=== design 1 ===
Fig. 1: design 1, M3 wires
Bar = 20 um.
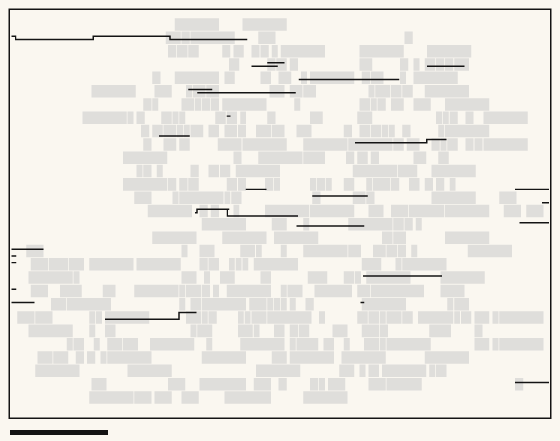

`src/rtl/button_press_decoder.sv`:
```
// Push-button front end: 2-FF synchroniser, polarity fix, counter debounce,
// and a press-duration classifier emitting short/long press events.
module button_press_decoder #(
    parameter int unsigned DEBOUNCE_CYCLES   = 1000000,
    parameter int unsigned LONG_PRESS_CYCLES = 50000000,
    parameter bit          BTN_ACTIVE_LOW    = 1'b1
) (
    input  logic       clk,
    input  logic       rst_n,
    input  logic       btn_in,
    output logic       btn_level,
    output logic       press_pulse,
    output logic       release_pulse,
    output logic       short_press,
    output logic       long_press,
    output logic       long_hold,
    output logic [7:0] press_count
);

    localparam int unsigned DEB_W  = (DEBOUNCE_CYCLES > 1) ? $clog2(DEBOUNCE_CYCLES) : 1;
    localparam int unsigned HOLD_W = $clog2(LONG_PRESS_CYCLES);
    localparam logic [DEB_W-1:0]  DEB_MAX      = DEB_W'(DEBOUNCE_CYCLES - 1);
    localparam logic [HOLD_W-1:0] HOLD_MAX     = HOLD_W'(LONG_PRESS_CYCLES - 1);
    localparam logic              PIN_RELEASED = BTN_ACTIVE_LOW;

    typedef enum logic [1:0] {
        IDLE      = 2'd0,
        PRESSED   = 2'd1,
        LONG_HELD = 2'd2
    } state_t;

    logic              sync1, sync2;
    logic              sync_p;
    logic [DEB_W-1:0]  deb_cnt;
    logic              deb_done_c;
    logic              rise_c;
    logic              fall_c;

    state_t            state, state_nxt;
    logic [HOLD_W-1:0] hold_cnt, hold_nxt;
    logic              short_nxt, long_nxt, long_hold_nxt;
    logic [7:0]        count_nxt;

    // Synchroniser flops reset to the released pin level so reset never looks like a press
    always_ff @(posedge clk or negedge rst_n) begin
        if (!rst_n) begin
            sync1 <= PIN_RELEASED;
            sync2 <= PIN_RELEASED;
        end else begin
            sync1 <= btn_in;
            sync2 <= sync1;
        end
    end

    assign sync_p = sync2 ^ BTN_ACTIVE_LOW;

    // A level is accepted once it has differed from btn_level for DEBOUNCE_CYCLES samples
    assign deb_done_c = (sync_p != btn_level) && (deb_cnt == DEB_MAX);
    assign rise_c     = deb_done_c &  sync_p;
    assign fall_c     = deb_done_c & ~sync_p;

    always_ff @(posedge clk or negedge rst_n) begin
        if (!rst_n) begin
            deb_cnt       <= '0;
            btn_level     <= 1'b0;
            press_pulse   <= 1'b0;
            release_pulse <= 1'b0;
        end else begin
            press_pulse   <= rise_c;
            release_pulse <= fall_c;
            if (sync_p == btn_level) begin
                deb_cnt <= '0;
            end else if (deb_cnt == DEB_MAX) begin
                btn_level <= sync_p;
                deb_cnt   <= '0;
            end else begin
                deb_cnt <= deb_cnt + DEB_W'(1);
            end
        end
    end

    // State register plus registered classifier outputs
    always_ff @(posedge clk or negedge rst_n) begin
        if (!rst_n) begin
            state       <= IDLE;
            hold_cnt    <= '0;
            short_press <= 1'b0;
            long_press  <= 1'b0;
            long_hold   <= 1'b0;
            press_count <= '0;
        end else begin
            state       <= state_nxt;
            hold_cnt    <= hold_nxt;
            short_press <= short_nxt;
            long_press  <= long_nxt;
            long_hold   <= long_hold_nxt;
            press_count <= count_nxt;
        end
    end

    // Next state; release is checked before the long threshold so it wins a tie
    always_comb begin
        state_nxt = state;
        hold_nxt  = hold_cnt;
        case (state)
            IDLE: begin
                if (rise_c) begin
                    state_nxt = PRESSED;
                    hold_nxt  = '0;
                end
            end
            PRESSED: begin
                if (fall_c) begin
                    state_nxt = IDLE;
                end else if (hold_cnt == HOLD_MAX) begin
                    state_nxt = LONG_HELD;
                end else begin
                    hold_nxt = hold_cnt + HOLD_W'(1);
                end
            end
            LONG_HELD: begin
                if (fall_c) begin
                    state_nxt = IDLE;
                end
            end
            default: begin
                state_nxt = IDLE;
            end
        endcase
    end

    always_comb begin
        short_nxt     = 1'b0;
        long_nxt      = 1'b0;
        long_hold_nxt = long_hold;
        count_nxt     = press_count;
        case (state)
            IDLE: begin
                if (rise_c) begin
                    count_nxt = press_count + 8'd1;
                end
            end
            PRESSED: begin
                if (fall_c) begin
                    short_nxt = 1'b1;
                end else if (hold_cnt == HOLD_MAX) begin
                    long_nxt      = 1'b1;
                    long_hold_nxt = 1'b1;
                end
            end
            LONG_HELD: begin
                if (fall_c) begin
                    long_hold_nxt = 1'b0;
                end
            end
            default: begin
                long_hold_nxt = 1'b0;
            end
        endcase
    end

endmodule

```
`config.mk`:
```
export PLATFORM = sky130hd
export DESIGN_NAME = button_press_decoder
export DESIGN_NICKNAME = d
export VERILOG_FILES = /design/src/rtl/button_press_decoder.sv
export SDC_FILE = /design/constraint.sdc
export NUM_CORES = 1
export LEC_CHECK = 0
export CAP_MARGIN = 20
export CORE_ASPECT_RATIO = 0.75
export CORE_UTILIZATION = 36
export DETAILED_ROUTE_END_ITERATION = 8
export PLACE_DENSITY_LB_ADDON = 0.2
export REMOVE_ABC_BUFFERS = 1
export SYNTH_ARGS = -nofsm -noshare
export SYNTH_HDL_FRONTEND = slang
export SYNTH_SLANG_ARGS = --single-unit
```
`constraint.sdc`:
```
create_clock -name clk -period 2.55 [get_ports clk]
set_input_delay 0.3825 -clock clk [delete_from_list [all_inputs] [get_ports clk]]
set_output_delay 0.3825 -clock clk [all_outputs]
set_load 0.01 [all_outputs]
```
=== design 2 ===
`src/rtl/fifo_sync_param.sv`:
```
// Single-clock parametrised FIFO with fill count, almost-full/empty thresholds,
// write acknowledge and selectable FWFT read mode. Optional sticky error flags: FIFO_SYNC_ERR_FLAGS_EN.
module fifo_sync_param #(
    parameter int unsigned DATA_WIDTH = 8,
    parameter int unsigned DEPTH      = 16,
    parameter int unsigned AF_THRESH  = DEPTH - 4,
    parameter int unsigned AE_THRESH  = 2,
    parameter int unsigned FWFT       = 0
) (
    input  logic                        clk,
    input  logic                        rst_n,
    input  logic                        wr_en,
    input  logic [DATA_WIDTH-1:0]       data_in,
    input  logic                        rd_en,
`ifdef FIFO_SYNC_ERR_FLAGS_EN
    input  logic                        err_clr,
    output logic                        overflow,
    output logic                        underflow,
`endif
    output logic [DATA_WIDTH-1:0]       data_out,
    output logic                        rd_valid,
    output logic                        wr_ack,
    output logic                        full,
    output logic                        empty,
    output logic                        almost_full,
    output logic                        almost_empty,
    output logic [$clog2(DEPTH):0]      count
);

    localparam int unsigned AW = $clog2(DEPTH);
    localparam int unsigned CW = AW + 1;

    logic [DATA_WIDTH-1:0] mem_q [DEPTH];
    logic [AW-1:0]         wr_ptr_q, wr_ptr_d;
    logic [AW-1:0]         rd_ptr_q, rd_ptr_d;
    logic [CW-1:0]         count_q, count_d;
    logic                  wr_ack_q, wr_ack_d;
    logic                  wr_acc_c, rd_acc_c;

    // Flags decode the registered count, so they lag the causing edge by one cycle.
    assign full         = (count_q == CW'(DEPTH));
    assign empty        = (count_q == '0);
    assign almost_full  = (count_q >= CW'(AF_THRESH));
    assign almost_empty = (count_q <= CW'(AE_THRESH));
    assign count        = count_q;
    assign wr_ack       = wr_ack_q;

    assign wr_acc_c = wr_en & ~full;
    assign rd_acc_c = rd_en & ~empty;

    always_comb begin
        wr_ptr_d = wr_ptr_q;
        rd_ptr_d = rd_ptr_q;
        count_d  = count_q;
        wr_ack_d = wr_acc_c;
        if (wr_acc_c) wr_ptr_d = wr_ptr_q + AW'(1);
        if (rd_acc_c) rd_ptr_d = rd_ptr_q + AW'(1);
        case ({wr_acc_c, rd_acc_c})
            2'b10:   count_d = count_q + CW'(1);
            2'b01:   count_d = count_q - CW'(1);
            default: count_d = count_q;
        endcase
    end

    always_ff @(posedge clk or negedge rst_n) begin
        if (!rst_n) begin
            wr_ptr_q <= '0;
            rd_ptr_q <= '0;
            count_q  <= '0;
            wr_ack_q <= 1'b0;
        end else begin
            wr_ptr_q <= wr_ptr_d;
            rd_ptr_q <= rd_ptr_d;
            count_q  <= count_d;
            wr_ack_q <= wr_ack_d;
        end
    end

    // Storage array is intentionally left out of reset.
    always_ff @(posedge clk) begin
        if (wr_acc_c) mem_q[wr_ptr_q] <= data_in;
    end

    generate
        if (FWFT == 0) begin : g_registered
            logic [DATA_WIDTH-1:0] data_out_q, data_out_d;
            logic                  rd_valid_q, rd_valid_d;

            always_comb begin
                data_out_d = data_out_q;
                rd_valid_d = 1'b0;
                if (rd_acc_c) begin
                    data_out_d = mem_q[rd_ptr_q];
                    rd_valid_d = 1'b1;
                end
            end

            always_ff @(posedge clk or negedge rst_n) begin
                if (!rst_n) begin
                    data_out_q <= '0;
                    rd_valid_q <= 1'b0;
                end else begin
                    data_out_q <= data_out_d;
                    rd_valid_q <= rd_valid_d;
                end
            end

            assign data_out = data_out_q;
            assign rd_valid = rd_valid_q;
        end else begin : g_fwft
            // Head word is presented directly; forced to zero while empty so reset reads 0.
            assign data_out = empty ? '0 : mem_q[rd_ptr_q];
            assign rd_valid = ~empty;
        end
    endgenerate

`ifdef FIFO_SYNC_ERR_FLAGS_EN
    logic overflow_q, overflow_d;
    logic underflow_q, underflow_d;

    // Sticky flags; a new error in the clear cycle wins.
    always_comb begin
        overflow_d  = (wr_en & full)  | (overflow_q  & ~err_clr);
        underflow_d = (rd_en & empty) | (underflow_q & ~err_clr);
    end

    always_ff @(posedge clk or negedge rst_n) begin
        if (!rst_n) begin
            overflow_q  <= 1'b0;
            underflow_q <= 1'b0;
        end else begin
            overflow_q  <= overflow_d;
            underflow_q <= underflow_d;
        end
    end

    assign overflow  = overflow_q;
    assign underflow = underflow_q;
`endif

endmodule
```
`config.mk`:
```
export PLATFORM = sky130hd
export DESIGN_NAME = fifo_sync_param
export DESIGN_NICKNAME = d
export VERILOG_FILES = /design/src/rtl/fifo_sync_param.sv
export SDC_FILE = /design/constraint.sdc
export NUM_CORES = 1
export LEC_CHECK = 0
export CORE_ASPECT_RATIO = 1.25
export CORE_MARGIN = 3
export CORE_UTILIZATION = 30
export CTS_CLUSTER_SIZE = 25
export DETAILED_ROUTE_END_ITERATION = 10
export PLACE_DENSITY = 0.57
export SETUP_SLACK_MARGIN = 0.3
export SYNTH_ARGS = -nofsm -noshare
export SYNTH_HDL_FRONTEND = slang
export SYNTH_SLANG_ARGS = --single-unit
```
`constraint.sdc`:
```
create_clock -name clk -period 4.82 [get_ports clk]
set_input_delay 0.964 -clock clk [delete_from_list [all_inputs] [get_ports clk]]
set_output_delay 0.964 -clock clk [all_outputs]
set_load 0.005 [all_outputs]
```
=== design 3 ===
===== config.mk =====
export PLATFORM = sky130hd
export DESIGN_NAME = voice_allocator
export DESIGN_NICKNAME = d
export VERILOG_FILES = /design/src/rtl/keyboard_pkg.sv /design/src/rtl/voice_picker.sv /design/src/rtl/voice_allocator.sv
export SDC_FILE = /design/constraint.sdc
export NUM_CORES = 1
export LEC_CHECK = 0
export CAP_MARGIN = 20
export CORE_MARGIN = 2
export CORE_UTILIZATION = 56
export CTS_CLUSTER_DIAMETER = 30
export DETAILED_ROUTE_END_ITERATION = 10
export PLACE_DENSITY = 0.79
export SYNTH_ARGS = -nofsm -noshare
export SYNTH_HDL_FRONTEND = slang
export SYNTH_HIERARCHICAL = 1
export SYNTH_SLANG_ARGS = --single-unit

===== constraint.sdc =====
create_clock -name clk -period 5.6 [get_ports clk]
set_input_delay 1.4 -clock clk [delete_from_list [all_inputs] [get_ports clk]]
set_output_delay 1.4 -clock clk [all_outputs]
set_load 0.01 [all_outputs]

===== src/rtl/keyboard_pkg.sv =====
// Shared types and constants for the keyboard voice allocation path.
package keyboard_pkg;

    localparam int unsigned NKEYS_MAX = 32;
    localparam int unsigned KEY_W     = 5;
    localparam int unsigned AGE_W     = 3;
    localparam int unsigned AGE_MAX   = 7;

    typedef logic [KEY_W-1:0] key_idx_t;
    typedef logic [AGE_W-1:0] age_t;

    typedef enum logic [1:0] {
        IDLE,
        SCAN,
        COMMIT
    } alloc_state_t;

endpackage


===== src/rtl/voice_picker.sv =====
// Combinational voice selection: lowest free voice and, with VOICE_STEAL_EN, the oldest voice.
module voice_picker
    import keyboard_pkg::*;
#(
    parameter int unsigned NVOICES = 4,
    localparam int unsigned VIDX_W = $clog2(NVOICES)
) (
    input  logic [NVOICES-1:0]  voice_on,
`ifdef VOICE_STEAL_EN
    input  age_t [NVOICES-1:0]  age,
    output logic [VIDX_W-1:0]   oldest_idx_c,
`endif
    output logic [VIDX_W-1:0]   free_idx_c,
    output logic                free_found_c
);

    // Scan downward so the lowest free index is the last one written.
    always_comb begin
        free_idx_c   = '0;
        free_found_c = 1'b0;
        for (int v = int'(NVOICES) - 1; v >= 0; v--) begin
            if (!voice_on[v]) begin
                free_idx_c   = VIDX_W'(v);
                free_found_c = 1'b1;
            end
        end
    end

`ifdef VOICE_STEAL_EN
    // Strict comparison keeps ties on the lowest index.
    always_comb begin
        age_t best;
        best         = age[0];
        oldest_idx_c = '0;
        for (int v = 1; v < int'(NVOICES); v++) begin
            if (age[v] > best) begin
                best         = age[v];
                oldest_idx_c = VIDX_W'(v);
            end
        end
    end
`endif

endmodule


===== src/rtl/voice_allocator.sv =====
// Maps key-state frames onto a fixed pool of voices, one key per cycle.
// Optional feature: define VOICE_STEAL_EN to steal the oldest voice when none is free.
module voice_allocator
    import keyboard_pkg::*;
#(
    parameter int unsigned NVOICES = 4,
    parameter int unsigned NKEYS   = 24
) (
    input  logic                        clk,
    input  logic                        reset,
    input  logic                        frame_valid,
    input  logic [NKEYS_MAX-1:0]        frame,
    output logic                        busy,
    output logic [NVOICES-1:0]          voice_on,
    output key_idx_t [NVOICES-1:0]      voice_key,
    output logic [NVOICES-1:0]          voice_start,
    output logic [7:0]                  drop_count
);

    localparam int unsigned VIDX_W = $clog2(NVOICES);

    alloc_state_t           state_q, state_d;
    key_idx_t               k_q, k_d;
    logic [NKEYS_MAX-1:0]   cur_keys_q, cur_keys_d;
    logic [NKEYS_MAX-1:0]   prev_keys_q, prev_keys_d;
    logic [NKEYS_MAX-1:0]   pend_frame_q, pend_frame_d;
    logic                   pend_valid_q, pend_valid_d;
    logic                   busy_q, busy_d;
    logic [NVOICES-1:0]     voice_on_q, voice_on_d;
    key_idx_t [NVOICES-1:0] voice_key_q, voice_key_d;
    logic [NVOICES-1:0]     voice_start_q, voice_start_d;
    logic [7:0]             drop_count_q, drop_count_d;

    logic [VIDX_W-1:0]      free_idx_c;
    logic                   free_found_c;
    logic [VIDX_W-1:0]      tgt_c;
    logic                   assign_en_c;

`ifdef VOICE_STEAL_EN
    age_t [NVOICES-1:0]     age_q, age_d;
    logic [VIDX_W-1:0]      oldest_idx_c;
`endif

    voice_picker #(.NVOICES(NVOICES)) u_picker (
        .voice_on     (voice_on_q),
`ifdef VOICE_STEAL_EN
        .age          (age_q),
        .oldest_idx_c (oldest_idx_c),
`endif
        .free_idx_c   (free_idx_c),
        .free_found_c (free_found_c)
    );

    always_comb begin
        state_d       = state_q;
        k_d           = k_q;
        cur_keys_d    = cur_keys_q;
        prev_keys_d   = prev_keys_q;
        pend_frame_d  = pend_frame_q;
        pend_valid_d  = pend_valid_q;
        voice_on_d    = voice_on_q;
        voice_key_d   = voice_key_q;
        voice_start_d = '0;
        drop_count_d  = drop_count_q;
        assign_en_c   = 1'b0;
        tgt_c         = '0;
`ifdef VOICE_STEAL_EN
        age_d         = age_q;
`endif

        case (state_q)
            IDLE: begin
                if (frame_valid) begin
                    state_d    = SCAN;
                    k_d        = '0;
                    cur_keys_d = frame;
                end else if (pend_valid_q) begin
                    state_d      = SCAN;
                    k_d          = '0;
                    cur_keys_d   = pend_frame_q;
                    pend_valid_d = 1'b0;
                end
            end

            SCAN: begin
                if (frame_valid) begin
                    pend_valid_d = 1'b1;
                    pend_frame_d = frame;
                end
                k_d = k_q + KEY_W'(1);
                if (k_q == KEY_W'(NKEYS - 1)) begin
                    state_d = COMMIT;
                end

                if (prev_keys_q[k_q] && !cur_keys_q[k_q]) begin
                    for (int v = 0; v < int'(NVOICES); v++) begin
                        if (voice_on_q[v] && voice_key_q[v] == k_q) begin
                            voice_on_d[v] = 1'b0;
                        end
                    end
                end else if (!prev_keys_q[k_q] && cur_keys_q[k_q]) begin
`ifdef VOICE_STEAL_EN
                    assign_en_c = 1'b1;
                    tgt_c       = free_found_c ? free_idx_c : oldest_idx_c;
`else
                    if (free_found_c) begin
                        assign_en_c = 1'b1;
                        tgt_c       = free_idx_c;
                    end else if (drop_count_q != 8'hFF) begin
                        drop_count_d = drop_count_q + 8'd1;
                    end
`endif
                end
            end

            COMMIT: begin
                prev_keys_d  = cur_keys_q;
                pend_valid_d = 1'b0;
                // A frame arriving now supersedes any pending one and starts back-to-back.
                if (frame_valid) begin
                    state_d    = SCAN;
                    k_d        = '0;
                    cur_keys_d = frame;
                end else if (pend_valid_q) begin
                    state_d    = SCAN;
                    k_d        = '0;
                    cur_keys_d = pend_frame_q;
                end else begin
                    state_d = IDLE;
                end
            end

            default: state_d = IDLE;
        endcase

        if (assign_en_c) begin
            for (int v = 0; v < int'(NVOICES); v++) begin
                if (VIDX_W'(v) == tgt_c) begin
                    voice_on_d[v]    = 1'b1;
                    voice_key_d[v]   = k_q;
                    voice_start_d[v] = 1'b1;
`ifdef VOICE_STEAL_EN
                    age_d[v]         = '0;
                end else if (voice_on_q[v] && age_q[v] != AGE_W'(AGE_MAX)) begin
                    age_d[v]         = age_q[v] + AGE_W'(1);
`endif
                end
            end
        end

        busy_d = (state_d != IDLE);
    end

    always_ff @(posedge clk or posedge reset) begin
        if (reset) begin
            state_q       <= IDLE;
            k_q           <= '0;
            cur_keys_q    <= '0;
            prev_keys_q   <= '0;
            pend_frame_q  <= '0;
            pend_valid_q  <= 1'b0;
            busy_q        <= 1'b0;
            voice_on_q    <= '0;
            voice_key_q   <= '0;
            voice_start_q <= '0;
            drop_count_q  <= '0;
`ifdef VOICE_STEAL_EN
            age_q         <= '0;
`endif
        end else begin
            state_q       <= state_d;
            k_q           <= k_d;
            cur_keys_q    <= cur_keys_d;
            prev_keys_q   <= prev_keys_d;
            pend_frame_q  <= pend_frame_d;
            pend_valid_q  <= pend_valid_d;
            busy_q        <= busy_d;
            voice_on_q    <= voice_on_d;
            voice_key_q   <= voice_key_d;
            voice_start_q <= voice_start_d;
            drop_count_q  <= drop_count_d;
`ifdef VOICE_STEAL_EN
            age_q         <= age_d;
`endif
        end
    end

    assign busy        = busy_q;
    assign voice_on    = voice_on_q;
    assign voice_key   = voice_key_q;
    assign voice_start = voice_start_q;
    assign drop_count  = drop_count_q;

endmodule


=== design 4 ===
### src/rtl/atomic_counter_reader.sv
// Initiator for the atomic 64-bit counter read: issues req/atomic, gathers LSB then MSB beats,
// and hands the sample to the host over valid/ready. Optional ATOMIC_READER_DELTA_EN adds delta_o.
module atomic_counter_reader #(
    parameter int unsigned TIMEOUT = 16,
    parameter int unsigned TO_W    = 5
) (
    input  logic        clk,
    input  logic        reset,
    input  logic        rd_valid_i,
    output logic        rd_ready_o,
    output logic        req_o,
    output logic        atomic_o,
    input  logic        ack_i,
    input  logic [31:0] count_i,
    output logic        data_valid_o,
    input  logic        data_ready_i,
    output logic [63:0] data_o,
`ifdef ATOMIC_READER_DELTA_EN
    output logic [63:0] delta_o,
`endif
    output logic        err_o
);

    typedef enum logic [2:0] {
        StIdle,
        StReq,
        StLsb,
        StMsb,
        StDone
    } state_e;

    localparam logic [TO_W-1:0] ToLast = TO_W'(TIMEOUT - 1);

    state_e            state_q, state_d;
    logic [TO_W-1:0]   to_q, to_d;
    logic [63:0]       data_q, data_d;
    logic              err_q, err_d;
    logic              rd_ready_q, rd_ready_d;
    logic              req_q, req_d;
    logic              atomic_q, atomic_d;
    logic              valid_q, valid_d;

    always_comb begin
        state_d = state_q;
        to_d    = to_q;
        data_d  = data_q;
        err_d   = err_q;
        unique case (state_q)
            StIdle: begin
                if (rd_valid_i) begin
                    state_d = StReq;
                end
            end
            StReq: begin
                data_d  = '0;
                err_d   = 1'b0;
                state_d = StLsb;
            end
            StLsb: begin
                if (ack_i) begin
                    data_d[31:0] = count_i;
                    state_d      = StMsb;
                end else if (to_q == ToLast) begin
                    err_d   = 1'b1;
                    state_d = StDone;
                end else begin
                    to_d = to_q + TO_W'(1);
                end
            end
            StMsb: begin
                if (ack_i) begin
                    data_d[63:32] = count_i;
                    state_d       = StDone;
                end else if (to_q == ToLast) begin
                    err_d   = 1'b1;
                    state_d = StDone;
                end else begin
                    to_d = to_q + TO_W'(1);
                end
            end
            StDone: begin
                if (data_ready_i) begin
                    state_d = StIdle;
                end
            end
            default: begin
                state_d = StIdle;
            end
        endcase

        // Every state entry starts a fresh wait window.
        if (state_d != state_q) begin
            to_d = '0;
        end

        // Outputs are registered from the next state so they line up with it.
        rd_ready_d = (state_d == StIdle);
        req_d      = (state_d == StReq) || (state_d == StLsb);
        atomic_d   = (state_d == StReq);
        valid_d    = (state_d == StDone);
    end

    always_ff @(posedge clk or posedge reset) begin
        if (reset) begin
            state_q    <= StIdle;
            to_q       <= '0;
            data_q     <= '0;
            err_q      <= 1'b0;
            rd_ready_q <= 1'b1;
            req_q      <= 1'b0;
            atomic_q   <= 1'b0;
            valid_q    <= 1'b0;
        end else begin
            state_q    <= state_d;
            to_q       <= to_d;
            data_q     <= data_d;
            err_q      <= err_d;
            rd_ready_q <= rd_ready_d;
            req_q      <= req_d;
            atomic_q   <= atomic_d;
            valid_q    <= valid_d;
        end
    end

    assign rd_ready_o   = rd_ready_q;
    assign req_o        = req_q;
    assign atomic_o     = atomic_q;
    assign data_valid_o = valid_q;
    assign data_o       = data_q;
    assign err_o        = err_q;

`ifdef ATOMIC_READER_DELTA_EN
    logic [63:0] prev_q, prev_d;
    logic [63:0] delta_q, delta_d;

    always_comb begin
        prev_d  = prev_q;
        delta_d = delta_q;
        // Delta is frozen on DONE entry; error results neither report nor update history.
        if ((state_q != StDone) && (state_d == StDone)) begin
            delta_d = err_d ? 64'd0 : (data_d - prev_q);
        end
        if ((state_q == StDone) && data_ready_i && !err_q) begin
            prev_d = data_q;
        end
    end

    always_ff @(posedge clk or posedge reset) begin
        if (reset) begin
            prev_q  <= '0;
            delta_q <= '0;
        end else begin
            prev_q  <= prev_d;
            delta_q <= delta_d;
        end
    end

    assign delta_o = delta_q;
`endif

endmodule

### config.mk
export PLATFORM = sky130hd
export DESIGN_NAME = atomic_counter_reader
export DESIGN_NICKNAME = d
export VERILOG_FILES = /design/src/rtl/atomic_counter_reader.sv
export SDC_FILE = /design/constraint.sdc
export NUM_CORES = 1
export LEC_CHECK = 0
export CAP_MARGIN = 10
export CORE_ASPECT_RATIO = 1.75
export CORE_MARGIN = 4
export CORE_UTILIZATION = 35
export DETAILED_ROUTE_END_ITERATION = 10
export PLACE_DENSITY_LB_ADDON = 0.08
export SYNTH_ARGS = -nofsm -noshare
export SYNTH_HDL_FRONTEND = slang
export SYNTH_SLANG_ARGS = --single-unit
### constraint.sdc
create_clock -name clk -period 2.4 [get_ports clk]
set_input_delay 0.48 -clock clk [delete_from_list [all_inputs] [get_ports clk]]
set_output_delay 0.48 -clock clk [all_outputs]
set_load 0.03 [all_outputs]
=== design 5 ===
$ cat src/rtl/score_tracker.sv
// Memory-game score/lives tracker: BCD score, lives bar, end-of-game blink, mode/status nibble.
// Latency: every output registered, valid one cycle after the causing edge; no backpressure (strobes are consumed every cycle).
module score_tracker #(
   parameter int MAX_SCORE = 32,
   parameter int LIVES     = 10,
   parameter int BLINK_DIV = 25000000
) (
   input  logic       CLOCK_50,
   input  logic       resetn,
   input  logic       ingameOn,
   input  logic       gameOver,
   input  logic       userquit,
   input  logic       match_pulse,
   input  logic       miss_pulse,
   input  logic [3:0] mode,
   output logic [3:0] hex0hldr,
   output logic [3:0] hex4hldr,
   output logic [3:0] hex5hldr,
   output logic [9:0] ledrhldr
);

   localparam logic [1:0] IDLE = 2'd0;
   localparam logic [1:0] PLAY = 2'd1;
   localparam logic [1:0] OVER = 2'd2;
   localparam logic [1:0] QUIT = 2'd3;

   localparam int            CW         = (BLINK_DIV > 1) ? $clog2(BLINK_DIV) : 1;
   localparam logic [CW-1:0] CNT_LAST   = CW'(BLINK_DIV - 1);
   localparam logic [6:0]    SCORE_MAX  = 7'(MAX_SCORE);
   localparam logic [3:0]    LIVES_INIT = 4'(LIVES);

   logic [1:0]    state, state_n;
   logic [3:0]    tens, tens_n, ones, ones_n, lives, lives_n;
   logic [CW-1:0] blink_cnt, blink_cnt_n;
   logic          blink_on, blink_on_n;
   logic [6:0]    score;
   logic [3:0]    hex0_n, hex4_n, hex5_n;
   logic [9:0]    ledr_n;

   assign score = 7'(tens) * 7'd10 + 7'(ones);

   always_comb begin
      state_n     = state;
      tens_n      = tens;
      ones_n      = ones;
      lives_n     = lives;
      blink_cnt_n = blink_cnt;
      blink_on_n  = blink_on;
      case (state)
         IDLE: begin
            tens_n  = 4'd0;
            ones_n  = 4'd0;
            lives_n = LIVES_INIT;
            if (ingameOn) state_n = PLAY;
         end
         PLAY: begin
            // both strobes land in the same cycle, so a final match still scores
            if (match_pulse && (score < SCORE_MAX)) begin
               if (ones == 4'd9) begin
                  ones_n = 4'd0;
                  tens_n = tens + 4'd1;
               end else begin
                  ones_n = ones + 4'd1;
               end
            end
            if (miss_pulse && (lives != 4'd0)) lives_n = lives - 4'd1;
            if (userquit)            state_n = QUIT;
            else if (gameOver)       state_n = OVER;
            else if (lives_n == 4'd0) state_n = OVER;
         end
         OVER: begin
            if (userquit)       state_n = QUIT;
            else if (!ingameOn) state_n = IDLE;
         end
         default: begin
            if (!userquit && !ingameOn) state_n = IDLE;
         end
      endcase

      // blink phase restarts lit on every entry into OVER
      if (state_n == OVER) begin
         if (state != OVER) begin
            blink_cnt_n = '0;
            blink_on_n  = 1'b1;
         end else if (blink_cnt == CNT_LAST) begin
            blink_cnt_n = '0;
            blink_on_n  = ~blink_on;
         end else begin
            blink_cnt_n = blink_cnt + CW'(1);
         end
      end
   end

   always_comb begin
      hex0_n = mode;
      hex4_n = 4'hF;
      hex5_n = 4'hF;
      ledr_n = 10'h000;
      case (state_n)
         PLAY: begin
            hex4_n = ones_n;
            hex5_n = tens_n;
            ledr_n = ~(10'h3FF << lives_n);
         end
         OVER: begin
            hex0_n = 4'hE;
            hex4_n = ones_n;
            hex5_n = tens_n;
            ledr_n = blink_on_n ? 10'h3FF : 10'h000;
         end
         QUIT:    hex0_n = 4'hF;
         default: hex0_n = mode;
      endcase
   end

   always_ff @(posedge CLOCK_50 or negedge resetn) begin
      if (!resetn) begin
         state     <= IDLE;
         tens      <= 4'd0;
         ones      <= 4'd0;
         lives     <= LIVES_INIT;
         blink_cnt <= '0;
         blink_on  <= 1'b0;
         hex0hldr  <= 4'hF;
         hex4hldr  <= 4'hF;
         hex5hldr  <= 4'hF;
         ledrhldr  <= 10'h000;
      end else begin
         state     <= state_n;
         tens      <= tens_n;
         ones      <= ones_n;
         lives     <= lives_n;
         blink_cnt <= blink_cnt_n;
         blink_on  <= blink_on_n;
         hex0hldr  <= hex0_n;
         hex4hldr  <= hex4_n;
         hex5hldr  <= hex5_n;
         ledrhldr  <= ledr_n;
      end
   end

endmodule

$ cat config.mk
export PLATFORM = sky130hd
export DESIGN_NAME = score_tracker
export DESIGN_NICKNAME = d
export VERILOG_FILES = /design/src/rtl/score_tracker.sv
export SDC_FILE = /design/constraint.sdc
export NUM_CORES = 1
export LEC_CHECK = 0
export CAP_MARGIN = 20
export CORE_MARGIN = 1
export CORE_UTILIZATION = 30
export CTS_CLUSTER_DIAMETER = 120
export DETAILED_ROUTE_END_ITERATION = 8
export PLACE_DENSITY_LB_ADDON = 0.08
export SETUP_SLACK_MARGIN = 0.4
export SLEW_MARGIN = 15
export SYNTH_ARGS = -nofsm -noshare
export SYNTH_HDL_FRONTEND = slang
export SYNTH_SLANG_ARGS = --single-unit
$ cat constraint.sdc
create_clock -name CLOCK_50 -period 4.11 [get_ports CLOCK_50]
set_input_delay 1.0275 -clock CLOCK_50 [delete_from_list [all_inputs] [get_ports CLOCK_50]]
set_output_delay 1.0275 -clock CLOCK_50 [all_outputs]
set_load 0.05 [all_outputs]
Fig. 2: design 2, clock wiring as the flow saved it
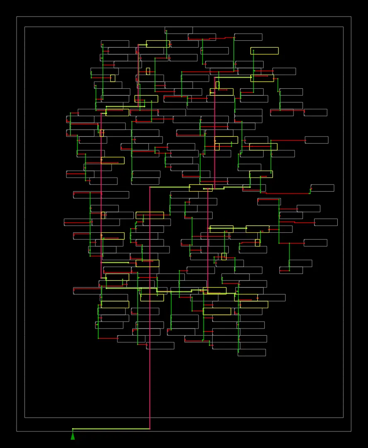
clk pwr: 1.45 mW
clock buffer count from CTS: 17
clock tree buffer count of the final layout: 20
clk latency of the worst-skew pair: 420 ps

Fig. 3: design 2, M3 wires
Bar = 50 um.
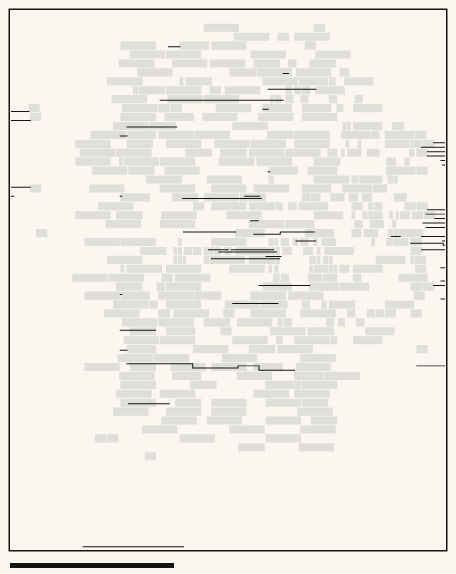
nets with wire on the layer	38
main direction	horizontal
wire length on this layer	460 um
longest straight run	37.5 um
Total Routed Length: 11.78 mm
met3 GRT Util: 2.712%
Vias: 2,928

==> job_summary.md, design 2 <==
## PnR job results

| Metric | Value |
|---|---|
| Fill cells | 1,788 |
| Int Pwr | 3.210 mW |
| Share of cells above drive strength 1 | 20.66% |
| Metal2 WL | 5.926 mm |
| Largest net degree at the start of global routing | 28 |
| Worst reg2reg setup slack | 1510 ps |
| Worst Hold Endpoint | data_out[2] |
| Top comb family, area | multiplexers |
| Xor+xnor area frac | 1.452% |
| Top area cell types | edfxtp_1, mux4_2, dfrtp_1 |
| Number of diodes | 0 |
| Area leader, netlist | edfxtp_1 |
| Logic share of the area | 20.56% |
| Inst Count DP | 597 |
| Combinational gate area | 1494 um2 |
| Clock-cell share | 8.818% |
| Status | completed |
| Actual slew at the worst max-slew pin | 1042 ps |
| Biggest Area Class | sequential cells |
| Met1 wire length | 5.112 mm |
| Final Hold Vio Count | 0 |
| Synthesis Warnings | 0 |
| P_comb | 1.16 mW |
| Leak | 2.474 nW |
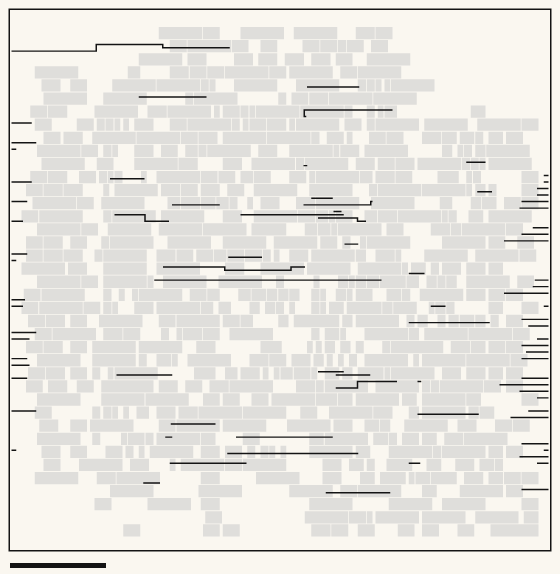
Fig. 4. M3 wires (design 3).
Bar = 20 um.
nets with wire on the layer	66
share of all routed wire	4.9%
main direction	horizontal
wire length on this layer	607 um
longest straight run	46.9 um
met3 GRT Util: 5.454%
Total Routed Length: 12.52 mm
Vias: 4,231

Fig. 5: design 3, M2 wires
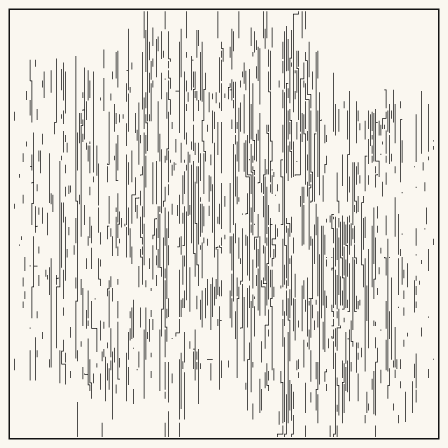
main direction	vertical
nets with wire on the layer	563
wire length on this layer	6,230 um
longest straight run	40.1 um
met2 usage: 35.14%

==> job_summary.md, design 3 <==
## PnR job results

| Metric | Value |
|---|---|
| Tot GR Track Use | 21.30% |
| Final Hold Vio Count | 0 |
| Kind of critical path | reg -> reg |
| Signal buf overhead | 9.970% |
| Hold wc startpoint | pend_frame_q[5] |
| Count of tool warnings | 27 |
| Multi-input gates | 355 |
| Invs w/o clock | 4 |
| Port Buffers | 71 |
| Max-Cap Viols | 0 |
| Met1 wire length | 5.484 mm |
| Largest net degree at the start of global routing | 120 |
| Hold WC Path Type | reg -> reg |
| Fill cells | 833 |
| Status | completed |
| First-pass DRT Iterations | 4 |
| Top-count cell post-synth | dfrtp_1 |
| Worst Hold Endpoint | pend_frame_q[5] |
| Top cell excl fill/tap | dfrtp_1 |
| Crit. Startpoint | k_q[2] |
Fig. 6: design 5, clock wiring as the flow saved it
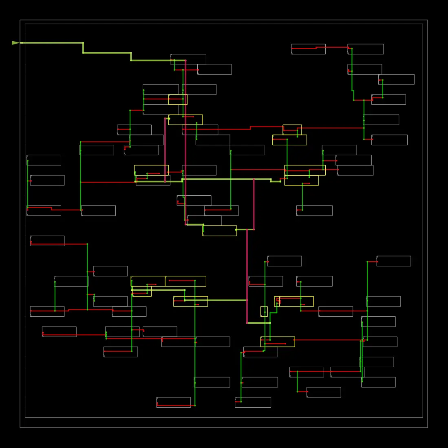
clock tree buffer count of the final layout: 13
clk latency of the worst-skew pair: 330 ps
clock buffer count from CTS: 9
clk pwr: 851 uW

Fig. 7: design 5, gate-type map
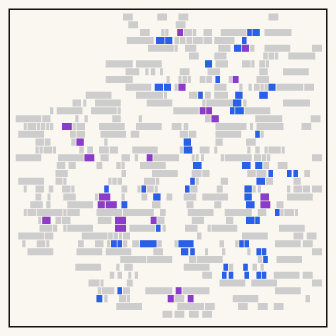
family	colour	cells	most used
AND and OR gates	purple	23	or4_1
inverting AOI/OAI gates	blue	60	o21ai_0
logic share of the area: 41.78%
Top cell excl fill/tap: dfrtp_1

==> job_summary.md, design 5 <==
## PnR job results

| Metric | Value |
|---|---|
| CP max stage cell | clkdlybuf4s50_1 |
| Via-to-Cell Ratio | 5.104 |
| Top-count cell post-synth | dfrtp_1 |
| Status | completed |
| Worst Hold Endpoint | blink_cnt[2] |
| Most used routing layer | met2 |
| Vias | 2,858 |
| Cell area after layout | 4405 um2 |
| Top area cell types | dfrtp_1, dfstp_2, xnor2_1 |
| Final setup TNS | 0 ps |
| Met1 usage in global routing | 20.73% |
| Placed instance area | 4020 um2 |
| Share of cells above drive strength 1 | 16.55% |
| Top pwr grp | combinational cells |
| Hold wc startpoint | blink_cnt[2] |
| Rows | 39 |
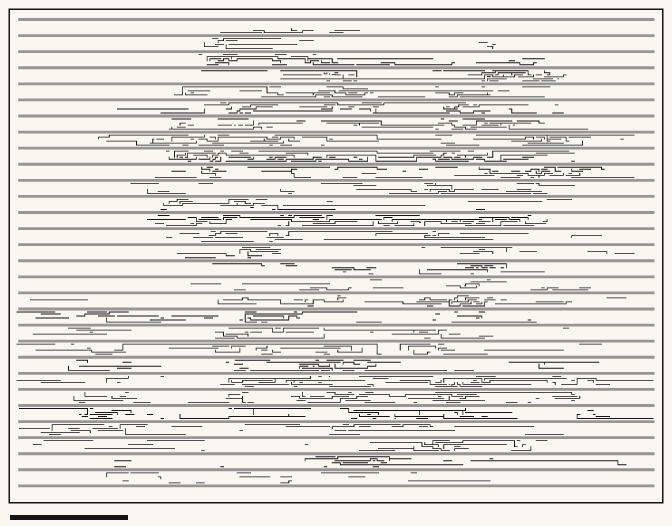
Fig. 8. Metal 1 (design 1).
Bar = 20 um. Supply wires on this layer in grey.
share of all routed wire	55%
nets with wire on the layer	325
main direction	horizontal
wire length on this layer	3,680 um
Total Routed Length: 6.653 mm
Vias: 2,386

Fig. 9: design 1, M2 wires
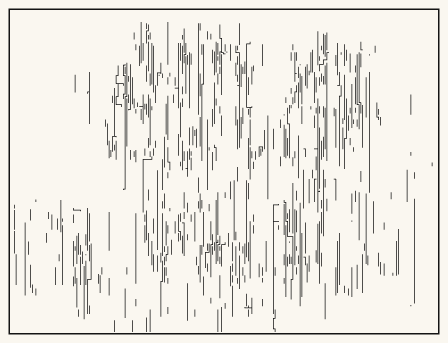
main direction	vertical
nets with wire on the layer	274
longest straight run	30.9 um
share of all routed wire	40%
wire length on this layer	2,640 um
met2 usage: 20.95%

About Fig. 1:
longest straight run	20.2 um
wire length on this layer	256 um
main direction	horizontal
share of all routed wire	3.8%
met3 GRT Util: 4.945%

==> job_summary.md, design 1 <==
## PnR job results

| Metric | Value |
|---|---|
| Synth Area per Inst | 9.800 um2 |
| CP Launch Type | register |
| Number of flip-flops in the largest register | 26 |
| Clock power share | 53.5% |
| Count of tool warnings | 25 |
| Reg with most FFs | hold_cnt |
| Leak | 1.656 nW |
| Status | completed |
| Worst reg2reg setup slack | 210 ps |
| Seq area share | 42.34% |
| Clk latency of the worst-skew pair | 320 ps |
| Nonclk buf count | 25 |
| DRC viols | 0 |
| Reg2reg start | deb_cnt[6] |
| Sequential fraction of the synthesis area | 50.67% |
| Int Pwr | 1.844 mW |
| Rows | 29 |
| Worst R2R Path Depth | 8 |
| Critical Path End Type | register |
| Via-to-Cell Ratio | 5.176 |
Fig. 10: design 4, metal 1
Bar = 20 um. Supply wires on this layer in grey.
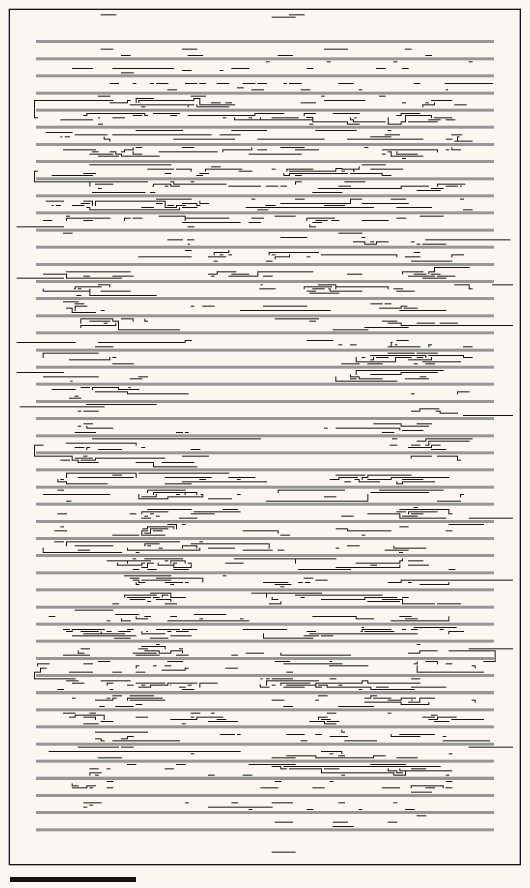
wire length on this layer	3,130 um
share of all routed wire	38%
main direction	horizontal
longest straight run	30.4 um
nets with wire on the layer	378
met1 usage in global routing: 18.51%
Vias: 2,503

Fig. 11: design 4, the metal 4 layer
Supply wires on this layer in grey.
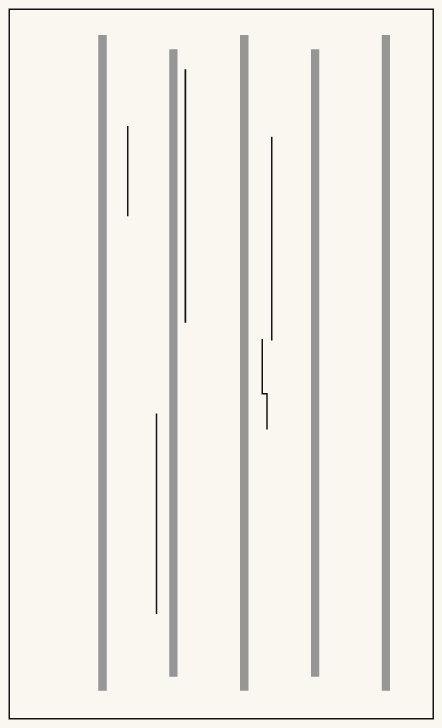
nets with wire on the layer	3
main direction	vertical
longest straight run	48.3 um
wire length on this layer	160 um
share of all routed wire	1.9%
Total Routed Length: 8.325 mm

==> job_summary.md, design 4 <==
## PnR job results

| Metric | Value |
|---|---|
| Placed instance area | 4542 um2 |
| Clock Tree Buf Depth | 2 |
| CP Launch Type | register |
| Hold wc startpoint | data_o[37] |
| Number of synthesized flops with an enable pin | 0 |
| Critical Path End Type | register |
| Invs w/o clock | 36 |
| Post-CTS setup buffer count | 0 |
| Yosys simple share | 9.608% |
| Clock tree buffer count of the final layout | 12 |
| CP Data Required Time | 2650 ps |
| Headroom to the max-slew limit | 58.47% |
| P&R area growth vs syn | 50.00% |
| CP Capture Point | to_q[3] |
| Final Hold Vio Count | 0 |
| Fin. max-slew vios | 0 |
| Top comb family, area | AND-OR/OR-AND gates |
| WL/cell | 16.10 um |
| Clock power share | 25.4% |
| Async S/R FF share, synth | 100.0% |
| Most frequent cells in the layout | clkdlybuf4s50_1, dfrtp_1, nand2_1, inv_1 |
| Status | completed |
| Leak | 2.135 nW |
| Global placer's final weighted congestion | 0.7460 |
| Crit path depth | 6 |
| Fill cells | 843 |
| End of the worst register-to-register path | to_q[3] |

=== design 6 ===
Fig. 12: design 6, clock wiring as the flow saved it
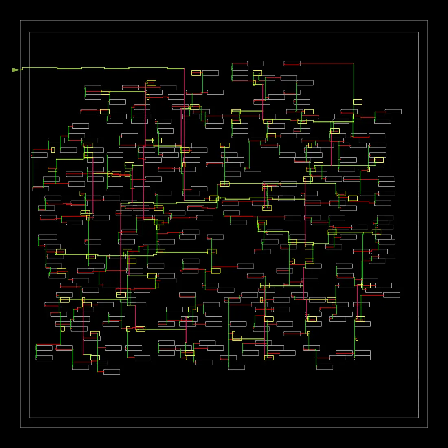

[src/rtl/bytes_to_block.sv]
// Packs a stream of IN_W-bit beats, MSB-first, into 128-bit blocks for the AES datapath.
// An assembly register plus an output register keep one beat per clock flowing while the consumer is ready.
module bytes_to_block #(
    parameter int IN_W = 8
) (
    input  logic            clk,
    input  logic            rst_n,
    input  logic            clr,
    input  logic [IN_W-1:0] in_data,
    input  logic            in_valid,
    input  logic            in_last,
    output logic            in_ready,
    output logic [127:0]    out_data,
    output logic [4:0]      out_nbytes,
    output logic            out_valid,
    input  logic            out_ready
);

    localparam int BEATS          = 128 / IN_W;
    localparam int BYTES_PER_BEAT = IN_W / 8;

    logic [127:0] asm_reg;
    logic [4:0]   asm_nbytes;
    logic         asm_full;
    logic [4:0]   cnt;

    logic         accept;
    logic         completing;
    logic         slot_free;
    logic [127:0] beat_ext;
    logic [127:0] asm_next;
    logic [4:0]   blk_nbytes;

    // in_ready comes straight from a flop, so out_ready never reaches it combinationally.
    assign in_ready   = ~asm_full;
    assign accept     = in_valid & in_ready;
    assign completing = accept & ((cnt == 5'(BEATS - 1)) | in_last);
    assign slot_free  = ~out_valid | out_ready;

    always_comb begin
        beat_ext              = '0;
        beat_ext[127 -: IN_W] = in_data;
        asm_next              = asm_reg | (beat_ext >> (int'(cnt) * IN_W));
        blk_nbytes            = 5'((int'(cnt) + 1) * BYTES_PER_BEAT);
    end

    // NOTE: state is updated with non-blocking assignments so every flop samples pre-edge values.
    always_ff @(posedge clk or negedge rst_n) begin
        if (!rst_n) begin
            asm_reg    <= '0;
            asm_nbytes <= '0;
            asm_full   <= 1'b0;
            cnt        <= '0;
            out_data   <= '0;
            out_nbytes <= '0;
            out_valid  <= 1'b0;
        end else if (clr) begin
            asm_reg    <= '0;
            asm_nbytes <= '0;
            asm_full   <= 1'b0;
            cnt        <= '0;
            out_data   <= '0;
            out_nbytes <= '0;
            out_valid  <= 1'b0;
        end else if (asm_full) begin
            // A stalled block can only exist while out_valid is high; it moves on the first ready cycle.
            if (out_ready) begin
                out_data   <= asm_reg;
                out_nbytes <= asm_nbytes;
                out_valid  <= 1'b1;
                asm_reg    <= '0;
                asm_nbytes <= '0;
                asm_full   <= 1'b0;
                cnt        <= '0;
            end
        end else if (completing) begin
            if (slot_free) begin
                out_data   <= asm_next;
                out_nbytes <= blk_nbytes;
                out_valid  <= 1'b1;
                asm_reg    <= '0;
                cnt        <= '0;
            end else begin
                asm_reg    <= asm_next;
                asm_nbytes <= blk_nbytes;
                asm_full   <= 1'b1;
                cnt        <= '0;
            end
        end else begin
            if (accept) begin
                asm_reg <= asm_next;
                cnt     <= cnt + 5'd1;
            end
            if (out_valid && out_ready) begin
                out_valid <= 1'b0;
            end
        end
    end

endmodule

[config.mk]
export PLATFORM = sky130hd
export DESIGN_NAME = bytes_to_block
export DESIGN_NICKNAME = d
export VERILOG_FILES = /design/src/rtl/bytes_to_block.sv
export SDC_FILE = /design/constraint.sdc
export NUM_CORES = 1
export LEC_CHECK = 0
export CELL_PAD_IN_SITES_DETAIL_PLACEMENT = 1
export CELL_PAD_IN_SITES_GLOBAL_PLACEMENT = 1
export CORE_MARGIN = 5
export CORE_UTILIZATION = 30
export CTS_BUF_LIST = sky130_fd_sc_hd__clkbuf_8
export CTS_CLUSTER_SIZE = 10
export DETAILED_ROUTE_END_ITERATION = 7
export PLACE_DENSITY = 0.69
export SYNTH_ARGS = -nofsm -noshare
export SYNTH_HDL_FRONTEND = slang
export SYNTH_SLANG_ARGS = --single-unit
[constraint.sdc]
create_clock -name clk -period 3.1 [get_ports clk]
set_input_delay 0.62 -clock clk [delete_from_list [all_inputs] [get_ports clk]]
set_output_delay 0.62 -clock clk [all_outputs]
set_load 0.02 [all_outputs]
=== design 7 ===
## config.mk

```make
export PLATFORM = sky130hd
export DESIGN_NAME = ps2_transmitter
export DESIGN_NICKNAME = d
export VERILOG_FILES = /design/src/rtl/ps2_pkg.sv /design/src/rtl/ps2_line_sync.sv /design/src/rtl/ps2_transmitter.sv
export SDC_FILE = /design/constraint.sdc
export NUM_CORES = 1
export LEC_CHECK = 0
export CORE_MARGIN = 2
export CORE_UTILIZATION = 30
export CTS_CLUSTER_DIAMETER = 80
export DETAILED_ROUTE_END_ITERATION = 10
export GPL_TIMING_DRIVEN = 1
export SLEW_MARGIN = 20
export SYNTH_ARGS = -nofsm -noshare
export SYNTH_HDL_FRONTEND = slang
export SYNTH_SLANG_ARGS = --single-unit
```

## constraint.sdc

```tcl
create_clock -name clk -period 2.4 [get_ports clk]
set_input_delay 0.48 -clock clk [delete_from_list [all_inputs] [get_ports clk]]
set_output_delay 0.48 -clock clk [all_outputs]
set_load 0.02 [all_outputs]
```

## src/rtl/ps2_pkg.sv

```systemverilog
// Shared PS/2 definitions: host-transmit FSM states, result codes and default timing.
package ps2_pkg;

    typedef enum logic [2:0] {
        ST_IDLE,
        ST_INHIBIT,
        ST_REQ,
        ST_SEND,
        ST_WAIT_IDLE
    } ps2_state_t;

    localparam logic [1:0] ERR_OK    = 2'b00;
    localparam logic [1:0] ERR_START = 2'b01;
    localparam logic [1:0] ERR_XFER  = 2'b10;
    localparam logic [1:0] ERR_NACK  = 2'b11;

    // 100 MHz clock: 120 us inhibit, 15 ms start window, 2 ms transfer window
    localparam int INHIBIT_CYCLES_DEF = 12000;
    localparam int START_TIMEOUT_DEF  = 1500000;
    localparam int XFER_TIMEOUT_DEF   = 200000;

    function automatic int max3(input int a, input int b, input int c);
        int m;
        m = (a > b) ? a : b;
        return (m > c) ? m : c;
    endfunction

endpackage

```

## src/rtl/ps2_line_sync.sv

```systemverilog
// Two-flop synchronizer for one raw PS/2 line plus a falling-edge strobe.
module ps2_line_sync (
    input  logic clk,
    input  logic rst,
    input  logic i_line,
    output logic o_sync,
    output logic o_fall
);

    logic r_meta;
    logic r_sync;
    logic r_prev;

    // Idle bus level is high, so reset to 1 to avoid a phantom edge.
    always_ff @(posedge clk) begin
        if (!rst) begin
            r_meta <= 1'b1;
            r_sync <= 1'b1;
            r_prev <= 1'b1;
        end else begin
            r_meta <= i_line;
            r_sync <= r_meta;
            r_prev <= r_sync;
        end
    end

    assign o_sync = r_sync;
    assign o_fall = r_prev & ~r_sync;

endmodule

```

## src/rtl/ps2_transmitter.sv

```systemverilog
// PS/2 host-to-device byte transmitter: inhibit, request-to-send, clocked-out
// frame under device clock, ACK check and timeouts on open-drain line enables.
module ps2_transmitter
    import ps2_pkg::*;
#(
    parameter int INHIBIT_CYCLES = INHIBIT_CYCLES_DEF,
    parameter int START_TIMEOUT  = START_TIMEOUT_DEF,
    parameter int XFER_TIMEOUT   = XFER_TIMEOUT_DEF
) (
    input  logic       clk,
    input  logic       rst,
    input  logic       kclk_in,
    input  logic       kdata_in,
    output logic       kclk_oe,
    output logic       kdata_oe,
    input  logic       tx_valid,
    input  logic [7:0] tx_data,
    output logic       tx_ready,
    output logic       done,
    output logic [1:0] err,
    output logic       busy
);

    localparam int TMAX = max3(INHIBIT_CYCLES, START_TIMEOUT, XFER_TIMEOUT);
    localparam int TW   = $clog2(TMAX + 1);

    localparam logic [TW-1:0] TMAX_V    = TW'(TMAX);
    localparam logic [TW-1:0] INH_LIM   = TW'(INHIBIT_CYCLES - 1);
    localparam logic [TW-1:0] START_LIM = TW'(START_TIMEOUT - 1);
    localparam logic [TW-1:0] XFER_LIM  = TW'(XFER_TIMEOUT - 1);

    ps2_state_t    r_state;
    logic [TW-1:0] r_timer;
    logic [3:0]    r_edges;
    logic [7:0]    r_data;
    logic          r_parity;

    logic          w_kclk_sync;
    logic          w_kclk_fall;
    logic          w_kdata_sync;
    logic          w_kdata_fall;
    logic [TW-1:0] w_timer_inc;
    logic          w_lines_idle;

    ps2_line_sync u_kclk_sync (
        .clk    (clk),
        .rst    (rst),
        .i_line (kclk_in),
        .o_sync (w_kclk_sync),
        .o_fall (w_kclk_fall)
    );

    ps2_line_sync u_kdata_sync (
        .clk    (clk),
        .rst    (rst),
        .i_line (kdata_in),
        .o_sync (w_kdata_sync),
        .o_fall (w_kdata_fall)
    );

    // One shared saturating timer; sized for the longest window so it never wraps.
    assign w_timer_inc  = (r_timer == TMAX_V) ? r_timer : r_timer + TW'(1);
    assign w_lines_idle = w_kclk_sync & w_kdata_sync & ~w_kclk_fall & ~w_kdata_fall;

    always_ff @(posedge clk) begin
        if (!rst) begin
            r_state  <= ST_IDLE;
            r_timer  <= '0;
            r_edges  <= '0;
            r_data   <= '0;
            r_parity <= 1'b0;
            kclk_oe  <= 1'b0;
            kdata_oe <= 1'b0;
            done     <= 1'b0;
            err      <= ERR_OK;
            busy     <= 1'b0;
            tx_ready <= 1'b1;
        end else begin
            done <= 1'b0;
            case (r_state)
                ST_IDLE: begin
                    if (tx_valid && tx_ready) begin
                        r_data   <= tx_data;
                        r_parity <= ~^tx_data;
                        r_edges  <= '0;
                        r_timer  <= '0;
                        r_state  <= ST_INHIBIT;
                        kclk_oe  <= 1'b1;
                        kdata_oe <= 1'b0;
                        busy     <= 1'b1;
                        tx_ready <= 1'b0;
                    end
                end
                ST_INHIBIT: begin
                    if (r_timer >= INH_LIM) begin
                        r_state  <= ST_REQ;
                        kdata_oe <= 1'b1;
                    end else begin
                        r_timer <= w_timer_inc;
                    end
                end
                ST_REQ: begin
                    r_state <= ST_SEND;
                    kclk_oe <= 1'b0;
                    r_timer <= '0;
                end
                ST_SEND: begin
                    if (w_kclk_fall) begin
                        r_edges <= r_edges + 4'd1;
                        r_timer <= (r_edges == 4'd0) ? '0 : w_timer_inc;
                        if (r_edges <= 4'd7) begin
                            kdata_oe <= ~r_data[r_edges[2:0]];
                        end else if (r_edges == 4'd8) begin
                            kdata_oe <= ~r_parity;
                        end else if (r_edges == 4'd9) begin
                            kdata_oe <= 1'b0;
                        end else if (!w_kdata_sync) begin
                            r_state  <= ST_WAIT_IDLE;
                            kdata_oe <= 1'b0;
                        end else begin
                            r_state  <= ST_IDLE;
                            kdata_oe <= 1'b0;
                            done     <= 1'b1;
                            err      <= ERR_NACK;
                            busy     <= 1'b0;
                            tx_ready <= 1'b1;
                        end
                    end else if (r_edges == 4'd0 && r_timer >= START_LIM) begin
                        r_state  <= ST_IDLE;
                        kclk_oe  <= 1'b0;
                        kdata_oe <= 1'b0;
                        done     <= 1'b1;
                        err      <= ERR_START;
                        busy     <= 1'b0;
                        tx_ready <= 1'b1;
                    end else if (r_edges != 4'd0 && r_timer >= XFER_LIM) begin
                        r_state  <= ST_IDLE;
                        kclk_oe  <= 1'b0;
                        kdata_oe <= 1'b0;
                        done     <= 1'b1;
                        err      <= ERR_XFER;
                        busy     <= 1'b0;
                        tx_ready <= 1'b1;
                    end else begin
                        r_timer <= w_timer_inc;
                    end
                end
                ST_WAIT_IDLE: begin
                    if (w_lines_idle) begin
                        r_state  <= ST_IDLE;
                        done     <= 1'b1;
                        err      <= ERR_OK;
                        busy     <= 1'b0;
                        tx_ready <= 1'b1;
                    end else if (r_timer >= XFER_LIM) begin
                        r_state  <= ST_IDLE;
                        kclk_oe  <= 1'b0;
                        kdata_oe <= 1'b0;
                        done     <= 1'b1;
                        err      <= ERR_XFER;
                        busy     <= 1'b0;
                        tx_ready <= 1'b1;
                    end else begin
                        r_timer <= w_timer_inc;
                    end
                end
                default: r_state <= ST_IDLE;
            endcase
        end
    end

endmodule

```

Fig. 13: design 7, metal 1
Bar = 20 um. Supply wires on this layer in grey.
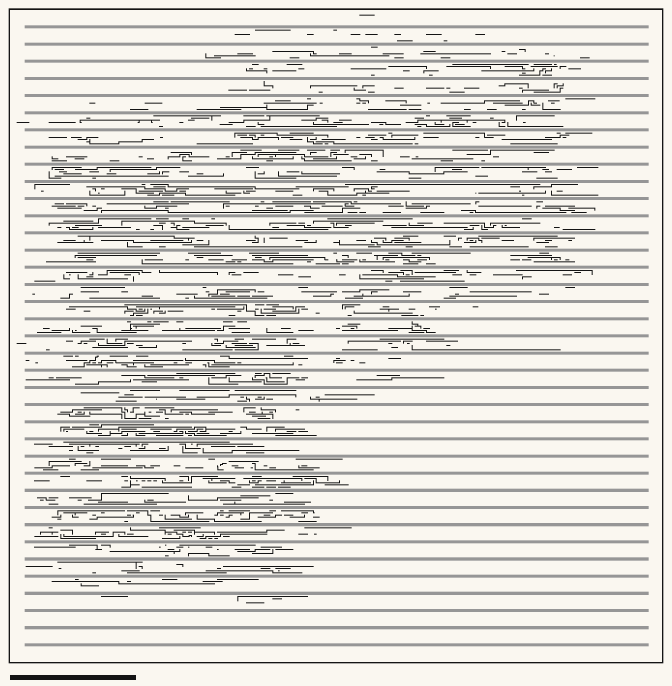
main direction	horizontal
longest straight run	30.8 um
wire length on this layer	3,810 um
share of all routed wire	42%
met1 usage in global routing: 22.64%
Vias: 3,144

==> job_summary.md, design 7 <==
## PnR job results

| Metric | Value |
|---|---|
| Number of diodes | 0 |
| FMAX | 403.9 MHz |
| Total Routed Length | 8.963 mm |
| FP Util | 30.56% |
| Invs w/o clock | 9 |
| Initial antenna violation count | 0 |
| CP max stage cell | or4bb_4 |
| Worst stage delay on the critical path | 580 ps |
| Core area | 9684 um2 |
| Share of cells above drive strength 1 | 30.82% |
| Setup slack after layout | -76.05 ps |
| Clock tree buffer count of the final layout | 6 |
| Most frequent cells in the layout | buf_4, nand2_1, dfxtp_1 |
| End of the worst register-to-register path | r_timer[15] |
| Synth Area per Inst | 7.912 um2 |
| Endpoints failing setup | 22 |
| Status | finished with violations |
| Port Buffers | 19 |
| Worst R2R Path Depth | 10 |
| Actual slew at the worst max-slew pin | 476.9 ps |
| Failing checks | negative setup slack |
| Synth Instances | 374 |
| Gates resized, CTS repair | 35 |
| Signal buf overhead | 19.82% |
| Top Registers | r_timer (21), r_data (8), r_edges (4) |
| First-pass GRT wire length | 14.60 mm |
| Yosys stat cell total | 374 |
| Cts hold-fix bufs | 0 |
Fig. 14: design 6, the metal 4 layer
Supply wires on this layer in grey.
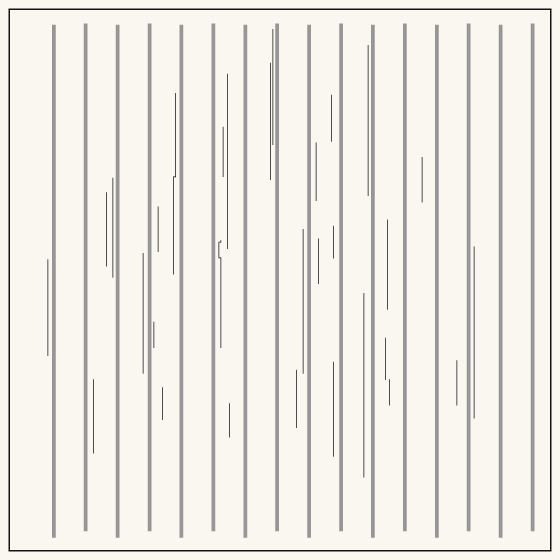
main direction	vertical
wire length on this layer	1,100 um
nets with wire on the layer	17
longest straight run	78.2 um
Vias: 13,030
Total Routed Length: 54.77 mm

Fig. 15: design 6, M3 wires
Bar = 50 um.
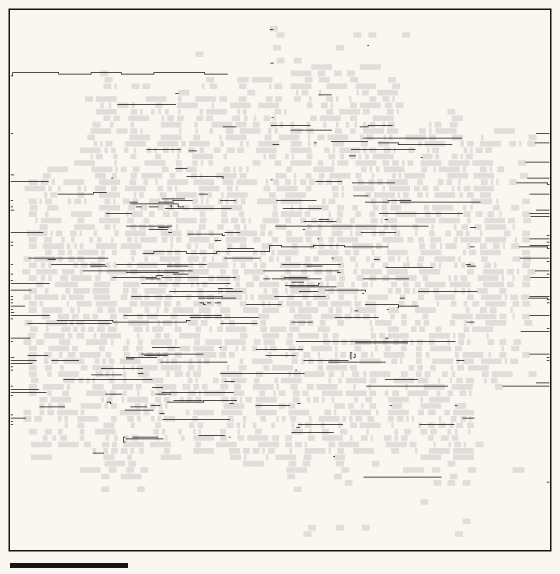
main direction	horizontal
nets with wire on the layer	158
wire length on this layer	2,940 um
share of all routed wire	5.4%
met3 GRT Util: 2.873%

Notes on Fig. 12 above:
clk latency of the worst-skew pair: 600 ps
Flops: 273

==> job_summary.md, design 6 <==
## PnR job results

| Metric | Value |
|---|---|
| Fill cells | 5,337 |
| Unrepaired setup endpoints after global routing | no |
| CP Launch Type | register |
| Top area cell types | dfrtp_1, a211oi_1, a311oi_1 |
| Logic share of the area | 35.43% |
| Clock buffer count from CTS | 49 |
| Flops out of synthesis | 273 |
| Synth Instances | 1,496 |
| Syn nets | 1,512 |
| FMAX | 354.1 MHz |
| Clk pwr | 3.56 mW |
| First-pass DRT Iterations | 5 |
| Yosys simple share | 11.72% |
| Peak VDD IR | 0.2403 mV |
| Met1 usage in global routing | 27.93% |
| Most frequent cells in the layout | dfrtp_1, clkdlybuf4s50_1, inv_1 |
| Status | completed |

=== design 8 ===
Fig. 16: design 8, M2 wires
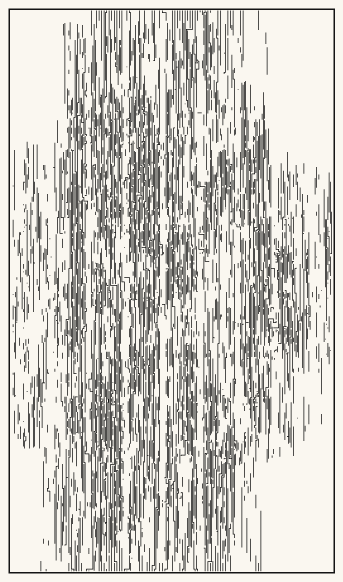

==> config.mk <==
export PLATFORM = sky130hd
export DESIGN_NAME = fofb_cell_collector_flat
export DESIGN_NICKNAME = d
export VERILOG_FILES = /design/src/rtl/fofb_cell_collector_if.sv /design/src/rtl/fofb_cell_collector.sv /design/src/flat_wrapper.sv
export SDC_FILE = /design/constraint.sdc
export NUM_CORES = 1
export LEC_CHECK = 0
export CAP_MARGIN = 15
export CORE_ASPECT_RATIO = 1.75
export CORE_UTILIZATION = 49
export DETAILED_ROUTE_END_ITERATION = 6
export PLACE_DENSITY = 0.8
export SETUP_SLACK_MARGIN = 0.1
export SYNTH_ARGS = -nofsm -noshare
export SYNTH_HDL_FRONTEND = slang
export SYNTH_SLANG_ARGS = --single-unit
==> constraint.sdc <==
create_clock -name sysClk -period 5.9 [get_ports sysClk]
set_clock_uncertainty 0.15 [all_clocks]
set_input_delay 0.885 -clock sysClk [delete_from_list [all_inputs] [get_ports sysClk]]
set_output_delay 0.885 -clock sysClk [all_outputs]
set_load 0.02 [all_outputs]
==> src/rtl/fofb_cell_collector_if.sv <==
// Per-link status event bundle from the cell-link receivers into the collector.
// Each field is packed per link, link k in the k-th slice.
interface fofb_cell_collector_if #(
    parameter int unsigned N_LINKS          = 2,
    parameter int unsigned CELL_INDEX_WIDTH = 5
);
    logic [N_LINKS-1:0]                  linkInhibit;
    logic [N_LINKS-1:0]                  statusValid;
    logic [2*N_LINKS-1:0]                statusCode;
    logic [CELL_INDEX_WIDTH*N_LINKS-1:0] statusCellIndex;
    logic [N_LINKS-1:0]                  statusFOFBenabled;

    modport master (
        output linkInhibit, statusValid, statusCode, statusCellIndex, statusFOFBenabled
    );
    modport slave (
        input  linkInhibit, statusValid, statusCode, statusCellIndex, statusFOFBenabled
    );
endinterface

==> src/rtl/fofb_cell_collector.sv <==
// FOFB cell collector: merges N_LINKS status streams into per-FA-cycle cell bitmaps and
// declares readout complete or timed out. Define FOFB_CELL_DUPLICATE_COUNT_EN for dupCount.
module fofb_cell_collector #(
    parameter int unsigned N_LINKS             = 2,
    parameter int unsigned MAX_CELLS           = 32,
    parameter int unsigned CELL_INDEX_WIDTH    = $clog2(MAX_CELLS),
    parameter int unsigned CELL_COUNT_WIDTH    = $clog2(MAX_CELLS + 1),
    parameter int unsigned SYSCLK_RATE         = 100000000,
    parameter int unsigned READOUT_TIMER_WIDTH = 5,
    parameter int unsigned SEQNO_WIDTH         = 3
) (
    input  logic                                sysClk,
    input  logic                                sysReset,
    input  logic                                FAstrobe,
    input  logic [CELL_COUNT_WIDTH-1:0]         cellCount,
    fofb_cell_collector_if.slave                status,
    output logic [MAX_CELLS-1:0]                fofbBitmapAll,
    output logic [MAX_CELLS-1:0]                fofbBitmapEnabled,
    output logic [MAX_CELLS-1:0]                fofbBitmapAllFASnapshot,
    output logic [MAX_CELLS-1:0]                fofbEnableBitmapFASnapshot,
    output logic [CELL_COUNT_WIDTH*N_LINKS-1:0] linkPacketCount,
    output logic                                readoutActive,
    output logic                                readoutValid,
    output logic                                readTimeout,
    output logic                                fofbEnabled,
    output logic                                timeoutStrobe,
    output logic [READOUT_TIMER_WIDTH-1:0]      readoutTime,
    output logic [SEQNO_WIDTH-1:0]              seqno,
    output logic [7:0]                          dupCount
);
    localparam int unsigned CLK_PER_US = SYSCLK_RATE / 1000000;
    localparam int unsigned DIV_WIDTH  = $clog2(CLK_PER_US);
    localparam logic [DIV_WIDTH-1:0] DIV_RELOAD = DIV_WIDTH'(CLK_PER_US - 1);
    localparam logic [DIV_WIDTH-1:0] DIV_FIRST  = DIV_WIDTH'(CLK_PER_US / 2 - 1);

    typedef enum logic {StIdle, StActive} state_e;
    state_e state, stateNext;

    logic [CELL_COUNT_WIDTH-1:0]    cellCounter, fofbCounter;
    logic [CELL_COUNT_WIDTH-1:0]    linkCounter [N_LINKS];
    logic [DIV_WIDTH-1:0]           divider;
    logic [READOUT_TIMER_WIDTH-1:0] timer;
    logic                           timeoutFlag;
    logic                           complete, timeout;

    logic [CELL_INDEX_WIDTH-1:0] cellIdx [N_LINKS];
    logic [N_LINKS-1:0]          accept;
    logic [MAX_CELLS-1:0]        setAll, setEn, newAll, newEn;

    // Merge every link in one cycle; an out-of-range index sets no bit.
    always_comb begin
        accept = '0;
        setAll = '0;
        setEn  = '0;
        for (int k = 0; k < N_LINKS; k++) begin
            cellIdx[k] = status.statusCellIndex[k*CELL_INDEX_WIDTH +: CELL_INDEX_WIDTH];
            accept[k]  = (state == StActive) && !FAstrobe && status.statusValid[k] &&
                         !status.linkInhibit[k] && (status.statusCode[2*k +: 2] == 2'b00);
            if (accept[k] && (32'(cellIdx[k]) < MAX_CELLS)) begin
                setAll[cellIdx[k]] = 1'b1;
                if (status.statusFOFBenabled[k]) setEn[cellIdx[k]] = 1'b1;
            end
        end
        newAll = setAll & ~fofbBitmapAll;
        newEn  = setEn & ~fofbBitmapEnabled;
    end

    // Completion is judged on the registered counter, so it lands one cycle after the event.
    always_comb begin
        stateNext = state;
        complete  = 1'b0;
        timeout   = 1'b0;
        if (FAstrobe) begin
            stateNext = StActive;
        end else if (state == StActive) begin
            if (cellCounter == cellCount) begin
                complete  = 1'b1;
                stateNext = StIdle;
            end else if (timeoutFlag) begin
                timeout   = 1'b1;
                stateNext = StIdle;
            end
        end
    end

    always_ff @(posedge sysClk or posedge sysReset) begin
        if (sysReset) state <= StIdle;
        else          state <= stateNext;
    end

    assign readoutActive = (state == StActive);

    always_ff @(posedge sysClk or posedge sysReset) begin
        if (sysReset) begin
            fofbBitmapAll              <= '0;
            fofbBitmapEnabled          <= '0;
            fofbBitmapAllFASnapshot    <= '0;
            fofbEnableBitmapFASnapshot <= '0;
            linkPacketCount            <= '0;
            cellCounter                <= '0;
            fofbCounter                <= '0;
            for (int k = 0; k < N_LINKS; k++) linkCounter[k] <= '0;
            divider                    <= '0;
            timer                      <= '0;
            timeoutFlag                <= 1'b0;
            readoutValid               <= 1'b0;
            readTimeout                <= 1'b0;
            fofbEnabled                <= 1'b0;
            timeoutStrobe              <= 1'b0;
            readoutTime                <= '0;
            seqno                      <= '0;
        end else begin
            timeoutStrobe <= 1'b0;
            if (FAstrobe) begin
                fofbBitmapAllFASnapshot    <= fofbBitmapAll;
                fofbEnableBitmapFASnapshot <= fofbBitmapEnabled;
                for (int k = 0; k < N_LINKS; k++) begin
                    linkPacketCount[k*CELL_COUNT_WIDTH +: CELL_COUNT_WIDTH] <= linkCounter[k];
                    linkCounter[k] <= '0;
                end
                fofbBitmapAll     <= '0;
                fofbBitmapEnabled <= '0;
                cellCounter       <= '0;
                fofbCounter       <= '0;
                readoutValid      <= 1'b0;
                readTimeout       <= 1'b0;
                timer             <= '0;
                timeoutFlag       <= 1'b0;
                divider           <= DIV_FIRST;
            end else begin
                fofbBitmapAll     <= fofbBitmapAll | setAll;
                fofbBitmapEnabled <= fofbBitmapEnabled | setEn;
                cellCounter       <= cellCounter + CELL_COUNT_WIDTH'($countones(newAll));
                fofbCounter       <= fofbCounter + CELL_COUNT_WIDTH'($countones(newEn));
                for (int k = 0; k < N_LINKS; k++) begin
                    if (accept[k] && (linkCounter[k] != '1)) linkCounter[k] <= linkCounter[k] + 1'b1;
                end
                if (state == StActive) begin
                    if (divider == '0) begin
                        divider <= DIV_RELOAD;
                        timer   <= timer + 1'b1;
                        if (timer == '1) timeoutFlag <= 1'b1;
                    end else begin
                        divider <= divider - 1'b1;
                    end
                end
                if (complete) begin
                    readoutValid <= 1'b1;
                    fofbEnabled  <= (fofbCounter == cellCount);
                    readoutTime  <= timer;
                    seqno        <= seqno + 1'b1;
                    timeoutFlag  <= 1'b0;
                end else if (timeout) begin
                    readTimeout   <= 1'b1;
                    timeoutStrobe <= 1'b1;
                    fofbEnabled   <= 1'b0;
                    readoutTime   <= timer;
                    timeoutFlag   <= 1'b0;
                end
            end
        end
    end

`ifdef FOFB_CELL_DUPLICATE_COUNT_EN
    logic [3:0]           dupInc;
    logic [MAX_CELLS-1:0] seen;
    logic [8:0]           dupSum;

    // A later link repeating an earlier link's cell in the same cycle is a duplicate.
    always_comb begin
        dupInc = '0;
        seen   = fofbBitmapAll;
        for (int k = 0; k < N_LINKS; k++) begin
            if (accept[k] && (32'(cellIdx[k]) < MAX_CELLS)) begin
                if (seen[cellIdx[k]]) dupInc = dupInc + 4'd1;
                seen[cellIdx[k]] = 1'b1;
            end
        end
        dupSum = {1'b0, dupCount} + 9'(dupInc);
    end

    always_ff @(posedge sysClk or posedge sysReset) begin
        if (sysReset)      dupCount <= '0;
        else if (FAstrobe) dupCount <= '0;
        else if (dupSum[8]) dupCount <= 8'hff;
        else               dupCount <= dupSum[7:0];
    end
`else
    assign dupCount = '0;
`endif

endmodule

==> src/flat_wrapper.sv <==
// flat-port wrapper written by rule: the top's interface ports become plain ports
module fofb_cell_collector_flat 
#(
    parameter int unsigned N_LINKS             = 2,
    parameter int unsigned MAX_CELLS           = 32,
    parameter int unsigned CELL_INDEX_WIDTH    = $clog2(MAX_CELLS),
    parameter int unsigned CELL_COUNT_WIDTH    = $clog2(MAX_CELLS + 1),
    parameter int unsigned SYSCLK_RATE         = 100000000,
    parameter int unsigned READOUT_TIMER_WIDTH = 5,
    parameter int unsigned SEQNO_WIDTH         = 3
)
  (sysClk, sysReset, FAstrobe, cellCount, fofbBitmapAll, fofbBitmapEnabled, fofbBitmapAllFASnapshot, fofbEnableBitmapFASnapshot, linkPacketCount, readoutActive, readoutValid, readTimeout, fofbEnabled, timeoutStrobe, readoutTime, seqno, dupCount, status_linkInhibit, status_statusValid, status_statusCode, status_statusCellIndex, status_statusFOFBenabled);
  fofb_cell_collector_if #(.N_LINKS(N_LINKS), .CELL_INDEX_WIDTH(CELL_INDEX_WIDTH)) status_i ();
  input  logic sysClk;
  input  logic sysReset;
  input  logic FAstrobe;
  input  logic [CELL_COUNT_WIDTH-1:0] cellCount;
  output logic [MAX_CELLS-1:0] fofbBitmapAll;
  output logic [MAX_CELLS-1:0] fofbBitmapEnabled;
  output logic [MAX_CELLS-1:0] fofbBitmapAllFASnapshot;
  output logic [MAX_CELLS-1:0] fofbEnableBitmapFASnapshot;
  output logic [CELL_COUNT_WIDTH*N_LINKS-1:0] linkPacketCount;
  output logic readoutActive;
  output logic readoutValid;
  output logic readTimeout;
  output logic fofbEnabled;
  output logic timeoutStrobe;
  output logic [READOUT_TIMER_WIDTH-1:0] readoutTime;
  output logic [SEQNO_WIDTH-1:0] seqno;
  output logic [7:0] dupCount;
  input wire logic [$bits(status_i.linkInhibit)-1:0] status_linkInhibit;
  input wire logic [$bits(status_i.statusValid)-1:0] status_statusValid;
  input wire logic [$bits(status_i.statusCode)-1:0] status_statusCode;
  input wire logic [$bits(status_i.statusCellIndex)-1:0] status_statusCellIndex;
  input wire logic [$bits(status_i.statusFOFBenabled)-1:0] status_statusFOFBenabled;
  assign status_i.linkInhibit = status_linkInhibit;
  assign status_i.statusValid = status_statusValid;
  assign status_i.statusCode = status_statusCode;
  assign status_i.statusCellIndex = status_statusCellIndex;
  assign status_i.statusFOFBenabled = status_statusFOFBenabled;
  fofb_cell_collector #(.N_LINKS(N_LINKS), .MAX_CELLS(MAX_CELLS), .CELL_INDEX_WIDTH(CELL_INDEX_WIDTH), .CELL_COUNT_WIDTH(CELL_COUNT_WIDTH), .SYSCLK_RATE(SYSCLK_RATE), .READOUT_TIMER_WIDTH(READOUT_TIMER_WIDTH), .SEQNO_WIDTH(SEQNO_WIDTH)) u_core (.sysClk(sysClk), .sysReset(sysReset), .FAstrobe(FAstrobe), .cellCount(cellCount), .status(status_i), .fofbBitmapAll(fofbBitmapAll), .fofbBitmapEnabled(fofbBitmapEnabled), .fofbBitmapAllFASnapshot(fofbBitmapAllFASnapshot), .fofbEnableBitmapFASnapshot(fofbEnableBitmapFASnapshot), .linkPacketCount(linkPacketCount), .readoutActive(readoutActive), .readoutValid(readoutValid), .readTimeout(readTimeout), .fofbEnabled(fofbEnabled), .timeoutStrobe(timeoutStrobe), .readoutTime(readoutTime), .seqno(seqno), .dupCount(dupCount));
endmodule
=== design 9 ===
==> src/rtl/rr_arb5_ctrl.sv <==
// rr_arb5_ctrl: five-requester round-robin arbiter with hold limit and registered idle flag
// Ports:
//   clk_i     clock, all state on rising edge
//   rst_ni    asynchronous active-low reset
//   req_i     level-sensitive requests, bit i = requester i
//   gnt_o     registered one-hot grant, zero when no owner
//   gnt_id_o  binary index of the owner, meaningful only while gnt_vld_o=1
//   gnt_vld_o high while a grant is held
//   idle_o    registered NOR of all requests
module rr_arb5_ctrl #(
  parameter int MAX_HOLD = 16,
  parameter int HOLD_W   = 5
) (
  input  logic       clk_i,
  input  logic       rst_ni,
  input  logic [4:0] req_i,
  output logic [4:0] gnt_o,
  output logic [2:0] gnt_id_o,
  output logic       gnt_vld_o,
  output logic       idle_o
);
  localparam logic [0:0] S_IDLE  = 1'b0;
  localparam logic [0:0] S_GRANT = 1'b1;
  localparam logic [HOLD_W-1:0] LIM = HOLD_W'(MAX_HOLD > 0 ? MAX_HOLD - 1 : 0);
  logic [0:0]        state_q, state_d;
  logic [2:0]        ptr_q, ptr_d, id_q, id_d;
  logic [4:0]        gnt_q, gnt_d;
  logic [HOLD_W-1:0] cnt_q, cnt_d;
  logic              idle_q;
  logic [4:0]        cand;
  logic [3:0]        sum;
  logic [2:0]        idx, win_id;
  logic              win_vld, own_req, at_lim, take, drop;
  always_comb begin
    // the current owner is never a candidate; in IDLE gnt_q is zero so all requests compete
    cand    = req_i & ~gnt_q;
    own_req = |(req_i & gnt_q);
    at_lim  = (MAX_HOLD != 0) && (cnt_q == LIM);
    win_vld = 1'b0;
    win_id  = '0;
    sum     = '0;
    idx     = '0;
    // scan from the farthest offset down so the nearest requester after ptr wins
    for (int i = 4; i >= 0; i--) begin
      sum = {1'b0, ptr_q} + 4'(i);
      idx = sum >= 4'd5 ? 3'(sum - 4'd5) : sum[2:0];
      if (cand[idx]) begin
        win_vld = 1'b1;
        win_id  = idx;
      end
    end
    take    = state_q == S_IDLE ? win_vld : (!own_req || at_lim) && win_vld;
    drop    = state_q == S_GRANT && !own_req && !win_vld;
    state_d = state_q;
    ptr_d   = ptr_q;
    id_d    = id_q;
    gnt_d   = gnt_q;
    cnt_d   = state_q == S_GRANT && !at_lim ? cnt_q + 1'b1 : '0;
    if (take) begin
      state_d = S_GRANT;
      id_d    = win_id;
      gnt_d   = 5'b00001 << win_id;
      cnt_d   = '0;
      ptr_d   = win_id == 3'd4 ? 3'd0 : win_id + 3'd1;
    end else if (drop) begin
      state_d = S_IDLE;
      gnt_d   = '0;
      cnt_d   = '0;
    end
  end
  always_ff @(posedge clk_i or negedge rst_ni) begin
    if (!rst_ni) begin
      state_q <= S_IDLE;
      ptr_q   <= '0;
      id_q    <= '0;
      gnt_q   <= '0;
      cnt_q   <= '0;
      idle_q  <= 1'b1;
    end else begin
      state_q <= state_d;
      ptr_q   <= ptr_d;
      id_q    <= id_d;
      gnt_q   <= gnt_d;
      cnt_q   <= cnt_d;
      idle_q  <= ~|req_i;
    end
  end
  assign gnt_o     = gnt_q;
  assign gnt_id_o  = id_q;
  assign gnt_vld_o = state_q == S_GRANT;
  assign idle_o    = idle_q;
endmodule

==> config.mk <==
export PLATFORM = sky130hd
export DESIGN_NAME = rr_arb5_ctrl
export DESIGN_NICKNAME = d
export VERILOG_FILES = /design/src/rtl/rr_arb5_ctrl.sv
export SDC_FILE = /design/constraint.sdc
export NUM_CORES = 1
export LEC_CHECK = 0
export CORE_ASPECT_RATIO = 0.5
export CORE_MARGIN = 10
export CORE_UTILIZATION = 59
export CTS_CLUSTER_DIAMETER = 100
export DETAILED_ROUTE_END_ITERATION = 16
export HOLD_SLACK_MARGIN = 0.12
export MAX_ROUTING_LAYER = met4
export PLACE_DENSITY = 0.88
export RECOVER_POWER = 25
export SYNTH_ARGS = -nofsm -noshare
export SYNTH_HDL_FRONTEND = slang
export SYNTH_SLANG_ARGS = --single-unit
==> constraint.sdc <==
create_clock -name clk_i -period 4.1 [get_ports clk_i]
set_input_delay 0.82 -clock clk_i [delete_from_list [all_inputs] [get_ports clk_i]]
set_output_delay 0.82 -clock clk_i [all_outputs]
set_load 0.02 [all_outputs]
=== design 10 ===
--- src/rtl/requant_perchan_if.sv ---
// Valid/ready stream carrying a data word and a channel tag.
// The design uses one instance for accumulator input and one for requantized output.
interface requant_perchan_if #(
    parameter int unsigned DATA_W = 8,
    parameter int unsigned CH_W   = 4
);
    logic              valid;
    logic              ready;
    logic [DATA_W-1:0] data;
    logic [CH_W-1:0]   ch;

    modport master (output valid, output data, output ch, input ready);
    modport slave  (input valid, input data, input ch, output ready);
endinterface

--- src/rtl/requant_perchan.sv ---
// Per-channel requantizer: acc * mult, rounding arithmetic right shift, zero-point offset,
// optional ReLU and saturation to OUT_W, as a two-stage valid/ready pipeline.
module requant_perchan #(
    parameter int unsigned IN_W    = 32,
    parameter int unsigned OUT_W   = 8,
    parameter int unsigned MULT_W  = 16,
    parameter int unsigned SHIFT_W = 6,
    parameter int unsigned NUM_CH  = 16,
    localparam int unsigned CH_W   = (NUM_CH > 1) ? $clog2(NUM_CH) : 1
) (
    input  logic                     clk,
    input  logic                     rst_n,
    input  logic                     cfg_we_i,
    input  logic [CH_W-1:0]          cfg_ch_i,
    input  logic signed [MULT_W-1:0] cfg_mult_i,
    input  logic [SHIFT_W-1:0]       cfg_shift_i,
    input  logic signed [OUT_W-1:0]  cfg_zp_i,
    input  logic                     relu_en_i,
    input  logic                     sat_clr_i,
    output logic [15:0]              sat_cnt_o,
    requant_perchan_if.slave         s_if,
    requant_perchan_if.master        m_if
);
    localparam int unsigned PW = IN_W + MULT_W;
    localparam int unsigned VW = PW + 2;

    logic signed [MULT_W-1:0] mult_q  [NUM_CH];
    logic [SHIFT_W-1:0]       shift_q [NUM_CH];
    logic signed [OUT_W-1:0]  zp_q    [NUM_CH];

    always_ff @(posedge clk or negedge rst_n) begin
        if (!rst_n) begin
            for (int i = 0; i < int'(NUM_CH); i++) begin
                mult_q[i]  <= '0;
                shift_q[i] <= '0;
                zp_q[i]    <= '0;
            end
        end else if (cfg_we_i && (32'(cfg_ch_i) < NUM_CH)) begin
            mult_q[cfg_ch_i]  <= cfg_mult_i;
            shift_q[cfg_ch_i] <= cfg_shift_i;
            zp_q[cfg_ch_i]    <= cfg_zp_i;
        end
    end

    // Out-of-range channels look up an all-zero entry so the beat still flows through as 0.
    logic signed [MULT_W-1:0] lk_mult;
    logic [SHIFT_W-1:0]       lk_shift;
    logic signed [OUT_W-1:0]  lk_zp;
    logic signed [PW-1:0]     prod_d;

    always_comb begin
        lk_mult  = '0;
        lk_shift = '0;
        lk_zp    = '0;
        if (32'(s_if.ch) < NUM_CH) begin
            lk_mult  = mult_q[s_if.ch];
            lk_shift = shift_q[s_if.ch];
            lk_zp    = zp_q[s_if.ch];
        end
        prod_d = PW'($signed(s_if.data)) * PW'(lk_mult);
    end

    logic                    v1_q;
    logic signed [PW-1:0]    prod_q;
    logic [SHIFT_W-1:0]      sh1_q;
    logic signed [OUT_W-1:0] zp1_q;
    logic                    relu1_q;
    logic [CH_W-1:0]         ch1_q;
    logic                    mv_q;
    logic [OUT_W-1:0]        mdata_q;
    logic [CH_W-1:0]         mch_q;
    logic [15:0]             sat_cnt_q, sat_cnt_d;
    logic                    adv1, adv2;

    assign adv2       = !mv_q || m_if.ready;
    assign adv1       = !v1_q || adv2;
    assign s_if.ready = adv1;

    // One extra bit absorbs the rounding addend; one more covers the zero-point add.
    logic signed [PW:0]      rnd_add, rnd_sum;
    logic signed [VW-1:0]    v, out_max, out_min, lo;
    logic [OUT_W-1:0]        clamp_d;
    logic                    sat;

    always_comb begin
        rnd_add = '0;
        if (sh1_q != '0) begin
            rnd_add = (PW+1)'(1) << (sh1_q - SHIFT_W'(1));
        end
        rnd_sum = (PW+1)'(prod_q) + rnd_add;
        rnd_sum = rnd_sum >>> sh1_q;
        v       = VW'(rnd_sum) + VW'(zp1_q);
        out_max = VW'({(OUT_W-1){1'b1}});
        out_min = ~out_max;
        lo      = (relu1_q && (VW'(zp1_q) > out_min)) ? VW'(zp1_q) : out_min;
        sat     = (v > out_max) || (v < out_min);
        if (v > out_max) begin
            clamp_d = OUT_W'(out_max);
        end else if (v < lo) begin
            clamp_d = OUT_W'(lo);
        end else begin
            clamp_d = OUT_W'(v);
        end
    end

    always_comb begin
        sat_cnt_d = sat_cnt_q;
        if (sat_clr_i) begin
            sat_cnt_d = '0;
        end else if (adv2 && v1_q && sat && (sat_cnt_q != 16'hFFFF)) begin
            sat_cnt_d = sat_cnt_q + 16'd1;
        end
    end

    always_ff @(posedge clk or negedge rst_n) begin
        if (!rst_n) begin
            v1_q      <= 1'b0;
            prod_q    <= '0;
            sh1_q     <= '0;
            zp1_q     <= '0;
            relu1_q   <= 1'b0;
            ch1_q     <= '0;
            mv_q      <= 1'b0;
            mdata_q   <= '0;
            mch_q     <= '0;
            sat_cnt_q <= '0;
        end else begin
            if (adv1) begin
                v1_q <= s_if.valid;
                if (s_if.valid) begin
                    prod_q  <= prod_d;
                    sh1_q   <= lk_shift;
                    zp1_q   <= lk_zp;
                    relu1_q <= relu_en_i;
                    ch1_q   <= s_if.ch;
                end
            end
            if (adv2) begin
                mv_q <= v1_q;
                if (v1_q) begin
                    mdata_q <= clamp_d;
                    mch_q   <= ch1_q;
                end
            end
            sat_cnt_q <= sat_cnt_d;
        end
    end

    assign m_if.valid = mv_q;
    assign m_if.data  = mdata_q;
    assign m_if.ch    = mch_q;
    assign sat_cnt_o  = sat_cnt_q;
endmodule

--- src/flat_wrapper.sv ---
// flat-port wrapper written by rule: the top's interface ports become plain ports
module requant_perchan_flat 
#(
    parameter int unsigned IN_W    = 32,
    parameter int unsigned OUT_W   = 8,
    parameter int unsigned MULT_W  = 16,
    parameter int unsigned SHIFT_W = 6,
    parameter int unsigned NUM_CH  = 16,
    localparam int unsigned CH_W   = (NUM_CH > 1) ? $clog2(NUM_CH) : 1
)
  (clk, rst_n, cfg_we_i, cfg_ch_i, cfg_mult_i, cfg_shift_i, cfg_zp_i, relu_en_i, sat_clr_i, sat_cnt_o, s_if_valid, s_if_data, s_if_ch, s_if_ready, m_if_valid, m_if_data, m_if_ch, m_if_ready);
  requant_perchan_if #(.DATA_W(32), .CH_W(4)) s_if_i ();
  requant_perchan_if #(.DATA_W(8), .CH_W(4)) m_if_i ();
  input  logic clk;
  input  logic rst_n;
  input  logic cfg_we_i;
  input  logic [CH_W-1:0] cfg_ch_i;
  input  logic signed [MULT_W-1:0] cfg_mult_i;
  input  logic [SHIFT_W-1:0] cfg_shift_i;
  input  logic signed [OUT_W-1:0] cfg_zp_i;
  input  logic relu_en_i;
  input  logic sat_clr_i;
  output logic [15:0] sat_cnt_o;
  input wire logic [$bits(s_if_i.valid)-1:0] s_if_valid;
  input wire logic [$bits(s_if_i.data)-1:0] s_if_data;
  input wire logic [$bits(s_if_i.ch)-1:0] s_if_ch;
  output wire logic [$bits(s_if_i.ready)-1:0] s_if_ready;
  output wire logic [$bits(m_if_i.valid)-1:0] m_if_valid;
  output wire logic [$bits(m_if_i.data)-1:0] m_if_data;
  output wire logic [$bits(m_if_i.ch)-1:0] m_if_ch;
  input wire logic [$bits(m_if_i.ready)-1:0] m_if_ready;
  assign s_if_i.valid = s_if_valid;
  assign s_if_i.data = s_if_data;
  assign s_if_i.ch = s_if_ch;
  assign s_if_ready = s_if_i.ready;
  assign m_if_valid = m_if_i.valid;
  assign m_if_data = m_if_i.data;
  assign m_if_ch = m_if_i.ch;
  assign m_if_i.ready = m_if_ready;
  requant_perchan #(.IN_W(IN_W), .OUT_W(OUT_W), .MULT_W(MULT_W), .SHIFT_W(SHIFT_W), .NUM_CH(NUM_CH)) u_core (.clk(clk), .rst_n(rst_n), .cfg_we_i(cfg_we_i), .cfg_ch_i(cfg_ch_i), .cfg_mult_i(cfg_mult_i), .cfg_shift_i(cfg_shift_i), .cfg_zp_i(cfg_zp_i), .relu_en_i(relu_en_i), .sat_clr_i(sat_clr_i), .sat_cnt_o(sat_cnt_o), .s_if(s_if_i), .m_if(m_if_i));
endmodule
--- config.mk ---
export PLATFORM = sky130hd
export DESIGN_NAME = requant_perchan_flat
export DESIGN_NICKNAME = d
export VERILOG_FILES = /design/src/rtl/requant_perchan_if.sv /design/src/rtl/requant_perchan.sv /design/src/flat_wrapper.sv
export SDC_FILE = /design/constraint.sdc
export NUM_CORES = 2
export LEC_CHECK = 0
export ABC_AREA = 0
export ABC_CLOCK_PERIOD_IN_PS = 25400
export CORE_MARGIN = 2
export CORE_UTILIZATION = 60
export CTS_CLUSTER_SIZE = 14
export DETAILED_ROUTE_END_ITERATION = 8
export PLACE_DENSITY_LB_ADDON = 0.3
export SETUP_SLACK_MARGIN = 0.1
export SYNTH_ARGS = -nofsm -noshare
export SYNTH_HDL_FRONTEND = slang
export SYNTH_SLANG_ARGS = --single-unit
--- constraint.sdc ---
create_clock -name clk -period 25.4 [get_ports clk]
set_clock_uncertainty 0.2 [all_clocks]
set_input_delay 3.81 -clock clk [delete_from_list [all_inputs] [get_ports clk]]
set_output_delay 3.81 -clock clk [all_outputs]
set_load 0.05 [all_outputs]
Fig. 17: design 9, M3 wires
Bar = 20 um.
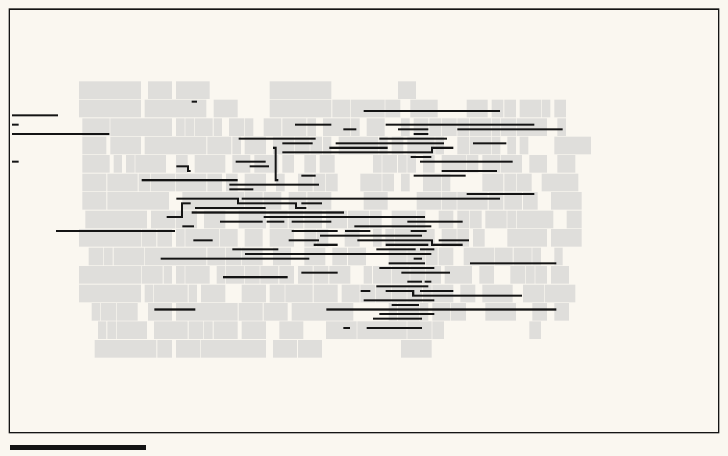
wire length on this layer	715 um
nets with wire on the layer	59
share of all routed wire	12%
longest straight run	37.7 um
Total Routed Length: 5.905 mm
Vias: 2,131

==> job_summary.md, design 9 <==
## PnR job results

| Metric | Value |
|---|---|
| Met1 usage in global routing | 22.21% |
| Synth Instances | 246 |
| Clock skew | 2.205 ps |
| Headroom to the max-slew limit | 45.20% |
| Yosys simple share | 31.34% |
| Post-Synthesis Cell Area | 2092 um2 |
| Fin. max-slew vios | 0 |
| WP buf/inv | 1 |
| CP Capture Point | ptr_q[2] |
| Top comb family, area | simple AND/OR/NAND/NOR gates |
| Status | completed |
| Number of synthesized flops with an enable pin | 0 |
| CP Launch Type | register |
| Clk latency of the worst-skew pair | 260 ps |
| Hold wc startpoint | cnt_q[0] |
| Async S/R FF share, synth | 100.0% |
| CTS sink count | 18 |
| WL/cell | 18.87 um |
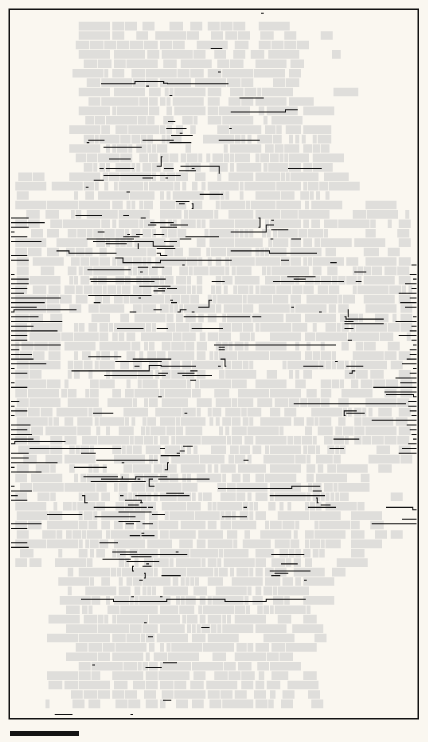
Fig. 18. M3 wires (design 8).
Bar = 20 um.
wire length on this layer	1,830 um
longest straight run	35.0 um
Total Routed Length: 33.25 mm
met3 GRT Util: 5.373%
Vias: 9,767

Fig. 19: design 8, clock wiring as the flow saved it
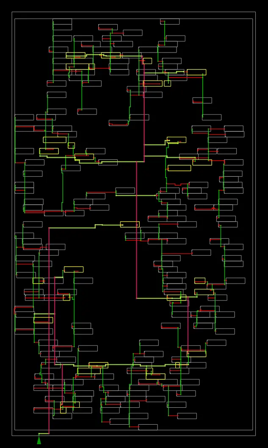
CTS sink count: 190
Flops: 190
clock buffer count from CTS: 17

## Picture notes: Fig. 16
share of all routed wire	52%
longest straight run	51.0 um
wire length on this layer	17,300 um
met2 usage: 49.73%

==> job_summary.md, design 8 <==
## PnR job results

| Metric | Value |
|---|---|
| Cell area after layout | 15,860 um2 |
| Met1 usage in global routing | 30.64% |
| Endpoints failing setup | 10 |
| Setup slack after layout | -369.6 ps |
| Vias in the first global route | 10,190 |
| Tot GR Track Use | 28.13% |
| FMAX | 159.5 MHz |
| Biggest Area Class | combinational gates |
| CTS tree | done |
| Worst R2R Path Depth | 23 |
| CP Launch Type | input pin |
| Reg clk slew, reported paths | 70 ps |
| Fill cells | 1,586 |
| Async S/R FF share, synth | 100.0% |
| End of the worst register-to-register path | u_core.fofbCounter[5] |
| Nets | 1,576 |
| Met1 wire length | 12.19 mm |
| Status | finished with violations |
| Logic share of the area | 38.51% |
| Post-DRT Antenna Nets | 0 |
| Die H | 204.6 um |
| Failing checks | negative setup slack |
| Post-CTS setup buffer count | 25 |
Fig. 20: design 10, M3 wires
Bar = 100 um.
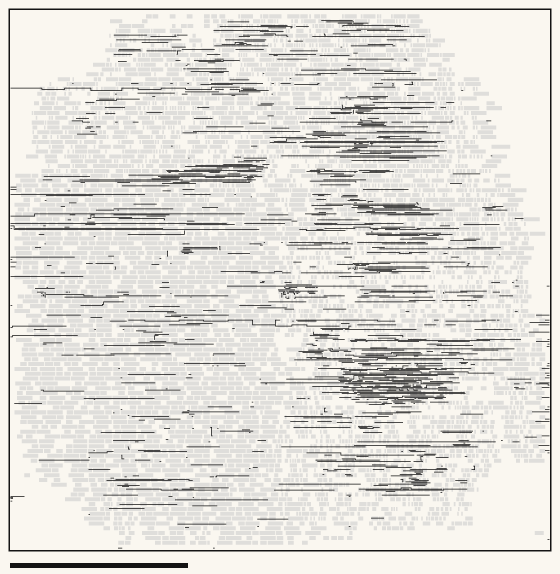
wire length on this layer	13,000 um
longest straight run	138 um
nets with wire on the layer	533
share of all routed wire	8.9%
met3 GRT Util: 6.296%
Total Routed Length: 145.6 mm

==> job_summary.md, design 10 <==
## PnR job results

| Metric | Value |
|---|---|
| H-tree depth | 2 |
| CP Data Required Time | 25,680 ps |
| Worst reg2reg setup slack | 12,550 ps |
| Multi-input gates | 3,789 |
| Final Hold Vio Count | 0 |
| Top Registers | u_core.mult_q (256), u_core.zp_q (128), u_core.shift_q (96) |
| Synthesis Warnings | 0 |
| Status | completed |
| Seq area share | 24.99% |
| Largest delay share family, worst path | adder cells |
| CTS tree | done |
| FP Util | 60.33% |
| CTS sink count | 577 |
| Area leader share | 26.71% |
| Fill cells | 6,929 |
| Post-synthesis compound-gate area fraction | 9.858% |
| Gates resized, CTS repair | 0 |
| Area leader, netlist | dfrtp_1 |
| Metal3 WL | 12.99 mm |
| # IOs | 107 |

=== design 11 ===
Fig. 21: design 11, M2 wires
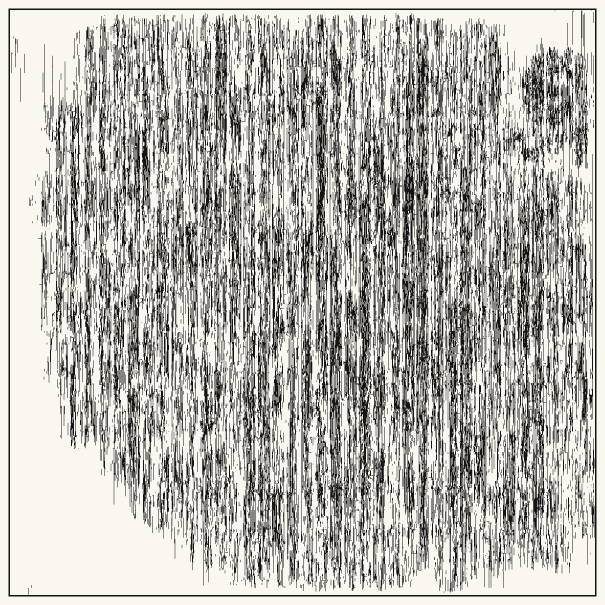

[src/rtl/flash_write_frame_loader_pkg.sv]
// Shared constants and FSM state type for the flash write frame loader.
// Frame layout: SYNC, addr[31:0] MSB first, len[15:0] MSB first, len payload bytes.
package flash_write_frame_loader_pkg;

  localparam logic [7:0]  FRAME_SYNC = 8'hA5;
  localparam int unsigned PAGE_BYTES = 256;

  typedef enum logic [2:0] {
    HUNT      = 3'd0,
    ADDR      = 3'd1,
    LEN       = 3'd2,
    PREFILL   = 3'd3,
    LAUNCH    = 3'd4,
    STREAM    = 3'd5,
    WAIT_DONE = 3'd6
  } state_t;

  // Bytes that must be buffered before the write controller is started.
  function automatic logic [15:0] prefill_target(input logic [15:0] len, input int unsigned page);
    return (32'(len) < page) ? len : page[15:0];
  endfunction

endpackage

[src/rtl/flash_write_frame_loader_if.sv]
// Receive-stream and write-controller signals of the frame loader.
// slave: the loader itself; master: host/UART side plus write controller.
interface flash_write_frame_loader_if;

  logic [7:0]  rx_data;
  logic        rx_valid;
  logic        rx_ready;
  logic        data_req;
  logic        write_finish;
  logic        pi_flag;
  logic [31:0] write_start_addr;
  logic [15:0] write_num;
  logic [7:0]  write_data;
  logic        busy;
  logic        frame_err;
  logic        underflow;

  modport slave (
    input  rx_data, rx_valid, data_req, write_finish,
    output rx_ready, pi_flag, write_start_addr, write_num, write_data,
           busy, frame_err, underflow
  );

  modport master (
    output rx_data, rx_valid, data_req, write_finish,
    input  rx_ready, pi_flag, write_start_addr, write_num, write_data,
           busy, frame_err, underflow
  );

endinterface

[src/rtl/flash_write_frame_loader_byte_fifo.sv]
// Synchronous byte FIFO, depth 2**AW, with a registered show-ahead head (dout).
// flush has priority over push/pop; dout holds across flush and when emptied.
module flash_byte_fifo #(
  parameter int unsigned AW = 9
) (
  input  logic        clk,
  input  logic        rst_n,
  input  logic        push,
  input  logic [7:0]  din,
  input  logic        pop,
  output logic [7:0]  dout,
  output logic [AW:0] count,
  output logic        full,
  output logic        empty,
  input  logic        flush
);

  localparam int unsigned DEPTH = 2 ** AW;

  logic [7:0]    mem_q [DEPTH];
  logic [AW-1:0] wr_ptr_q;
  logic [AW-1:0] rd_ptr_q;
  logic [AW-1:0] rd_next;
  logic [AW:0]   count_q;
  logic [7:0]    dout_q;
  logic          do_push;
  logic          do_pop;

  assign empty   = (count_q == '0);
  assign full    = count_q[AW];
  assign do_push = push & ~full & ~flush;
  assign do_pop  = pop & ~empty & ~flush;
  assign rd_next = rd_ptr_q + 1'b1;
  assign count   = count_q;
  assign dout    = dout_q;

  always_ff @(posedge clk) begin
    if (do_push) mem_q[wr_ptr_q] <= din;
  end

  always_ff @(posedge clk or negedge rst_n) begin
    if (!rst_n) begin
      wr_ptr_q <= '0;
      rd_ptr_q <= '0;
      count_q  <= '0;
      dout_q   <= '0;
    end else if (flush) begin
      wr_ptr_q <= '0;
      rd_ptr_q <= '0;
      count_q  <= '0;
    end else begin
      if (do_push) wr_ptr_q <= wr_ptr_q + 1'b1;
      if (do_pop)  rd_ptr_q <= rd_next;
      case ({do_push, do_pop})
        2'b10:   count_q <= count_q + 1'b1;
        2'b01:   count_q <= count_q - 1'b1;
        default: count_q <= count_q;
      endcase
      // Head follows the next stored byte, or the incoming byte when it becomes the head.
      if (do_pop) begin
        if (count_q != (AW+1)'(1)) dout_q <= mem_q[rd_next];
        else if (do_push)          dout_q <= din;
      end else if (do_push && empty) begin
        dout_q <= din;
      end
    end
  end

endmodule

[src/rtl/flash_write_frame_loader.sv]
// Frame parser feeding the SPI flash write controller: buffers payload, launches with pi_flag.
// Optional inter-byte timeout enabled by defining TIMEOUT_EN.
module flash_write_frame_loader
  import flash_write_frame_loader_pkg::*;
#(
  parameter int unsigned FIFO_AW     = 9,
  parameter int unsigned PAGE_BYTES  = flash_write_frame_loader_pkg::PAGE_BYTES,
  parameter logic [31:0] TIMEOUT_CYC = 32'd5_000_000
) (
  input  logic                        system_clk,
  input  logic                        system_reset_n,
  flash_write_frame_loader_if.slave   bus
);

  state_t        state_q, state_d;
  logic [31:0]   addr_q, addr_d;
  logic [15:0]   len_q, len_d;
  logic [15:0]   rcvd_q, rcvd_d;
  logic [1:0]    idx_q, idx_d;
  logic          frame_err_q, frame_err_d;
  logic          underflow_q, underflow_d;

  logic          fifo_push, fifo_pop, fifo_flush;
  logic          fifo_full, fifo_empty;
  logic [FIFO_AW:0] fifo_count;
  logic [7:0]    fifo_dout;

  logic          rx_ready;
  logic          accept;
  logic          stream_phase;
  logic          timeout;
  logic [16:0]   post_count;

  flash_byte_fifo #(.AW(FIFO_AW)) u_fifo (
    .clk   (system_clk),
    .rst_n (system_reset_n),
    .push  (fifo_push),
    .din   (bus.rx_data),
    .pop   (fifo_pop),
    .dout  (fifo_dout),
    .count (fifo_count),
    .full  (fifo_full),
    .empty (fifo_empty),
    .flush (fifo_flush)
  );

  always_comb begin
    rx_ready = 1'b0;
    case (state_q)
      HUNT, ADDR, LEN: rx_ready = 1'b1;
      PREFILL, STREAM: rx_ready = ~fifo_full & (rcvd_q < len_q);
      default:         rx_ready = 1'b0;
    endcase
  end

  assign accept       = bus.rx_valid & rx_ready;
  assign stream_phase = (state_q == STREAM) || (state_q == WAIT_DONE);

`ifdef TIMEOUT_EN
  logic [31:0] tmo_q;
  logic        tmo_run;

  assign tmo_run = (state_q == ADDR) || (state_q == LEN) || (state_q == PREFILL);
  assign timeout = tmo_run & ~accept & (tmo_q == TIMEOUT_CYC - 32'd1);

  always_ff @(posedge system_clk or negedge system_reset_n) begin
    if (!system_reset_n)          tmo_q <= '0;
    else if (!tmo_run || accept)  tmo_q <= '0;
    else                          tmo_q <= tmo_q + 32'd1;
  end
`else
  assign timeout = 1'b0;
`endif

  always_comb begin
    state_d     = state_q;
    addr_d      = addr_q;
    len_d       = len_q;
    rcvd_d      = rcvd_q;
    idx_d       = idx_q;
    frame_err_d = 1'b0;
    underflow_d = underflow_q;
    fifo_push   = 1'b0;
    fifo_pop    = 1'b0;
    fifo_flush  = 1'b0;
    post_count  = '0;

    if (stream_phase && bus.data_req) begin
      fifo_pop = 1'b1;
      if (fifo_empty) underflow_d = 1'b1;
    end

    case (state_q)
      HUNT: begin
        if (accept && bus.rx_data == FRAME_SYNC) begin
          state_d = ADDR;
          idx_d   = '0;
        end
      end
      ADDR: begin
        if (accept) begin
          addr_d = {addr_q[23:0], bus.rx_data};
          idx_d  = idx_q + 2'd1;
          if (idx_q == 2'd3) state_d = LEN;
        end
      end
      LEN: begin
        if (accept) begin
          len_d = {len_q[7:0], bus.rx_data};
          idx_d = idx_q + 2'd1;
          if (idx_q == 2'd1) begin
            idx_d = '0;
            if ({len_q[7:0], bus.rx_data} == 16'd0) begin
              frame_err_d = 1'b1;
              state_d     = HUNT;
            end else begin
              rcvd_d  = '0;
              state_d = PREFILL;
            end
          end
        end
      end
      PREFILL: begin
        if (accept) begin
          fifo_push = 1'b1;
          rcvd_d    = rcvd_q + 16'd1;
        end
        post_count = 17'(fifo_count) + 17'(fifo_push);
        if (post_count >= {1'b0, prefill_target(len_q, PAGE_BYTES)}) state_d = LAUNCH;
      end
      LAUNCH: begin
        underflow_d = 1'b0;
        state_d     = STREAM;
      end
      STREAM: begin
        if (accept) begin
          fifo_push = 1'b1;
          rcvd_d    = rcvd_q + 16'd1;
        end
        // An early finish abandons the rest of the frame, so drop whatever is buffered.
        if (bus.write_finish) begin
          fifo_flush = 1'b1;
          state_d    = HUNT;
        end else if (rcvd_d == len_q) begin
          state_d = WAIT_DONE;
        end
      end
      WAIT_DONE: begin
        if (bus.write_finish) begin
          fifo_flush = 1'b1;
          state_d    = HUNT;
        end
      end
      default: state_d = HUNT;
    endcase

    if (timeout) begin
      frame_err_d = 1'b1;
      fifo_flush  = 1'b1;
      fifo_push   = 1'b0;
      state_d     = HUNT;
    end
  end

  always_ff @(posedge system_clk or negedge system_reset_n) begin
    if (!system_reset_n) begin
      state_q     <= HUNT;
      addr_q      <= '0;
      len_q       <= '0;
      rcvd_q      <= '0;
      idx_q       <= '0;
      frame_err_q <= 1'b0;
      underflow_q <= 1'b0;
    end else begin
      state_q     <= state_d;
      addr_q      <= addr_d;
      len_q       <= len_d;
      rcvd_q      <= rcvd_d;
      idx_q       <= idx_d;
      frame_err_q <= frame_err_d;
      underflow_q <= underflow_d;
    end
  end

  assign bus.rx_ready         = rx_ready;
  assign bus.pi_flag          = (state_q == LAUNCH);
  assign bus.write_start_addr = addr_q;
  assign bus.write_num        = len_q;
  assign bus.write_data       = fifo_dout;
  assign bus.busy             = (state_q != HUNT);
  assign bus.frame_err        = frame_err_q;
  assign bus.underflow        = underflow_q;

endmodule
[src/flat_wrapper.sv]
// flat-port wrapper written by rule: the top's interface ports become plain ports
module flash_write_frame_loader_flat import flash_write_frame_loader_pkg::*;
#(
  parameter int unsigned FIFO_AW     = 9,
  parameter int unsigned PAGE_BYTES  = flash_write_frame_loader_pkg::PAGE_BYTES,
  parameter logic [31:0] TIMEOUT_CYC = 32'd5_000_000
)
  (system_clk, system_reset_n, bus_rx_data, bus_rx_valid, bus_data_req, bus_write_finish, bus_rx_ready, bus_pi_flag, bus_write_start_addr, bus_write_num, bus_write_data, bus_busy, bus_frame_err, bus_underflow);
  flash_write_frame_loader_if bus_i ();
  input  logic system_clk;
  input  logic system_reset_n;
  input wire logic [$bits(bus_i.rx_data)-1:0] bus_rx_data;
  input wire logic [$bits(bus_i.rx_valid)-1:0] bus_rx_valid;
  input wire logic [$bits(bus_i.data_req)-1:0] bus_data_req;
  input wire logic [$bits(bus_i.write_finish)-1:0] bus_write_finish;
  output wire logic [$bits(bus_i.rx_ready)-1:0] bus_rx_ready;
  output wire logic [$bits(bus_i.pi_flag)-1:0] bus_pi_flag;
  output wire logic [$bits(bus_i.write_start_addr)-1:0] bus_write_start_addr;
  output wire logic [$bits(bus_i.write_num)-1:0] bus_write_num;
  output wire logic [$bits(bus_i.write_data)-1:0] bus_write_data;
  output wire logic [$bits(bus_i.busy)-1:0] bus_busy;
  output wire logic [$bits(bus_i.frame_err)-1:0] bus_frame_err;
  output wire logic [$bits(bus_i.underflow)-1:0] bus_underflow;
  assign bus_i.rx_data = bus_rx_data;
  assign bus_i.rx_valid = bus_rx_valid;
  assign bus_i.data_req = bus_data_req;
  assign bus_i.write_finish = bus_write_finish;
  assign bus_rx_ready = bus_i.rx_ready;
  assign bus_pi_flag = bus_i.pi_flag;
  assign bus_write_start_addr = bus_i.write_start_addr;
  assign bus_write_num = bus_i.write_num;
  assign bus_write_data = bus_i.write_data;
  assign bus_busy = bus_i.busy;
  assign bus_frame_err = bus_i.frame_err;
  assign bus_underflow = bus_i.underflow;
  flash_write_frame_loader #(.FIFO_AW(FIFO_AW), .PAGE_BYTES(PAGE_BYTES), .TIMEOUT_CYC(TIMEOUT_CYC)) u_core (.system_clk(system_clk), .system_reset_n(system_reset_n), .bus(bus_i));
endmodule
[config.mk]
export PLATFORM = sky130hd
export DESIGN_NAME = flash_write_frame_loader_flat
export DESIGN_NICKNAME = d
export VERILOG_FILES = /design/src/rtl/flash_write_frame_loader_pkg.sv /design/src/rtl/flash_write_frame_loader_if.sv /design/src/rtl/flash_write_frame_loader_byte_fifo.sv /design/src/rtl/flash_write_frame_loader.sv /design/src/flat_wrapper.sv
export SDC_FILE = /design/constraint.sdc
export NUM_CORES = 2
export LEC_CHECK = 0
export CAP_MARGIN = 0
export CORE_UTILIZATION = 55
export DETAILED_ROUTE_END_ITERATION = 6
export HOLD_SLACK_MARGIN = 0.02
export PLACE_DENSITY = 0.67
export SETUP_SLACK_MARGIN = 0.15
export SLEW_MARGIN = 20
export SYNTH_ARGS = -nofsm -noshare
export SYNTH_HDL_FRONTEND = slang
export SYNTH_SLANG_ARGS = --single-unit
[constraint.sdc]
create_clock -name system_clk -period 5.96 [get_ports system_clk]
set_clock_uncertainty 0.05 [all_clocks]
set_input_delay 0.596 -clock system_clk [delete_from_list [all_inputs] [get_ports system_clk]]
set_output_delay 0.596 -clock system_clk [all_outputs]
set_load 0.01 [all_outputs]
=== design 12 ===
**src/rtl/vrot_pkg.sv**
```systemverilog
// Shared constants and types for the lane-rotate datapath.
package vrot_pkg;

    localparam int VROT_LANES  = 4;
    localparam int VROT_LANE_W = 32;
    localparam int VROT_AMT_W  = 5;

    typedef logic [VROT_LANES*VROT_LANE_W-1:0] vrot_vec_t;
    typedef logic [VROT_LANES-1:0][VROT_AMT_W-1:0] vrot_amt_t;

endpackage

```
**src/rtl/vrot32.sv**
```systemverilog
// Combinational rotate-right of four independent 32-bit lanes.
module vrot32
    import vrot_pkg::*;
(
    input  vrot_vec_t state_in,
    input  vrot_amt_t amt,
    output vrot_vec_t state_out
);

    logic [2*VROT_LANE_W-1:0] dbl;

    // Rotate each lane by shifting a doubled copy; amount 0 leaves the lane as-is.
    always_comb begin
        state_out = '0;
        dbl       = '0;
        for (int l = 0; l < VROT_LANES; l++) begin
            dbl = {state_in[l*VROT_LANE_W +: VROT_LANE_W],
                   state_in[l*VROT_LANE_W +: VROT_LANE_W]} >> amt[l];
            state_out[l*VROT_LANE_W +: VROT_LANE_W] = dbl[VROT_LANE_W-1:0];
        end
    end

endmodule

```
**src/rtl/vrot_arb.sv**
```systemverilog
// Round-robin arbiter in front of a shared lane-rotate unit with a single
// output register (1-cycle latency, full throughput).
// Optional perf counters are compiled in with VROT_ARB_PERF_EN.
module vrot_arb
    import vrot_pkg::*;
#(
    parameter int NUM_REQ = 2,
    parameter int ID_W    = $clog2(NUM_REQ)
) (
    input  logic                        clk,
    input  logic                        rst_n,
    input  logic [NUM_REQ-1:0]          req_valid,
    output logic [NUM_REQ-1:0]          req_ready,
    input  vrot_vec_t [NUM_REQ-1:0]     req_state,
    input  vrot_vec_t [NUM_REQ-1:0]     req_rot,
    output logic                        rsp_valid,
    input  logic                        rsp_ready,
    output vrot_vec_t                   rsp_state,
    output logic [ID_W-1:0]             rsp_id
`ifdef VROT_ARB_PERF_EN
    ,
    output logic [NUM_REQ-1:0][31:0]    perf_grant_cnt,
    output logic [31:0]                 perf_stall_cnt
`endif
);

    logic            can_accept;
    logic            gnt_any;
    logic [ID_W-1:0] gnt_idx;
    logic [ID_W:0]   cand;
    logic [ID_W-1:0] ptr;
    logic [ID_W-1:0] ptr_nxt;
    logic            req_xfer;
    vrot_vec_t       sel_state;
    vrot_vec_t       sel_rot;
    vrot_amt_t       sel_amt;
    vrot_vec_t       rot_out;
    logic            unused_rot_bits;

    assign can_accept = !rsp_valid || rsp_ready;
    assign req_xfer   = |(req_valid & req_ready);

    // Pick the first valid requester at or after ptr, wrapping modulo NUM_REQ.
    always_comb begin
        gnt_any = 1'b0;
        gnt_idx = '0;
        cand    = '0;
        for (int i = 0; i < NUM_REQ; i++) begin
            cand = {1'b0, ptr} + (ID_W+1)'(i);
            if (cand >= (ID_W+1)'(NUM_REQ)) begin
                cand = cand - (ID_W+1)'(NUM_REQ);
            end
            if (!gnt_any && req_valid[cand[ID_W-1:0]]) begin
                gnt_any = 1'b1;
                gnt_idx = cand[ID_W-1:0];
            end
        end
    end

    // One-hot accept, suppressed while the output register cannot take data or in reset.
    always_comb begin
        req_ready = '0;
        if (rst_n && can_accept && gnt_any) begin
            req_ready[gnt_idx] = 1'b1;
        end
    end

    assign ptr_nxt   = (gnt_idx == ID_W'(NUM_REQ-1)) ? '0 : gnt_idx + ID_W'(1);
    assign sel_state = req_state[gnt_idx];
    assign sel_rot   = req_rot[gnt_idx];

    // Only the low five bits of each 32-bit amount lane steer the rotate.
    always_comb begin
        sel_amt = '0;
        for (int l = 0; l < VROT_LANES; l++) begin
            sel_amt[l] = sel_rot[l*VROT_LANE_W +: VROT_AMT_W];
        end
    end

    assign unused_rot_bits = ^sel_rot;

    vrot32 u_vrot32 (
        .state_in  (sel_state),
        .amt       (sel_amt),
        .state_out (rot_out)
    );

    // Output register and round-robin pointer; reload on grant, clear on bare drain.
    always_ff @(posedge clk or negedge rst_n) begin
        if (!rst_n) begin
            rsp_valid <= 1'b0;
            rsp_state <= '0;
            rsp_id    <= '0;
            ptr       <= '0;
        end else if (req_xfer) begin
            rsp_valid <= 1'b1;
            rsp_state <= rot_out;
            rsp_id    <= gnt_idx;
            ptr       <= ptr_nxt;
        end else if (rsp_ready) begin
            rsp_valid <= 1'b0;
        end
    end

`ifdef VROT_ARB_PERF_EN
    // Saturating per-requester grant counters and output stall counter.
    always_ff @(posedge clk or negedge rst_n) begin
        if (!rst_n) begin
            perf_grant_cnt <= '0;
            perf_stall_cnt <= '0;
        end else begin
            for (int k = 0; k < NUM_REQ; k++) begin
                if (req_valid[k] && req_ready[k] && perf_grant_cnt[k] != 32'hFFFF_FFFF) begin
                    perf_grant_cnt[k] <= perf_grant_cnt[k] + 32'd1;
                end
            end
            if (rsp_valid && !rsp_ready && perf_stall_cnt != 32'hFFFF_FFFF) begin
                perf_stall_cnt <= perf_stall_cnt + 32'd1;
            end
        end
    end
`endif

endmodule

```
**config.mk**
```make
export PLATFORM = sky130hd
export DESIGN_NAME = vrot_arb
export DESIGN_NICKNAME = d
export VERILOG_FILES = /design/src/rtl/vrot_pkg.sv /design/src/rtl/vrot32.sv /design/src/rtl/vrot_arb.sv
export SDC_FILE = /design/constraint.sdc
export NUM_CORES = 1
export LEC_CHECK = 0
export CAP_MARGIN = 20
export CELL_PAD_IN_SITES_DETAIL_PLACEMENT = 2
export CELL_PAD_IN_SITES_GLOBAL_PLACEMENT = 2
export CORE_AREA = 4 4 250 252
export CTS_BUF_LIST = sky130_fd_sc_hd__clkbuf_4
export CTS_CLUSTER_SIZE = 28
export DETAILED_ROUTE_END_ITERATION = 10
export DIE_AREA = 0 0 254 256
export PLACE_DENSITY = 0.75
export SYNTH_ARGS = -nofsm -noshare
export SYNTH_HDL_FRONTEND = slang
export SYNTH_HIERARCHICAL = 1
export SYNTH_SLANG_ARGS = --single-unit
```
**constraint.sdc**
```tcl
create_clock -name clk -period 6.86 [get_ports clk]
set_input_delay 1.029 -clock clk [delete_from_list [all_inputs] [get_ports clk]]
set_output_delay 1.029 -clock clk [all_outputs]
set_load 0.05 [all_outputs]
```
=== design 13 ===
File: src/rtl/sync_fifo.sv
// Single-clock FIFO with chip select and full/empty status.
// Define FIFO_ERR_FLAGS_EN to add registered overflow/underflow pulses.
module sync_fifo #(
    parameter int FIFO_DEPTH = 8,
    parameter int DATA_WIDTH = 32
) (
    input  logic                  clk,
    input  logic                  rst_n,
    input  logic                  cs,
    input  logic                  wr_en,
    input  logic                  rd_en,
    input  logic [DATA_WIDTH-1:0] data_in,
    output logic [DATA_WIDTH-1:0] data_out,
    output logic                  empty,
    output logic                  full
`ifdef FIFO_ERR_FLAGS_EN
    ,
    output logic                  overflow,
    output logic                  underflow
`endif
);

    localparam int AW = $clog2(FIFO_DEPTH);

    logic [AW:0]           wr_ptr_q, wr_ptr_d;
    logic [AW:0]           rd_ptr_q, rd_ptr_d;
    logic [DATA_WIDTH-1:0] data_out_q, data_out_d;
    logic [DATA_WIDTH-1:0] mem_q [FIFO_DEPTH];
    logic                  wr_acc, rd_acc;

    // Pointers carry one extra wrap bit to tell full from empty.
    assign empty = (wr_ptr_q == rd_ptr_q);
    assign full  = (wr_ptr_q[AW-1:0] == rd_ptr_q[AW-1:0]) &&
                   (wr_ptr_q[AW] != rd_ptr_q[AW]);

    assign data_out = data_out_q;

    always_comb begin
        wr_acc     = cs & wr_en & ~full;
        rd_acc     = cs & rd_en & ~empty;
        wr_ptr_d   = wr_ptr_q + {{AW{1'b0}}, wr_acc};
        rd_ptr_d   = rd_ptr_q + {{AW{1'b0}}, rd_acc};
        data_out_d = data_out_q;
        if (rd_acc) begin
            data_out_d = mem_q[rd_ptr_q[AW-1:0]];
        end
    end

    always_ff @(posedge clk or negedge rst_n) begin
        if (!rst_n) begin
            wr_ptr_q   <= '0;
            rd_ptr_q   <= '0;
            data_out_q <= '0;
        end else begin
            wr_ptr_q   <= wr_ptr_d;
            rd_ptr_q   <= rd_ptr_d;
            data_out_q <= data_out_d;
        end
    end

    // Storage is not reset; empty pointers make stale words unreachable.
    always_ff @(posedge clk) begin
        if (wr_acc) begin
            mem_q[wr_ptr_q[AW-1:0]] <= data_in;
        end
    end

`ifdef FIFO_ERR_FLAGS_EN
    logic overflow_q, overflow_d;
    logic underflow_q, underflow_d;

    always_comb begin
        overflow_d  = cs & wr_en & full;
        underflow_d = cs & rd_en & empty;
    end

    always_ff @(posedge clk or negedge rst_n) begin
        if (!rst_n) begin
            overflow_q  <= 1'b0;
            underflow_q <= 1'b0;
        end else begin
            overflow_q  <= overflow_d;
            underflow_q <= underflow_d;
        end
    end

    assign overflow  = overflow_q;
    assign underflow = underflow_q;
`endif

endmodule

File: config.mk
export PLATFORM = sky130hd
export DESIGN_NAME = sync_fifo
export DESIGN_NICKNAME = d
export VERILOG_FILES = /design/src/rtl/sync_fifo.sv
export SDC_FILE = /design/constraint.sdc
export NUM_CORES = 1
export LEC_CHECK = 0
export CAP_MARGIN = 20
export CORE_ASPECT_RATIO = 0.6
export CORE_MARGIN = 5
export CORE_UTILIZATION = 59
export DETAILED_ROUTE_END_ITERATION = 6
export PLACE_DENSITY = 0.75
export SKIP_LAST_GASP = 1
export SLEW_MARGIN = 20
export SYNTH_ARGS = -nofsm -noshare
export SYNTH_HDL_FRONTEND = slang
export SYNTH_SLANG_ARGS = --single-unit
File: constraint.sdc
create_clock -name clk -period 6.7 [get_ports clk]
set_clock_uncertainty 0.2 [all_clocks]
set_input_delay 1.34 -clock clk [delete_from_list [all_inputs] [get_ports clk]]
set_output_delay 1.34 -clock clk [all_outputs]
set_load 0.02 [all_outputs]
=== design 14 ===
### src/rtl/debounce_edge_sync.sv
// Two-flop synchroniser plus a counting debouncer for a bouncy asynchronous input.
// Produces a clean level, one-cycle rise/fall pulses, a push-on/push-off toggle and a busy flag.
module debounce_edge_sync #(
    parameter int STABLE_CYCLES = 4,
    parameter int CNT_W         = $clog2(STABLE_CYCLES + 1)
) (
    input  logic clock,
    input  logic reset,
    input  logic din,
    output logic level,
    output logic rise,
    output logic fall,
    output logic toggle,
    output logic busy
);

    typedef enum logic [1:0] {
        LOW       = 2'd0,
        WAIT_HIGH = 2'd1,
        HIGH      = 2'd2,
        WAIT_LOW  = 2'd3
    } state_t;

    localparam logic [CNT_W-1:0] CNT_LAST = CNT_W'(STABLE_CYCLES - 1);

    logic             s1;
    logic             s2;
    state_t           state;
    state_t           state_nxt;
    logic [CNT_W-1:0] cnt;
    logic [CNT_W-1:0] cnt_nxt;
    logic             level_nxt;
    logic             rise_nxt;
    logic             fall_nxt;
    logic             toggle_nxt;
    logic             busy_nxt;

    // The counter counts s2 samples of the candidate value already seen, so it starts at 1.
    always_comb begin
        state_nxt  = state;
        cnt_nxt    = cnt;
        level_nxt  = level;
        rise_nxt   = 1'b0;
        fall_nxt   = 1'b0;
        toggle_nxt = toggle;
        unique case (state)
            LOW: begin
                if (s2) begin
                    state_nxt = WAIT_HIGH;
                    cnt_nxt   = CNT_W'(1);
                end else begin
                    cnt_nxt   = '0;
                end
            end
            WAIT_HIGH: begin
                if (!s2) begin
                    state_nxt = LOW;
                    cnt_nxt   = '0;
                end else if (cnt == CNT_LAST) begin
                    state_nxt  = HIGH;
                    level_nxt  = 1'b1;
                    rise_nxt   = 1'b1;
                    toggle_nxt = ~toggle;
                    cnt_nxt    = '0;
                end else begin
                    cnt_nxt = cnt + CNT_W'(1);
                end
            end
            HIGH: begin
                if (!s2) begin
                    state_nxt = WAIT_LOW;
                    cnt_nxt   = CNT_W'(1);
                end
            end
            WAIT_LOW: begin
                if (s2) begin
                    state_nxt = HIGH;
                    cnt_nxt   = '0;
                end else if (cnt == CNT_LAST) begin
                    state_nxt = LOW;
                    level_nxt = 1'b0;
                    fall_nxt  = 1'b1;
                    cnt_nxt   = '0;
                end else begin
                    cnt_nxt = cnt + CNT_W'(1);
                end
            end
            default: begin
                state_nxt = LOW;
                cnt_nxt   = '0;
            end
        endcase
        busy_nxt = (state_nxt == WAIT_HIGH) || (state_nxt == WAIT_LOW);
    end

    // Reset wins over every transition and clears the synchroniser too.
    always_ff @(posedge clock) begin
        if (reset) begin
            s1     <= 1'b0;
            s2     <= 1'b0;
            state  <= LOW;
            cnt    <= '0;
            level  <= 1'b0;
            rise   <= 1'b0;
            fall   <= 1'b0;
            toggle <= 1'b0;
            busy   <= 1'b0;
        end else begin
            s1     <= din;
            s2     <= s1;
            state  <= state_nxt;
            cnt    <= cnt_nxt;
            level  <= level_nxt;
            rise   <= rise_nxt;
            fall   <= fall_nxt;
            toggle <= toggle_nxt;
            busy   <= busy_nxt;
        end
    end

endmodule

### config.mk
export PLATFORM = sky130hd
export DESIGN_NAME = debounce_edge_sync
export DESIGN_NICKNAME = d
export VERILOG_FILES = /design/src/rtl/debounce_edge_sync.sv
export SDC_FILE = /design/constraint.sdc
export NUM_CORES = 1
export LEC_CHECK = 0
export CORE_AREA = 3 3 40 42
export CTS_CLUSTER_DIAMETER = 60
export DETAILED_ROUTE_END_ITERATION = 7
export DIE_AREA = 0 0 43 45
export PLACE_DENSITY = 0.61
export SLEW_MARGIN = 10
export SYNTH_ARGS = -nofsm -noshare
export SYNTH_HDL_FRONTEND = slang
export SYNTH_SLANG_ARGS = --single-unit
### constraint.sdc
create_clock -name clock -period 1.8 [get_ports clock]
set_clock_uncertainty 0.1 [all_clocks]
set_input_delay 0.27 -clock clock [delete_from_list [all_inputs] [get_ports clock]]
set_output_delay 0.27 -clock clock [all_outputs]
set_load 0.05 [all_outputs]
Fig. 22: design 11, clock wiring as the flow saved it
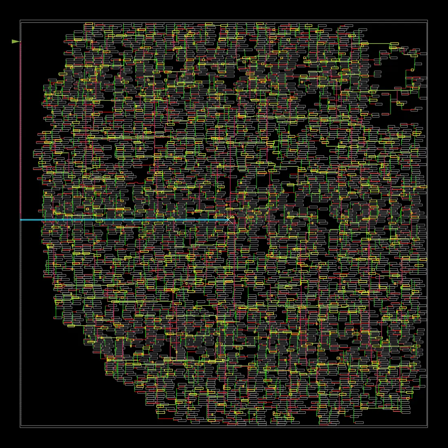
clock buffer count from CTS: 405
clk latency of the worst-skew pair: 960 ps

Notes on Fig. 21 above:
share of all routed wire	47%
main direction	vertical
wire length on this layer	194 mm
nets with wire on the layer	7,580
longest straight run	187 um
Total Routed Length: 415.6 mm
Vias: 82,870
met2 usage: 41.96%

==> job_summary.md, design 11 <==
## PnR job results

| Metric | Value |
|---|---|
| Placed instance area | 171,200 um2 |
| Main flop type | edfxtp_1 |
| Signal buf overhead | 1.669% |
| Cell area after layout | 184,900 um2 |
| Setup slack after layout | 642.9 ps |
| Yosys adder share | 0.3103% |
| Port Buffers | 73 |
| CTS Root Cell | clkbuf_16 |
| Failing checks | design-rule violations |
| DRC viols | 1 |
| Crit. Startpoint | u_core.bus.write_num[6] |
| DR iter-0 viols | 11,350 |
| H-tree depth | 5 |
| First-pass GRT wire length | 601.3 mm |
| CP Capture Point | u_core.u_fifo.mem_q[243][2] |
| Xor+xnor area frac | 0.2944% |
| Kind of critical path | reg -> reg |
| Number of synthesized flops with an enable pin | 4,096 |
| Metal3 WL | 41.31 mm |
| Tot GR Track Use | 27.63% |
| Core area | 298,000 um2 |
| Status | finished with violations |
| First-pass DRT Iterations | 7 |
| DPL Wire Length | 246.5 mm |
| Top area cell types | edfxtp_1, mux4_2, dfrtp_1 |
| Top pwr grp | sequential cells |
| Worst Hold Endpoint | u_core.u_fifo.mem_q[297][0] |
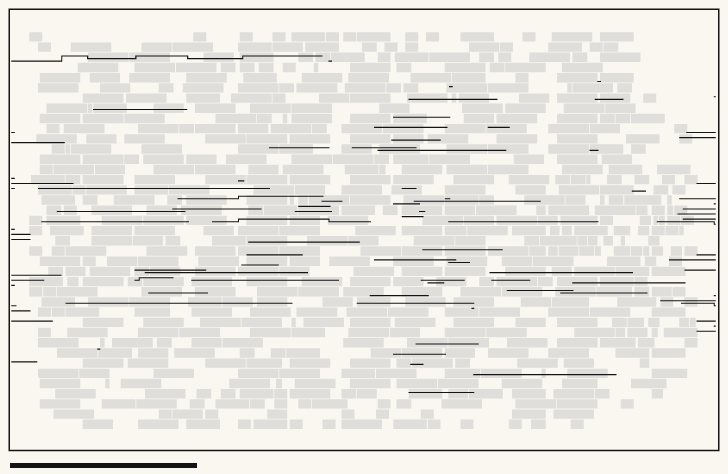
Fig. 23. M3 wires (design 13).
Bar = 50 um.
wire length on this layer	1,410 um
share of all routed wire	6.8%
longest straight run	61.6 um
Vias: 5,045
met3 GRT Util: 4.186%

==> job_summary.md, design 13 <==
## PnR job results

| Metric | Value |
|---|---|
| Core Util, Final | 70.03% |
| Multi-input gates | 162 |
| Number of diodes | 0 |
| Flops out of synthesis | 296 |
| Die area | 22,170 um2 |
| Crit path depth | 5 |
| Nets | 612 |
| Synth Area per Inst | 23.41 um2 |
| FMAX | 230.5 MHz |
| Combinational fraction of design power | 29.2% |
| Biggest Area Class | sequential cells |
| Status | completed |
| H-tree depth | 1 |
| Dpl ws | 2779 ps |
| Sequential share of power | 44.5% |
| Int Pwr | 3.985 mW |
| Synthesis area per yosys | 11,330 um2 |
| Count of tool warnings | 26 |
| Met1 wire length | 9.835 mm |
| Sequential fraction of the synthesis area | 76.69% |
| Rows | 39 |
| Total Routed Length | 20.79 mm |
| Fill cells | 1,165 |
| Clock power share | 26.3% |
| Port Buffers | 70 |
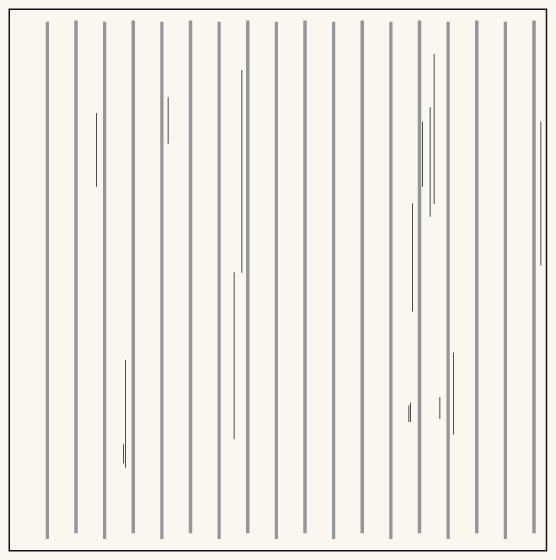
Fig. 24. The metal 4 layer (design 12).
Supply wires on this layer in grey.
share of all routed wire	1.1%
nets with wire on the layer	12
wire length on this layer	628 um
main direction	vertical
longest straight run	95.9 um
Vias: 11,150
Total Routed Length: 55.16 mm

Fig. 25: design 12, metal 1
Bar = 100 um. Supply wires on this layer in grey.
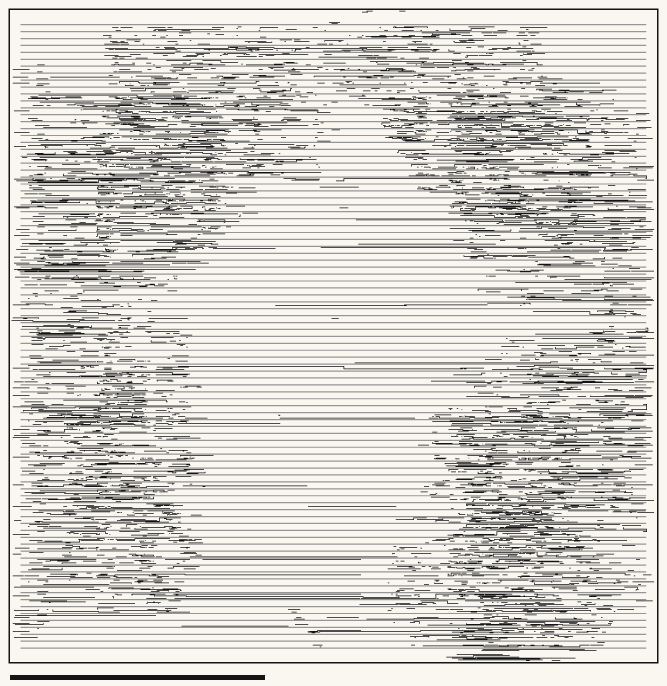
wire length on this layer	22.8 mm
share of all routed wire	41%
met1 usage in global routing: 20.19%

==> job_summary.md, design 12 <==
## PnR job results

| Metric | Value |
|---|---|
| Met1 wire length | 22.78 mm |
| Via-to-Cell Ratio | 5.403 |
| Tmin final | 4813 ps |
| Cell Type Count | 18 |
| WL/cell | 26.73 um |
| Status | completed |
| Endpoints failing setup | 0 |
| Die width | 254 um |
| CTS Root Cell | clkbuf_4 |
| Clk pwr | 628 uW |
| Logic share of the area | 55.27% |
| Final hold slack | 353.9 ps |
| Data arrival time of the worst path | 3780 ps |
| Clock power share | 9.8% |
| Max-Cap Viols | 0 |
| CP Data Required Time | 5830 ps |
| Sequential fraction of the synthesis area | 21.79% |
| Global placer's final weighted congestion | 0.8546 |
Fig. 26: design 14, metal 1
Bar = 10 um. Supply wires on this layer in grey.
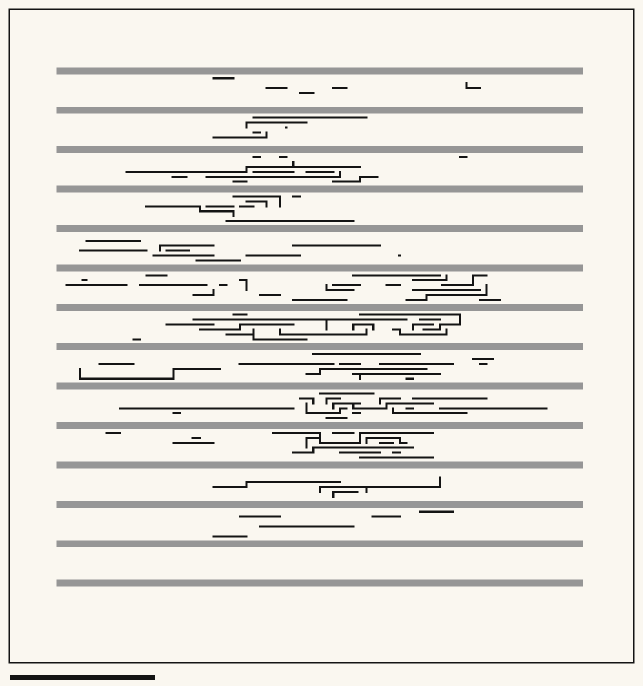
longest straight run	14.7 um
main direction	horizontal
wire length on this layer	404 um
nets with wire on the layer	55
Total Routed Length: 806 um
Vias: 363
met1 usage in global routing: 11.98%

==> job_summary.md, design 14 <==
## PnR job results

| Metric | Value |
|---|---|
| Met3 GRT Util | 2.390% |
| Status | completed |
| First-pass GRT wire length | 1.248 mm |
| Largest delay share family, worst path | simple AND/OR/NAND/NOR gates |
| DPL Wire Length | 552.7 um |
| Top comb family, area | simple AND/OR/NAND/NOR gates |
| Inst Count DP | 68 |
| CP Data Required Time | 1900 ps |
| Gates resized, CTS repair | 0 |
| Most used routing layer | met1 |
| Headroom to the max-slew limit | 74.89% |
| Placed instance area | 518.0 um2 |
| Final worst path period share | 77.58% |
| Flops | 11 |
| Layout Cells excl Fill | 72 |
| Biggest Area Class | sequential cells |
| Initial antenna violation count | 0 |
| GR Overflow Total | 0 |
| Syn nets | 52 |
| Total power | 452.9 uW |
| Flops out of synthesis | 11 |
| Clock Tree Buf Depth | 2 |
| DR iter-0 viols | 5 |
| Int Pwr | 348.7 uW |


==> notes/layouts.md <==
Pictures saved along the way, in no particular order.

Metal 1.
panel A
Bar = 50 um. Supply wires on this layer in grey.
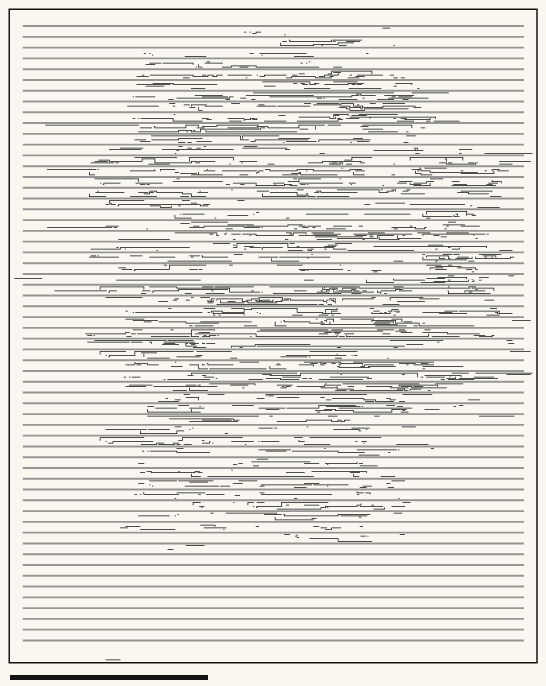
panel B
Bar = 20 um. Supply wires on this layer in grey.
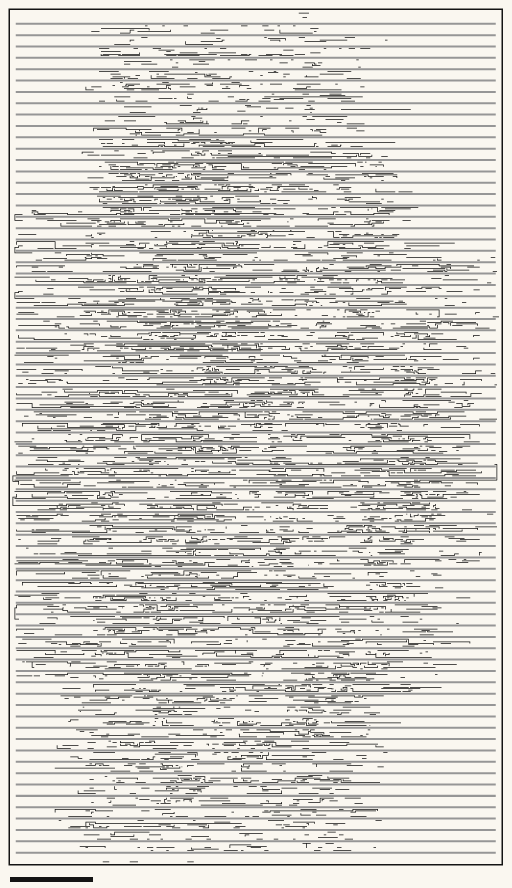
panel C
Bar = 20 um. Supply wires on this layer in grey.
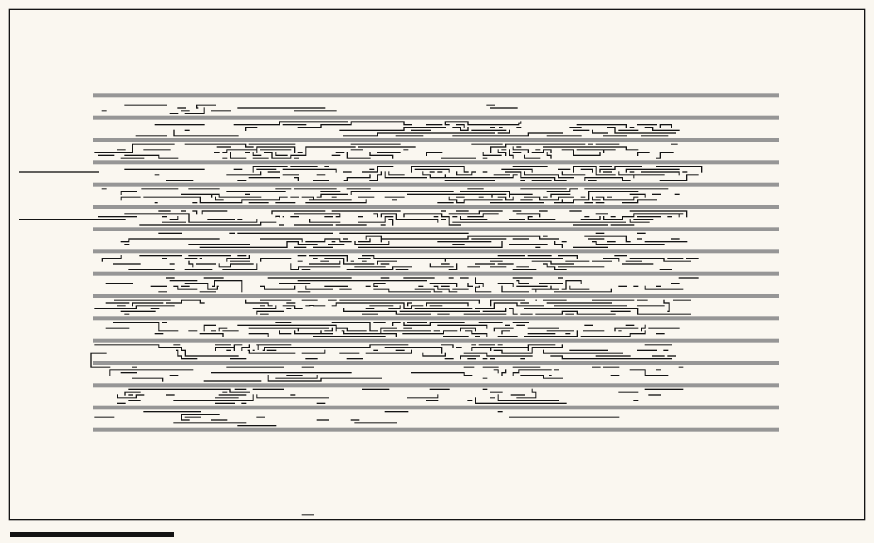
panel D
Bar = 20 um. Supply wires on this layer in grey.
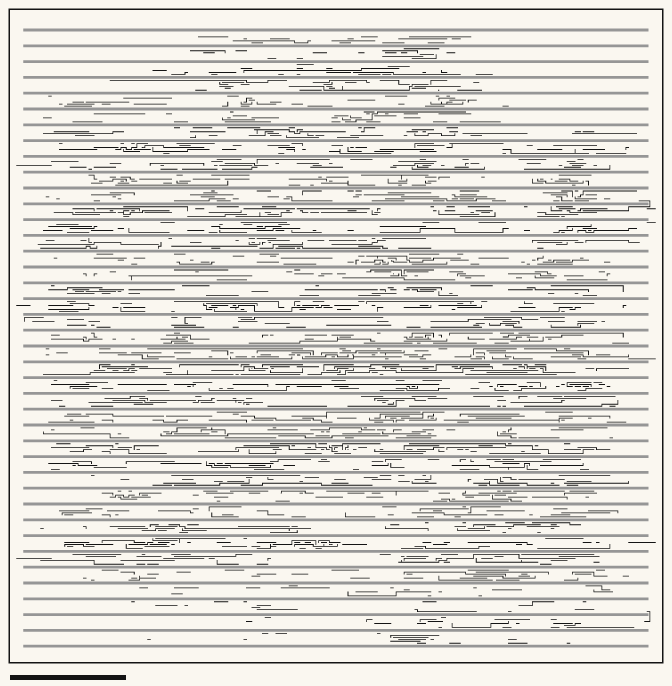
panel E
Bar = 20 um. Supply wires on this layer in grey.
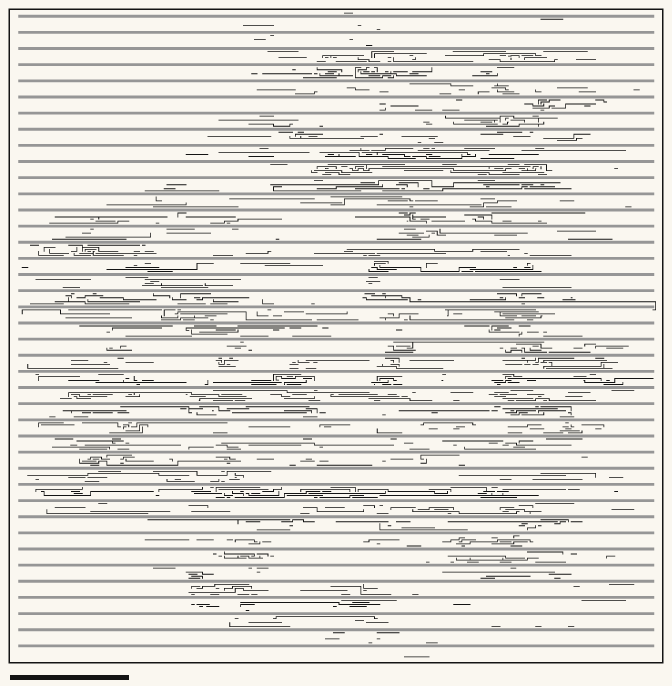
panel F
Bar = 200 um. Supply wires on this layer in grey.
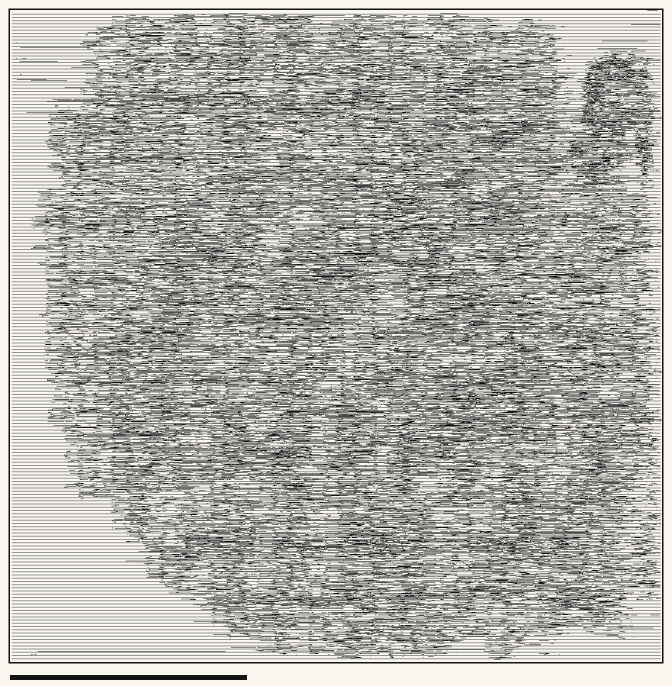
For design 11, see panel F.
For design 5, see panel E.
For design 9, see panel C.
For design 2, see panel A.
For design 8, see panel B.
For design 3, see panel D.
Of these, smallest die: panel C
Of these, largest die: panel F

Key to panel F:
wire length on this layer	168 mm
main direction	horizontal


==> screenshots <==
Gate-type map.
(a)
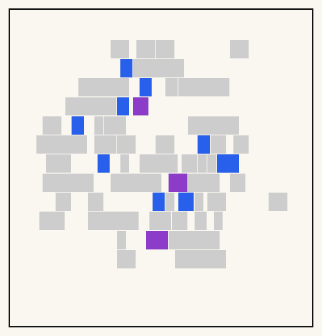
(b)
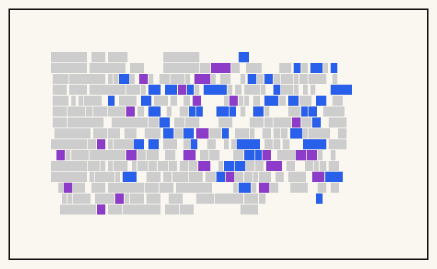
(c)
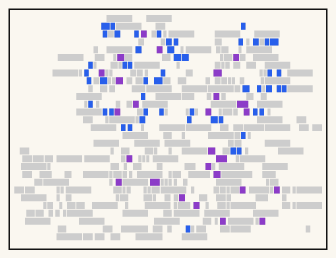
- fewest cells: (a)
- design 14 = (a)
- design 9 = (b)
- design 1 = (c)

Power and IR drop assume default switching activity.
